==================== design 1
**Design 1: placed standard cells**

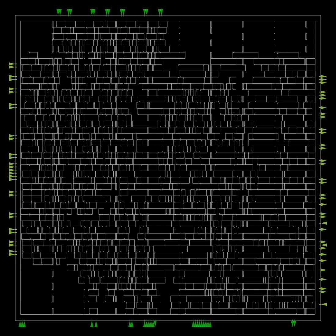

===== config.mk =====
export PLATFORM = sky130hd
export DESIGN_NAME = mant_addsub_norm
export DESIGN_NICKNAME = d
export VERILOG_FILES = /design/src/rtl/float_pkg.sv /design/src/rtl/lzc_count.sv /design/src/rtl/mant_addsub_norm.sv
export SDC_FILE = /design/constraint.sdc
export NUM_CORES = 1
export LEC_CHECK = 0
export CORE_MARGIN = 2
export CORE_UTILIZATION = 55
export DETAILED_ROUTE_END_ITERATION = 10
export PLACE_DENSITY = 0.84
export SYNTH_ARGS = -nofsm -noshare
export SYNTH_HDL_FRONTEND = slang
export SYNTH_HIERARCHICAL = 1
export SYNTH_SLANG_ARGS = --single-unit

===== constraint.sdc =====
create_clock -name clk_i -period 6.5 [get_ports clk_i]
set_clock_uncertainty 0.05 [all_clocks]
set_input_delay 1.3 -clock clk_i [delete_from_list [all_inputs] [get_ports clk_i]]
set_output_delay 1.3 -clock clk_i [all_outputs]
set_load 0.1 [all_outputs]

===== src/rtl/float_pkg.sv =====
// Shared float constants and helpers for the FC add/sub datapath stages.
package float_pkg;

    localparam int EW      = 8;
    localparam int MW      = 23;
    localparam int FW      = 1 + EW + MW;
    localparam int EXP_MAX = (1 << EW) - 1;

    localparam logic [FW-1:0] FLOAT_ZERO = '0;

    function automatic int clog2i(input int v);
        int r;
        r = 0;
        for (int i = 0; i < 31; i++) begin
            if ((1 << i) < v) r = i + 1;
        end
        return r;
    endfunction

    function automatic int mini(input int a, input int b);
        return (a < b) ? a : b;
    endfunction

endpackage


===== src/rtl/lzc_count.sv =====
// Leading-zero counter; an all-zero input reports W.
module lzc_count
    import float_pkg::*;
#(
    parameter int W  = float_pkg::MW + 1,
    parameter int CW = clog2i(W + 1)
) (
    input  logic [W-1:0]  data_i,
    output logic [CW-1:0] cnt_o
);

    // Scan upward so the highest set bit has the final word.
    always_comb begin
        cnt_o = CW'(W);
        for (int i = 0; i < W; i++) begin
            if (data_i[i]) cnt_o = CW'(W - 1 - i);
        end
    end

endmodule


===== src/rtl/mant_addsub_norm.sv =====
// Mantissa add/sub, normalise and pack: 3-stage valid/ready pipeline.
// Define MANT_ROUND_NEAREST_EN for round-to-nearest on the carry/lz=0 paths.
module mant_addsub_norm
    import float_pkg::*;
#(
    parameter int EW = float_pkg::EW,
    parameter int MW = float_pkg::MW,
    parameter int FW = float_pkg::FW
) (
    input  logic          clk_i,
    input  logic          rst_i,
    input  logic          valid_i,
    output logic          ready_o,
    input  logic [EW:0]   exp_i,
    input  logic          equal_i,
    input  logic          close_i,
    input  logic          round_1_i,
    input  logic          sgn_big_i,
    input  logic          sgn_small_i,
    input  logic [MW:0]   mantisa0_i,
    input  logic [MW:0]   mantisa1_i,
    output logic          valid_o,
    input  logic          ready_i,
    output logic [FW-1:0] float_o
);

    localparam int XW = EW + 2;
    localparam int CW = clog2i(MW + 2);
    localparam logic [EW:0] EMAX = (EW+1)'((1 << EW) - 1);

    logic en;
    logic v1_q, v2_q, vo_q;
    logic [FW-1:0] flt_q, flt_d;

    assign en      = ~vo_q | ready_i;
    assign ready_o = en;
    assign valid_o = vo_q;
    assign float_o = flt_q;

    // ---------------- S1: add / subtract ----------------
    logic          eff_sub;
    logic [MW+1:0] sum, dif, mag1_d, mag1_q;
    logic          sgn1_d, sgn1_q, zero1_q, sub1_q;
    logic [XW-1:0] exp1_q;

    always_comb begin
        eff_sub = sgn_big_i ^ sgn_small_i;
        sum     = {1'b0, mantisa0_i} + {1'b0, mantisa1_i};
        dif     = {1'b0, mantisa0_i} - {1'b0, mantisa1_i};
        mag1_d  = sum;
        sgn1_d  = sgn_big_i;
        if (eff_sub) begin
            mag1_d = dif;
            // Negative difference only arises with equal exponents.
            if (dif[MW+1]) begin
                mag1_d = -dif;
                sgn1_d = ~sgn_big_i;
            end
        end
    end

    always_ff @(posedge clk_i) begin
        if (en) begin
            mag1_q  <= mag1_d;
            sgn1_q  <= sgn1_d;
            zero1_q <= (mag1_d == '0);
            sub1_q  <= eff_sub;
            exp1_q  <= {1'b0, exp_i};
        end
    end

`ifdef MANT_ROUND_NEAREST_EN
    logic rnd1_q;
    always_ff @(posedge clk_i) begin
        if (en) rnd1_q <= round_1_i;
    end
`endif

    // ---------------- S2: normalise ----------------
    logic [CW-1:0] lz;
    logic          carry;
    logic [MW:0]   shf, mant2_d, mant2_q;
    logic [XW-1:0] exp2_d, exp2_q;
    logic          sgn2_q, zero2_q;

    lzc_count #(.W(MW + 1), .CW(CW)) u_lzc (
        .data_i (mag1_q[MW:0]),
        .cnt_o  (lz)
    );

`ifdef MANT_ROUND_NEAREST_EN
    logic [MW+1:0] rnd;
    logic          rnd_en;
`endif

    always_comb begin
        carry   = ~sub1_q & mag1_q[MW+1];
        shf     = mag1_q[MW:0] << lz;
        mant2_d = shf;
        exp2_d  = exp1_q - XW'(lz);
        if (carry) begin
            mant2_d = mag1_q[MW+1:1];
            exp2_d  = exp1_q + XW'(1);
        end
`ifdef MANT_ROUND_NEAREST_EN
        rnd_en = carry | (sub1_q & (lz == '0));
        if (carry)
            rnd = {1'b0, mag1_q[MW+1:1]} + {{(MW+1){1'b0}}, mag1_q[0]};
        else
            rnd = {1'b0, mag1_q[MW:0]} + {{(MW+1){1'b0}}, rnd1_q};
        // A rounding carry-out renormalises by one more position.
        if (rnd_en) begin
            mant2_d = rnd[MW+1] ? rnd[MW+1:1] : rnd[MW:0];
            exp2_d  = exp2_d + XW'(rnd[MW+1]);
        end
`endif
    end

    always_ff @(posedge clk_i) begin
        if (en) begin
            mant2_q <= mant2_d;
            exp2_q  <= exp2_d;
            sgn2_q  <= sgn1_q;
            zero2_q <= zero1_q;
        end
    end

    // ---------------- S3: pack ----------------
    always_comb begin
        flt_d = FLOAT_ZERO;
        if (zero2_q)
            flt_d = FLOAT_ZERO;
        else if (exp2_q[XW-1] || exp2_q == '0)
            flt_d = {sgn2_q, {(FW-1){1'b0}}};
        else if (exp2_q[EW:0] >= EMAX)
            flt_d = {sgn2_q, {EW{1'b1}}, {MW{1'b0}}};
        else
            flt_d = {sgn2_q, exp2_q[EW-1:0], mant2_q[MW-1:0]};
    end

    always_ff @(posedge clk_i or posedge rst_i) begin
        if (rst_i) begin
            v1_q  <= 1'b0;
            v2_q  <= 1'b0;
            vo_q  <= 1'b0;
            flt_q <= FLOAT_ZERO;
        end else if (en) begin
            v1_q  <= valid_i;
            v2_q  <= v1_q;
            vo_q  <= v2_q;
            flt_q <= flt_d;
        end
    end

    logic unused_ok;
`ifdef MANT_ROUND_NEAREST_EN
    assign unused_ok = ^{close_i, equal_i, mant2_q[MW]};
`else
    assign unused_ok = ^{close_i, equal_i, round_1_i, mant2_q[MW]};
`endif

endmodule


==================== design 2
File: src/rtl/multicycle_controller_if.sv
// Control/handshake bundle between the multi-cycle controller (master) and its datapath (slave).
interface multicycle_controller_if #(
   parameter int unsigned INSTR_WIDTH = 32
);
   logic [INSTR_WIDTH-1:0] instr_i;
   logic                   zero_i;
   logic                   mem_ready_i;
   logic                   PCWrite_o;
   logic                   AdrSrc_o;
   logic                   MemWrite_o;
   logic                   IRWrite_o;
   logic [1:0]             ResultSrc_o;
   logic [1:0]             ALUSrcA_o;
   logic [1:0]             ALUSrcB_o;
   logic [2:0]             ALUControl_o;
   logic [1:0]             ImmSrc_o;
   logic                   RegWrite_o;
   logic [3:0]             state_o;
   logic                   illegal_o;

   modport master (
      input  instr_i, zero_i, mem_ready_i,
      output PCWrite_o, AdrSrc_o, MemWrite_o, IRWrite_o, ResultSrc_o, ALUSrcA_o,
             ALUSrcB_o, ALUControl_o, ImmSrc_o, RegWrite_o, state_o, illegal_o
   );

   modport slave (
      output instr_i, zero_i, mem_ready_i,
      input  PCWrite_o, AdrSrc_o, MemWrite_o, IRWrite_o, ResultSrc_o, ALUSrcA_o,
             ALUSrcB_o, ALUControl_o, ImmSrc_o, RegWrite_o, state_o, illegal_o
   );
endinterface

File: src/rtl/multicycle_controller.sv
// Multi-cycle control FSM for the RV32I subset core (lw, sw, R/I-ALU, beq, jal).
// Optional MC_ILLEGAL_TRAP_EN: unknown opcodes park the FSM in TRAP and raise illegal_o.
module multicycle_controller (
   input logic                     clk_i,
   input logic                     rst_i,
   multicycle_controller_if.master bus
);
   typedef enum logic [3:0] {
      FETCH    = 4'd0,
      DECODE   = 4'd1,
      MEMADR   = 4'd2,
      MEMREAD  = 4'd3,
      MEMWB    = 4'd4,
      MEMWRITE = 4'd5,
      EXECUTER = 4'd6,
      EXECUTEI = 4'd7,
      ALUWB    = 4'd8,
      BEQ      = 4'd9,
      JAL      = 4'd10
`ifdef MC_ILLEGAL_TRAP_EN
      , TRAP   = 4'd11
`endif
   } state_t;

   localparam logic [6:0] OP_LW   = 7'b0000011;
   localparam logic [6:0] OP_SW   = 7'b0100011;
   localparam logic [6:0] OP_R    = 7'b0110011;
   localparam logic [6:0] OP_ALUI = 7'b0010011;
   localparam logic [6:0] OP_BEQ  = 7'b1100011;
   localparam logic [6:0] OP_JAL  = 7'b1101111;

   localparam logic [2:0] ALU_ADD = 3'b000;
   localparam logic [2:0] ALU_SUB = 3'b001;
   localparam logic [2:0] ALU_AND = 3'b010;
   localparam logic [2:0] ALU_OR  = 3'b011;
   localparam logic [2:0] ALU_SLT = 3'b101;

   state_t     state_q, state_d;
   logic [6:0] opcode;
   logic [2:0] funct3;
   logic       funct7_5;
   logic [2:0] alu_funct;
   logic       pc_write, adr_src, mem_write, ir_write, reg_write;
   logic [1:0] result_src, alu_src_a, alu_src_b, imm_src;
   logic [2:0] alu_ctrl;
   logic       unused_instr;

   assign opcode       = bus.instr_i[6:0];
   assign funct3       = bus.instr_i[14:12];
   assign funct7_5     = bus.instr_i[30];
   assign unused_instr = ^{bus.instr_i[31], bus.instr_i[29:15], bus.instr_i[11:7]};

   // ALU operation for EXECUTER/EXECUTEI; only R-type may select sub via funct7[5]
   always_comb begin
      alu_funct = ALU_ADD;
      case (funct3)
         3'b000:  alu_funct = (opcode[5] & funct7_5) ? ALU_SUB : ALU_ADD;
         3'b010:  alu_funct = ALU_SLT;
         3'b110:  alu_funct = ALU_OR;
         3'b111:  alu_funct = ALU_AND;
         default: alu_funct = ALU_ADD;
      endcase
   end

   always_comb begin
      imm_src = 2'b00;
      case (opcode)
         OP_SW:   imm_src = 2'b01;
         OP_BEQ:  imm_src = 2'b10;
         OP_JAL:  imm_src = 2'b11;
         default: imm_src = 2'b00;
      endcase
   end

   always_ff @(posedge clk_i) begin
      if (rst_i) state_q <= FETCH;
      else       state_q <= state_d;
   end

   // Next state and per-state datapath selects
   always_comb begin
      state_d    = state_q;
      pc_write   = 1'b0;
      adr_src    = 1'b0;
      mem_write  = 1'b0;
      ir_write   = 1'b0;
      reg_write  = 1'b0;
      result_src = 2'b00;
      alu_src_a  = 2'b00;
      alu_src_b  = 2'b00;
      alu_ctrl   = ALU_ADD;
      case (state_q)
         FETCH: begin
            alu_src_b  = 2'b10;
            result_src = 2'b10;
            pc_write   = bus.mem_ready_i;
            ir_write   = bus.mem_ready_i;
            if (bus.mem_ready_i) state_d = DECODE;
         end
         DECODE: begin
            alu_src_a = 2'b01;
            alu_src_b = 2'b01;
            case (opcode)
               OP_LW, OP_SW: state_d = MEMADR;
               OP_R:         state_d = EXECUTER;
               OP_ALUI:      state_d = EXECUTEI;
               OP_BEQ:       state_d = BEQ;
               OP_JAL:       state_d = JAL;
`ifdef MC_ILLEGAL_TRAP_EN
               default:      state_d = TRAP;
`else
               default:      state_d = FETCH;
`endif
            endcase
         end
         MEMADR: begin
            alu_src_a = 2'b10;
            alu_src_b = 2'b01;
            state_d   = opcode[5] ? MEMWRITE : MEMREAD;
         end
         MEMREAD: begin
            adr_src = 1'b1;
            if (bus.mem_ready_i) state_d = MEMWB;
         end
         MEMWB: begin
            result_src = 2'b01;
            reg_write  = 1'b1;
            state_d    = FETCH;
         end
         MEMWRITE: begin
            adr_src   = 1'b1;
            mem_write = 1'b1;
            if (bus.mem_ready_i) state_d = FETCH;
         end
         EXECUTER: begin
            alu_src_a = 2'b10;
            alu_ctrl  = alu_funct;
            state_d   = ALUWB;
         end
         EXECUTEI: begin
            alu_src_a = 2'b10;
            alu_src_b = 2'b01;
            alu_ctrl  = alu_funct;
            state_d   = ALUWB;
         end
         ALUWB: begin
            reg_write = 1'b1;
            state_d   = FETCH;
         end
         BEQ: begin
            alu_src_a = 2'b10;
            alu_ctrl  = ALU_SUB;
            pc_write  = bus.zero_i;
            state_d   = FETCH;
         end
         JAL: begin
            alu_src_a = 2'b01;
            alu_src_b = 2'b10;
            pc_write  = 1'b1;
            state_d   = ALUWB;
         end
`ifdef MC_ILLEGAL_TRAP_EN
         TRAP:    state_d = TRAP;
`endif
         default: state_d = FETCH;
      endcase
      // An instruction abandoned by reset must not commit any write
      if (rst_i) begin
         pc_write  = 1'b0;
         ir_write  = 1'b0;
         mem_write = 1'b0;
         reg_write = 1'b0;
      end
   end

`ifdef MC_ILLEGAL_TRAP_EN
   logic illegal_q, illegal_d;

   assign illegal_d = illegal_q | (state_d == TRAP);

   always_ff @(posedge clk_i) begin
      if (rst_i) illegal_q <= 1'b0;
      else       illegal_q <= illegal_d;
   end

   assign bus.illegal_o = illegal_q;
`else
   assign bus.illegal_o = 1'b0;
`endif

   assign bus.PCWrite_o    = pc_write;
   assign bus.AdrSrc_o     = adr_src;
   assign bus.MemWrite_o   = mem_write;
   assign bus.IRWrite_o    = ir_write;
   assign bus.ResultSrc_o  = result_src;
   assign bus.ALUSrcA_o    = alu_src_a;
   assign bus.ALUSrcB_o    = alu_src_b;
   assign bus.ALUControl_o = alu_ctrl;
   assign bus.ImmSrc_o     = imm_src;
   assign bus.RegWrite_o   = reg_write;
   assign bus.state_o      = 4'(state_q);
endmodule

File: src/flat_wrapper.sv
// flat-port wrapper written by rule: the top's interface ports become plain ports
module multicycle_controller_flat 
  (clk_i, rst_i, bus_instr_i, bus_zero_i, bus_mem_ready_i, bus_PCWrite_o, bus_AdrSrc_o, bus_MemWrite_o, bus_IRWrite_o, bus_ResultSrc_o, bus_ALUSrcA_o, bus_ALUSrcB_o, bus_ALUControl_o, bus_ImmSrc_o, bus_RegWrite_o, bus_state_o, bus_illegal_o);
  multicycle_controller_if #(.INSTR_WIDTH(32)) bus_i ();
  input logic clk_i;
  input logic rst_i;
  input wire logic [$bits(bus_i.instr_i)-1:0] bus_instr_i;
  input wire logic [$bits(bus_i.zero_i)-1:0] bus_zero_i;
  input wire logic [$bits(bus_i.mem_ready_i)-1:0] bus_mem_ready_i;
  output wire logic [$bits(bus_i.PCWrite_o)-1:0] bus_PCWrite_o;
  output wire logic [$bits(bus_i.AdrSrc_o)-1:0] bus_AdrSrc_o;
  output wire logic [$bits(bus_i.MemWrite_o)-1:0] bus_MemWrite_o;
  output wire logic [$bits(bus_i.IRWrite_o)-1:0] bus_IRWrite_o;
  output wire logic [$bits(bus_i.ResultSrc_o)-1:0] bus_ResultSrc_o;
  output wire logic [$bits(bus_i.ALUSrcA_o)-1:0] bus_ALUSrcA_o;
  output wire logic [$bits(bus_i.ALUSrcB_o)-1:0] bus_ALUSrcB_o;
  output wire logic [$bits(bus_i.ALUControl_o)-1:0] bus_ALUControl_o;
  output wire logic [$bits(bus_i.ImmSrc_o)-1:0] bus_ImmSrc_o;
  output wire logic [$bits(bus_i.RegWrite_o)-1:0] bus_RegWrite_o;
  output wire logic [$bits(bus_i.state_o)-1:0] bus_state_o;
  output wire logic [$bits(bus_i.illegal_o)-1:0] bus_illegal_o;
  assign bus_i.instr_i = bus_instr_i;
  assign bus_i.zero_i = bus_zero_i;
  assign bus_i.mem_ready_i = bus_mem_ready_i;
  assign bus_PCWrite_o = bus_i.PCWrite_o;
  assign bus_AdrSrc_o = bus_i.AdrSrc_o;
  assign bus_MemWrite_o = bus_i.MemWrite_o;
  assign bus_IRWrite_o = bus_i.IRWrite_o;
  assign bus_ResultSrc_o = bus_i.ResultSrc_o;
  assign bus_ALUSrcA_o = bus_i.ALUSrcA_o;
  assign bus_ALUSrcB_o = bus_i.ALUSrcB_o;
  assign bus_ALUControl_o = bus_i.ALUControl_o;
  assign bus_ImmSrc_o = bus_i.ImmSrc_o;
  assign bus_RegWrite_o = bus_i.RegWrite_o;
  assign bus_state_o = bus_i.state_o;
  assign bus_illegal_o = bus_i.illegal_o;
  multicycle_controller u_core (.clk_i(clk_i), .rst_i(rst_i), .bus(bus_i));
endmodule
File: config.mk
export PLATFORM = sky130hd
export DESIGN_NAME = multicycle_controller_flat
export DESIGN_NICKNAME = d
export VERILOG_FILES = /design/src/rtl/multicycle_controller_if.sv /design/src/rtl/multicycle_controller.sv /design/src/flat_wrapper.sv
export SDC_FILE = /design/constraint.sdc
export NUM_CORES = 1
export LEC_CHECK = 0
export CELL_PAD_IN_SITES_DETAIL_PLACEMENT = 1
export CELL_PAD_IN_SITES_GLOBAL_PLACEMENT = 1
export CORE_MARGIN = 3
export CORE_UTILIZATION = 18
export DETAILED_ROUTE_END_ITERATION = 10
export PLACE_DENSITY_LB_ADDON = 0.1
export REMOVE_ABC_BUFFERS = 1
export SLEW_MARGIN = 20
export SYNTH_ARGS = -nofsm -noshare
export SYNTH_HDL_FRONTEND = slang
export SYNTH_SLANG_ARGS = --single-unit
export TNS_END_PERCENT = 1
File: constraint.sdc
create_clock -name clk_i -period 1.92 [get_ports clk_i]
set_input_delay 0.384 -clock clk_i [delete_from_list [all_inputs] [get_ports clk_i]]
set_output_delay 0.384 -clock clk_i [all_outputs]
set_load 0.01 [all_outputs]
==================== design 3
===== config.mk =====
export PLATFORM = sky130hd
export DESIGN_NAME = fetch_controller
export DESIGN_NICKNAME = d
export VERILOG_FILES = /design/src/rtl/fetch_controller_pkg.sv /design/src/rtl/fetch_buffer.sv /design/src/rtl/fetch_controller.sv
export SDC_FILE = /design/constraint.sdc
export NUM_CORES = 1
export LEC_CHECK = 0
export ABC_AREA = 1
export CORE_UTILIZATION = 45
export CTS_CLUSTER_DIAMETER = 40
export CTS_CLUSTER_SIZE = 12
export DETAILED_ROUTE_END_ITERATION = 12
export HOLD_SLACK_MARGIN = 0.05
export PLACE_DENSITY_LB_ADDON = 0.25
export RECOVER_POWER = 25
export SYNTH_ARGS = -nofsm -noshare
export SYNTH_HDL_FRONTEND = slang
export SYNTH_HIERARCHICAL = 1
export SYNTH_SLANG_ARGS = --single-unit

===== constraint.sdc =====
create_clock -name clk -period 4.7 [get_ports clk]
set_input_delay 0.47 -clock clk [delete_from_list [all_inputs] [get_ports clk]]
set_output_delay 0.47 -clock clk [all_outputs]
set_load 0.02 [all_outputs]

===== src/rtl/fetch_controller_pkg.sv =====
// Shared defaults and FSM encoding for the instruction fetch controller.
package fetch_controller_pkg;

    localparam int unsigned ADDR_W_DEF    = 16;
    localparam int unsigned INST_W_DEF    = 16;
    localparam int unsigned BUF_DEPTH_DEF = 2;
    localparam logic [15:0] RESET_PC_DEF  = 16'h0000;

    typedef enum logic {
        ST_RUN    = 1'b0,
        ST_HALTED = 1'b1
    } fetch_state_e;

endpackage


===== src/rtl/fetch_buffer.sv =====
// Two-entry {pc, instr} FIFO between the instruction memory and decode.
module fetch_buffer #(
    parameter int unsigned ADDR_W = 16,
    parameter int unsigned INST_W = 16
) (
    input  logic              clk,
    input  logic              reset,
    input  logic              push,
    input  logic [ADDR_W-1:0] push_pc,
    input  logic [INST_W-1:0] push_instr,
    input  logic              pop,
    input  logic              flush,
    output logic [1:0]        count,
    output logic [ADDR_W-1:0] head_pc,
    output logic [INST_W-1:0] head_instr
);

    logic [ADDR_W-1:0] pc_q    [2];
    logic [INST_W-1:0] instr_q [2];
    logic              rd_ptr_q;
    logic              wr_ptr_q;
    logic [1:0]        count_q;
    logic              do_push;
    logic              do_pop;

    // A push into a full buffer is only accepted when the head leaves in the same cycle.
    always_comb begin
        do_pop  = pop && (count_q != 2'd0);
        do_push = push && ((count_q != 2'd2) || do_pop);
    end

    always_ff @(posedge clk) begin
        if (reset || flush) begin
            rd_ptr_q <= 1'b0;
            wr_ptr_q <= 1'b0;
            count_q  <= 2'd0;
        end else begin
            if (do_push) wr_ptr_q <= ~wr_ptr_q;
            if (do_pop)  rd_ptr_q <= ~rd_ptr_q;
            case ({do_push, do_pop})
                2'b10:   count_q <= count_q + 2'd1;
                2'b01:   count_q <= count_q - 2'd1;
                default: count_q <= count_q;
            endcase
        end
    end

    // NOTE: payload storage has no reset; count_q alone decides which entries are valid.
    always_ff @(posedge clk) begin
        if (do_push && !flush && !reset) begin
            pc_q[wr_ptr_q]    <= push_pc;
            instr_q[wr_ptr_q] <= push_instr;
        end
    end

    assign count      = count_q;
    assign head_pc    = pc_q[rd_ptr_q];
    assign head_instr = instr_q[rd_ptr_q];

endmodule


===== src/rtl/fetch_controller.sv =====
// Instruction fetch front end: issues sequential reads, buffers responses,
// handles redirects (flush + squash) and a halt state left only by redirect.
module fetch_controller
    import fetch_controller_pkg::*;
#(
    parameter int unsigned       ADDR_W    = ADDR_W_DEF,
    parameter int unsigned       INST_W    = INST_W_DEF,
    parameter logic [ADDR_W-1:0] RESET_PC  = ADDR_W'(RESET_PC_DEF),
    parameter int unsigned       BUF_DEPTH = BUF_DEPTH_DEF
) (
    input  logic              clk,
    input  logic              reset,
    output logic              mem_rd_en,
    output logic [ADDR_W-1:0] mem_addr,
    input  logic [INST_W-1:0] mem_rdata,
    input  logic              redirect_valid,
    input  logic [ADDR_W-1:0] redirect_pc,
    input  logic              halt_req,
    output logic              out_valid,
    input  logic              out_ready,
    output logic [INST_W-1:0] out_instr,
    output logic [ADDR_W-1:0] out_pc,
    output logic              halted
);

    fetch_state_e      state_q, state_d;
    logic [ADDR_W-1:0] fetch_pc_q, fetch_pc_d;
    logic              inflight_q, inflight_d;
    logic [ADDR_W-1:0] inflight_pc_q, inflight_pc_d;

    logic [1:0]        buf_count;
    logic [ADDR_W-1:0] head_pc;
    logic [INST_W-1:0] head_instr;
    logic              pop;
    logic              push;
    logic              issue;
    logic [2:0]        occupancy;

    assign out_valid = (buf_count != 2'd0);

    // NOTE: every always_comb output gets a default first so no path can infer a latch.
    always_comb begin
        state_d       = state_q;
        fetch_pc_d    = fetch_pc_q;
        inflight_pc_d = inflight_pc_q;
        pop           = out_valid && out_ready;
        push          = inflight_q && !redirect_valid;
        occupancy     = {1'b0, buf_count} + {2'b00, inflight_q} - {2'b00, pop};
        issue         = (state_q == ST_RUN) && !redirect_valid
                        && (occupancy < 3'(BUF_DEPTH));
        inflight_d    = issue;

        if (redirect_valid) begin
            state_d    = ST_RUN;
            fetch_pc_d = redirect_pc;
        end else begin
            if (halt_req) state_d = ST_HALTED;
            if (issue) begin
                fetch_pc_d    = fetch_pc_q + ADDR_W'(1);
                inflight_pc_d = fetch_pc_q;
            end
        end
    end

    // NOTE: sequential state uses non-blocking assignments so all registers update together.
    always_ff @(posedge clk) begin
        if (reset) begin
            state_q       <= ST_RUN;
            fetch_pc_q    <= RESET_PC;
            inflight_q    <= 1'b0;
            inflight_pc_q <= '0;
        end else begin
            state_q       <= state_d;
            fetch_pc_q    <= fetch_pc_d;
            inflight_q    <= inflight_d;
            inflight_pc_q <= inflight_pc_d;
        end
    end

    fetch_buffer #(
        .ADDR_W (ADDR_W),
        .INST_W (INST_W)
    ) u_buffer (
        .clk        (clk),
        .reset      (reset),
        .push       (push),
        .push_pc    (inflight_pc_q),
        .push_instr (mem_rdata),
        .pop        (pop),
        .flush      (redirect_valid),
        .count      (buf_count),
        .head_pc    (head_pc),
        .head_instr (head_instr)
    );

    // The strobe is gated by reset so nothing is issued while reset is held.
    assign mem_rd_en = issue && !reset;
    assign mem_addr  = mem_rd_en ? fetch_pc_q : '0;
    assign out_pc    = out_valid ? head_pc    : '0;
    assign out_instr = out_valid ? head_instr : '0;
    assign halted    = (state_q == ST_HALTED);

endmodule


==================== design 4
**config.mk**
```make
export PLATFORM = sky130hd
export DESIGN_NAME = hdc_class_scheduler
export DESIGN_NICKNAME = d
export VERILOG_FILES = /design/src/rtl/hdc_pkg.sv /design/src/rtl/hdc_fp16_cmp.sv /design/src/rtl/hdc_class_scheduler.sv
export SDC_FILE = /design/constraint.sdc
export NUM_CORES = 1
export LEC_CHECK = 0
export ABC_AREA = 1
export CAP_MARGIN = 20
export CORE_UTILIZATION = 39
export CTS_BUF_LIST = sky130_fd_sc_hd__clkbuf_4 sky130_fd_sc_hd__clkbuf_8
export DETAILED_ROUTE_END_ITERATION = 7
export GPL_TIMING_DRIVEN = 0
export PLACE_DENSITY = 0.69
export SYNTH_ARGS = -nofsm -noshare
export SYNTH_HDL_FRONTEND = slang
export SYNTH_SLANG_ARGS = --single-unit
export TNS_END_PERCENT = 10
```
**constraint.sdc**
```tcl
create_clock -name clk -period 2.38 [get_ports clk]
set_input_delay 0.476 -clock clk [delete_from_list [all_inputs] [get_ports clk]]
set_output_delay 0.476 -clock clk [all_outputs]
set_load 0.01 [all_outputs]
```
**src/rtl/hdc_pkg.sv**
```systemverilog
// hdc_pkg: shared FP16 constants and scheduler state encoding for the HDC classifier
package hdc_pkg;
  localparam int FP16_W = 16;
  localparam logic [FP16_W-1:0] FP16_POS_ZERO = 16'h0000;
  localparam logic [FP16_W-1:0] FP16_POS_INF  = 16'h7C00;
  localparam logic [FP16_W-1:0] FP16_NEG_INF  = 16'hFC00;
  localparam logic [FP16_W-1:0] FP16_NAN      = 16'h7E00;
  typedef enum logic [1:0] {IDLE, ISSUE, DRAIN, FINISH} sched_state_t;
endpackage

```
**src/rtl/hdc_fp16_cmp.sv**
```systemverilog
// hdc_fp16_cmp: FP16 strict greater-than with NaN detection, +0 and -0 compare equal
module hdc_fp16_cmp
  import hdc_pkg::*;
(
  input  logic [FP16_W-1:0] a,
  input  logic [FP16_W-1:0] b,
  output logic              a_gt_b,
  output logic              a_is_nan
);
  logic              b_is_nan;
  logic [FP16_W-1:0] ka, kb;
  // Map each value to an unsigned key whose integer order is the float order
  always_comb begin
    a_is_nan = (a[14:10] == FP16_POS_INF[14:10]) && |a[9:0];
    b_is_nan = (b[14:10] == FP16_POS_INF[14:10]) && |b[9:0];
    ka = a[15] ? ~a : a | 16'h8000;
    kb = b[15] ? ~b : b | 16'h8000;
    a_gt_b = !a_is_nan && !b_is_nan && |{a[14:0], b[14:0]} && ka > kb;
  end
endmodule

```
**src/rtl/hdc_class_scheduler.sv**
```systemverilog
// hdc_class_scheduler: issues class-memory reads, tracks them through the adder tree and keeps the FP16 argmax
module hdc_class_scheduler
  import hdc_pkg::*;
#(
  parameter int  WIDTH       = FP16_W,
  parameter int  NUM_CLASSES = 16,
  parameter int  TREE_LAT    = 5,
  localparam int CLS_W       = $clog2(NUM_CLASSES)
) (
  input  logic             clk,
  input  logic             rst,
  input  logic             start,
  input  logic [CLS_W:0]   num_classes,
  output logic             mem_rd_en,
  output logic [CLS_W-1:0] mem_addr,
  input  logic [WIDTH-1:0] tree_sum,
  output logic             busy,
  output logic             done,
  output logic [CLS_W-1:0] out_class,
  output logic [WIDTH-1:0] out_score,
  output logic             no_result
);
  localparam logic [CLS_W:0] MAX_C = (CLS_W+1)'(NUM_CLASSES);
  sched_state_t                 state, state_nx;
  logic [CLS_W:0]               num_q, num_eff, cnt;
  logic [TREE_LAT:0]            sr_vld, sr_use;
  logic [TREE_LAT:0][CLS_W-1:0] sr_tag;
  logic                         seen, fin, gt, nan, take, empty, last;
  assign num_eff   = num_classes > MAX_C ? MAX_C : num_classes;
  assign last      = cnt + (CLS_W+1)'(1) == num_q;
  assign empty     = ~|sr_vld[TREE_LAT-1:0];
  assign take      = sr_use[TREE_LAT] && !nan && (!seen || gt);
  assign no_result = fin && !seen;
  hdc_fp16_cmp u_cmp (.a(tree_sum), .b(out_score), .a_gt_b(gt), .a_is_nan(nan));
  // State register
  always_ff @(posedge clk or negedge rst)
    if (!rst) state <= IDLE;
    else state <= state_nx;
  // Next state; an empty run still drains one bubble token so done keeps the same latency
  always_comb
    state_nx = state == IDLE  ? (start ? (num_eff == '0 ? DRAIN : ISSUE) : IDLE) :
               state == ISSUE ? (last ? DRAIN : ISSUE) :
               state == DRAIN ? (empty ? FINISH : DRAIN) : IDLE;
  // Outputs decoded from state
  always_comb begin
    mem_rd_en = state == ISSUE;
    mem_addr  = mem_rd_en ? cnt[CLS_W-1:0] : '0;
    busy      = state != IDLE;
    done      = state == FINISH;
  end
  // Issue counter, in-flight valid/tag pipe and running argmax
  always_ff @(posedge clk or negedge rst)
    if (!rst) begin
      num_q      <= '0;
      cnt        <= '0;
      sr_vld     <= '0;
      sr_use     <= '0;
      sr_tag     <= '0;
      seen       <= 1'b0;
      fin        <= 1'b0;
      out_class  <= '0;
      out_score  <= FP16_POS_ZERO;
    end else begin
      sr_vld <= {sr_vld[TREE_LAT-1:0], mem_rd_en || (state == IDLE && start && num_eff == '0)};
      sr_use <= {sr_use[TREE_LAT-1:0], mem_rd_en};
      sr_tag <= {sr_tag[TREE_LAT-1:0], mem_addr};
      cnt    <= mem_rd_en ? cnt + (CLS_W+1)'(1) : '0;
      if (state == IDLE && start) begin
        num_q     <= num_eff;
        seen      <= 1'b0;
        fin       <= 1'b0;
        out_class <= '0;
        out_score <= FP16_POS_ZERO;
      end else if (take) begin
        seen      <= 1'b1;
        out_class <= sr_tag[TREE_LAT];
        out_score <= tree_sum;
      end
      if (state == DRAIN && empty) fin <= 1'b1;
    end
endmodule
```

==> gallery <==
Placement by cell class.
shot_01.png
Bar = 20 µm.
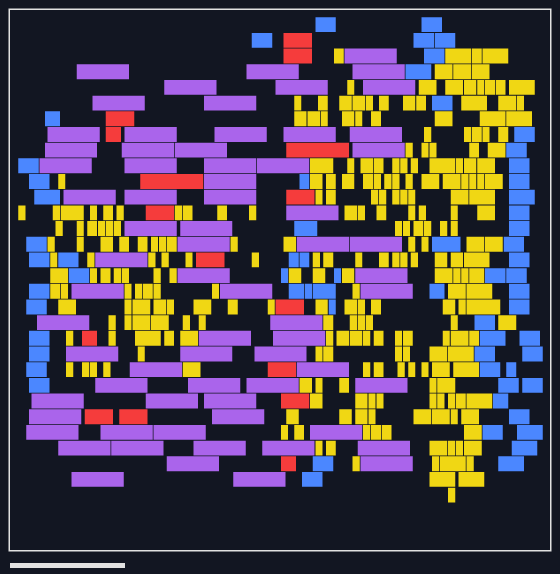
shot_02.png
Bar = 20 µm.
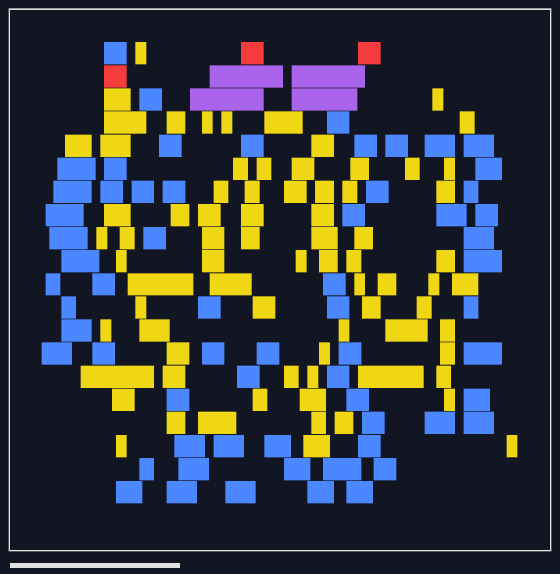
shot_03.png
Bar = 20 µm.
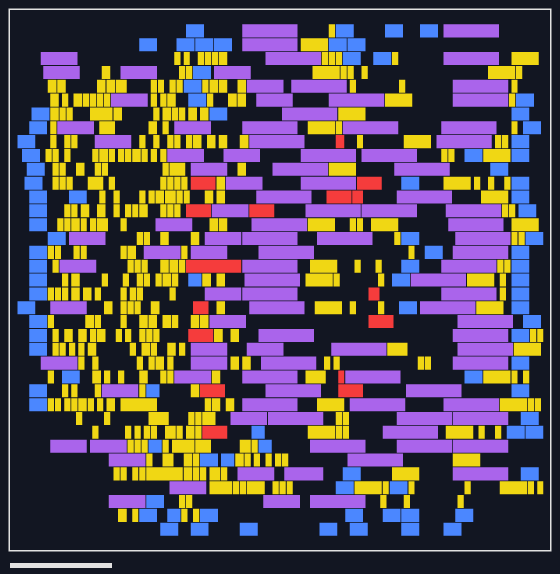
shot_04.png
Bar = 50 µm.
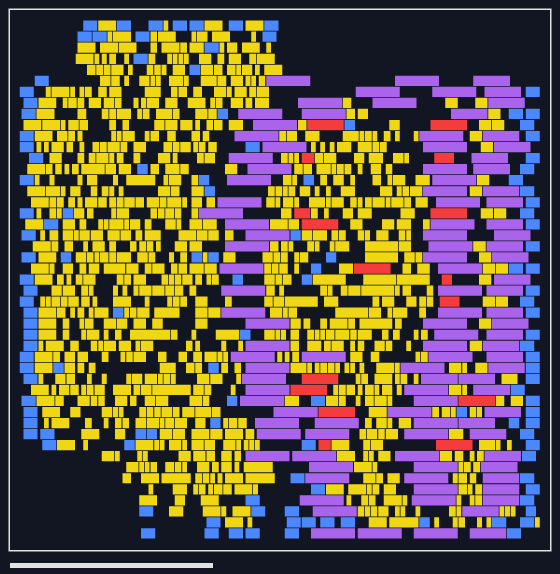
Of these, fewest cells: shot_02.png
Of these, fewest sequential cells: shot_02.png
shot_02.png: design 2
shot_03.png: design 3
shot_01.png: design 4
shot_04.png: design 1

**Design 3: power grid**

Bar = 20 µm. Pins as bars on the die edge.
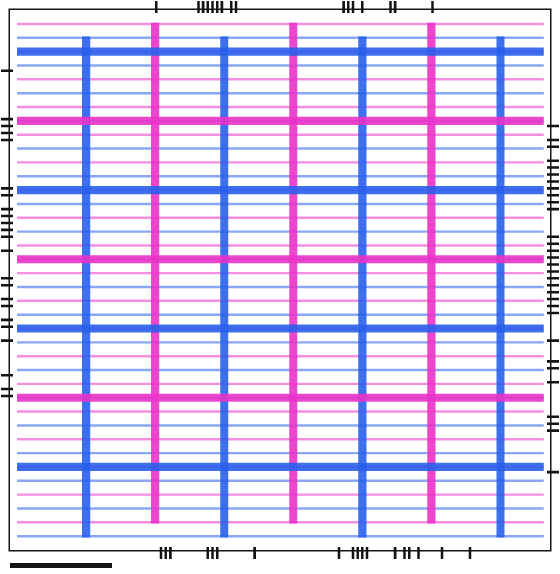
- VSS: blue
- VDD: magenta
- met5 straps: 7
- signal pins: 88
- rows: 37
- met1 rails: 38
Die H: 106 µm
chip width: 106 µm
maximum VDD drop: 0.000173 V
Core Region: 10400 µm²

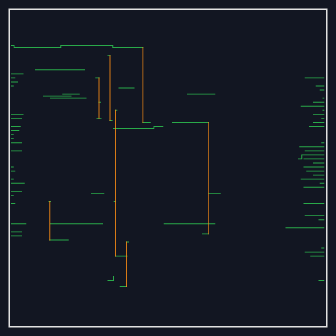
**Above:** design 3 (metal layers overlaid).
Only two layers are drawn.
- M4: orange (wire length 175 µm)
- M3: green (wire length 394 µm)
GR Util All Layers: 0.169
per-cell routed wire length: 12.8 µm
routed wire length: 9.38 mm

==> Table 3: Implementation characteristics, design 3 <==
Physical design parameters

Parameter                              Value

Outcome
  Result of the run    completed

Final timing
  Post-route worst setup slack    0.698 ns
  Slew at the pin closest to its max-slew limit    1.08 ns
  Number of pins with negative max-slew slack in the final report    0
  Setup TNS    0 ns
  Period minus WS final    4.00 ns

Clock network
  Worst-case clock buffer depth    2
  Total number of H-tree levels    3

Power
  Part of the power in the clock network    0.328
  Clock group total power    0.559 mW
  Pwr top    sequential cells
  Sw Pwr    0.396 mW
  Seq power    0.996 mW
  PnR Total Power    1.70 mW

Placed design
  Worst slack at placement    0.680 ns
  Placement-stage cell area    5810 µm²

Logic synthesis
  Yosys synthesis chip area    4880 µm²
  Dominant cell area share    0.394
  Synth Area per Inst    9.58 µm²
  Post-synth design cell area    4880 µm²
  Count of state elements after synthesis    103
  Main flop type after synthesis    sky130_fd_sc_hd__edfxtp_1
  Most repeated cell in the gate-level netlist after synthesis    sky130_fd_sc_hd__nand2_1

Final layout
  Antenna diode instance count    0
  Non-clock buffer area fraction after layout    0.154
  Ratio of cells with drive above 1 in the final layout    0.115
  Sequential cell area share    0.450
  Invs w/o clock    71
  Flops    103
  Final Cell Area    6010 µm²

GRT
  Busiest layer in global routing    met2
  Global-route met1 utilization    0.216

Critical path
  Arrival time at the worst endpoint    3.53 ns
  WP depth    13
  Flop-to-flop setup slack    1.90 ns
  R2R Path Start    u_buffer/count[1]$_SDFFE_PP0P_

Die
  Placement row count    37
  Number of top-level pins    88
  Die area    11300 µm²

Worst hold path
  Worst Hold Path EP    u_buffer/pc_q[0][10]$_DFFE_PP_

Detailed routing
  Antenna violation net count after detailed routing    0
-- design 3: state kept, by name, indices dropped and copies added, names as in the netlist, named ones only --
register,flops
u_buffer/instr_q,32
u_buffer/pc_q,32
halted,1
inflight_q,1
u_buffer/count,2
inflight_pc_q,16
fetch_pc_q,16
u_buffer/wr_ptr_q,1
u_buffer/rd_ptr_q,1
-- design 3: kinds of logic after synthesis --
logic type / synth area share
compound gates: 0.0300
simple gates: 0.212
buf+inv: 0.0895
xor+xnor: 0.00539
mux: 0.0970
fa+ha+maj: 0.0118
flops: 0.554
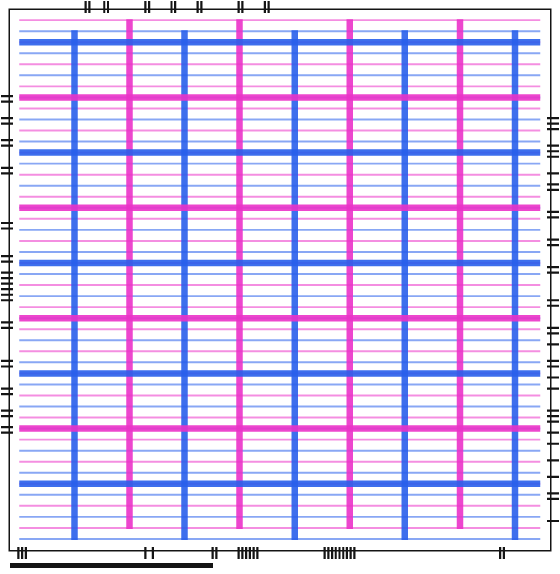
**Above:** design 1 (power grid).
Bar = 50 µm. Pins as bars on the die edge.
- VDD: magenta
- VSS: blue
- met1 rails: 48
- signal pins: 100
- met5 straps: 9
- met4 straps: 9
- rows: 47
Die H: 133 µm
maximum VDD drop: 0.000339 V
chip width: 133 µm
Core Region: 16400 µm²

## Picture notes: 'placed standard cells' of design 1
sequential cell area share: 0.284
post-layout util: 0.653
number of cells in the finished layout apart from fillers: 1332
Filler Cells Inserted: 1346

==> Table 3: Implementation characteristics, design 1 <==
Physical design parameters

Parameter                              Value

Final layout
  Largest register FFs    32
  Combinational cell area excluding buffers and inverters    5660 µm²
  Antenna diode instance count    0
  Non-clock buffer area fraction after layout    0.110
  Synth-to-Final Area Change    17.0%

Final timing
  Minimum hold slack    0.378 ns
  Worst slew margin    0.217
  Upper clock frequency limit    0.169 GHz

Logic synthesis
  Cells after Synth    1025
  Most instantiated cells after synthesis    86 x sky130_fd_sc_hd__nor2_1, 79 x sky130_fd_sc_hd__nand2_1, 75 x sky130_fd_sc_hd__a21oi_1, 72 x sky130_fd_sc_hd__edfxtp_1, 65 x sky130_fd_sc_hd__o21ai_0
  Synth Area per Inst    8.94 µm²
  Distinct lib cells used    86
  Cell count listed in synth_stat.txt    1025

GRT
  Largest net degree at the start of global routing    73
  GR Overflow Total    0
  Met3 GRT Util    0.0226

Detailed routing
  Violation count after the first detailed-route iteration    700
  Total iterations of the first detailed-routing run    5
  Met2 layer wire length in the routed design    10.9 mm

Clock network
  Worst-case clock buffer depth    2

Critical path
  Arrival time at the worst endpoint    6.03 ns
  Stage delay of the slowest cell on the critical path    0.66 ns
  Kind of end point of the critical path    flip-flop
  R2R Path Start    mag1_q[1]$_DFFE_PP_
  Most frequent CP cell    sky130_fd_sc_hd__a21oi_1

Worst hold path
  Type of the worst min-delay path    reg2reg

Outcome
  Result of the run    completed
[design 1: cell families after synthesis]
| kind of cell | Yosys count | synth area share |
|---|---|---|
| simple gates | 323 | 0.176 |
| fa+ha+maj | 63 | 0.0885 |
| flops | 107 | 0.332 |
| compound gates | 323 | 0.248 |
| xor+xnor | 50 | 0.0478 |
| mux | 38 | 0.0548 |
| buf+inv | 121 | 0.0531 |
[design 1: per-stage QoR]
stage,worst slack (ns),std cells
floorplan,1.29,1025
global placement,0.409,1316
detailed placement,0.303,1316
CTS,0.643,1332
global route,0.285,1332
finish,0.591,1332
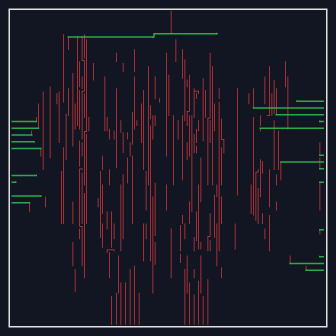
**Above:** design 2 (metal layers overlaid).
Only two layers are drawn.
- M2: red (wire length 1330 µm)
- M3: green (wire length 134 µm)
via count of the routed design: 883
routed wire length: 2.42 mm

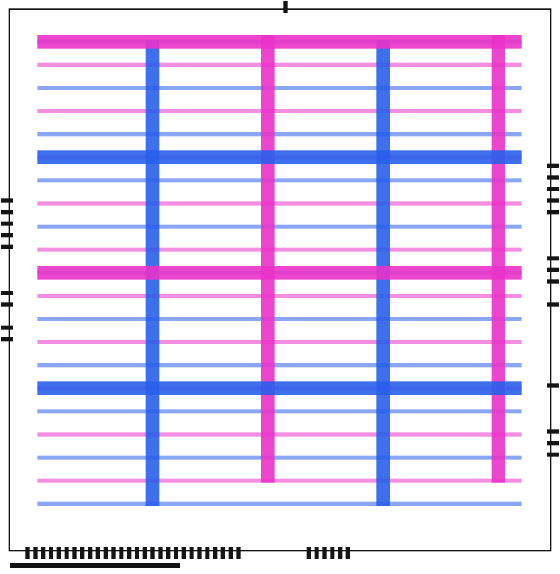
**Above:** design 2 (power grid).
Bar = 20 µm. Pins as bars on the die edge.
- VSS: blue
- VDD: magenta
- rows: 20
- met5 straps: 4
chip width: 63.6 µm
Die H: 63.6 µm
maximum VDD drop: 0.000237 V
Core Region: 3100 µm²

==> Table 3: Implementation characteristics, design 2 <==
Physical design parameters

Parameter                              Value

Outcome
  Result of the run    completed

Final timing
  Setup TNS    0 ns
  Final hold vios    0
  Setup repair after global routing missed its margin    yes
  Post-route worst setup slack    0.0262 ns
  Upper clock frequency limit    0.528 GHz

Clock network
  Clock transition at the registers of the reported paths    0.04 ns
  Worst-case clock buffer depth    2
  Sink Count    4
  Clock insertion delay at the later pin of the skew report    0.23 ns
  TritonCTS buffer count    3

Final layout
  Final Cell Area    1240 µm²
  Final #Nets    184
  Synth-to-Final Area Change    109%
  Signal buffers    63
  Number of cells in the finished layout apart from fillers    190
  Commonest non-fill, non-tap cells in the layout    30 x sky130_fd_sc_hd__buf_4, 13 x sky130_fd_sc_hd__clkdlybuf4s50_1, 8 x sky130_fd_sc_hd__nor2_1, 8 x sky130_fd_sc_hd__dlymetal6s2s_1, 7 x sky130_fd_sc_hd__dlygate4sd2_1
  Combinational cell area excluding buffers and inverters    518 µm²
  Multi-Input Combinational    72
  Antenna diode instance count    0
  Sequential standard cell area    92.6 µm²
  Dominant logic cell type in the layout    sky130_fd_sc_hd__buf_4

Detailed routing
  Per-cell routed wire length    12.7 µm
  Violation count after the first detailed-route iteration    4

GRT
  Busiest layer in global routing    met2
  GR Overflow Total    0
  Largest net degree at the start of global routing    11
  Global-route met1 utilization    0.131
  Antenna violations before repair    0
  Met3 GRT Util    0.0339

Placed design
  Routability congestion estimate    0.756
  Post-Place Cells    187

Die
  Number of top-level pins    57
  Initial standard-cell utilization of the core    0.192
  Inserted tap cell count    44

Logic synthesis
  Yosys synthesis chip area    597 µm²
  Post-synth design cell area    597 µm²
  Warnings, synthesis    0
  Multiplexer fraction of the synthesized cell area    0
  XOR/XNOR Area Share    0.0294
  Count of state elements after synthesis    4
  Dominant cell area share    0.134

Power
  PnR Total Power    0.345 mW

Critical path
  R2R Path Start    u_core.bus.state_o[3]$_SDFFE_PP0P_
  Startpoint class of the critical path    input port
  Flop-to-flop setup slack    0.12 ns

Worst hold path
  Launch point of the worst hold path    bus_instr_i[3]

Run
  Reported max-cap violation count    0
-- design 2: routing by layer --
metal,part of all wire,wire (µm),up-vias
li1,-,-,438
met1,0.40,956,420
met2,0.55,1330,25
met3,0.055,133,0
met4,0,0,0
met5,0,0,-
-- design 2: where the power goes --
group / switching [mW] / internal [mW] / total (mW) / leakage (nW)
Sequential: 0.00475 / 0.0825 / 0.0873 / 0.0352
Clock: 0.0335 / 0.0699 / 0.103 / 0.0138
Combinational: 0.0641 / 0.0904 / 0.154 / 0.565
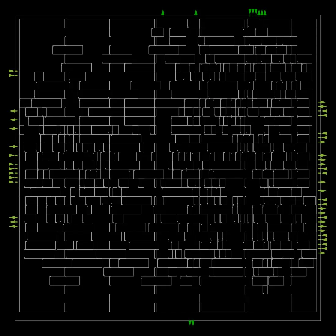
**Above:** design 4 (placed standard cells).
number of cells in the finished layout apart from fillers: 519
post-layout util: 0.513
sequential cell area share: 0.412

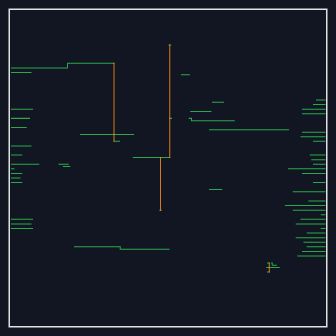
**Above:** design 4 (metal layers overlaid).
Only two layers are drawn.
- M3: green (wire length 381 µm)
- M4: orange (wire length 74.8 µm)
via count of the routed design: 2550
per-cell routed wire length: 13.3 µm

==> Table 3: Implementation characteristics, design 4 <==
Physical design parameters

Parameter                              Value

Detailed routing
  Met2 layer wire length in the routed design    3.21 mm
  Detailed-route wire length on metal 1    3.23 mm
  Antenna violation net count after detailed routing    0
  Routed wire length    6.90 mm
  DRC errors left    0

Placed design
  Routability congestion estimate    0.845
  Worst slack at placement    -0.269 ns
  Detailed-placement wirelength estimate    5.08 mm

Logic synthesis
  Main flop type after synthesis    sky130_fd_sc_hd__dfrtp_1
  Multiplexer fraction of the synthesized cell area    0
  Post-synth design cell area    3280 µm²
  Main kind of combinational logic by area    simple AND/OR/NAND/NOR gates
  XOR/XNOR Area Share    0.0962
  Number of nets in the synthesized netlist    390
  Share of synthesized cell area in and-or and or-and compound cells    0.0359
  Most repeated cell in the gate-level netlist after synthesis    sky130_fd_sc_hd__dfrtp_1
  Warnings, synthesis    0
  Count of state elements after synthesis    69

Clock network
  TritonCTS buffer count    9
  Clk root buf    sky130_fd_sc_hd__clkbuf_8
  Clock insertion delay at the later pin of the skew report    0.33 ns

GRT
  Met3 GRT Util    0.0364
  Wire length of the first global-routing pass    11.9 mm
  Global-route met1 utilization    0.228
  GR Util All Layers    0.176
  Vias in the first global route    2567

Die
  Number of top-level pins    52
  Die H    93.7 µm
  Chip width    93.7 µm

Worst hold path
  Type of the worst min-delay path    in2async

Final layout
  Sequential standard cell area    1730 µm²
  Dominant logic cell type in the layout    sky130_fd_sc_hd__dfrtp_1
  Final #Nets    450
  Non-clock buffer area fraction after layout    0.145
  Leading cell kind    sequential cells
  Signal buffers    64
  Layout clock buffer count    13
  Flops    69

Outcome
  Result of the run    completed

Critical path
  Startpoint class of the critical path    flip-flop
  Register-to-Register Path Depth    15
  Required time of the critical path    1.90 ns

Power
  Internal Power    3.41 mW
  Pwr/cell area    1300 nW/µm²

Final timing
  Setup repair after global routing missed its margin    no
  Share of the clock period used by the worst path after layout    0.937
## design 4: registers in the layout (all words and copies together) (netlist names)
name and flops:
sr_tag 24, out_score 16, sr_use 6, cnt 5, num_q 5, sr_vld 5
out_class 4, state 2, fin 1, seen 1
## design 4: critical path, stage by stage, from the launching register on
cell,delay (ns)
sky130_fd_sc_hd__dfrtp_1,0.39
sky130_fd_sc_hd__inv_1,0.09
sky130_fd_sc_hd__nor2_4,0.12
sky130_fd_sc_hd__inv_2,0.11
sky130_fd_sc_hd__nor2_1,0.15
sky130_fd_sc_hd__clkdlybuf4s50_1,0.56

==================== design 5
**config.mk**
```make
export PLATFORM = sky130hd
export DESIGN_NAME = spi_slave_if
export DESIGN_NICKNAME = d
export VERILOG_FILES = /design/src/rtl/spi_pkg.sv /design/src/rtl/spi_piso_shifter.sv /design/src/rtl/spi_slave_if.sv
export SDC_FILE = /design/constraint.sdc
export NUM_CORES = 1
export LEC_CHECK = 0
export ABC_AREA = 1
export CAP_MARGIN = 15
export CELL_PAD_IN_SITES_DETAIL_PLACEMENT = 1
export CELL_PAD_IN_SITES_GLOBAL_PLACEMENT = 2
export CORE_UTILIZATION = 33
export CTS_BUF_LIST = sky130_fd_sc_hd__clkbuf_8
export CTS_CLUSTER_SIZE = 28
export DETAILED_ROUTE_END_ITERATION = 12
export GPL_TIMING_DRIVEN = 0
export PLACE_DENSITY = 0.78
export SYNTH_ARGS = -nofsm -noshare
export SYNTH_HDL_FRONTEND = slang
export SYNTH_SLANG_ARGS = --single-unit
```
**constraint.sdc**
```tcl
create_clock -name clk -period 1.7 [get_ports clk]
set_input_delay 0.51 -clock clk [delete_from_list [all_inputs] [get_ports clk]]
set_output_delay 0.51 -clock clk [all_outputs]
set_load 0.005 [all_outputs]
```
**src/rtl/spi_pkg.sv**
```systemverilog
// Shared types and constants for the SPI slave front-end and its RAM.
package spi_pkg;

  typedef enum logic [2:0] {IDLE, CHK_CMD, WRITE, READ_ADD, READ_DATA} spi_state_e;

  localparam int FRAME_W = 10;
  localparam int DATA_W  = 8;

  // Command codes carried in rx_data[9:8]; decoded by the RAM, not here.
  localparam logic [1:0] CMD_WR_ADDR = 2'b00;
  localparam logic [1:0] CMD_WR_DATA = 2'b01;
  localparam logic [1:0] CMD_RD_ADDR = 2'b10;
  localparam logic [1:0] CMD_RD_DATA = 2'b11;

endpackage

```
**src/rtl/spi_piso_shifter.sv**
```systemverilog
// Load/shift-out register for the MISO read response, MSB first.
// The loaded MSB appears on o_bit at the load edge; after the last bit
// one extra edge returns o_bit to 0 (o_last flags that edge).
module spi_piso_shifter #(
  parameter int W = 8
) (
  input  logic         clk,
  input  logic         rst,
  input  logic         i_clr,
  input  logic         i_load,
  input  logic [W-1:0] i_data,
  output logic         o_bit,
  output logic         o_busy,
  output logic         o_last
);
  localparam int CW = $clog2(W);

  logic [W-1:0]  r_sr;
  logic [CW-1:0] r_cnt;
  logic          r_bit;
  logic          r_busy;

  // Abort has priority; a load is only honoured while idle.
  always_ff @(posedge clk or posedge rst) begin
    if (rst) begin
      r_sr   <= '0;
      r_cnt  <= '0;
      r_bit  <= 1'b0;
      r_busy <= 1'b0;
    end else if (i_clr) begin
      r_sr   <= '0;
      r_cnt  <= '0;
      r_bit  <= 1'b0;
      r_busy <= 1'b0;
    end else if (i_load && !r_busy) begin
      r_sr   <= {i_data[W-2:0], 1'b0};
      r_bit  <= i_data[W-1];
      r_cnt  <= CW'(W-1);
      r_busy <= 1'b1;
    end else if (r_busy) begin
      if (r_cnt != '0) begin
        r_bit <= r_sr[W-1];
        r_sr  <= r_sr << 1;
        r_cnt <= r_cnt - 1'b1;
      end else begin
        r_bit  <= 1'b0;
        r_busy <= 1'b0;
      end
    end
  end

  assign o_bit  = r_bit;
  assign o_busy = r_busy;
  assign o_last = r_busy && (r_cnt == '0);

endmodule

```
**src/rtl/spi_slave_if.sv**
```systemverilog
// SPI slave front-end: deserialises {selector, cmd[1:0], payload[7:0]}
// MOSI frames onto rx_data/rx_valid and serialises RAM read data on MISO.
// Optional macro SPI_SLAVE_PROTO_CHECK_EN adds the proto_err output and
// an idle-stability check on the receive shift register.
module spi_slave_if
  import spi_pkg::*;
#(
  parameter int FRAME_W = spi_pkg::FRAME_W,
  parameter int DATA_W  = spi_pkg::DATA_W
) (
  input  logic               clk,
  input  logic               rst,
  input  logic               SS_n,
  input  logic               MOSI,
  output logic               MISO,
  output logic [FRAME_W-1:0] rx_data,
  input  logic [DATA_W-1:0]  tx_data,
  input  logic               tx_valid,
  output logic               rx_valid
`ifdef SPI_SLAVE_PROTO_CHECK_EN
  ,
  output logic               proto_err
`endif
);

  spi_state_e         r_state;
  logic [3:0]         r_cnt;
  logic               r_rx_done;      // receive phase finished, ignore MOSI
  logic               r_wait_tx;      // READ_DATA waiting for tx_valid
  logic               r_rd_addr_seen;
  logic [FRAME_W-1:0] r_rx_data;
  logic               r_rx_valid;

  logic w_abort;
  logic w_load;
  logic w_miso;
  logic w_busy;
  logic w_last;

  assign w_abort = (r_state != IDLE) && SS_n;
  assign w_load  = (r_state == READ_DATA) && r_wait_tx && tx_valid && !SS_n && !w_busy;

  spi_piso_shifter #(.W(DATA_W)) u_piso (
    .clk    (clk),
    .rst    (rst),
    .i_clr  (w_abort),
    .i_load (w_load),
    .i_data (tx_data),
    .o_bit  (w_miso),
    .o_busy (w_busy),
    .o_last (w_last)
  );

  // Main FSM: frame sequencing, receive shift, rx_valid pulse, read tracking.
  always_ff @(posedge clk or posedge rst) begin
    if (rst) begin
      r_state        <= IDLE;
      r_cnt          <= '0;
      r_rx_done      <= 1'b0;
      r_wait_tx      <= 1'b0;
      r_rd_addr_seen <= 1'b0;
      r_rx_data      <= '0;
      r_rx_valid     <= 1'b0;
    end else begin
      r_rx_valid <= 1'b0;
      if (w_abort) begin
        // Deselect: drop back to IDLE; rd_addr_seen survives an aborted read.
        r_state   <= IDLE;
        r_cnt     <= '0;
        r_rx_done <= 1'b0;
        r_wait_tx <= 1'b0;
      end else begin
        case (r_state)
          IDLE: begin
            r_cnt     <= '0;
            r_rx_done <= 1'b0;
            if (!SS_n) r_state <= CHK_CMD;
          end
          CHK_CMD: begin
            if (!MOSI)               r_state <= WRITE;
            else if (r_rd_addr_seen) r_state <= READ_DATA;
            else                     r_state <= READ_ADD;
          end
          WRITE, READ_ADD, READ_DATA: begin
            if (!r_rx_done) begin
              r_rx_data <= {r_rx_data[FRAME_W-2:0], MOSI};
              if (r_cnt == 4'(FRAME_W-1)) begin
                r_cnt      <= '0;
                r_rx_valid <= 1'b1;
                r_rx_done  <= 1'b1;
                if (r_state == READ_ADD)  r_rd_addr_seen <= 1'b1;
                if (r_state == READ_DATA) r_wait_tx      <= 1'b1;
              end else begin
                r_cnt <= r_cnt + 1'b1;
              end
            end else if (r_state == READ_DATA) begin
              if (w_load) r_wait_tx      <= 1'b0;
              if (w_last) r_rd_addr_seen <= 1'b0;
            end
          end
          default: r_state <= IDLE;
        endcase
      end
    end
  end

  assign MISO     = w_miso;
  assign rx_data  = r_rx_data;
  assign rx_valid = r_rx_valid;

`ifdef SPI_SLAVE_PROTO_CHECK_EN
  logic r_proto_err;

  // Flag deselect during an unfinished receive or an outstanding response.
  always_ff @(posedge clk or posedge rst) begin
    if (rst) r_proto_err <= 1'b0;
    else     r_proto_err <= w_abort && (!r_rx_done || r_wait_tx || w_busy);
  end

  assign proto_err = r_proto_err;

  // Receive shift register must not move while the FSM sits in IDLE.
  a_idle_stable: assert property (@(posedge clk) disable iff (rst)
    (r_state == IDLE) |=> $stable(r_rx_data));
`endif

endmodule

```
==================== design 6
===== src/rtl/instr_pkg.sv =====
// instr_pkg: module selects, opcodes, fetch states and the power-on program
package instr_pkg;
  localparam logic [3:0] MainMemEn    = 4'd0;
  localparam logic [3:0] InstrMemEn   = 4'd1;
  localparam logic [3:0] MatrixAluEn  = 4'd2;
  localparam logic [3:0] IntegerAluEn = 4'd3;
  localparam logic [3:0] ExecuteEn    = 4'd4;
  localparam logic [7:0] MMult      = 8'h00;
  localparam logic [7:0] MAdd       = 8'h01;
  localparam logic [7:0] MSub       = 8'h02;
  localparam logic [7:0] MTranspose = 8'h03;
  localparam logic [7:0] MScale     = 8'h04;
  localparam logic [7:0] MScaleImm  = 8'h05;
  localparam logic [7:0] IntAdd     = 8'h10;
  localparam logic [7:0] IntSub     = 8'h11;
  localparam logic [7:0] IntMult    = 8'h12;
  localparam logic [7:0] IntDiv     = 8'h13;
  localparam logic [7:0] Stop       = 8'hFF;
  typedef enum logic [1:0] {IDLE, FETCH, ISSUE, HALT} fetch_state_t;
  localparam logic [255:0] PROG_LINE0 = {32'h01020001, 32'h10100908, 32'h02030200, 32'h03040200,
                                         32'h04050310, 32'h00060403, 32'h120A0100, 32'h11110A01};
  localparam logic [255:0] PROG_LINE1 = {32'h130B0A11, 32'hFF000000, 192'h0};
  // Lines beyond the first two of the default program are empty.
  function automatic logic [255:0] default_prog(input int i);
    return (i == 0) ? PROG_LINE0 : (i == 1) ? PROG_LINE1 : '0;
  endfunction
endpackage


===== src/rtl/instr_line_ram.sv =====
// instr_line_ram: DEPTH x line store, bus and sequencer read ports, one write port, reset preload
module instr_line_ram
  import instr_pkg::*;
#(
  parameter int LW = 256,
  parameter int DEPTH = 4,
  localparam int AW = $clog2(DEPTH)
) (
  input  logic          clk,
  input  logic          rst,
  input  logic          we,
  input  logic [AW-1:0] waddr,
  input  logic [LW-1:0] wdata,
  input  logic [11:0]   bus_idx,
  output logic [LW-1:0] bus_line,
  input  logic [AW-1:0] seq_idx,
  output logic [LW-1:0] seq_line
);
  logic [LW-1:0] mem [DEPTH];
  // Reset reloads the default program; otherwise one line may be written per edge.
  always_ff @(posedge clk or posedge rst)
    if (rst)
      for (int i = 0; i < DEPTH; i++) mem[i] <= LW'(default_prog(i));
    else if (we)
      mem[waddr] <= wdata;
  // Reads are combinational so registered consumers see pre-write data on a same-cycle load.
  always_comb begin
    bus_line = (bus_idx < 12'(DEPTH)) ? mem[bus_idx[AW-1:0]] : '0;
    seq_line = mem[seq_idx];
  end
endmodule


===== src/rtl/instr_fetch_seq.sv =====
// instr_fetch_seq: instruction store with legacy bus line read, line load and a stop-aware fetch sequencer
module instr_fetch_seq
  import instr_pkg::*;
#(
  parameter int INSTR_W = 32,
  parameter int LINE_N = 8,
  parameter int DEPTH = 4,
  parameter logic [3:0] MOD_ID = InstrMemEn,
  parameter logic [7:0] STOP_OP = Stop,
  localparam int LW = INSTR_W * LINE_N,
  localparam int LA = $clog2(DEPTH),
  localparam int SA = $clog2(LINE_N),
  localparam int PA = $clog2(DEPTH * LINE_N)
) (
  input  logic               Clk,
  input  logic               Reset,
  input  logic [15:0]        address,
  input  logic               nRead,
  output logic [LW-1:0]      InstructDataOut,
  input  logic               LoadEn,
  input  logic [LA-1:0]      LoadAddr,
  input  logic [LW-1:0]      LoadData,
  input  logic               Start,
  input  logic               Ready,
  output logic               InstrValid,
  output logic [INSTR_W-1:0] InstrOut,
  output logic [PA-1:0]      Pc,
  output logic               Busy,
  output logic               Halted,
  output logic               Overrun
);
  fetch_state_t state;
  logic [LA-1:0] line;
  logic [SA-1:0] slot;
  logic [LW-1:0] linebuf;
  logic [LW-1:0] bus_line;
  logic [LW-1:0] seq_line;
  // Slot 0 is the most significant word of a line and executes first.
  function automatic logic [INSTR_W-1:0] slot_word(input logic [LW-1:0] l, input logic [SA-1:0] k);
    return l[INSTR_W*(LINE_N-1-int'(k)) +: INSTR_W];
  endfunction
  instr_line_ram #(.LW(LW), .DEPTH(DEPTH)) u_ram (
    .clk(Clk),
    .rst(Reset),
    .we(LoadEn),
    .waddr(LoadAddr),
    .wdata(LoadData),
    .bus_idx(address[11:0]),
    .bus_line(bus_line),
    .seq_idx(line),
    .seq_line(seq_line)
  );
  // Legacy bus read: one-cycle registered line when this module is selected with nRead low.
  always_ff @(posedge Clk or posedge Reset)
    if (Reset) InstructDataOut <= '0;
    else if (address[15:12] == MOD_ID && !nRead) InstructDataOut <= bus_line;
  // Sequencer: FETCH buffers a line, ISSUE hands out one slot per handshake, stops on STOP_OP or overrun.
  always_ff @(posedge Clk or posedge Reset)
    if (Reset) begin
      state <= IDLE;
      line <= '0;
      slot <= '0;
      linebuf <= '0;
      InstrValid <= 1'b0;
      InstrOut <= '0;
      Pc <= '0;
      Busy <= 1'b0;
      Halted <= 1'b0;
      Overrun <= 1'b0;
    end else begin
      case (state)
        IDLE, HALT:
          if (Start) begin
            state <= FETCH;
            line <= '0;
            slot <= '0;
            Overrun <= 1'b0;
            Busy <= 1'b1;
            Halted <= 1'b0;
          end
        FETCH: begin
          linebuf <= seq_line;
          slot <= '0;
          InstrOut <= slot_word(seq_line, '0);
          Pc <= PA'(line) * PA'(LINE_N);
          InstrValid <= 1'b1;
          state <= ISSUE;
        end
        ISSUE:
          if (Ready) begin
            if (InstrOut[INSTR_W-1 -: 8] == STOP_OP) begin
              state <= HALT;
              InstrValid <= 1'b0;
              Busy <= 1'b0;
              Halted <= 1'b1;
            end else if (slot < SA'(LINE_N - 1)) begin
              slot <= slot + SA'(1);
              InstrOut <= slot_word(linebuf, slot + SA'(1));
              Pc <= Pc + PA'(1);
            end else if (line < LA'(DEPTH - 1)) begin
              line <= line + LA'(1);
              state <= FETCH;
              InstrValid <= 1'b0;
            end else begin
              Overrun <= 1'b1;
              state <= HALT;
              InstrValid <= 1'b0;
              Busy <= 1'b0;
              Halted <= 1'b1;
            end
          end
        default: state <= IDLE;
      endcase
    end
endmodule


===== config.mk =====
export PLATFORM = sky130hd
export DESIGN_NAME = instr_fetch_seq
export DESIGN_NICKNAME = d
export VERILOG_FILES = /design/src/rtl/instr_pkg.sv /design/src/rtl/instr_line_ram.sv /design/src/rtl/instr_fetch_seq.sv
export SDC_FILE = /design/constraint.sdc
export NUM_CORES = 2
export LEC_CHECK = 0
export ABC_CLOCK_PERIOD_IN_PS = 155500
export CORE_ASPECT_RATIO = 0.75
export CORE_MARGIN = 3
export CORE_UTILIZATION = 40
export CTS_BUF_LIST = sky130_fd_sc_hd__clkbuf_16
export DETAILED_ROUTE_END_ITERATION = 12
export PLACE_DENSITY_LB_ADDON = 0.1
export SYNTH_ARGS = -nofsm -noshare
export SYNTH_HDL_FRONTEND = slang
export SYNTH_SLANG_ARGS = --single-unit

===== constraint.sdc =====
create_clock -name Clk -period 155.5 [get_ports Clk]
set_input_delay 31.1 -clock Clk [delete_from_list [all_inputs] [get_ports Clk]]
set_output_delay 31.1 -clock Clk [all_outputs]
set_load 0.02 [all_outputs]

==================== design 7
`src/rtl/inst_fetcher.sv`:
```
// Instruction fetch stage: owns the PC, requests words from the cache, queues them.
// Define JAL_PREDECODE_EN to redirect the PC on JAL at fetch time.
module inst_fetcher #(
   parameter int          IQ_DEPTH = 4,
   parameter logic [31:0] RESET_PC = 32'h0
) (
   input  logic        clk_in,
   input  logic        rst_in,
   input  logic        rdy_in,
   input  logic        rob_clear_up,
   input  logic [31:0] rob_new_pc,
   output logic        should_fetch,
   output logic [31:0] pc,
   input  logic        fetch_ready,
   input  logic [31:0] inst,
   input  logic [31:0] inst_addr,
   output logic        iq_valid,
   output logic [31:0] iq_inst,
   output logic [31:0] iq_pc,
   output logic [31:0] iq_pred_pc,
   input  logic        iq_pop
);

   localparam int PW = $clog2(IQ_DEPTH);
   localparam int CW = PW + 1;

   typedef enum logic {IDLE, REQ} state_t;

   state_t          state;
   logic [PW-1:0]   head;
   logic [PW-1:0]   tail;
   logic [CW-1:0]   count;
   logic [31:0]     mem_inst [IQ_DEPTH];
   logic [31:0]     mem_pc   [IQ_DEPTH];
   logic [31:0]     mem_pred [IQ_DEPTH];

   logic            live;
   logic            pop_ok;
   logic            accept;
   logic            has_space;
   logic [CW-1:0]   count_nxt;
   logic [31:0]     next_pc;

   assign live   = rdy_in && !rob_clear_up;
   assign pop_ok = live && iq_pop && (count != '0);
   assign accept = live && (state == REQ) && fetch_ready &&
                   (inst_addr == pc) &&
                   ((count != CW'(IQ_DEPTH)) || pop_ok);

   assign count_nxt = count + CW'(accept) - CW'(pop_ok);
   assign has_space = count_nxt < CW'(IQ_DEPTH);

`ifdef JAL_PREDECODE_EN
   logic [31:0] jal_imm;
   assign jal_imm = {{11{inst[31]}}, inst[31], inst[19:12],
                     inst[20], inst[30:21], 1'b0};
   assign next_pc = (inst[6:0] == 7'b1101111) ? pc + jal_imm
                                              : pc + 32'd4;
`else
   assign next_pc = pc + 32'd4;
`endif

   // Drop the request the same cycle the cache answers so it never re-samples
   assign should_fetch = live && (state == REQ) && !fetch_ready;

   always_ff @(posedge clk_in or posedge rst_in) begin
      if (rst_in) begin
         state <= IDLE;
         pc    <= RESET_PC;
         head  <= '0;
         tail  <= '0;
         count <= '0;
      end else if (rdy_in) begin
         if (rob_clear_up) begin
            state <= REQ;
            pc    <= rob_new_pc;
            head  <= '0;
            tail  <= '0;
            count <= '0;
         end else begin
            count <= count_nxt;
            if (pop_ok)
               head <= head + PW'(1);
            if (accept) begin
               tail <= tail + PW'(1);
               pc   <= next_pc;
            end
            if (accept || state == IDLE)
               state <= has_space ? REQ : IDLE;
         end
      end
   end

   always_ff @(posedge clk_in) begin
      if (accept) begin
         mem_inst[tail] <= inst;
         mem_pc[tail]   <= pc;
         mem_pred[tail] <= next_pc;
      end
   end

   assign iq_valid   = (count != '0);
   assign iq_inst    = iq_valid ? mem_inst[head] : '0;
   assign iq_pc      = iq_valid ? mem_pc[head]   : '0;
   assign iq_pred_pc = iq_valid ? mem_pred[head] : '0;

endmodule

```
`config.mk`:
```
export PLATFORM = sky130hd
export DESIGN_NAME = inst_fetcher
export DESIGN_NICKNAME = d
export VERILOG_FILES = /design/src/rtl/inst_fetcher.sv
export SDC_FILE = /design/constraint.sdc
export NUM_CORES = 1
export LEC_CHECK = 0
export CAP_MARGIN = 20
export CELL_PAD_IN_SITES_DETAIL_PLACEMENT = 1
export CELL_PAD_IN_SITES_GLOBAL_PLACEMENT = 2
export CORE_ASPECT_RATIO = 1.2
export CORE_UTILIZATION = 40
export CTS_BUF_LIST = sky130_fd_sc_hd__clkbuf_4
export DETAILED_ROUTE_END_ITERATION = 10
export PLACE_DENSITY = 0.88
export SLEW_MARGIN = 40
export SYNTH_ARGS = -nofsm -noshare
export SYNTH_HDL_FRONTEND = slang
export SYNTH_SLANG_ARGS = --single-unit
```
`constraint.sdc`:
```
create_clock -name clk_in -period 5.98 [get_ports clk_in]
set_input_delay 1.196 -clock clk_in [delete_from_list [all_inputs] [get_ports clk_in]]
set_output_delay 1.196 -clock clk_in [all_outputs]
set_load 0.01 [all_outputs]
```
**Design 7: clock distribution**

Bar = 50 µm.
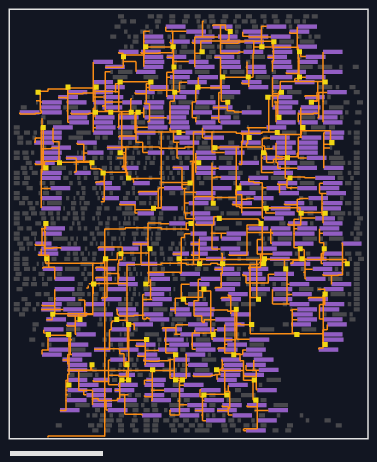
- clock-net drivers: yellow (count 104)
- flip-flops: purple (count 416)
- clock wires: orange (length 5540 µm)
- flops lie: spread over the die
final setup skew: 0.0616 ns
clock insertion delay at the later pin of the skew report: 0.83 ns
clock group total power: 2.41 mW
part of the power in the clock network: 0.357

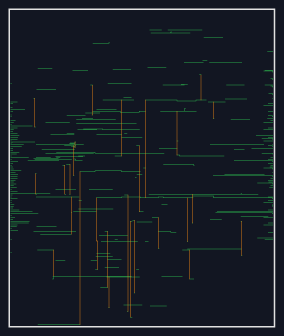
**Above:** design 7 (metal layers overlaid).
Only two layers are drawn.
- M4: orange (wire length 954 µm)
- M3: green (wire length 2700 µm)
per-cell routed wire length: 23.7 µm
via count of the routed design: 10400
GR Util All Layers: 0.212
routed wire length: 46.0 mm

==> Table 3: Implementation characteristics, design 7 <==
Physical design parameters

Parameter                              Value

Detailed routing
  Total iterations of the first detailed-routing run    8
  DRC errors left    30

Final timing
  Share of the clock period used by the worst path after layout    0.779
  Worst slew margin    0.478
  Final hold vios    0

Worst hold path
  Launch point of the worst hold path    state$_DFFE_PP0P_
  Worst Hold Path EP    state$_DFFE_PP0P_

Power
  Leakage power total    7.24 nW
  Maximum VDD drop    0.000131 V
  Switch share    0.256

Die
  Inserted tap cell count    552
  Die H    231 µm
  Chip width    192 µm

Critical path
  Flop-to-flop setup slack    1.96 ns
  Arrival time at the worst endpoint    3.46 ns
  Startpoint class of the critical path    flip-flop
  Register-to-Register Path Depth    16

Clock network
  Number of hold buffers added after CTS    0
  TritonCTS buffer count    104
  Total number of H-tree levels    3

Outcome
  Result of the run    finished with violations
  Violated checks    DRC

Logic synthesis
  Cell types with the largest area share after synthesis    sky130_fd_sc_hd__edfxtp_1 65%, sky130_fd_sc_hd__mux4_2 12%, sky130_fd_sc_hd__dfrtp_1 5.7%
  Most repeated cell in the gate-level netlist after synthesis    sky130_fd_sc_hd__edfxtp_1
  Yosys synthesis chip area    17400 µm²
  Main kind of combinational logic by area    multiplexers
  Library cell with the largest summed area after synthesis    sky130_fd_sc_hd__edfxtp_1
  Main flop type after synthesis    sky130_fd_sc_hd__edfxtp_1

Final layout
  Synth-to-Final Area Change    25.4%
  Non-clock buffer area fraction after layout    0.119
  Combinational cell area excluding buffers and inverters    4800 µm²

GRT
  Met3 GRT Util    0.0423
[design 7: through the flow]
step	total power, mW	std cells	area [µm²]	util	setup WS (ns)
2_1_floorplan	3.91	992	17400	-	0.575
6_report	6.73	1937	21800	0.509	1.32
4_1_cts	6.82	1931	21800	0.509	1.18
3_5_place_dp	4.40	1737	20500	0.477	0.890
3_3_place_gp	4.37	1736	20400	0.476	0.935
5_1_grt	7.02	1937	21800	0.509	1.07
[design 7: state kept, by name, indices dropped and copies added (netlist names)]
signal	flops
mem_inst	128
mem_pc	128
mem_pred	120
pc	32
count	3
head	2
tail	2
state	1
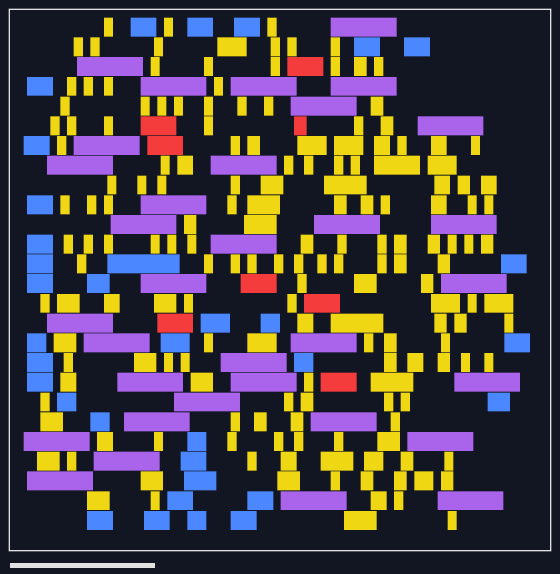
**Above:** design 5 (placement by cell class).
Bar = 20 µm.
- remaining logic cells: yellow (cells 172; share of their area 42%)
- remaining buffers and delay cells: blue (cells 34; share of their area 16%)
- clock drivers and dummy loads: red (cells 8; share of their area 4.6%)
- sequential cells: purple (cells 33; share of their area 38%)
Final Cell Area: 2280 µm²
placement row count: 26

==> Table 3: Implementation characteristics, design 5 <==
Physical design parameters

Parameter                              Value

Final timing
  Minimum hold slack    0.476 ns

Clock network
  Number of hold buffers added after CTS    0
  Sink Count    33

Power
  Pwr top    sequential cells
  Internal Power    1.75 mW

Placed design
  Post-Place Cells    301
  Count of buffers inserted at the top-level ports    24

Final layout
  Dominant logic cell type in the layout    sky130_fd_sc_hd__nand2_1
  Layout clock buffer count    7
  Clock network area share    0.0444
  Signal buffers    34

Die
  Die area    5540 µm²
  Inserted tap cell count    70

Critical path
  Cell with the largest stage delay on the worst path    sky130_fd_sc_hd__clkdlybuf4s50_1
  Required time of the critical path    1.19 ns
  Cells along the critical path    clkdlybuf4s50_1

GRT
  Global-route met1 utilization    0.231
  Largest net degree at the start of global routing    23

Outcome
  Result of the run    completed

Worst hold path
  Launch point of the worst hold path    u_piso.r_sr[6]$_DFFE_PP0P_
-- design 5: cells in the mapped netlist (all sizes together) --
| library cell | number |
|---|---|
| nor3 | 2 |
| buf | 2 |
| nand4 | 1 |
| dfrtp | 33 |
| nand3b | 2 |
| nand2 | 81 |
| or2 | 2 |
| a21oi | 8 |
| xor2 | 2 |
| ha | 4 |
| o21ai | 17 |
| o22ai | 1 |
| a31oi | 1 |
| inv | 22 |
| nor2 | 15 |
| nand3 | 13 |
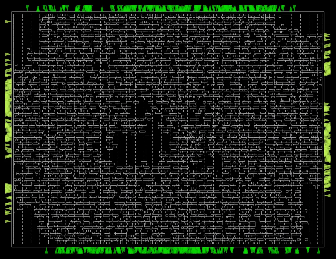
**Above:** design 6 (placed standard cells).
Core Region: 179000 µm²
Filler Cells Inserted: 15400
post-layout util: 0.479
inserted tap cell count: 2380

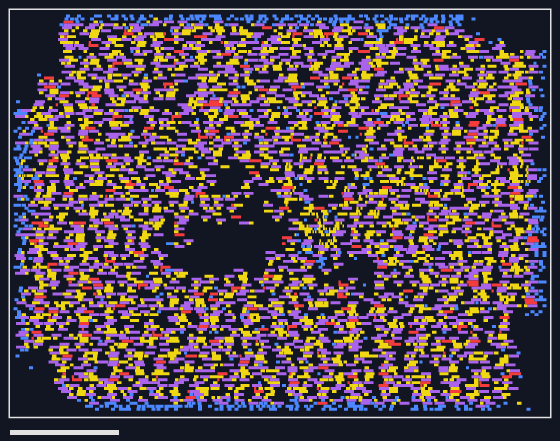
**Above:** design 6 (placement by cell class).
Bar = 100 µm.
- sequential cells: purple (cells 1584; share of their area 48%)
- remaining buffers and delay cells: blue (cells 654; share of their area 7.8%)
- clock drivers and dummy loads: red (cells 311; share of their area 6.4%)
- remaining logic cells: yellow (cells 2334; share of their area 38%)
sequential cell area share: 0.464
Final Cell Area: 85600 µm²
placement row count: 134

==> Table 3: Implementation characteristics, design 6 <==
Physical design parameters

Parameter                              Value

Outcome
  Result of the run    completed

Logic synthesis
  Cell types with the largest area share after synthesis    sky130_fd_sc_hd__dfrtp_1 53%, sky130_fd_sc_hd__mux2_2 20%, sky130_fd_sc_hd__mux4_2 18%
  Multiplexer fraction of the synthesized cell area    0.384
  Cells after Synth    4264
  Most instantiated cells after synthesis    1527 x sky130_fd_sc_hd__dfrtp_1, 1280 x sky130_fd_sc_hd__mux2_2, 576 x sky130_fd_sc_hd__mux4_2, 256 x sky130_fd_sc_hd__a22o_1, 222 x sky130_fd_sc_hd__clkbuf_1
  Yosys synthesis chip area    72200 µm²
  Library cell with the largest summed area after synthesis    sky130_fd_sc_hd__dfrtp_1
  Share of synthesized cell area in and-or and or-and compound cells    0.0384
  Synth Area per Inst    16.9 µm²

Critical path
  Kind of end point of the critical path    async pin
  Arrival time at the worst endpoint    37.06 ns
  Worst Setup SP    Reset
  Flop-to-flop setup slack    150.55 ns
  Most frequent CP cell    sky130_fd_sc_hd__buf_4
  Stage delay of the slowest cell on the critical path    0.77 ns
  Capturing point of the worst reg2reg path    InstrOut[0]$_DFFE_PP0P_

Worst hold path
  Hold Crit Depth    1
  Type of the worst min-delay path    reg2reg
  Worst Hold Path EP    Halted$_DFFE_PP0P_

Final timing
  Final hold vios    0
  Share of the clock period used by the worst path after layout    0.233
  Minimum hold slack    0.483 ns
  Upper clock frequency limit    0.0276 GHz
  Slew at the pin closest to its max-slew limit    1.11 ns

Detailed routing
  Antenna violation net count after detailed routing    0
  Average vias per placed instance    5.70

Clock network
  Number of hold buffers added after CTS    0
  Clk root buf    sky130_fd_sc_hd__clkbuf_16
  Sink Count    1584
  Clock transition at the registers of the reported paths    0.06 ns
  Clock insertion delay at the later pin of the skew report    0.80 ns
  Post-CTS Setup Inserts    0

Placed design
  Count of buffers inserted at the top-level ports    576

GRT
  Antenna violations before repair    23
  Busiest layer in global routing    met2
  GR Overflow Total    0

Final layout
  Antenna diode instance count    15
  Flops    1584
  Clock network area share    0.0613
  Combinational cell area excluding buffers and inverters    31100 µm²
  Final #Nets    5026
  Non-clock buffer area fraction after layout    0.0755
  Layout clock buffer count    171
  Invs w/o clock    8

Power
  Maximum VDD drop    0.0000102 V
==> design 6: sequential cells by signal, indices dropped and copies added (netlist names) <==
signal / cells
Pc: 5
linebuf: 256
InstrValid: 1
line: 2
Halted: 1
Busy: 1
slot: 3
Overrun: 1
InstructDataOut: 256
InstrOut: 32
state: 2
u_ram.mem: 1024
==> design 6: where the power goes <==
part / internal, mW / switching, mW
clock: 0.218 / 0.172
combinational: 0.166 / 0.131
sequential: 0.506 / 0.0693
total: 0.889 / 0.371

==================== design 8
**Design 8: metal layers overlaid**

Only two layers are drawn.
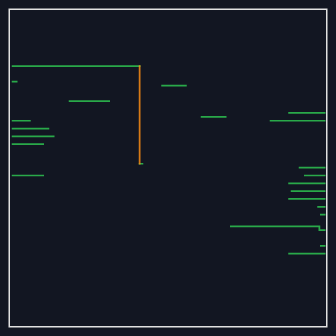

--- config.mk ---
export PLATFORM = sky130hd
export DESIGN_NAME = cpu_sequencer
export DESIGN_NICKNAME = d
export VERILOG_FILES = /design/src/rtl/cpu_seq_pkg.sv /design/src/rtl/seq_wait_timer.sv /design/src/rtl/cpu_sequencer.sv
export SDC_FILE = /design/constraint.sdc
export NUM_CORES = 1
export LEC_CHECK = 0
export CAP_MARGIN = 25
export CORE_MARGIN = 3
export CORE_UTILIZATION = 49
export CTS_BUF_LIST = sky130_fd_sc_hd__clkbuf_4
export DETAILED_ROUTE_END_ITERATION = 8
export GPL_ROUTABILITY_DRIVEN = 0
export PLACE_DENSITY_LB_ADDON = 0.12
export RECOVER_POWER = 100
export SLEW_MARGIN = 20
export SYNTH_ARGS = -nofsm -noshare
export SYNTH_HDL_FRONTEND = slang
export SYNTH_SLANG_ARGS = --single-unit
--- constraint.sdc ---
create_clock -name clk -period 4.5 [get_ports clk]
set_clock_uncertainty 0.2 [all_clocks]
set_input_delay 0.675 -clock clk [delete_from_list [all_inputs] [get_ports clk]]
set_output_delay 0.675 -clock clk [all_outputs]
set_load 0.03 [all_outputs]
--- src/rtl/cpu_seq_pkg.sv ---
// Shared definitions for cpu_sequencer: state encodings, default parameters,
// control-strobe bus layout and a byte parity helper.
package cpu_seq_pkg;

  localparam int PC_W_DEF     = 8;
  localparam int WAIT_MAX_DEF = 15;
  localparam int WAIT_CNT_W   = 8;

  typedef enum logic [3:0] {
    ST_IDLE      = 4'd0,
    ST_FETCH_I   = 4'd1,
    ST_FETCH_IMM = 4'd2,
    ST_DECODE    = 4'd3,
    ST_EXECUTE   = 4'd4,
    ST_WRITEBACK = 4'd5,
    ST_OUTPUT    = 4'd6,
    ST_HALT      = 4'd7,
    ST_FAULT     = 4'd8,
    ST_PAUSE     = 4'd9
  } seq_state_e;

  // Bit positions of the phase strobes inside the packed control bus
  localparam int STB_INS  = 0;
  localparam int STB_IMM  = 1;
  localparam int STB_EXEC = 2;
  localparam int STB_WB   = 3;
  localparam int STB_OUT  = 4;
  localparam int STB_W    = 5;

  function automatic logic parity8(input logic [7:0] d);
    return ^d;
  endfunction

endpackage

--- src/rtl/seq_wait_timer.sv ---
// Fetch wait counter for cpu_sequencer: clears on request, counts idle fetch
// cycles and flags the last permitted cycle (count == WAIT_MAX-1).
module seq_wait_timer
  import cpu_seq_pkg::*;
#(
  parameter int WAIT_MAX = WAIT_MAX_DEF
) (
  input  logic clk,
  input  logic rst_n,
  input  logic clr,
  input  logic inc,
  output logic expire
);

  localparam logic [WAIT_CNT_W-1:0] LAST_CNT = WAIT_CNT_W'(WAIT_MAX - 1);
  localparam logic [WAIT_CNT_W-1:0] CNT_ONE  = WAIT_CNT_W'(1'b1);

  logic [WAIT_CNT_W-1:0] count_r;

  // Wait counter register; clear has priority over increment
  always_ff @(posedge clk) begin
    if (!rst_n) begin
      count_r <= {WAIT_CNT_W{1'b0}};
    end else if (clr) begin
      count_r <= {WAIT_CNT_W{1'b0}};
    end else if (inc) begin
      count_r <= count_r + CNT_ONE;
    end else begin
      count_r <= count_r;
    end
  end

  assign expire = (count_r == LAST_CNT);

endmodule

--- src/rtl/cpu_sequencer.sv ---
// Phase sequencer for the 8-bit CPU: host byte fetch, PC ownership, phase strobes,
// halt/fault detection. Optional single-step PAUSE state under CPU_SEQ_STEP_EN.
module cpu_sequencer
  import cpu_seq_pkg::*;
#(
  parameter int PC_W     = PC_W_DEF,
  parameter int WAIT_MAX = WAIT_MAX_DEF
) (
  input  logic            clk,
  input  logic            rst_n,
  input  logic            run,
`ifdef CPU_SEQ_STEP_EN
  input  logic            step,
`endif
  input  logic [7:0]      byte_in,
  input  logic            byte_valid,
  output logic            byte_req,
  input  logic            needs_imm,
  input  logic            is_halt,
  input  logic            is_jump,
  input  logic [PC_W-1:0] jmp_addr,
  output logic [PC_W-1:0] pc,
  output logic            ins_load,
  output logic            imm_load,
  output logic            exec_en,
  output logic            wb_en,
  output logic            out_en,
  output logic [3:0]      state,
  output logic            halted,
  output logic            fault
);

  localparam logic [PC_W-1:0] PC_ONE = PC_W'(1'b1);

  seq_state_e       state_r;
  seq_state_e       state_nxt_s;
  logic [PC_W-1:0]  pc_r;
  logic [PC_W-1:0]  pc_nxt_s;
  logic [STB_W-1:0] stb_s;
  logic             req_s;
  logic             tmr_clr_s;
  logic             tmr_inc_s;
  logic             tmr_expire_s;
  logic             unused_byte_s;

  // The data byte goes straight to the instruction/immediate registers
  assign unused_byte_s = parity8(byte_in);

  seq_wait_timer #(
    .WAIT_MAX(WAIT_MAX)
  ) u_wait_timer (
    .clk    (clk),
    .rst_n  (rst_n),
    .clr    (tmr_clr_s),
    .inc    (tmr_inc_s),
    .expire (tmr_expire_s)
  );

  // Next-state, PC update and phase strobe decode
  always_comb begin
    state_nxt_s = state_r;
    pc_nxt_s    = pc_r;
    stb_s       = {STB_W{1'b0}};
    req_s       = 1'b0;
    tmr_clr_s   = 1'b1;
    tmr_inc_s   = 1'b0;
    case (state_r)
      ST_IDLE: begin
        if (run) begin
          state_nxt_s = ST_FETCH_I;
        end else begin
          state_nxt_s = ST_IDLE;
        end
      end
      ST_FETCH_I, ST_FETCH_IMM: begin
        req_s = 1'b1;
        if (byte_valid) begin
          pc_nxt_s = pc_r + PC_ONE;
          if (state_r == ST_FETCH_I) begin
            stb_s[STB_INS] = 1'b1;
            state_nxt_s    = ST_DECODE;
          end else begin
            stb_s[STB_IMM] = 1'b1;
            state_nxt_s    = ST_EXECUTE;
          end
        end else begin
          tmr_clr_s = 1'b0;
          tmr_inc_s = 1'b1;
          // A valid on the last permitted cycle takes the branch above instead
          if (tmr_expire_s) begin
            state_nxt_s = ST_FAULT;
          end else begin
            state_nxt_s = state_r;
          end
        end
      end
      ST_DECODE: begin
        if (is_halt) begin
          state_nxt_s = ST_HALT;
        end else if (needs_imm) begin
          state_nxt_s = ST_FETCH_IMM;
        end else begin
          state_nxt_s = ST_EXECUTE;
        end
      end
      ST_EXECUTE: begin
        stb_s[STB_EXEC] = 1'b1;
        state_nxt_s     = ST_WRITEBACK;
      end
      ST_WRITEBACK: begin
        stb_s[STB_WB] = 1'b1;
        state_nxt_s   = ST_OUTPUT;
      end
      ST_OUTPUT: begin
        stb_s[STB_OUT] = 1'b1;
        if (is_jump) begin
          pc_nxt_s = jmp_addr;
        end else begin
          pc_nxt_s = pc_r;
        end
        if (run) begin
`ifdef CPU_SEQ_STEP_EN
          state_nxt_s = ST_PAUSE;
`else
          state_nxt_s = ST_FETCH_I;
`endif
        end else begin
          state_nxt_s = ST_IDLE;
        end
      end
`ifdef CPU_SEQ_STEP_EN
      ST_PAUSE: begin
        if (!run) begin
          state_nxt_s = ST_IDLE;
        end else if (step) begin
          state_nxt_s = ST_FETCH_I;
        end else begin
          state_nxt_s = ST_PAUSE;
        end
      end
`endif
      ST_HALT, ST_FAULT: begin
        state_nxt_s = state_r;
      end
      default: begin
        // Unreachable encodings are treated as a fault
        state_nxt_s = ST_FAULT;
      end
    endcase
  end

  // State and program counter registers
  always_ff @(posedge clk) begin
    if (!rst_n) begin
      state_r <= ST_IDLE;
      pc_r    <= {PC_W{1'b0}};
    end else begin
      state_r <= state_nxt_s;
      pc_r    <= pc_nxt_s;
    end
  end

  // Gated by rst_n so a fetch in flight during reset is never accepted
  assign byte_req = rst_n & req_s;
  assign ins_load = rst_n & stb_s[STB_INS];
  assign imm_load = rst_n & stb_s[STB_IMM];
  assign exec_en  = rst_n & stb_s[STB_EXEC];
  assign wb_en    = rst_n & stb_s[STB_WB];
  assign out_en   = rst_n & stb_s[STB_OUT];

  assign pc     = pc_r;
  assign state  = state_r;
  assign halted = (state_r == ST_HALT);
  assign fault  = (state_r == ST_FAULT);

endmodule

==================== design 9
**src/rtl/div_pkg.sv**
```systemverilog
// Shared definitions for the sequential signed divider: FSM states,
// default operand widths, saturation constants and the iteration counter width.
package div_pkg;

  localparam int DW_N_DEF = 16;
  localparam int DW_D_DEF = 8;

  // The iteration counter counts down from DW_N-1 to 0, so it needs $clog2(DW_N) bits.
  localparam int CNT_W = $clog2(DW_N_DEF);

  // Saturated quotients returned for divide-by-zero and MIN/-1 overflow.
  // These follow the default dividend width; a different DW_N needs matching values here.
  localparam logic [DW_N_DEF-1:0] Q_MAX = {1'b0, {(DW_N_DEF-1){1'b1}}};
  localparam logic [DW_N_DEF-1:0] Q_MIN = {1'b1, {(DW_N_DEF-1){1'b0}}};

  typedef enum logic [2:0] {
    IDLE,
    PREP,
    ITER,
    FIX,
    DONE
  } state_t;

endpackage

```
**src/rtl/div_restore_step.sv**
```systemverilog
// One radix-2 restoring division step on unsigned magnitudes: shift the next
// dividend bit into the partial remainder, trial-subtract the divisor magnitude,
// and keep the difference only when it does not go negative.
module div_restore_step #(
  parameter int DW_D = 8
) (
  input  logic [DW_D-1:0] rem_in,
  input  logic            bit_in,
  input  logic [DW_D-1:0] dmag,
  output logic [DW_D-1:0] rem_out,
  output logic            q_bit
);

  logic [DW_D:0]   shifted;
  logic [DW_D-1:0] diff;

  // The incoming remainder is always below dmag, so the shifted value is below
  // 2*dmag and a single subtraction decides the bit. When it succeeds the true
  // difference is below dmag and therefore fits in DW_D bits, which is why the
  // subtraction only needs the low DW_D bits.
  always_comb begin
    shifted = {rem_in, bit_in};
    diff    = shifted[DW_D-1:0] - dmag;
    q_bit   = (shifted >= {1'b0, dmag});
    rem_out = q_bit ? diff : shifted[DW_D-1:0];
  end

endmodule

```
**src/rtl/seq_signed_divider.sv**
```systemverilog
// Multi-cycle signed divider (restoring, one quotient bit per cycle) with a
// valid/ready handshake on both sides. Quotient truncates toward zero and the
// remainder carries the sign of the dividend. Latency from accept to out_valid
// is DW_N+2 cycles for every operand pair, including the saturating special cases.
module seq_signed_divider
  import div_pkg::*;
#(
  parameter int DW_N = DW_N_DEF,
  parameter int DW_D = DW_D_DEF
) (
  input  logic                   clk,
  input  logic                   rst_n,
  input  logic                   in_valid,
  output logic                   in_ready,
  input  logic        [DW_N-1:0] dividend,
  input  logic        [DW_D-1:0] divisor,
  output logic                   out_valid,
  input  logic                   out_ready,
  output logic signed [DW_N-1:0] quotient,
  output logic signed [DW_D-1:0] remainder,
  output logic                   ovf,
  output logic                   dbz,
  output logic                   busy
);

  state_t state, next_state;

  logic [CNT_W-1:0] count;
  logic [DW_N-1:0]  dvd_r;
  logic [DW_D-1:0]  dvs_r;
  logic [DW_N-1:0]  quo_r;
  logic [DW_D-1:0]  rem_r;
  logic [DW_D-1:0]  dmag_r;
  logic             neg_n;
  logic             neg_d;
  logic             dbz_r;
  logic             ovf_r;

  logic [DW_D-1:0]  step_rem;
  logic             step_q;

  // The magnitudes are read as unsigned values, so the same-width two's
  // complement negation of the most negative operand yields its true magnitude
  // (e.g. 0x8000 reads as 32768) without spending an extra register bit.
  logic [DW_N-1:0]  abs_n;
  logic [DW_D-1:0]  abs_d;

  // Operand magnitudes for the PREP cycle.
  always_comb begin
    abs_n = dvd_r[DW_N-1] ? -dvd_r : dvd_r;
    abs_d = dvs_r[DW_D-1] ? -dvs_r : dvs_r;
  end

  div_restore_step #(
    .DW_D (DW_D)
  ) u_step (
    .rem_in  (rem_r),
    .bit_in  (quo_r[DW_N-1]),
    .dmag    (dmag_r),
    .rem_out (step_rem),
    .q_bit   (step_q)
  );

  // State register; a low rst_n abandons any division in progress.
  always_ff @(posedge clk) begin
    if (!rst_n) state <= IDLE;
    else        state <= next_state;
  end

  // Next-state and handshake outputs; only IDLE accepts operands and only DONE presents a result.
  always_comb begin
    next_state = state;
    in_ready   = 1'b0;
    out_valid  = 1'b0;
    busy       = 1'b1;
    case (state)
      IDLE: begin
        in_ready = 1'b1;
        busy     = 1'b0;
        if (in_valid) next_state = PREP;
      end
      PREP: next_state = ITER;
      ITER: if (count == '0) next_state = FIX;
      FIX:  next_state = DONE;
      DONE: begin
        out_valid = 1'b1;
        if (out_ready) next_state = IDLE;
      end
      default: next_state = IDLE;
    endcase
  end

  // Datapath: capture operands, form magnitudes and flags, iterate the
  // restoring steps, then apply signs and saturation into the result registers.
  // The result registers only change in FIX, so they stay put through DONE and
  // keep their values after the handshake until the next result.
  always_ff @(posedge clk) begin
    if (!rst_n) begin
      count     <= '0;
      dvd_r     <= '0;
      dvs_r     <= '0;
      quo_r     <= '0;
      rem_r     <= '0;
      dmag_r    <= '0;
      neg_n     <= 1'b0;
      neg_d     <= 1'b0;
      dbz_r     <= 1'b0;
      ovf_r     <= 1'b0;
      quotient  <= '0;
      remainder <= '0;
      ovf       <= 1'b0;
      dbz       <= 1'b0;
    end else begin
      case (state)
        IDLE: begin
          if (in_valid) begin
            dvd_r <= dividend;
            dvs_r <= divisor;
          end
        end
        PREP: begin
          quo_r  <= abs_n;
          dmag_r <= abs_d;
          rem_r  <= '0;
          neg_n  <= dvd_r[DW_N-1];
          neg_d  <= dvs_r[DW_D-1];
          dbz_r  <= (dvs_r == '0);
          ovf_r  <= (dvd_r == {1'b1, {(DW_N-1){1'b0}}}) && (dvs_r == '1);
          count  <= CNT_W'(DW_N-1);
        end
        ITER: begin
          rem_r <= step_rem;
          quo_r <= {quo_r[DW_N-2:0], step_q};
          count <= count - CNT_W'(1);
        end
        FIX: begin
          if (dbz_r) begin
            quotient  <= neg_n ? Q_MIN : Q_MAX;
            remainder <= '0;
            dbz       <= 1'b1;
            ovf       <= 1'b0;
          end else if (ovf_r) begin
            quotient  <= Q_MAX;
            remainder <= '0;
            dbz       <= 1'b0;
            ovf       <= 1'b1;
          end else begin
            quotient  <= (neg_n ^ neg_d) ? -quo_r : quo_r;
            remainder <= neg_n ? -rem_r : rem_r;
            dbz       <= 1'b0;
            ovf       <= 1'b0;
          end
        end
        default: ;
      endcase
    end
  end

endmodule
```
**config.mk**
```make
export PLATFORM = sky130hd
export DESIGN_NAME = seq_signed_divider
export DESIGN_NICKNAME = d
export VERILOG_FILES = /design/src/rtl/div_pkg.sv /design/src/rtl/div_restore_step.sv /design/src/rtl/seq_signed_divider.sv
export SDC_FILE = /design/constraint.sdc
export NUM_CORES = 1
export LEC_CHECK = 0
export ABC_CLOCK_PERIOD_IN_PS = 1950
export CORE_ASPECT_RATIO = 1.75
export CORE_MARGIN = 8
export CORE_UTILIZATION = 50
export CTS_BUF_LIST = sky130_fd_sc_hd__clkbuf_16
export DETAILED_ROUTE_END_ITERATION = 16
export GPL_TIMING_DRIVEN = 1
export PLACE_DENSITY_LB_ADDON = 0.12
export SLEW_MARGIN = 20
export SYNTH_ARGS = -nofsm -noshare
export SYNTH_HDL_FRONTEND = slang
export SYNTH_SLANG_ARGS = --single-unit
```
**constraint.sdc**
```tcl
create_clock -name clk -period 1.95 [get_ports clk]
set_input_delay 0.195 -clock clk [delete_from_list [all_inputs] [get_ports clk]]
set_output_delay 0.195 -clock clk [all_outputs]
set_load 0.01 [all_outputs]
```
**Design 8: placed standard cells**

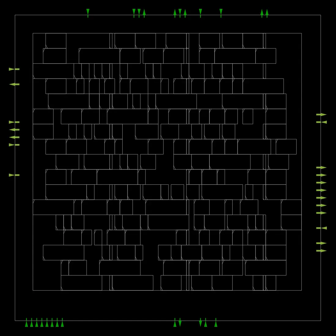
number of cells in the finished layout apart from fillers: 202
post-layout util: 0.684
sequential cell area share: 0.262
inserted tap cell count: 28
Filler Cells Inserted: 192

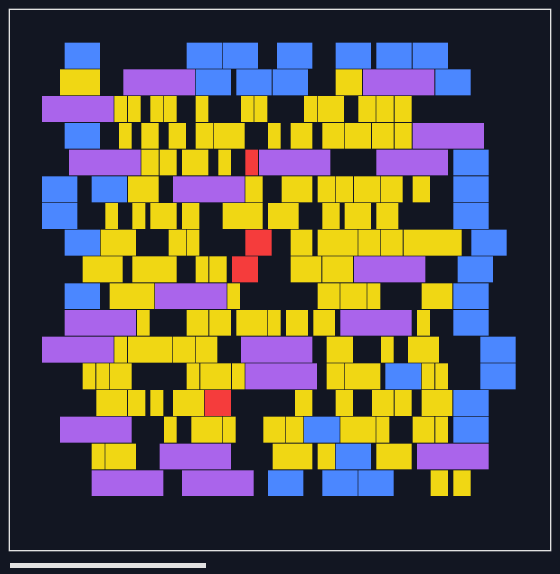
**Above:** design 8 (placement by cell class).
Bar = 20 µm.
- clock drivers and dummy loads: red (cells 4; share of their area 1.8%)
- sequential cells: purple (cells 20; share of their area 27%)
- remaining buffers and delay cells: blue (cells 34; share of their area 23%)
- remaining logic cells: yellow (cells 116; share of their area 49%)
Core Region: 2230 µm²
placement row count: 17
Final Cell Area: 1530 µm²

About 'metal layers overlaid' of design 8:
- M4: orange (wire length 17.0 µm)
- M3: green (wire length 133 µm)
per-cell routed wire length: 13.5 µm
routed wire length: 2.72 mm
via count of the routed design: 1155
GR Util All Layers: 0.198

==> Table 3: Implementation characteristics, design 8 <==
Physical design parameters

Parameter                              Value

Die
  Initial standard-cell utilization of the core    0.526

Clock network
  TritonCTS clock tree    built
  Clk root buf    sky130_fd_sc_hd__clkbuf_4
  Number of hold buffers added after CTS    0
  Clock transition at the registers of the reported paths    0.12 ns

Critical path
  Gate family responsible for the most delay along the worst path    buffers and inverters
  Kind of end point of the critical path    primary output

Final timing
  Share of the clock period used by the worst path after layout    0.826

GRT
  Antenna violations before repair    0

Power
  Sequential power share    0.454
  Internal Power    0.309 mW

Logic synthesis
  Post-synth design cell area    1170 µm²
  Share of synthesized cell area in and-or and or-and compound cells    0.169
  Cells after Synth    144
  Dominant cell area share    0.341
  Main flop type after synthesis    sky130_fd_sc_hd__dfxtp_1
  Distinct lib cells used    46
  AND/OR/NAND/NOR Cells, Area Fraction    0.325

Detailed routing
  DRC errors left    0
  Average vias per placed instance    5.72

Outcome
  Result of the run    completed

Run
  Reported max-cap violation count    0

Final layout
  Signal buffers    34
  Antenna diode instance count    0
  Flops    20
## design 8: kinds of logic after synthesis
| group | Yosys count |
|---|---|
| simple gates | 70 |
| compound gates | 29 |
| flops | 20 |
| buf+inv | 11 |
| fa+ha+maj | 4 |
| xor+xnor | 7 |
| mux | 3 |
## design 8: routing by layer
| metal | vias to the layer above | part of all wire |
|---|---|---|
| met4 | 0 | 0.0062 |
| met1 | 540 | 0.45 |
| met3 | 2 | 0.048 |
| li1 | 588 | - |
| met5 | - | 0 |
| met2 | 25 | 0.49 |
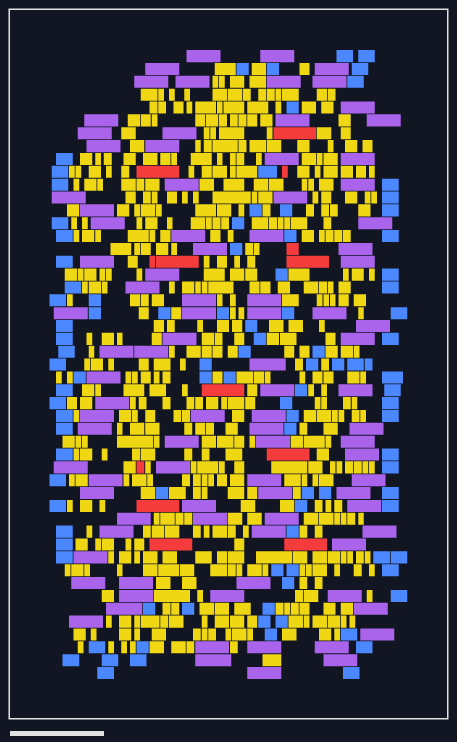
**Above:** design 9 (placement by cell class).
Bar = 20 µm.
- remaining buffers and delay cells: blue (cells 100; share of their area 15%)
- clock drivers and dummy loads: red (cells 13; share of their area 4.0%)
- remaining logic cells: yellow (cells 502; share of their area 51%)
- sequential cells: purple (cells 93; share of their area 30%)
Core Region: 10100 µm²
placement row count: 49
post-layout util: 0.623
Final Cell Area: 6310 µm²
sequential cell area share: 0.296

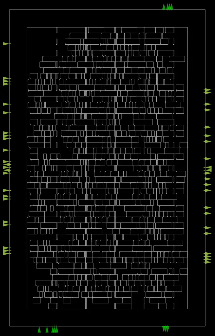
**Above:** design 9 (placed standard cells).
inserted tap cell count: 127
Filler Cells Inserted: 970
number of cells in the finished layout apart from fillers: 835

==> Table 3: Implementation characteristics, design 9 <==
Physical design parameters

Parameter                              Value

Placed design
  Routability congestion estimate    0.872
  Detailed-placement wirelength estimate    8.82 mm

Final timing
  Number of pins with negative max-slew slack in the final report    0
  Share of the clock period used by the worst path after layout    0.989
  Worst slew margin    0.349
  Slew at the pin closest to its max-slew limit    0.970 ns
  Minimum hold slack    0.260 ns
  Setup TNS    0 ns
  Setup repair after global routing missed its margin    yes

Critical path
  Capturing instance or port of the critical path    quotient[15]$_SDFFE_PN0P_
  Worst-path fanout max    2
  Stage delay of the slowest cell on the critical path    0.58 ns
  Startpoint class of the critical path    flip-flop
  Capturing point of the worst reg2reg path    quotient[15]$_SDFFE_PN0P_

Clock network
  Post-CTS Setup Inserts    0
  Sink Count    93
  Total of cells resized after clock tree synthesis    6
  Clk root buf    sky130_fd_sc_hd__clkbuf_16
  TritonCTS buffer count    9
  Clock transition at the registers of the reported paths    0.06 ns

GRT
  Antenna violations before repair    0
  GR Util All Layers    0.174
  Largest net degree at the start of global routing    38
  Vias in the first global route    4427
  Met3 GRT Util    0.0407

Logic synthesis
  Adder-Cell Fraction of Synth Area    0.0381
  Library cell with the largest summed area after synthesis    sky130_fd_sc_hd__dfxtp_1
  Cell count listed in synth_stat.txt    634
  EDFF count, synth    0
  Main flop type after synthesis    sky130_fd_sc_hd__dfxtp_1
  Multiplexer fraction of the synthesized cell area    0.0137
  Warnings, synthesis    0

Final layout
  Layout clock buffer count    9
  Share of cell area taken by multi-input logic gates    0.481
  Synth-to-Final Area Change    23.2%
  Final #Nets    749
  Leading cell kind    logic gates
  Antenna diode instance count    0

Run
  Reported max-cap violation count    0

Detailed routing
  Met2 layer wire length in the routed design    6.04 mm
  Total iterations of the first detailed-routing run    4
  Violation count after the first detailed-route iteration    315
  Amount of wire on met3 after detailed routing    490 µm
  DRC errors left    0

Die
  Die area    13900 µm²
  Number of top-level pins    57
  Die H    150 µm
  Chip width    92.5 µm

Power
  Sequential power share    0.397
  Sw Pwr    1.80 mW
  Part of the power in the clock network    0.273
  Maximum VDD drop    0.000582 V

Outcome
  Result of the run    completed
==> design 9: how the worst min path moves through the flow <==
stage,start,to,slack [ns],depth (start not counted)
finish,rst_n,remainder[0]$_SDFFE_PN0P_,0.26,2
global route,rst_n,quotient[0]$_SDFFE_PN0P_,0.28,2
detailed placement,quotient[4]$_SDFFE_PN0P_,quotient[4]$_SDFFE_PN0P_,0.44,2
floorplan,dividend[12],dvd_r[12]$_SDFFE_PN0P_,0.34,2
CTS,rst_n,remainder[0]$_SDFFE_PN0P_,0.26,2
global placement,quotient[4]$_SDFFE_PN0P_,quotient[4]$_SDFFE_PN0P_,0.43,2

==> screenshots <==
Clock distribution.
Bar = 20 µm.
Plate I
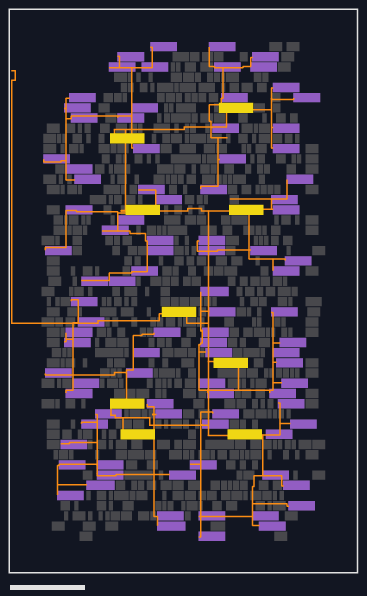
Plate II
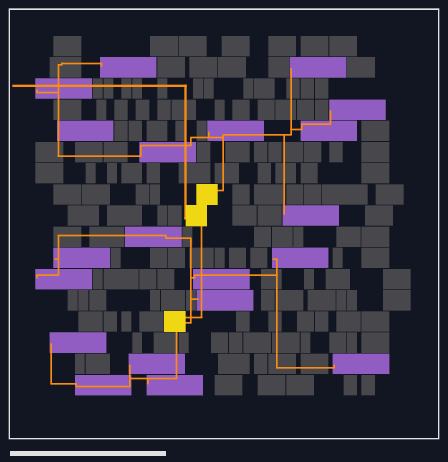
Plate II is design 8.
Plate I is design 9.

Key to Plate I:
- clock wires: orange (length 1090 µm)
- flip-flops: purple (count 93)
- clock-net drivers: yellow (count 9)
- flops lie: spread over the die


==================== design 10
**Design 10: placed standard cells**

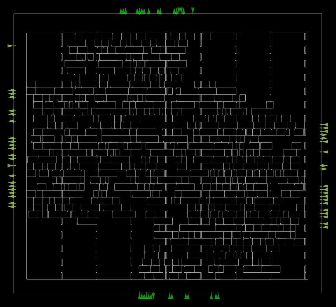

===== config.mk =====
export PLATFORM = sky130hd
export DESIGN_NAME = hazard_scoreboard
export DESIGN_NICKNAME = d
export VERILOG_FILES = /design/src/rtl/hazard_scoreboard_pkg.sv /design/src/rtl/hazard_src_match.sv /design/src/rtl/hazard_scoreboard.sv
export SDC_FILE = /design/constraint.sdc
export NUM_CORES = 1
export LEC_CHECK = 0
export CAP_MARGIN = 10
export CORE_ASPECT_RATIO = 0.9
export CORE_MARGIN = 5
export CORE_UTILIZATION = 30
export CTS_CLUSTER_DIAMETER = 200
export CTS_CLUSTER_SIZE = 28
export DETAILED_ROUTE_END_ITERATION = 7
export GPL_ROUTABILITY_DRIVEN = 0
export GPL_TIMING_DRIVEN = 0
export MAX_ROUTING_LAYER = met4
export PLACE_DENSITY = 0.56
export SLEW_MARGIN = 20
export SYNTH_ARGS = -nofsm -noshare
export SYNTH_HDL_FRONTEND = slang
export SYNTH_HIERARCHICAL = 1
export SYNTH_SLANG_ARGS = --single-unit

===== constraint.sdc =====
create_clock -name clk -period 3.94 [get_ports clk]
set_input_delay 0.591 -clock clk [delete_from_list [all_inputs] [get_ports clk]]
set_output_delay 0.591 -clock clk [all_outputs]
set_load 0.05 [all_outputs]

===== src/rtl/hazard_scoreboard_pkg.sv =====
// Shared constants for the D-stage hazard scoreboard: Tnew/Tuse stage
// values, the register-file forward select code and default mult/div latencies.
package hazard_scoreboard_pkg;

    // Tnew/Tuse stage constants (cycles until a value exists / is needed)
    localparam int PC_T  = 0;
    localparam int ALU_T = 1;
    localparam int DM_T  = 2;

    // Forward select code meaning "take the operand from the register file"
    localparam int FWD_RF = 0;

    // Default busy times of the multiply/divide unit
    localparam int MULT_LAT_DEF = 5;
    localparam int DIV_LAT_DEF  = 10;

    // Larger of two integers, used for sizing counters at elaboration time
    function automatic int max_int(input int a, input int b);
        if (a > b) begin
            max_int = a;
        end else begin
            max_int = b;
        end
    endfunction

endpackage


===== src/rtl/hazard_src_match.sv =====
// Per-source hazard check: finds the youngest in-flight writer of one D-stage
// source register and decides whether D must stall or can forward from it.
module hazard_src_match
    import hazard_scoreboard_pkg::*;
#(
    parameter int STAGES = 3,
    parameter int AW     = 5,
    parameter int TW     = 3,
    localparam int FSW   = $clog2(STAGES + 1)
) (
    input  logic                       use_s,
    input  logic [AW-1:0]              src,
    input  logic [TW-1:0]              tuse,
    input  logic [STAGES-1:0]          ent_valid,
    input  logic [STAGES-1:0][AW-1:0]  ent_a3,
    input  logic [STAGES-1:0][TW-1:0]  ent_tnew,
    output logic                       stall_s,
    output logic [FSW-1:0]             fwd_sel_s
);

    logic           hit_s;
    logic [TW-1:0]  hit_tnew_s;
    logic [FSW-1:0] hit_k_s;

    // Priority search from oldest to youngest so the youngest matching writer wins
    always_comb begin
        hit_s      = 1'b0;
        hit_tnew_s = '0;
        hit_k_s    = FSW'(FWD_RF);
        for (int k = STAGES - 1; k >= 0; k--) begin
            if (use_s && (src != '0) && ent_valid[k] && (ent_a3[k] == src)) begin
                hit_s      = 1'b1;
                hit_tnew_s = ent_tnew[k];
                hit_k_s    = FSW'(k + 1);
            end else begin
                hit_s      = hit_s;
                hit_tnew_s = hit_tnew_s;
                hit_k_s    = hit_k_s;
            end
        end
    end

    // Stall when the producer is too late for the consumer; forward once ready
    always_comb begin
        stall_s   = 1'b0;
        fwd_sel_s = FSW'(FWD_RF);
        if (hit_s) begin
            stall_s = (hit_tnew_s > tuse);
            if (hit_tnew_s == '0) begin
                fwd_sel_s = hit_k_s;
            end else begin
                fwd_sel_s = FSW'(FWD_RF);
            end
        end else begin
            stall_s   = 1'b0;
            fwd_sel_s = FSW'(FWD_RF);
        end
    end

endmodule


===== src/rtl/hazard_scoreboard.sv =====
// D-stage hazard scoreboard: tracks in-flight register writers after D,
// produces stall and forward selects, models mult/div occupancy and counts
// stalled cycles.
module hazard_scoreboard
    import hazard_scoreboard_pkg::*;
#(
    parameter int STAGES   = 3,
    parameter int TW       = 3,
    parameter int NREG     = 32,
    parameter int MULT_LAT = MULT_LAT_DEF,
    parameter int DIV_LAT  = DIV_LAT_DEF,
    localparam int AW      = $clog2(NREG),
    localparam int FSW     = $clog2(STAGES + 1)
) (
    input  logic            clk,
    input  logic            reset,
    input  logic            d_valid,
    input  logic [AW-1:0]   d_rs,
    input  logic [AW-1:0]   d_rt,
    input  logic            d_use_rs,
    input  logic            d_use_rt,
    input  logic [TW-1:0]   d_tuse_rs,
    input  logic [TW-1:0]   d_tuse_rt,
    input  logic            d_regwrite,
    input  logic [AW-1:0]   d_a3,
    input  logic [TW-1:0]   d_tnew,
    input  logic            d_md,
    input  logic            d_md_start,
    input  logic            d_md_div,
    input  logic            flush,
    output logic            stall,
    output logic [FSW-1:0]  fwd_rs_sel,
    output logic [FSW-1:0]  fwd_rt_sel,
    output logic            md_busy,
    output logic [31:0]     stall_cnt
);

    localparam int MDW = $clog2(max_int(MULT_LAT, DIV_LAT) + 1);

    // Tracked entries; index 0 is the E stage (stage 1)
    logic [STAGES-1:0]          ent_valid_q, ent_valid_d;
    logic [STAGES-1:0][AW-1:0]  ent_a3_q,    ent_a3_d;
    logic [STAGES-1:0][TW-1:0]  ent_tnew_q,  ent_tnew_d;
    logic                       e_md_start_q, e_md_start_d;
    logic [MDW-1:0]             md_cnt_q,    md_cnt_d;
    logic [31:0]                stall_cnt_q, stall_cnt_d;

    logic                       stall_rs_s, stall_rt_s;
    logic                       md_stall_s;
    logic                       stall_s;
    logic                       accept_s;

    // Tnew count-down that stops at zero once the value exists
    function automatic logic [TW-1:0] sat_dec(input logic [TW-1:0] v);
        if (v == '0) begin
            sat_dec = '0;
        end else begin
            sat_dec = v - TW'(1);
        end
    endfunction

    hazard_src_match #(
        .STAGES (STAGES),
        .AW     (AW),
        .TW     (TW)
    ) u_match_rs (
        .use_s     (d_use_rs),
        .src       (d_rs),
        .tuse      (d_tuse_rs),
        .ent_valid (ent_valid_q),
        .ent_a3    (ent_a3_q),
        .ent_tnew  (ent_tnew_q),
        .stall_s   (stall_rs_s),
        .fwd_sel_s (fwd_rs_sel)
    );

    hazard_src_match #(
        .STAGES (STAGES),
        .AW     (AW),
        .TW     (TW)
    ) u_match_rt (
        .use_s     (d_use_rt),
        .src       (d_rt),
        .tuse      (d_tuse_rt),
        .ent_valid (ent_valid_q),
        .ent_a3    (ent_a3_q),
        .ent_tnew  (ent_tnew_q),
        .stall_s   (stall_rt_s),
        .fwd_sel_s (fwd_rt_sel)
    );

    // Combine data hazards with the mult/div occupancy hazard
    always_comb begin
        md_busy    = (md_cnt_q != '0);
        md_stall_s = d_valid && d_md && (md_busy || e_md_start_q);
        stall_s    = d_valid && (stall_rs_s || stall_rt_s || md_stall_s);
        accept_s   = d_valid && !stall_s && !flush;
        stall      = stall_s;
        stall_cnt  = stall_cnt_q;
    end

    // Next state of the tracked entries: shift toward retirement, load E from D
    always_comb begin
        ent_valid_d  = '0;
        ent_a3_d     = '0;
        ent_tnew_d   = '0;
        e_md_start_d = 1'b0;
        for (int k = 1; k < STAGES; k++) begin
            ent_valid_d[k] = ent_valid_q[k-1];
            ent_a3_d[k]    = ent_a3_q[k-1];
            ent_tnew_d[k]  = sat_dec(ent_tnew_q[k-1]);
        end
        if (flush) begin
            // A flushed cycle empties the whole tracked window, D included
            ent_valid_d  = '0;
            e_md_start_d = 1'b0;
        end else if (accept_s) begin
            ent_valid_d[0] = d_regwrite && (d_a3 != '0);
            ent_a3_d[0]    = d_a3;
            ent_tnew_d[0]  = d_tnew;
            e_md_start_d   = d_md_start;
        end else begin
            // Stalled or empty D: a bubble enters E
            ent_valid_d[0] = 1'b0;
            ent_a3_d[0]    = '0;
            ent_tnew_d[0]  = '0;
            e_md_start_d   = 1'b0;
        end
    end

    // Mult/div busy counter: loads when a start enters E, otherwise drains;
    // a flush does not abandon an operation already issued
    always_comb begin
        md_cnt_d = md_cnt_q;
        if (accept_s && d_md_start) begin
            if (d_md_div) begin
                md_cnt_d = MDW'(DIV_LAT);
            end else begin
                md_cnt_d = MDW'(MULT_LAT);
            end
        end else if (md_cnt_q != '0) begin
            md_cnt_d = md_cnt_q - MDW'(1);
        end else begin
            md_cnt_d = '0;
        end
    end

    // Stall performance counter, wraps naturally at 2^32
    always_comb begin
        if (stall_s) begin
            stall_cnt_d = stall_cnt_q + 32'd1;
        end else begin
            stall_cnt_d = stall_cnt_q;
        end
    end

    // State registers with synchronous active-low reset
    always_ff @(posedge clk) begin
        if (!reset) begin
            ent_valid_q  <= '0;
            ent_a3_q     <= '0;
            ent_tnew_q   <= '0;
            e_md_start_q <= 1'b0;
            md_cnt_q     <= '0;
            stall_cnt_q  <= 32'd0;
        end else begin
            ent_valid_q  <= ent_valid_d;
            ent_a3_q     <= ent_a3_d;
            ent_tnew_q   <= ent_tnew_d;
            e_md_start_q <= e_md_start_d;
            md_cnt_q     <= md_cnt_d;
            stall_cnt_q  <= stall_cnt_d;
        end
    end

endmodule


==================== design 11
**src/rtl/core_wb_arbiter.sv**
```systemverilog
// Writeback arbiter: merges ALU, FPU and input-byte results onto the register-file
// write ports, and tracks per-register pending-write reservations for both files.
module core_wb_arbiter #(
  parameter bit RR_EN = 1'b1
) (
  input  logic        CLK,
  input  logic        RST_N,
  input  logic        ALU_VALID,
  output logic        ALU_READY,
  input  logic [4:0]  ALU_ADDR,
  input  logic [31:0] ALU_DATA,
  input  logic        FPU_VALID,
  output logic        FPU_READY,
  input  logic [4:0]  FPU_ADDR,
  input  logic [31:0] FPU_DATA,
  input  logic        IN_VALID,
  output logic        IN_READY,
  input  logic [4:0]  IN_ADDR,
  input  logic [7:0]  IN_DATA,
  input  logic        ISSUE_VALID,
  input  logic        ISSUE_FP,
  input  logic [4:0]  ISSUE_ADDR,
  output logic        WE,
  output logic [4:0]  WADDR,
  output logic [4:0]  FWADDR,
  output logic [31:0] WDATA,
  output logic        INE,
  output logic [7:0]  INDATA,
  output logic [31:0] BUSY_INT,
  output logic [31:0] BUSY_FP
);

  typedef enum logic [1:0] {
    SRC_ALU = 2'd0,
    SRC_FPU = 2'd1,
    SRC_IN  = 2'd2
  } src_e;

  src_e        ptr, ptr_next;
  logic [2:0]  valid_vec, rot_valid, rot_grant, grant;
  logic [31:0] set_int, set_fp, clr_int, clr_fp;

  assign valid_vec = {IN_VALID, FPU_VALID, ALU_VALID};

  // Rotate so the requester under the pointer sits in bit 0, keep the lowest set
  // bit, then rotate the one-hot result back into requester order.
  always_comb begin
    // NOTE: every combinational output gets a default first so no path can infer a latch.
    rot_valid = valid_vec;
    grant     = '0;
    case (ptr)
      SRC_FPU: rot_valid = {valid_vec[0], valid_vec[2], valid_vec[1]};
      SRC_IN:  rot_valid = {valid_vec[1], valid_vec[0], valid_vec[2]};
      default: rot_valid = valid_vec;
    endcase
    rot_grant = rot_valid & (~rot_valid + 3'd1);
    case (ptr)
      SRC_FPU: grant = {rot_grant[1], rot_grant[0], rot_grant[2]};
      SRC_IN:  grant = {rot_grant[0], rot_grant[2], rot_grant[1]};
      default: grant = rot_grant;
    endcase
    if (!RR_EN) grant = valid_vec & (~valid_vec + 3'd1);
  end

  always_comb begin
    ptr_next = ptr;
    if (RR_EN) begin
      if (grant[0])      ptr_next = SRC_FPU;
      else if (grant[1]) ptr_next = SRC_IN;
      else if (grant[2]) ptr_next = SRC_ALU;
    end
  end

  // Readiness is forced low while reset is held, independent of the pointer.
  assign ALU_READY = grant[0] & RST_N;
  assign FPU_READY = grant[1] & RST_N;
  assign IN_READY  = grant[2] & RST_N;

  always_comb begin
    set_int = '0;
    set_fp  = '0;
    clr_int = '0;
    clr_fp  = '0;
    if (ISSUE_VALID) begin
      if (ISSUE_FP) set_fp[ISSUE_ADDR]  = 1'b1;
      else          set_int[ISSUE_ADDR] = 1'b1;
    end
    if (grant[0]) clr_int[ALU_ADDR] = 1'b1;
    if (grant[2]) clr_int[IN_ADDR]  = 1'b1;
    if (grant[1]) clr_fp[FPU_ADDR]  = 1'b1;
  end

  always_ff @(posedge CLK or negedge RST_N) begin
    if (!RST_N) begin
      ptr <= SRC_ALU;
    end else begin
      // NOTE: sequential state uses non-blocking assignments so every flop samples pre-edge values.
      ptr <= ptr_next;
    end
  end

  always_ff @(posedge CLK or negedge RST_N) begin
    if (!RST_N) begin
      WE     <= 1'b0;
      INE    <= 1'b0;
      WADDR  <= '0;
      FWADDR <= '0;
      WDATA  <= '0;
      INDATA <= '0;
    end else begin
      WE     <= grant[0] | grant[1];
      INE    <= grant[2];
      WADDR  <= grant[0] ? ALU_ADDR : (grant[2] ? IN_ADDR : 5'd0);
      FWADDR <= grant[1] ? FPU_ADDR : 5'd0;
      if (grant[0])      WDATA <= ALU_DATA;
      else if (grant[1]) WDATA <= FPU_DATA;
      if (grant[2])      INDATA <= IN_DATA;
    end
  end

  // Set is applied after clear so a same-edge reservation survives; bit 0 never sets.
  always_ff @(posedge CLK or negedge RST_N) begin
    if (!RST_N) begin
      BUSY_INT <= '0;
      BUSY_FP  <= '0;
    end else begin
      BUSY_INT <= ((BUSY_INT & ~clr_int) | set_int) & 32'hFFFF_FFFE;
      BUSY_FP  <= ((BUSY_FP  & ~clr_fp)  | set_fp)  & 32'hFFFF_FFFE;
    end
  end

endmodule

```
**config.mk**
```make
export PLATFORM = sky130hd
export DESIGN_NAME = core_wb_arbiter
export DESIGN_NICKNAME = d
export VERILOG_FILES = /design/src/rtl/core_wb_arbiter.sv
export SDC_FILE = /design/constraint.sdc
export NUM_CORES = 1
export LEC_CHECK = 0
export ABC_AREA = 1
export ABC_CLOCK_PERIOD_IN_PS = 2750
export CAP_MARGIN = 10
export CORE_MARGIN = 2
export CORE_UTILIZATION = 42
export DETAILED_ROUTE_END_ITERATION = 12
export PLACE_DENSITY = 0.77
export SYNTH_ARGS = -nofsm -noshare
export SYNTH_HDL_FRONTEND = slang
export SYNTH_SLANG_ARGS = --single-unit
```
**constraint.sdc**
```tcl
create_clock -name CLK -period 2.75 [get_ports CLK]
set_input_delay 0.825 -clock CLK [delete_from_list [all_inputs] [get_ports CLK]]
set_output_delay 0.825 -clock CLK [all_outputs]
set_load 0.01 [all_outputs]
```

==> layout pictures side by side <==
Power grid.
(a)
Bar = 20 µm. Pins as bars on the die edge.
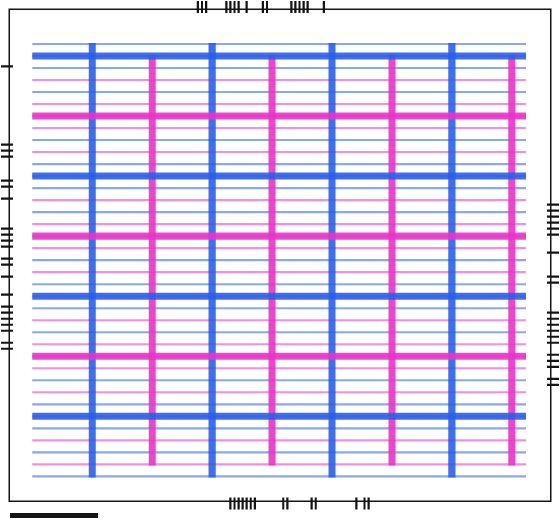
(b)
Bar = 50 µm. Pins as bars on the die edge.
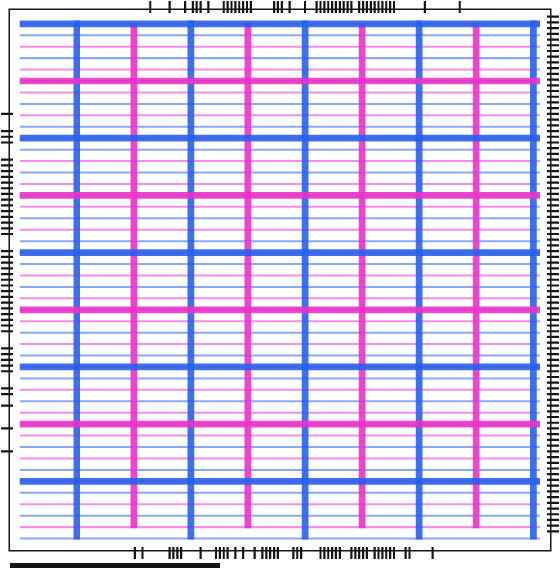
- design 11 = (b)
- design 10 = (a)

**Design 11: placement by cell class**

Bar = 50 µm.
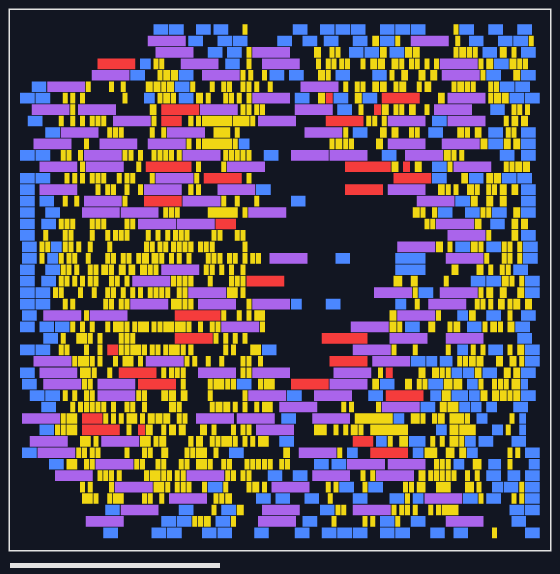
- sequential cells: purple (cells 116; share of their area 31%)
- remaining logic cells: yellow (cells 777; share of their area 36%)
- remaining buffers and delay cells: blue (cells 249; share of their area 26%)
- clock drivers and dummy loads: red (cells 31; share of their area 6.8%)
placement row count: 45
post-layout util: 0.632
Core Region: 15100 µm²
Final Cell Area: 9570 µm²

==> Table 3: Implementation characteristics, design 11 <==
Physical design parameters

Parameter                              Value

Final layout
  Invs w/o clock    65
  Multi-Input Combinational    712
  Registers with the most flip-flops    WDATA (32), BUSY_FP (31), BUSY_INT (31)
  Synth-to-Final Area Change    47.3%
  Filler Cells Inserted    1360
  Sequential standard cell area    2900 µm²
  Share of cell area taken by multi-input logic gates    0.328

GRT
  Antenna violations before repair    0
  Largest net degree at the start of global routing    67

Logic synthesis
  Most repeated cell in the gate-level netlist after synthesis    sky130_fd_sc_hd__nand2_1
  Library cell with the largest summed area after synthesis    sky130_fd_sc_hd__dfrtp_1
  EDFF count, synth    0
  Most instantiated cells after synthesis    417 x sky130_fd_sc_hd__nand2_1, 125 x sky130_fd_sc_hd__nand3_1, 116 x sky130_fd_sc_hd__dfrtp_1, 107 x sky130_fd_sc_hd__nor2_1, 64 x sky130_fd_sc_hd__inv_1
  Adder-Cell Fraction of Synth Area    0.00385
  Multiplexer fraction of the synthesized cell area    0
  Yosys synthesis chip area    6500 µm²
  Cells after Synth    934
  Warnings, synthesis    0
  Share of async-settable or async-resettable flops after synthesis    1.00
  XOR/XNOR Area Share    0
  Synth Area per Inst    6.96 µm²

Worst hold path
  Type of the worst min-delay path    reg2reg

Clock network
  Post-CTS Setup Inserts    8
  Total of cells resized after clock tree synthesis    29
  Worst-case clock buffer depth    2
  TritonCTS buffer count    17
  Sink Count    116
  Clk root buf    sky130_fd_sc_hd__clkbuf_16

Power
  Combinational share of power    0.566
  Power in combinational cells    6.97 mW
  Clock group total power    2.36 mW

Critical path
  Worst Setup SP    ptr[1]$_DFFE_PN0P_
  Capturing instance or port of the critical path    FPU_READY

Detailed routing
  Antenna violation net count after detailed routing    0
  Per-cell routed wire length    15.4 µm
  Routed wire length    21.0 mm
  DRC errors left    0
  Amount of wire on met3 after detailed routing    1.75 mm
  Average vias per placed instance    5.03
  Detailed-route wire length on metal 1    8.77 mm

Die
  Die area    16500 µm²

Final timing
  Post-route worst setup slack    -0.0490 ns
  Number of setup violations in the final report    2
  Minimum hold slack    0.468 ns
  Setup TNS    -0.0576 ns
  Period minus WS final    2.80 ns
  Slew at the pin closest to its max-slew limit    0.841 ns

Outcome
  Violated checks    setup timing
  Result of the run    finished with violations

Run
  Reported max-cap violation count    0

Placed design
  Detailed-placement wirelength estimate    15.1 mm
design 11: critical path, cell delays in order (launching register included):
cell and delay (ns):
sky130_fd_sc_hd__dfrtp_1 0.41, sky130_fd_sc_hd__ha_4 0.30, sky130_fd_sc_hd__inv_4 0.04, sky130_fd_sc_hd__or2_4 0.23
sky130_fd_sc_hd__nand2_4 0.09, sky130_fd_sc_hd__nand4_1 0.10, sky130_fd_sc_hd__nand2_1 0.12, sky130_fd_sc_hd__nand2_2 0.08
sky130_fd_sc_hd__nor2_2 0.06, sky130_fd_sc_hd__buf_2 0.12
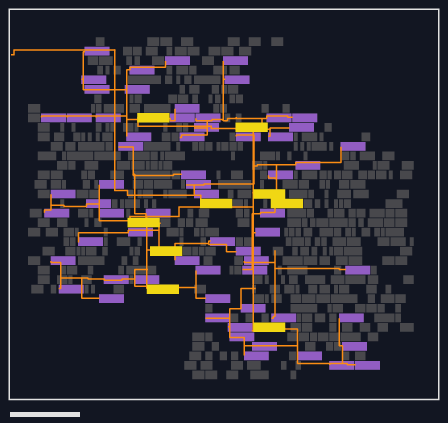
**Above:** design 10 (clock distribution).
Bar = 20 µm.
- clock wires: orange (length 938 µm)
- clock-net drivers: yellow (count 9)
- flip-flops: purple (count 64)
- routed clock nets: 10
clock group total power: 0.792 mW
final setup skew: 0.00410 ns

Notes on 'placed standard cells' of design 10 above:
placement row count: 36
inserted tap cell count: 152
Filler Cells Inserted: 1081

==> Table 3: Implementation characteristics, design 10 <==
Physical design parameters

Parameter                              Value

Outcome
  Result of the run    finished with violations
  Violated checks    setup timing

Logic synthesis
  XOR/XNOR Area Share    0.124
  Warnings, synthesis    6
  Multiplexer fraction of the synthesized cell area    0
  Share of async-settable or async-resettable flops after synthesis    0
  Cell types with the largest area share after synthesis    sky130_fd_sc_hd__dfxtp_1 38%, sky130_fd_sc_hd__xnor2_1 11%, sky130_fd_sc_hd__nor2_1 4.3%
  Distinct lib cells used    49

Final timing
  Number of setup violations in the final report    4
  Worst slew margin    0.588
  Post-route worst setup slack    -0.347 ns

Detailed routing
  Via count of the routed design    3176
  Amount of wire on met3 after detailed routing    467 µm
  Met2 layer wire length in the routed design    4.52 mm

Power
  Pwr/cell area    324 nW/µm²
  Leakage power total    1.83 nW
  Sw Pwr    0.407 mW

Clock network
  Worst-case clock buffer depth    2
  TritonCTS clock tree    built
  TritonCTS buffer count    9

Placed design
  Post-Place Cells    614

GRT
  Wire length of the first global-routing pass    15.9 mm

Die
  Core Region    10900 µm²

Critical path
  Required time of the critical path    3.35 ns

Final layout
  Invs w/o clock    19
  Sequential standard cell area    1280 µm²
design 10: path summary, 6_finish.rpt:
path / startpoint / endpoint / slack [ns] / cells after the start
max: d_rt[1] / stall / -0.35 / 17
min: ent_tnew_q[3]$_SDFF_PP0_ / ent_tnew_q[6]$_SDFF_PP0_ / 0.48 / 1
max reg2reg: ent_a3_d[12]$_SDFF_PN0_ / stall_cnt[22]$_SDFFE_PN0P_ / 0.08 / 16
min reg2reg: ent_tnew_q[3]$_SDFF_PP0_ / ent_tnew_q[6]$_SDFF_PP0_ / 0.48 / 1

==================== design 12
**Design 12: metal layers overlaid**

Only two layers are drawn.
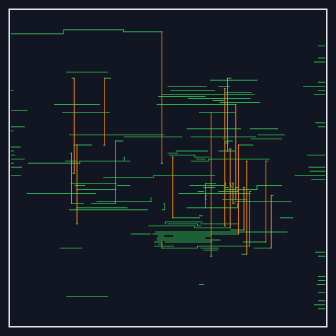

==> config.mk <==
export PLATFORM = sky130hd
export DESIGN_NAME = apb_poll_timer
export DESIGN_NICKNAME = d
export VERILOG_FILES = /design/src/rtl/apb_poll_timer_pkg.sv /design/src/rtl/apb_poll_timer_ch.sv /design/src/rtl/apb_poll_timer.sv
export SDC_FILE = /design/constraint.sdc
export NUM_CORES = 1
export LEC_CHECK = 0
export ABC_CLOCK_PERIOD_IN_PS = 3410
export CAP_MARGIN = 10
export CORE_MARGIN = 2
export CORE_UTILIZATION = 45
export CTS_CLUSTER_DIAMETER = 100
export DETAILED_ROUTE_END_ITERATION = 8
export PLACE_DENSITY = 0.68
export RECOVER_POWER = 50
export SETUP_SLACK_MARGIN = 0.15
export SLEW_MARGIN = 20
export SYNTH_ARGS = -nofsm -noshare
export SYNTH_HDL_FRONTEND = slang
export SYNTH_SLANG_ARGS = --single-unit
==> constraint.sdc <==
create_clock -name clk -period 3.41 [get_ports clk]
set_input_delay 0.682 -clock clk [delete_from_list [all_inputs] [get_ports clk]]
set_output_delay 0.682 -clock clk [all_outputs]
set_load 0.005 [all_outputs]
==> src/rtl/apb_poll_timer_pkg.sv <==
// -----------------------------------------------------------------------------
// apb_poll_timer_pkg
// Shared constants for the APB poll timer:
//   - register byte offsets
//   - CTRL abort-field bit base
//   - LOAD reset value
//   - legal channel-count range
//   - register-select enum used by the address decoder
// -----------------------------------------------------------------------------
package apb_poll_timer_pkg;

    localparam int C_OFF_CTRL        = 'h00;
    localparam int C_OFF_STATUS      = 'h04;
    localparam int C_OFF_DONE        = 'h08;
    localparam int C_OFF_IRQ_EN      = 'h0C;
    localparam int C_OFF_LOAD_BASE   = 'h10;

    // CTRL: bit[ch] starts a channel, bit[C_CTRL_ABORT_BASE+ch] aborts it.
    localparam int C_CTRL_ABORT_BASE = 16;

    localparam int C_LOAD_RST_VAL    = 15;

    localparam int C_NUM_CH_MIN      = 1;
    localparam int C_NUM_CH_MAX      = 16;

    typedef enum logic [2:0] {
        REG_NONE,
        REG_CTRL,
        REG_STATUS,
        REG_DONE,
        REG_IRQ_EN,
        REG_LOAD
    } reg_sel_e;

endpackage

==> src/rtl/apb_poll_timer_ch.sv <==
// -----------------------------------------------------------------------------
// apb_poll_timer_ch
// One countdown channel. A start loads the counter and raises busy. Busy then
// stays high for LOAD+1 cycles. The terminal cycle (cnt==0) emits a
// combinational done pulse, so the owner can set DONE on the same edge that
// busy clears.
// Ports:
//   clk, rst      - clock, synchronous active-high reset
//   i_start       - (re)load counter from i_load and go busy (wins over abort)
//   i_abort       - drop busy and clear counter, no done
//   i_load        - reload value
//   o_busy        - channel busy flag
//   o_done_pulse  - high on the natural terminal cycle only
// -----------------------------------------------------------------------------
module apb_poll_timer_ch #(
    parameter int G_CNT_WIDTH = 8
) (
    input  logic                   clk,
    input  logic                   rst,
    input  logic                   i_start,
    input  logic                   i_abort,
    input  logic [G_CNT_WIDTH-1:0] i_load,
    output logic                   o_busy,
    output logic                   o_done_pulse
);

    logic                   r_busy;
    logic [G_CNT_WIDTH-1:0] r_cnt;
    logic                   w_terminal;

    assign w_terminal = r_busy && (r_cnt == '0);

    always_ff @(posedge clk) begin
        if (rst) begin
            r_busy <= 1'b0;
            r_cnt  <= '0;
        end else if (i_start) begin
            // Covers restart, including restart on the terminal cycle.
            r_busy <= 1'b1;
            r_cnt  <= i_load;
        end else if (i_abort) begin
            r_busy <= 1'b0;
            r_cnt  <= '0;
        end else if (w_terminal) begin
            r_busy <= 1'b0;
        end else if (r_busy) begin
            r_cnt  <= r_cnt - G_CNT_WIDTH'(1);
        end
    end

    // A start or abort landing on the terminal cycle suppresses completion.
    assign o_done_pulse = w_terminal && !i_start && !i_abort;
    assign o_busy       = r_busy;

endmodule

==> src/rtl/apb_poll_timer.sv <==
// -----------------------------------------------------------------------------
// apb_poll_timer
// APB slave with G_NUM_CH independent countdown channels.
// Zero-wait-state APB interface; prdata is combinational in the read access
// phase. A level irq is raised when any channel's DONE and IRQ_EN bits are
// both set.
// Ports:
//   clk, rst                     - clock, synchronous active-high reset
//   s_apb_*                      - APB slave (pprot/pstrb accepted, ignored)
//   busy[G_NUM_CH-1:0]           - per-channel busy flags
//   irq                          - OR of (DONE & IRQ_EN)
// Register map (byte offsets):
//   0x00 CTRL   (WO)
//   0x04 STATUS (RO)
//   0x08 DONE   (W1C)
//   0x0C IRQ_EN (RW)
//   0x10+4*ch LOAD[ch] (RW)
// -----------------------------------------------------------------------------
module apb_poll_timer
    import apb_poll_timer_pkg::*;
#(
    parameter int G_REGWIDTH   = 32,
    parameter int G_ADDR_WIDTH = 7,
    parameter int G_NUM_CH     = 4,
    parameter int G_CNT_WIDTH  = 8
) (
    input  logic                      clk,
    input  logic                      rst,
    input  logic                      s_apb_psel,
    input  logic                      s_apb_penable,
    input  logic                      s_apb_pwrite,
    input  logic [2:0]                s_apb_pprot,
    input  logic [G_ADDR_WIDTH-1:0]   s_apb_paddr,
    input  logic [G_REGWIDTH-1:0]     s_apb_pwdata,
    input  logic [G_REGWIDTH/8-1:0]   s_apb_pstrb,
    output logic                      s_apb_pready,
    output logic [G_REGWIDTH-1:0]     s_apb_prdata,
    output logic                      s_apb_pslverr,
    output logic [G_NUM_CH-1:0]       busy,
    output logic                      irq
);

    if (G_NUM_CH < C_NUM_CH_MIN || G_NUM_CH > C_NUM_CH_MAX) begin : g_bad_num_ch
        $error("apb_poll_timer: G_NUM_CH out of range");
    end

    logic                   w_access;
    logic                   w_wr;
    logic                   w_rd;
    reg_sel_e               w_sel;
    int                     w_addr;
    int                     w_load_idx;
    logic [G_NUM_CH-1:0]    w_start;
    logic [G_NUM_CH-1:0]    w_abort;
    logic [G_NUM_CH-1:0]    w_load_we;
    logic [G_NUM_CH-1:0]    w_done_pulse;
    logic [G_NUM_CH-1:0]    w_done_w1c;
    logic [G_REGWIDTH-1:0]  w_rdata;
    logic                   w_unused_apb;

    logic [G_NUM_CH-1:0]    r_done;
    logic [G_NUM_CH-1:0]    r_irq_en;
    logic [G_CNT_WIDTH-1:0] r_load [G_NUM_CH];

    assign w_access = s_apb_psel && s_apb_penable;
    assign w_wr     = w_access && s_apb_pwrite;
    assign w_rd     = w_access && !s_apb_pwrite;

    // Protection and byte strobes have no meaning for these registers.
    assign w_unused_apb = ^{s_apb_pprot, s_apb_pstrb, s_apb_pwdata};

    // Address decode. REG_NONE covers unaligned, unmapped and LOAD slots
    // beyond the implemented channels; those produce pslverr.
    always_comb begin
        w_addr     = int'(s_apb_paddr);
        w_sel      = REG_NONE;
        w_load_idx = 0;
        if (s_apb_paddr[1:0] == 2'b00) begin
            if (w_addr == C_OFF_CTRL) begin
                w_sel = REG_CTRL;
            end else if (w_addr == C_OFF_STATUS) begin
                w_sel = REG_STATUS;
            end else if (w_addr == C_OFF_DONE) begin
                w_sel = REG_DONE;
            end else if (w_addr == C_OFF_IRQ_EN) begin
                w_sel = REG_IRQ_EN;
            end else if (w_addr >= C_OFF_LOAD_BASE &&
                         w_addr <  C_OFF_LOAD_BASE + 4 * G_NUM_CH) begin
                w_sel      = REG_LOAD;
                w_load_idx = (w_addr - C_OFF_LOAD_BASE) >> 2;
            end
        end
    end

    genvar gi;
    generate
        for (gi = 0; gi < G_NUM_CH; gi++) begin : g_ch
            assign w_start[gi]   = w_wr && (w_sel == REG_CTRL) && s_apb_pwdata[gi];
            assign w_abort[gi]   = w_wr && (w_sel == REG_CTRL) &&
                                   s_apb_pwdata[C_CTRL_ABORT_BASE + gi];
            assign w_load_we[gi] = w_wr && (w_sel == REG_LOAD) && (w_load_idx == gi);

            apb_poll_timer_ch #(
                .G_CNT_WIDTH (G_CNT_WIDTH)
            ) u_ch (
                .clk          (clk),
                .rst          (rst),
                .i_start      (w_start[gi]),
                .i_abort      (w_abort[gi]),
                .i_load       (r_load[gi]),
                .o_busy       (busy[gi]),
                .o_done_pulse (w_done_pulse[gi])
            );
        end
    endgenerate

    assign w_done_w1c = (w_wr && (w_sel == REG_DONE)) ? s_apb_pwdata[G_NUM_CH-1:0] : '0;

    always_ff @(posedge clk) begin
        if (rst) begin
            r_done   <= '0;
            r_irq_en <= '0;
            for (int i = 0; i < G_NUM_CH; i++) begin
                r_load[i] <= G_CNT_WIDTH'(C_LOAD_RST_VAL);
            end
        end else begin
            // Hardware set wins over a simultaneous write-1-to-clear.
            r_done <= (r_done & ~w_done_w1c) | w_done_pulse;
            if (w_wr && (w_sel == REG_IRQ_EN)) begin
                r_irq_en <= s_apb_pwdata[G_NUM_CH-1:0];
            end
            for (int i = 0; i < G_NUM_CH; i++) begin
                if (w_load_we[i]) begin
                    r_load[i] <= s_apb_pwdata[G_CNT_WIDTH-1:0];
                end
            end
        end
    end

    always_comb begin
        w_rdata = '0;
        case (w_sel)
            REG_STATUS: w_rdata = G_REGWIDTH'(busy);
            REG_DONE:   w_rdata = G_REGWIDTH'(r_done);
            REG_IRQ_EN: w_rdata = G_REGWIDTH'(r_irq_en);
            REG_LOAD: begin
                for (int i = 0; i < G_NUM_CH; i++) begin
                    if (w_load_idx == i) begin
                        w_rdata = G_REGWIDTH'(r_load[i]);
                    end
                end
            end
            default:    w_rdata = '0;
        endcase
    end

    // Reset masks the combinational outputs so nothing leaks before the
    // registers have actually been cleared.
    assign s_apb_pready  = 1'b1;
    assign s_apb_prdata  = (w_rd && !rst) ? w_rdata : '0;
    assign s_apb_pslverr = w_access && !rst && (w_sel == REG_NONE);
    assign irq           = !rst && (|(r_done & r_irq_en));

endmodule

==================== design 13
File: src/rtl/uart_tx_arbiter.sv
// Purpose: shares one UART transmitter among NUM_REQ byte sources (round-robin, one byte per frame) and owns the baud divisor.
// Latency: req sampled high at edge N -> tx_start/ack pulse for the single cycle N..N+1; next grant only after the frame ends.
// Backpressure: sources hold req/req_data until ack; while active no grant is made and pending requests wait for IDLE.
//
// Ports:
//   clk, reset          rising-edge clock, synchronous active-high reset
//   req, req_data       per-source request and byte (source i at req_data[8i+7:8i])
//   ack                 one-hot one-cycle pulse: byte of source i taken
//   baud_cfg            requested divisor (0 ignored); tx_baud_control is the latched copy,
//                       only updated in IDLE so a frame never sees a divisor change
//   tx_start, tx_data   start strobe and byte to the transmitter; tx_busy is its frame-in-progress flag
//   grant_id, active    last granted index; high whenever the FSM is not IDLE
//   err                 sticky: transmitter did not go busy within BUSY_TIMEOUT cycles
//
// Build option: UART_ARB_FIXED_PRIO_EN pins the search pointer at 0 (fixed priority, lowest index wins).

module uart_tx_arbiter #(
  parameter int NUM_REQ      = 4,
  parameter int BAUD_W       = 16,
  parameter int RST_BAUD     = 8,
  parameter int BUSY_TIMEOUT = 15
) (
  input  logic                 clk,
  input  logic                 reset,
  input  logic [NUM_REQ-1:0]   req,
  input  logic [8*NUM_REQ-1:0] req_data,
  output logic [NUM_REQ-1:0]   ack,
  input  logic [BAUD_W-1:0]    baud_cfg,
  output logic [BAUD_W-1:0]    tx_baud_control,
  output logic                 tx_start,
  output logic [7:0]           tx_data,
  input  logic                 tx_busy,
  output logic [2:0]           grant_id,
  output logic                 active,
  output logic                 err
);

  localparam int               CNT_W     = $clog2(BUSY_TIMEOUT + 1);
  localparam logic [2:0]       LAST_IDX  = 3'(NUM_REQ - 1);
  localparam logic [3:0]       NUM_REQ_W = 4'(NUM_REQ);
  localparam logic [CNT_W-1:0] CNT_LAST  = CNT_W'(BUSY_TIMEOUT - 1);

  typedef enum logic [1:0] {IDLE, WAIT_BUSY, WAIT_DONE} state_t;

  state_t             state, state_nxt;
  logic [2:0]         ptr, ptr_nxt;
  logic [CNT_W-1:0]   cnt, cnt_nxt;
  logic [NUM_REQ-1:0] ack_nxt;
  logic               tx_start_nxt;
  logic [7:0]         tx_data_nxt;
  logic [2:0]         grant_id_nxt;
  logic               err_nxt;
  logic [BAUD_W-1:0]  baud_nxt;

  // Round-robin search: rotate the request vector so ptr lands at bit 0,
  // take the lowest set bit, then rotate the offset back to an index.
  logic [2*NUM_REQ-1:0] req_dbl;
  logic [NUM_REQ-1:0]   req_rot;
  logic                 win_vld;
  logic [2:0]           win_off;
  logic [3:0]           win_sum;
  logic [2:0]           win_idx;

  assign req_dbl = {req, req};
  assign req_rot = req_dbl[ptr +: NUM_REQ];

  always_comb begin
    win_vld = |req_rot;
    win_off = '0;
    for (int i = NUM_REQ - 1; i >= 0; i--) begin
      if (req_rot[i]) win_off = 3'(i);
    end
    win_sum = {1'b0, ptr} + {1'b0, win_off};
    win_idx = (win_sum >= NUM_REQ_W) ? 3'(win_sum - NUM_REQ_W) : win_sum[2:0];
  end

  always_comb begin
    state_nxt    = state;
    ptr_nxt      = ptr;
    cnt_nxt      = cnt;
    ack_nxt      = '0;
    tx_start_nxt = 1'b0;
    tx_data_nxt  = tx_data;
    grant_id_nxt = grant_id;
    err_nxt      = err;
    baud_nxt     = tx_baud_control;
    unique case (state)
      IDLE: begin
        // Latch ahead of the grant decision, so a divisor change on the
        // grant edge already applies to the frame being started.
        if (baud_cfg != '0) baud_nxt = baud_cfg;
        if (win_vld) begin
          state_nxt    = WAIT_BUSY;
          cnt_nxt      = '0;
          tx_start_nxt = 1'b1;
          ack_nxt      = {{(NUM_REQ-1){1'b0}}, 1'b1} << win_idx;
          tx_data_nxt  = req_data[8*win_idx +: 8];
          grant_id_nxt = win_idx;
`ifdef UART_ARB_FIXED_PRIO_EN
          ptr_nxt      = '0;
`else
          ptr_nxt      = (win_idx == LAST_IDX) ? 3'd0 : win_idx + 3'd1;
`endif
        end
      end
      WAIT_BUSY: begin
        // The transmitter cannot have reacted during the strobe cycle,
        // so busy is only examined once tx_start has dropped.
        if (!tx_start) begin
          if (tx_busy) begin
            state_nxt = WAIT_DONE;
          end else if (cnt == CNT_LAST) begin
            err_nxt   = 1'b1;
            state_nxt = IDLE;
          end else begin
            cnt_nxt = cnt + CNT_W'(1);
          end
        end
      end
      WAIT_DONE: begin
        if (!tx_busy) state_nxt = IDLE;
      end
      default: state_nxt = IDLE;
    endcase
  end

  always_ff @(posedge clk) begin
    if (reset) begin
      state           <= IDLE;
      ptr             <= '0;
      cnt             <= '0;
      ack             <= '0;
      tx_start        <= 1'b0;
      tx_data         <= '0;
      grant_id        <= '0;
      err             <= 1'b0;
      tx_baud_control <= BAUD_W'(RST_BAUD);
    end else begin
      state           <= state_nxt;
      ptr             <= ptr_nxt;
      cnt             <= cnt_nxt;
      ack             <= ack_nxt;
      tx_start        <= tx_start_nxt;
      tx_data         <= tx_data_nxt;
      grant_id        <= grant_id_nxt;
      err             <= err_nxt;
      tx_baud_control <= baud_nxt;
    end
  end

  assign active = (state != IDLE);

endmodule

File: config.mk
export PLATFORM = sky130hd
export DESIGN_NAME = uart_tx_arbiter
export DESIGN_NICKNAME = d
export VERILOG_FILES = /design/src/rtl/uart_tx_arbiter.sv
export SDC_FILE = /design/constraint.sdc
export NUM_CORES = 1
export LEC_CHECK = 0
export ABC_AREA = 1
export ABC_CLOCK_PERIOD_IN_PS = 6590
export CAP_MARGIN = 5
export CORE_MARGIN = 2
export CORE_UTILIZATION = 46
export CTS_CLUSTER_SIZE = 28
export DETAILED_ROUTE_END_ITERATION = 8
export PLACE_DENSITY = 0.85
export SYNTH_ARGS = -nofsm -noshare
export SYNTH_HDL_FRONTEND = slang
export SYNTH_SLANG_ARGS = --single-unit
File: constraint.sdc
create_clock -name clk -period 6.59 [get_ports clk]
set_input_delay 1.318 -clock clk [delete_from_list [all_inputs] [get_ports clk]]
set_output_delay 1.318 -clock clk [all_outputs]
set_load 0.02 [all_outputs]
==================== design 14
**src/rtl/am2940_word_ctrl.sv**
```systemverilog
// Am2940-style DMA instruction decoder and request/ack transfer sequencer driving word_path (and address path).
// Optional address-path control is enabled by defining AM2940_ADDR_CTRL_EN.
module am2940_word_ctrl #(
  parameter int INSTR_W = 3,
  parameter int DATA_W  = 4
) (
  input  logic               clk,
  input  logic               res,
  input  logic               instr_valid,
  input  logic [INSTR_W-1:0] instr,
  input  logic [DATA_W-1:0]  bus_data_in,
  input  logic [DATA_W-1:0]  word_count_in,
  input  logic               wco_in,
  input  logic               xfer_ack,
  output logic               plwr,
  output logic               selw,
  output logic               plwc,
  output logic               enw,
  output logic               incw,
  output logic               wci,
  output logic               plar,
  output logic               plac,
  output logic               ena,
  output logic               inca,
  output logic               aci,
  output logic [2:0]         ctrl_reg_out,
  output logic [1:0]         data_sel,
  output logic               data_oe,
  output logic               xfer_req,
  output logic               done
);

  localparam logic [INSTR_W-1:0] OP_WRCR   = INSTR_W'(0);
  localparam logic [INSTR_W-1:0] OP_RDCR   = INSTR_W'(1);
  localparam logic [INSTR_W-1:0] OP_RDWC   = INSTR_W'(2);
  localparam logic [INSTR_W-1:0] OP_RDAC   = INSTR_W'(3);
  localparam logic [INSTR_W-1:0] OP_REINIT = INSTR_W'(4);
  localparam logic [INSTR_W-1:0] OP_LDADDR = INSTR_W'(5);
  localparam logic [INSTR_W-1:0] OP_LDWC   = INSTR_W'(6);
  localparam logic [INSTR_W-1:0] OP_ENCT   = INSTR_W'(7);

`ifdef AM2940_ADDR_CTRL_EN
  localparam bit ADDR_EN = 1'b1;
`else
  localparam bit ADDR_EN = 1'b0;
`endif

  typedef enum logic [1:0] {
    IDLE  = 2'd0,
    COUNT = 2'd1,
    DONE  = 2'd2
  } state_t;

  state_t     state, state_nxt;
  logic [2:0] ctrl_reg, ctrl_nxt;

  logic       d_plwr, d_selw, d_plwc, d_plar, d_plac, d_oe;
  logic [1:0] d_sel;
  logic       load;
  logic       count_ack;
  logic       mode_carry;
  logic       term;
  logic       unused_bus;

  assign unused_bus = ^bus_data_in;
  // Reserved modes 10/11 fall back to down-count.
  assign mode_carry = (ctrl_reg[1:0] == 2'b01);
  assign term       = mode_carry ? wco_in : (word_count_in == DATA_W'(1));

  always_ff @(posedge clk or negedge res) begin
    if (!res) begin
      state    <= IDLE;
      ctrl_reg <= 3'b000;
    end else begin
      state    <= state_nxt;
      ctrl_reg <= ctrl_nxt;
    end
  end

  always_comb begin
    state_nxt = state;
    ctrl_nxt  = ctrl_reg;
    d_plwr    = 1'b0;
    d_selw    = 1'b0;
    d_plwc    = 1'b0;
    d_plar    = 1'b0;
    d_plac    = 1'b0;
    d_oe      = 1'b0;
    d_sel     = 2'b00;
    load      = 1'b0;
    count_ack = 1'b0;

    if (instr_valid) begin
      case (instr)
        OP_WRCR: begin
          if (state != COUNT) ctrl_nxt = bus_data_in[2:0];
        end
        OP_RDCR, OP_RDWC: begin
          d_oe  = 1'b1;
          d_sel = instr[1:0];
        end
        OP_RDAC: begin
          d_oe  = ADDR_EN;
          d_sel = ADDR_EN ? instr[1:0] : 2'b00;
        end
        OP_REINIT: begin
          d_plwc    = 1'b1;
          d_selw    = 1'b1;
          d_plac    = ADDR_EN;
          load      = 1'b1;
          state_nxt = IDLE;
        end
        OP_LDADDR: begin
          if (ADDR_EN) begin
            d_plar = 1'b1;
            d_plac = 1'b1;
            load   = 1'b1;
            // DONE is only released by REINIT or LDWC.
            if (state != DONE) state_nxt = IDLE;
          end
        end
        OP_LDWC: begin
          d_plwr    = 1'b1;
          d_plwc    = 1'b1;
          load      = 1'b1;
          state_nxt = IDLE;
        end
        OP_ENCT: begin
          if (state == IDLE) begin
            if (!mode_carry && (word_count_in == '0)) state_nxt = DONE;
            else                                      state_nxt = COUNT;
          end
        end
        default: ;
      endcase
    end

    // A concurrent load owns the counters, so the ack is dropped.
    if (state == COUNT && xfer_ack && !load) begin
      count_ack = 1'b1;
      if (term) state_nxt = DONE;
    end
  end

  assign plwr         = res & d_plwr;
  assign selw         = res & d_selw;
  assign plwc         = res & d_plwc;
  assign enw          = res & (state == COUNT);
  assign incw         = res & mode_carry;
  assign wci          = res & count_ack;
  assign ctrl_reg_out = res ? ctrl_reg : 3'b000;
  assign data_oe      = res & d_oe;
  assign data_sel     = res ? d_sel : 2'b00;
  assign xfer_req     = res & (state == COUNT);
  assign done         = res & (state == DONE);

`ifdef AM2940_ADDR_CTRL_EN
  assign plar = res & d_plar;
  assign plac = res & d_plac;
  assign ena  = res & (state == COUNT);
  assign inca = res & (state == COUNT) & ctrl_reg[2];
  assign aci  = res & count_ack;
`else
  logic unused_addr;
  assign unused_addr = d_plar | d_plac;
  assign plar = 1'b0;
  assign plac = 1'b0;
  assign ena  = 1'b0;
  assign inca = 1'b0;
  assign aci  = 1'b0;
`endif

endmodule

```
**config.mk**
```make
export PLATFORM = sky130hd
export DESIGN_NAME = am2940_word_ctrl
export DESIGN_NICKNAME = d
export VERILOG_FILES = /design/src/rtl/am2940_word_ctrl.sv
export SDC_FILE = /design/constraint.sdc
export NUM_CORES = 1
export LEC_CHECK = 0
export ABC_CLOCK_PERIOD_IN_PS = 2400
export CAP_MARGIN = 25
export CORE_ASPECT_RATIO = 1.1
export CORE_MARGIN = 4
export CORE_UTILIZATION = 25
export DETAILED_ROUTE_END_ITERATION = 8
export GPL_TIMING_DRIVEN = 0
export PLACE_DENSITY = 0.6
export SLEW_MARGIN = 20
export SYNTH_ARGS = -nofsm -noshare
export SYNTH_HDL_FRONTEND = slang
export SYNTH_SLANG_ARGS = --single-unit
```
**constraint.sdc**
```tcl
create_clock -name clk -period 2.4 [get_ports clk]
set_input_delay 0.36 -clock clk [delete_from_list [all_inputs] [get_ports clk]]
set_output_delay 0.36 -clock clk [all_outputs]
set_load 0.01 [all_outputs]
```
==================== design 15
`config.mk`:
```
export PLATFORM = sky130hd
export DESIGN_NAME = mux_rr_sched_flat
export DESIGN_NICKNAME = d
export VERILOG_FILES = /design/src/rtl/mux_rr_sched_pkg.sv /design/src/rtl/mux_rr_sched_if.sv /design/src/rtl/mux_rr_sched_rr_picker.sv /design/src/rtl/mux_rr_sched.sv /design/src/flat_wrapper.sv
export SDC_FILE = /design/constraint.sdc
export NUM_CORES = 1
export LEC_CHECK = 0
export ABC_AREA = 1
export ABC_CLOCK_PERIOD_IN_PS = 3600
export CAP_MARGIN = 0
export CORE_ASPECT_RATIO = 1.25
export CORE_MARGIN = 2
export CORE_UTILIZATION = 45
export DETAILED_ROUTE_END_ITERATION = 8
export PLACE_DENSITY = 0.93
export SLEW_MARGIN = 5
export SYNTH_ARGS = -nofsm -noshare
export SYNTH_HDL_FRONTEND = slang
export SYNTH_HIERARCHICAL = 1
export SYNTH_SLANG_ARGS = --single-unit
```
`constraint.sdc`:
```
create_clock -name clk -period 3.6 [get_ports clk]
set_input_delay 0.72 -clock clk [delete_from_list [all_inputs] [get_ports clk]]
set_output_delay 0.72 -clock clk [all_outputs]
set_load 0.02 [all_outputs]
```
`src/rtl/mux_rr_sched_pkg.sv`:
```
// Shared types and constants for the round-robin mux scheduler.
package mux_sched_pkg;

  localparam int unsigned N_REQ  = 8;
  localparam int unsigned DATA_W = 8;
  localparam int unsigned SEL_W  = 3;

  typedef enum logic [0:0] {IDLE, HOLD} sched_state_t;

  typedef logic [DATA_W-1:0] lane_t;

endpackage

```
`src/rtl/mux_rr_sched_if.sv`:
```
// Requester lanes plus downstream valid/ready bus of the mux scheduler.
interface mux_rr_sched_if #(
  parameter int unsigned CNT_W = 16
);

  logic [mux_sched_pkg::N_REQ-1:0]                             req;
  logic [mux_sched_pkg::N_REQ-1:0][mux_sched_pkg::DATA_W-1:0]  c_in;
  logic [mux_sched_pkg::SEL_W-1:0]                             select;
  mux_sched_pkg::lane_t                                        saida;
  logic                                                        saida_valid;
  logic                                                        saida_ready;
  logic [mux_sched_pkg::N_REQ-1:0]                             ack;
  logic                                                        busy;
  logic [CNT_W-1:0]                                            xfer_cnt;

  // Requesters and downstream consumer.
  modport master (
    output req, c_in, saida_ready,
    input  select, saida, saida_valid, ack, busy, xfer_cnt
  );

  // Scheduler.
  modport slave (
    input  req, c_in, saida_ready,
    output select, saida, saida_valid, ack, busy, xfer_cnt
  );

endinterface

```
`src/rtl/mux_rr_sched_rr_picker.sv`:
```
// Combinational round-robin pick: first set request at or after ptr, wrapping.
module rr_picker
  import mux_sched_pkg::*;
(
  input  logic [N_REQ-1:0] req_i,
  input  logic [SEL_W-1:0] ptr_i,
  output logic             found_o,
  output logic [SEL_W-1:0] idx_o
);

  logic [N_REQ-1:0] rot;
  logic [SEL_W-1:0] off;

  // rot[i] is the request i places after ptr; truncation to SEL_W gives the wrap.
  always_comb begin
    rot = '0;
    for (int i = 0; i < N_REQ; i++) begin
      rot[i] = req_i[SEL_W'(i + int'(ptr_i))];
    end
  end

  always_comb begin
    off = '0;
    for (int i = N_REQ - 1; i >= 0; i--) begin
      if (rot[i]) off = SEL_W'(i);
    end
  end

  assign found_o = |req_i;
  assign idx_o   = ptr_i + off;

endmodule

```
`src/rtl/mux_rr_sched.sv`:
```
// Round-robin scheduler for a shared 8-way byte mux with valid/ready output.
// Define MUX_SCHED_PRIO0_EN to give requester 0 absolute priority in IDLE.
module mux_rr_sched
  import mux_sched_pkg::*;
#(
  parameter int unsigned CNT_W = 16
) (
  input  logic          clk,
  input  logic          rst,
  mux_rr_sched_if.slave bus
);

  sched_state_t     state_q, state_d;
  logic [SEL_W-1:0] ptr_q, ptr_d;
  logic [SEL_W-1:0] sel_q, sel_d;
  lane_t            saida_q, saida_d;
  logic [N_REQ-1:0] ack_q, ack_d;
  logic [CNT_W-1:0] cnt_q, cnt_d;

  logic             pick_found;
  logic [SEL_W-1:0] pick_idx;
  logic [SEL_W-1:0] win_idx;

  rr_picker u_picker (
    .req_i   (bus.req),
    .ptr_i   (ptr_q),
    .found_o (pick_found),
    .idx_o   (pick_idx)
  );

`ifdef MUX_SCHED_PRIO0_EN
  assign win_idx = bus.req[0] ? '0 : pick_idx;
`else
  assign win_idx = pick_idx;
`endif

  always_comb begin
    state_d = state_q;
    ptr_d   = ptr_q;
    sel_d   = sel_q;
    saida_d = saida_q;
    ack_d   = '0;
    cnt_d   = cnt_q;
    unique case (state_q)
      IDLE: begin
        if (pick_found) begin
          sel_d   = win_idx;
          saida_d = bus.c_in[win_idx];
          state_d = HOLD;
        end
      end
      HOLD: begin
        if (bus.saida_ready) begin
          ack_d   = N_REQ'(1) << sel_q;
          ptr_d   = sel_q + SEL_W'(1);
          cnt_d   = (cnt_q == '1) ? cnt_q : cnt_q + CNT_W'(1);
          state_d = IDLE;
        end
      end
      default: state_d = IDLE;
    endcase
  end

  always_ff @(posedge clk or posedge rst) begin
    if (rst) begin
      state_q <= IDLE;
      ptr_q   <= '0;
      sel_q   <= '0;
      saida_q <= '0;
      ack_q   <= '0;
      cnt_q   <= '0;
    end else begin
      state_q <= state_d;
      ptr_q   <= ptr_d;
      sel_q   <= sel_d;
      saida_q <= saida_d;
      ack_q   <= ack_d;
      cnt_q   <= cnt_d;
    end
  end

  assign bus.select      = sel_q;
  assign bus.saida       = saida_q;
  assign bus.saida_valid = (state_q == HOLD);
  assign bus.busy        = (state_q == HOLD);
  assign bus.ack         = ack_q;
  assign bus.xfer_cnt    = cnt_q;

endmodule

```
`src/flat_wrapper.sv`:
```
// flat-port wrapper written by rule: the top's interface ports become plain ports
module mux_rr_sched_flat import mux_sched_pkg::*;
#(
  parameter int unsigned CNT_W = 16
)
  (clk, rst, bus_req, bus_c_in, bus_saida_ready, bus_select, bus_saida, bus_saida_valid, bus_ack, bus_busy, bus_xfer_cnt);
  mux_rr_sched_if #(.CNT_W(CNT_W)) bus_i ();
  input  logic clk;
  input  logic rst;
  input wire logic [$bits(bus_i.req)-1:0] bus_req;
  input wire logic [$bits(bus_i.c_in)-1:0] bus_c_in;
  input wire logic [$bits(bus_i.saida_ready)-1:0] bus_saida_ready;
  output wire logic [$bits(bus_i.select)-1:0] bus_select;
  output wire logic [$bits(bus_i.saida)-1:0] bus_saida;
  output wire logic [$bits(bus_i.saida_valid)-1:0] bus_saida_valid;
  output wire logic [$bits(bus_i.ack)-1:0] bus_ack;
  output wire logic [$bits(bus_i.busy)-1:0] bus_busy;
  output wire logic [$bits(bus_i.xfer_cnt)-1:0] bus_xfer_cnt;
  assign bus_i.req = bus_req;
  assign bus_i.c_in = bus_c_in;
  assign bus_i.saida_ready = bus_saida_ready;
  assign bus_select = bus_i.select;
  assign bus_saida = bus_i.saida;
  assign bus_saida_valid = bus_i.saida_valid;
  assign bus_ack = bus_i.ack;
  assign bus_busy = bus_i.busy;
  assign bus_xfer_cnt = bus_i.xfer_cnt;
  mux_rr_sched #(.CNT_W(CNT_W)) u_core (.clk(clk), .rst(rst), .bus(bus_i));
endmodule
```

==> gallery <==
Power grid.
picture 1
Bar = 20 µm. Pins as bars on the die edge.
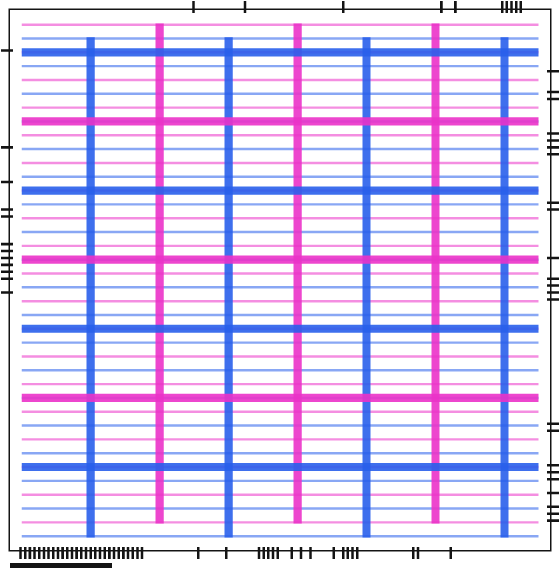
picture 2
Bar = 20 µm. Pins as bars on the die edge.
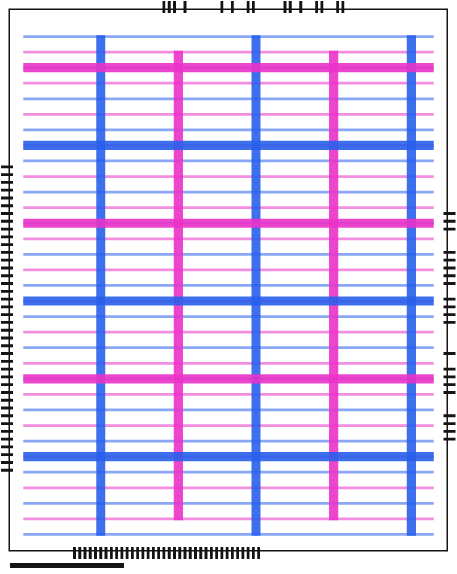
picture 3
Bar = 20 µm. Pins as bars on the die edge.
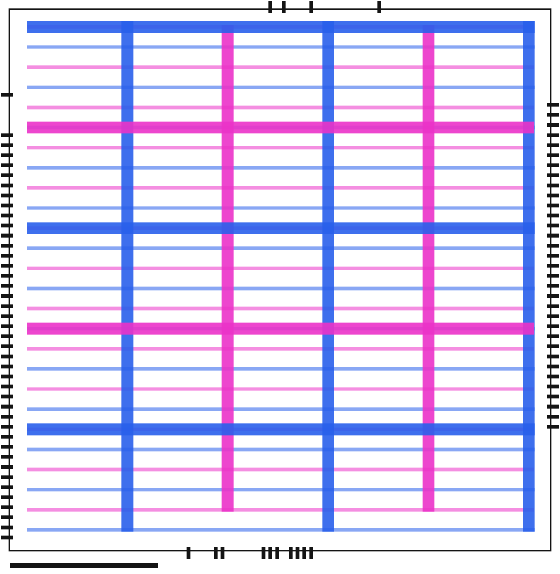
picture 4
Bar = 10 µm. Pins as bars on the die edge.
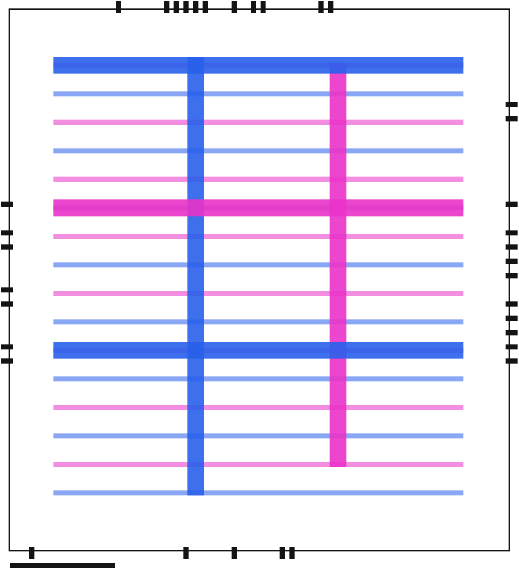
Design 13 is picture 3.
Design 14 is picture 4.
Design 15 is picture 2.
Design 12 is picture 1.
Of these, most pins: picture 2
Of these, largest die: picture 1

Key to picture 4:
- VDD: magenta
- VSS: blue
- met4 straps: 2
- met5 straps: 3
- rows: 15

**Design 14: metal layers overlaid**

Only two layers are drawn.
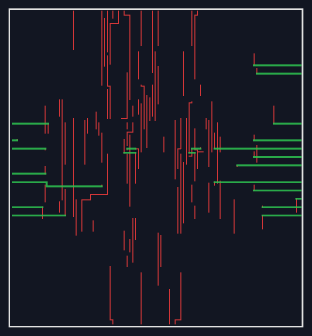
- M3: green (wire length 144 µm)
- M2: red (wire length 540 µm)
GR Util All Layers: 0.0965
per-cell routed wire length: 11.0 µm

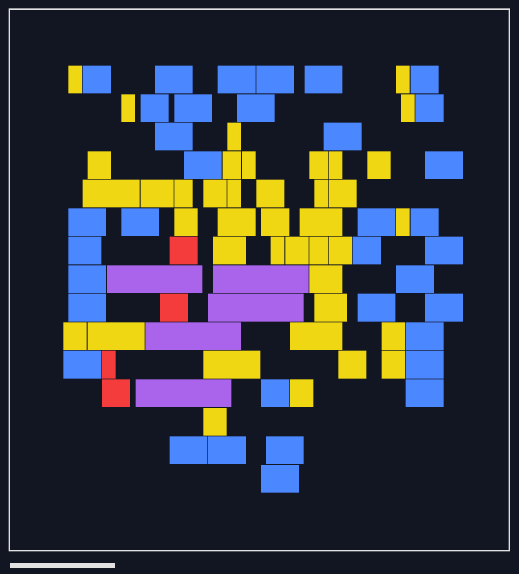
**Above:** design 14 (placement by cell class).
Bar = 10 µm.
- clock drivers and dummy loads: red (cells 4; share of their area 3.5%)
- sequential cells: purple (cells 5; share of their area 17%)
- remaining buffers and delay cells: blue (cells 35; share of their area 44%)
- remaining logic cells: yellow (cells 40; share of their area 36%)
post-layout util: 0.489
Final Cell Area: 779 µm²
Core Region: 1600 µm²
placement row count: 15
sequential cell area share: 0.161

==> Table 3: Implementation characteristics, design 14 <==
Physical design parameters

Parameter                              Value

Power
  Pwr top    combinational cells
  Seq power    0.151 mW
  PnR Total Power    0.489 mW
  Part of the power in the clock network    0.189
  Clock group total power    0.0923 mW
  Power in combinational cells    0.246 mW

Critical path
  Kind of end point of the critical path    primary output
  Most frequent CP cell    sky130_fd_sc_hd__clkdlybuf4s50_1
  Worst setup path category    in2out
  Worst-path fanout max    7
  Register-to-Register Path Depth    3
  Required time of the critical path    2.04 ns
  Cell with the largest stage delay on the worst path    sky130_fd_sc_hd__clkdlybuf4s50_1

Final timing
  Final hold vios    0
  Share of the clock period used by the worst path after layout    0.964
  Period minus WS final    2.31 ns

Outcome
  Result of the run    completed

Die
  Die H    51.5 µm
  Chip width    47.6 µm

Final layout
  Combinational cell area excluding buffers and inverters    272 µm²
  Ratio of cells with drive above 1 in the final layout    0.202
  Final #Nets    101
  Sequential standard cell area    125 µm²
  Synth-to-Final Area Change    81.1%

Logic synthesis
  Main flop type after synthesis    sky130_fd_sc_hd__dfrtp_1
  Post-synth seq share    0.291
  Adder-Cell Fraction of Synth Area    0
  Most instantiated cells after synthesis    7 x sky130_fd_sc_hd__and2_1, 6 x sky130_fd_sc_hd__buf_4, 5 x sky130_fd_sc_hd__dfrtp_1, 4 x sky130_fd_sc_hd__nor2_1, 3 x sky130_fd_sc_hd__mux2_4
  Cells after Synth    47
  Count of state elements after synthesis    5
  Yosys synthesis chip area    430 µm²
  Share of synthesized cell area in and-or and or-and compound cells    0.0756
  Share of async-settable or async-resettable flops after synthesis    1.00
  Warnings, synthesis    0
  Cell types with the largest area share after synthesis    sky130_fd_sc_hd__dfrtp_1 29%, sky130_fd_sc_hd__buf_4 10%, sky130_fd_sc_hd__mux2_4 10%

Detailed routing
  Antenna violation net count after detailed routing    0
  Detailed-route wire length on metal 1    430 µm
  Amount of wire on met3 after detailed routing    144 µm
  Top metal layer carrying routed signals    met3
  DRC errors left    0

Clock network
  Worst-case clock buffer depth    2
  Clock transition at the registers of the reported paths    0.04 ns
  Post-CTS Setup Inserts    0

GRT
  Wire length of the first global-routing pass    1.75 mm
  Met3 GRT Util    0.0415
  Antenna violations before repair    0

Placed design
  Routability congestion estimate    0.713
  Worst slack at placement    -0.0314 ns
  Count of buffers inserted at the top-level ports    28
design 14: stage by stage:
step	std cells	instance area, µm²	TNS, ns
floorplan	51	445	0
finish	101	779	0
detailed placement	96	747	-0.0513
CTS	100	772	0
global placement	96	747	-0.0294
global route	101	779	0
design 14: worst reg2reg max path, delay by kind of cell (launching register included):
family | cells | cell delay, ns
DFF | 1 | 0.40
muxes | 1 | 0.32
and+or+nand+nor | 2 | 0.69
design 14: final cells by class:
cell class,instances,area share
timing repair buffer,29,0.368
sequential,5,0.161
buffer,6,0.0578
multi-input combinational,39,0.348
clock buffer,4,0.0337
inverter,1,0.00482
tap,17,0.0273
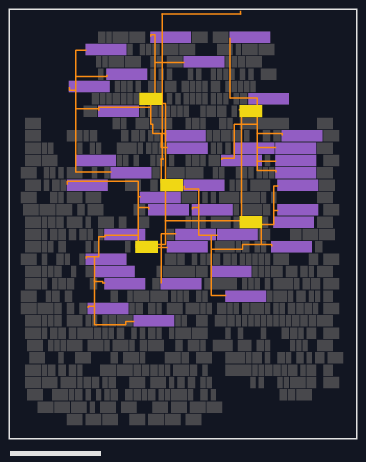
**Above:** design 15 (clock distribution).
Bar = 20 µm.
- clock wires: orange (length 490 µm)
- flip-flops: purple (count 39)
- clock-net drivers: yellow (count 5)
- routed clock nets: 6
clock group total power: 0.379 mW
part of the power in the clock network: 0.084
clock insertion delay at the later pin of the skew report: 0.29 ns
final setup skew: 0.00681 ns

==> Table 3: Implementation characteristics, design 15 <==
Physical design parameters

Parameter                              Value

Critical path
  Worst setup path category    in2reg

Die
  Number of top-level pins    112
  Chip width    76.3 µm

Worst hold path
  Launch point of the worst hold path    u_core/bus.saida[4]$_DFFE_PP0P_
  Worst Hold Path EP    u_core/bus.saida[4]$_DFFE_PP0P_

Power
  Internal Power    2.10 mW
  Pwr/cell area    1060 nW/µm²
  Sequential power share    0.159

Logic synthesis
  Main kind of combinational logic by area    simple AND/OR/NAND/NOR gates
  Number of nets in the synthesized netlist    541
  Cell types with the largest area share after synthesis    sky130_fd_sc_hd__dfrtp_1 33%, sky130_fd_sc_hd__nand2_1 21%, sky130_fd_sc_hd__nand3_1 11%
  Count of state elements after synthesis    39

Final layout
  Synth-to-Final Area Change    44.8%

GRT
  Global-route met1 utilization    0.240
  GR Util All Layers    0.228
  Busiest layer in global routing    met2

Placed design
  Placement-stage cell area    4130 µm²

Clock network
  Clk root buf    sky130_fd_sc_hd__clkbuf_8
  Clock transition at the registers of the reported paths    0.08 ns

Outcome
  Result of the run    completed
-- design 15: cell type report --
class,count,area share
Timing Repair Buffer,119,0.278
Sequential cell,39,0.229
Multi-Input combinational cell,359,0.403
Tap cell,85,0.0250
Clock buffer,6,0.0194
Inverter,40,0.0376
Clock inverter,2,0.00822
-- design 15: per-stage QoR --
step | util | hold WS, ns
3_3_place_gp | 0.661 | 0.482
4_1_cts | 0.680 | 0.508
5_1_grt | 0.682 | 0.540
6_report | 0.682 | 0.509
3_5_place_dp | 0.661 | 0.488
2_1_floorplan | - | 0.475
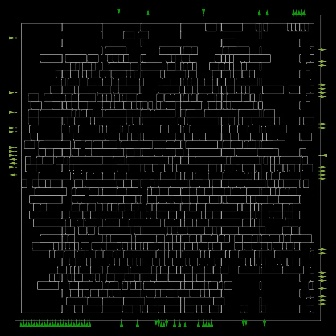
**Above:** design 12 (placed standard cells).
post-layout util: 0.580
sequential cell area share: 0.310
Core Region: 10200 µm²

## Picture notes: 'metal layers overlaid' of design 12
- M4: orange (wire length 516 µm)
- M3: green (wire length 1250 µm)
GR Util All Layers: 0.252
routed wire length: 14.1 mm
via count of the routed design: 4551
per-cell routed wire length: 18.1 µm

==> Table 3: Implementation characteristics, design 12 <==
Physical design parameters

Parameter                              Value

Final timing
  Number of pins with negative max-slew slack in the final report    0
  Share of the clock period used by the worst path after layout    1.04
  Post-route worst setup slack    -0.141 ns
  Final hold vios    0
  Number of setup violations in the final report    8
  Worst slew margin    0.524
  Setup repair after global routing missed its margin    yes

Critical path
  Startpoint class of the critical path    input port
  Cells along the critical path    buf_8, inv_8, ha_4, or3b_4, a211o_4, or4_4, a21oi_4, buf_6, buf_6, a32o_2, buf_2
  Kind of end point of the critical path    primary output
  Number of buffer and inverter instances along the worst setup path    5
  WP depth    11

GRT
  Wire length of the first global-routing pass    21.9 mm
  Largest net degree at the start of global routing    53
  Vias in the first global route    4330

Detailed routing
  Antenna violation net count after detailed routing    0
  Amount of wire on met3 after detailed routing    1.25 mm
  Detailed-route wire length on metal 1    5.64 mm

Worst hold path
  Type of the worst min-delay path    reg2reg
  Worst Hold Path EP    r_done[3]$_SDFF_PP0_
  Launch point of the worst hold path    r_done[3]$_SDFF_PP0_

Die
  Number of top-level pins    90
  Initial standard-cell utilization of the core    0.460
  Placement row count    37
  Die area    11300 µm²

Outcome
  Violated checks    setup timing
  Result of the run    finished with violations

Power
  Internal Power    1.47 mW
  Clock group total power    0.793 mW

Clock network
  Sink Count    76
  Worst-case clock buffer depth    2
  TritonCTS clock tree    built
  Clk root buf    sky130_fd_sc_hd__clkbuf_8
  Number of hold buffers added after CTS    0

Final layout
  Ratio of cells with drive above 1 in the final layout    0.218
  Combinational cell area excluding buffers and inverters    2700 µm²
  Synth-to-Final Area Change    26.2%
  Final #Nets    696

Placed design
  Count of buffers inserted at the top-level ports    37
  Detailed-placement wirelength estimate    9.90 mm

Logic synthesis
  Warnings, synthesis    0
  Post-synth design cell area    4700 µm²
  XOR/XNOR Area Share    0
## design 12: final cells by class
class	count	share of cell area
Clock buffer	12	0.0297
Clock inverter	4	0.00885
Inverter	18	0.0131
Multi-Input combinational cell	420	0.454
Sequential cell	76	0.310
Tap cell	136	0.0287
Timing Repair Buffer	112	0.156
## design 12: per-stage QoR
stage	instances	instance area (µm²)
floorplan	565	4790
global route	778	5940
global placement	734	5360
finish	778	5940
detailed placement	734	5360
CTS	769	5810
## design 12: flip-flops by register name (all words and copies together), names as in the netlist
register,cells
r_irq_en,4
r_load,32
g_ch.u_ch.r_cnt,32
g_ch.u_ch.o_busy,4
r_done,4
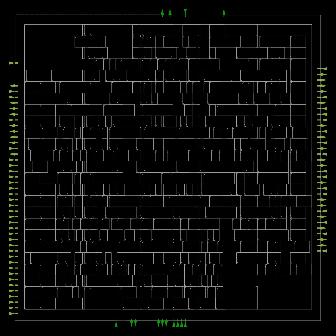
**Above:** design 13 (placed standard cells).
Flops: 42
Filler Cells Inserted: 418
placement row count: 25
post-layout util: 0.683

==> Table 3: Implementation characteristics, design 13 <==
Physical design parameters

Parameter                              Value

Final layout
  Synth-to-Final Area Change    45.3%
  Combinational cell area excluding buffers and inverters    1220 µm²
  Multi-Input Combinational    245
  Signal buffers    88
  Antenna diode instance count    0
  Ratio of cells with drive above 1 in the final layout    0.0622
  Dominant logic cell type in the layout    sky130_fd_sc_hd__clkdlybuf4s50_1

Placed design
  Placement-stage cell area    3080 µm²
  Post-Place Cells    448

Worst hold path
  Type of the worst min-delay path    reg2reg

Logic synthesis
  EDFF count, synth    0
  Post-synth seq share    0.384
  Cell count listed in synth_stat.txt    319
  Library cell with the largest summed area after synthesis    sky130_fd_sc_hd__dfxtp_1
  Share of synthesized cell area in and-or and or-and compound cells    0.145
  Cells after Synth    319
  XOR/XNOR Area Share    0
  AND/OR/NAND/NOR Cells, Area Fraction    0.372

Critical path
  Most frequent CP cell    sky130_fd_sc_hd__nand2_1
  Startpoint class of the critical path    input port
  Gate family responsible for the most delay along the worst path    adder cells
  Worst setup path category    in2reg
  Capturing instance or port of the critical path    tx_data[6]$_SDFFE_PP0N_

Outcome
  Result of the run    completed

Power
  Seq power    0.400 mW
  Internal Power    0.816 mW
  Part of the power in the clock network    0.129
  Sw Pwr    0.710 mW
  Sequential power share    0.262

Final timing
  Period minus WS final    3.97 ns
  Number of setup violations in the final report    0

Die
  Die area    5330 µm²
  Die H    73.0 µm
  Initial standard-cell utilization of the core    0.470
  Chip width    73.0 µm

Clock network
  TritonCTS clock tree    built
  Sink Count    42
  Total of cells resized after clock tree synthesis    0

Detailed routing
  Per-cell routed wire length    12.5 µm
  Total iterations of the first detailed-routing run    4
  Average vias per placed instance    5.25
design 13: registers in the layout, summed over array words and instances, names as in the netlist:
| signal | count |
|---|---|
| ack | 4 |
| tx_data | 8 |
| cnt | 4 |
| state | 2 |
| grant_id | 3 |
| ptr | 3 |
| tx_start | 1 |
| tx_baud_control | 16 |
| err | 1 |
design 13: routing by layer:
layer  track usage  routed length, µm  share of wire  up-vias
met5             0                  0              0        -
met4        0.0782                110          0.019        0
met3        0.0787                544          0.095       12
met2         0.350               2560           0.45      111
met1         0.284               2500           0.44     1054
li1              -                  -              -     1219


## Gallery

Clock distribution.
panel A
Bar = 20 µm.
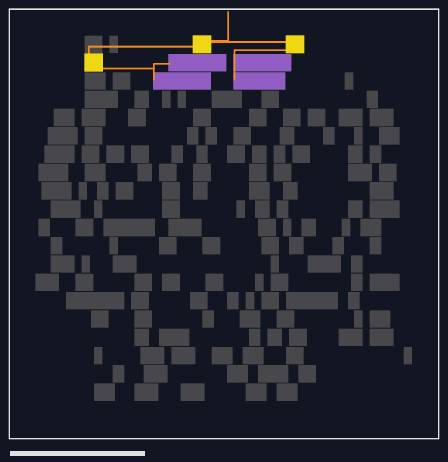
panel B
Bar = 20 µm.
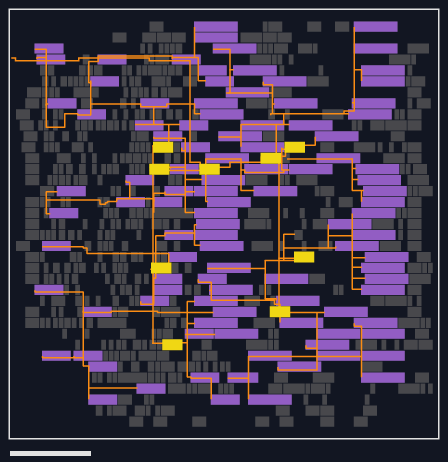
panel C
Bar = 20 µm.
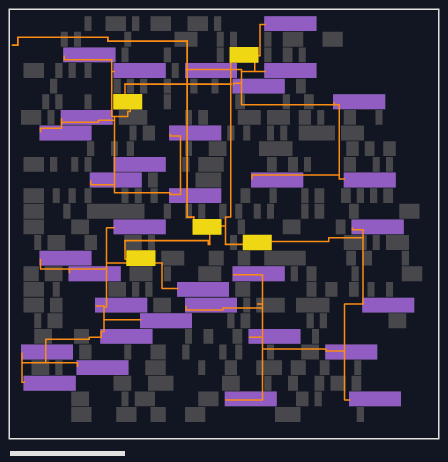
panel D
Bar = 100 µm.
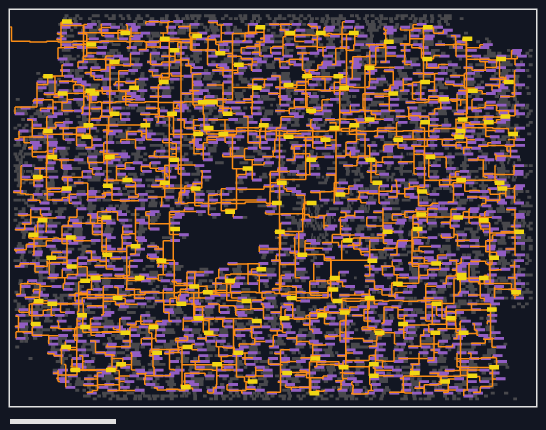
panel E
Bar = 20 µm.
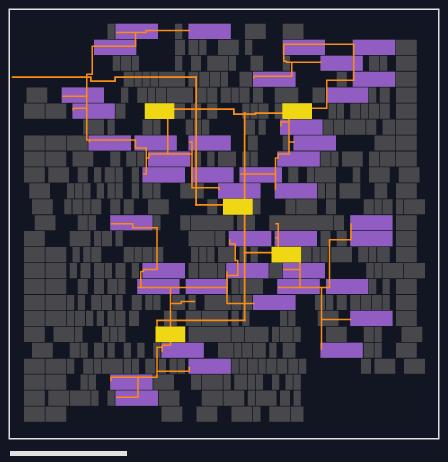
panel F
Bar = 20 µm.
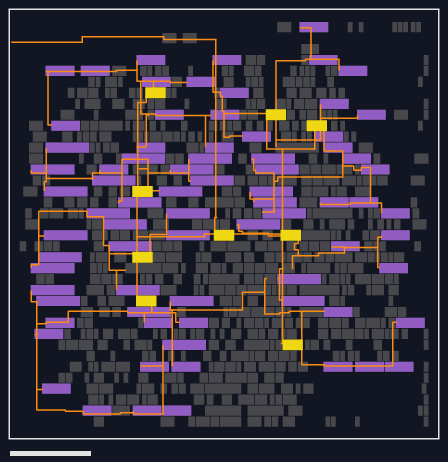
The one with the most sequential cells is panel D.
The one with the fewest sequential cells is panel A.
| from | picture |
|---|---|
| design 5 | panel C |
| design 2 | panel A |
| design 6 | panel D |
| design 13 | panel E |
| design 3 | panel B |
| design 12 | panel F |

Key to panel F:
- clock-net drivers: yellow (count 9)
- flip-flops: purple (count 76)
- clock wires: orange (length 1090 µm)
- routed clock nets: 10
- flops lie: spread over the die


==> layout pictures side by side <==
Clock distribution.
image #1
Bar = 50 µm.
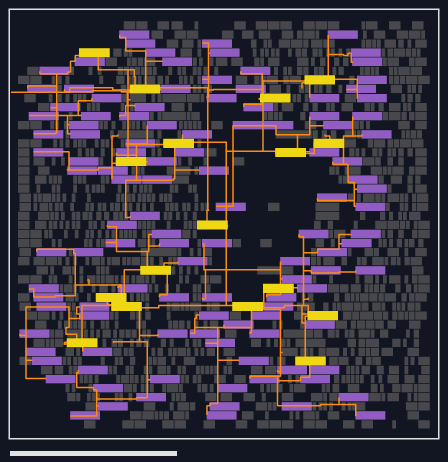
image #2
Bar = 20 µm.
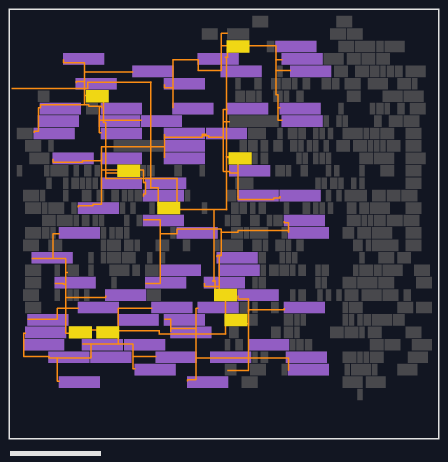
image #3
Bar = 50 µm.
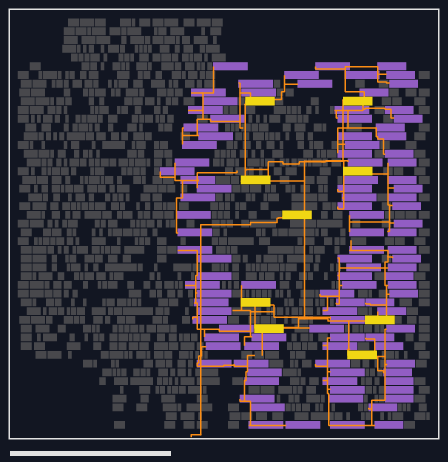
image #4
Bar = 10 µm.
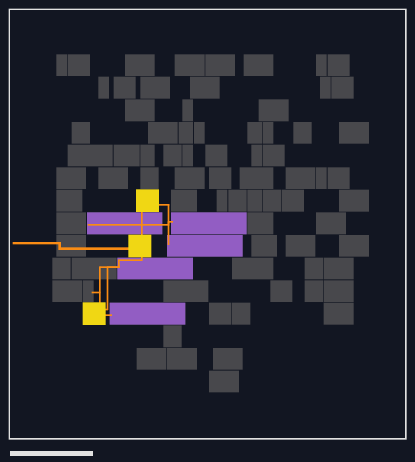
Image #2 is design 4.
Image #1 is design 11.
Image #3 is design 1.
Image #4 is design 14.
Of these, fewest sequential cells: image #4
Of these, smallest die: image #4

Key to image #3:
- clock wires: orange (length 1080 µm)
- clock-net drivers: yellow (count 9)
- flip-flops: purple (count 107)
- routed clock nets: 10

Power is estimated from default activity; no workload was simulated.
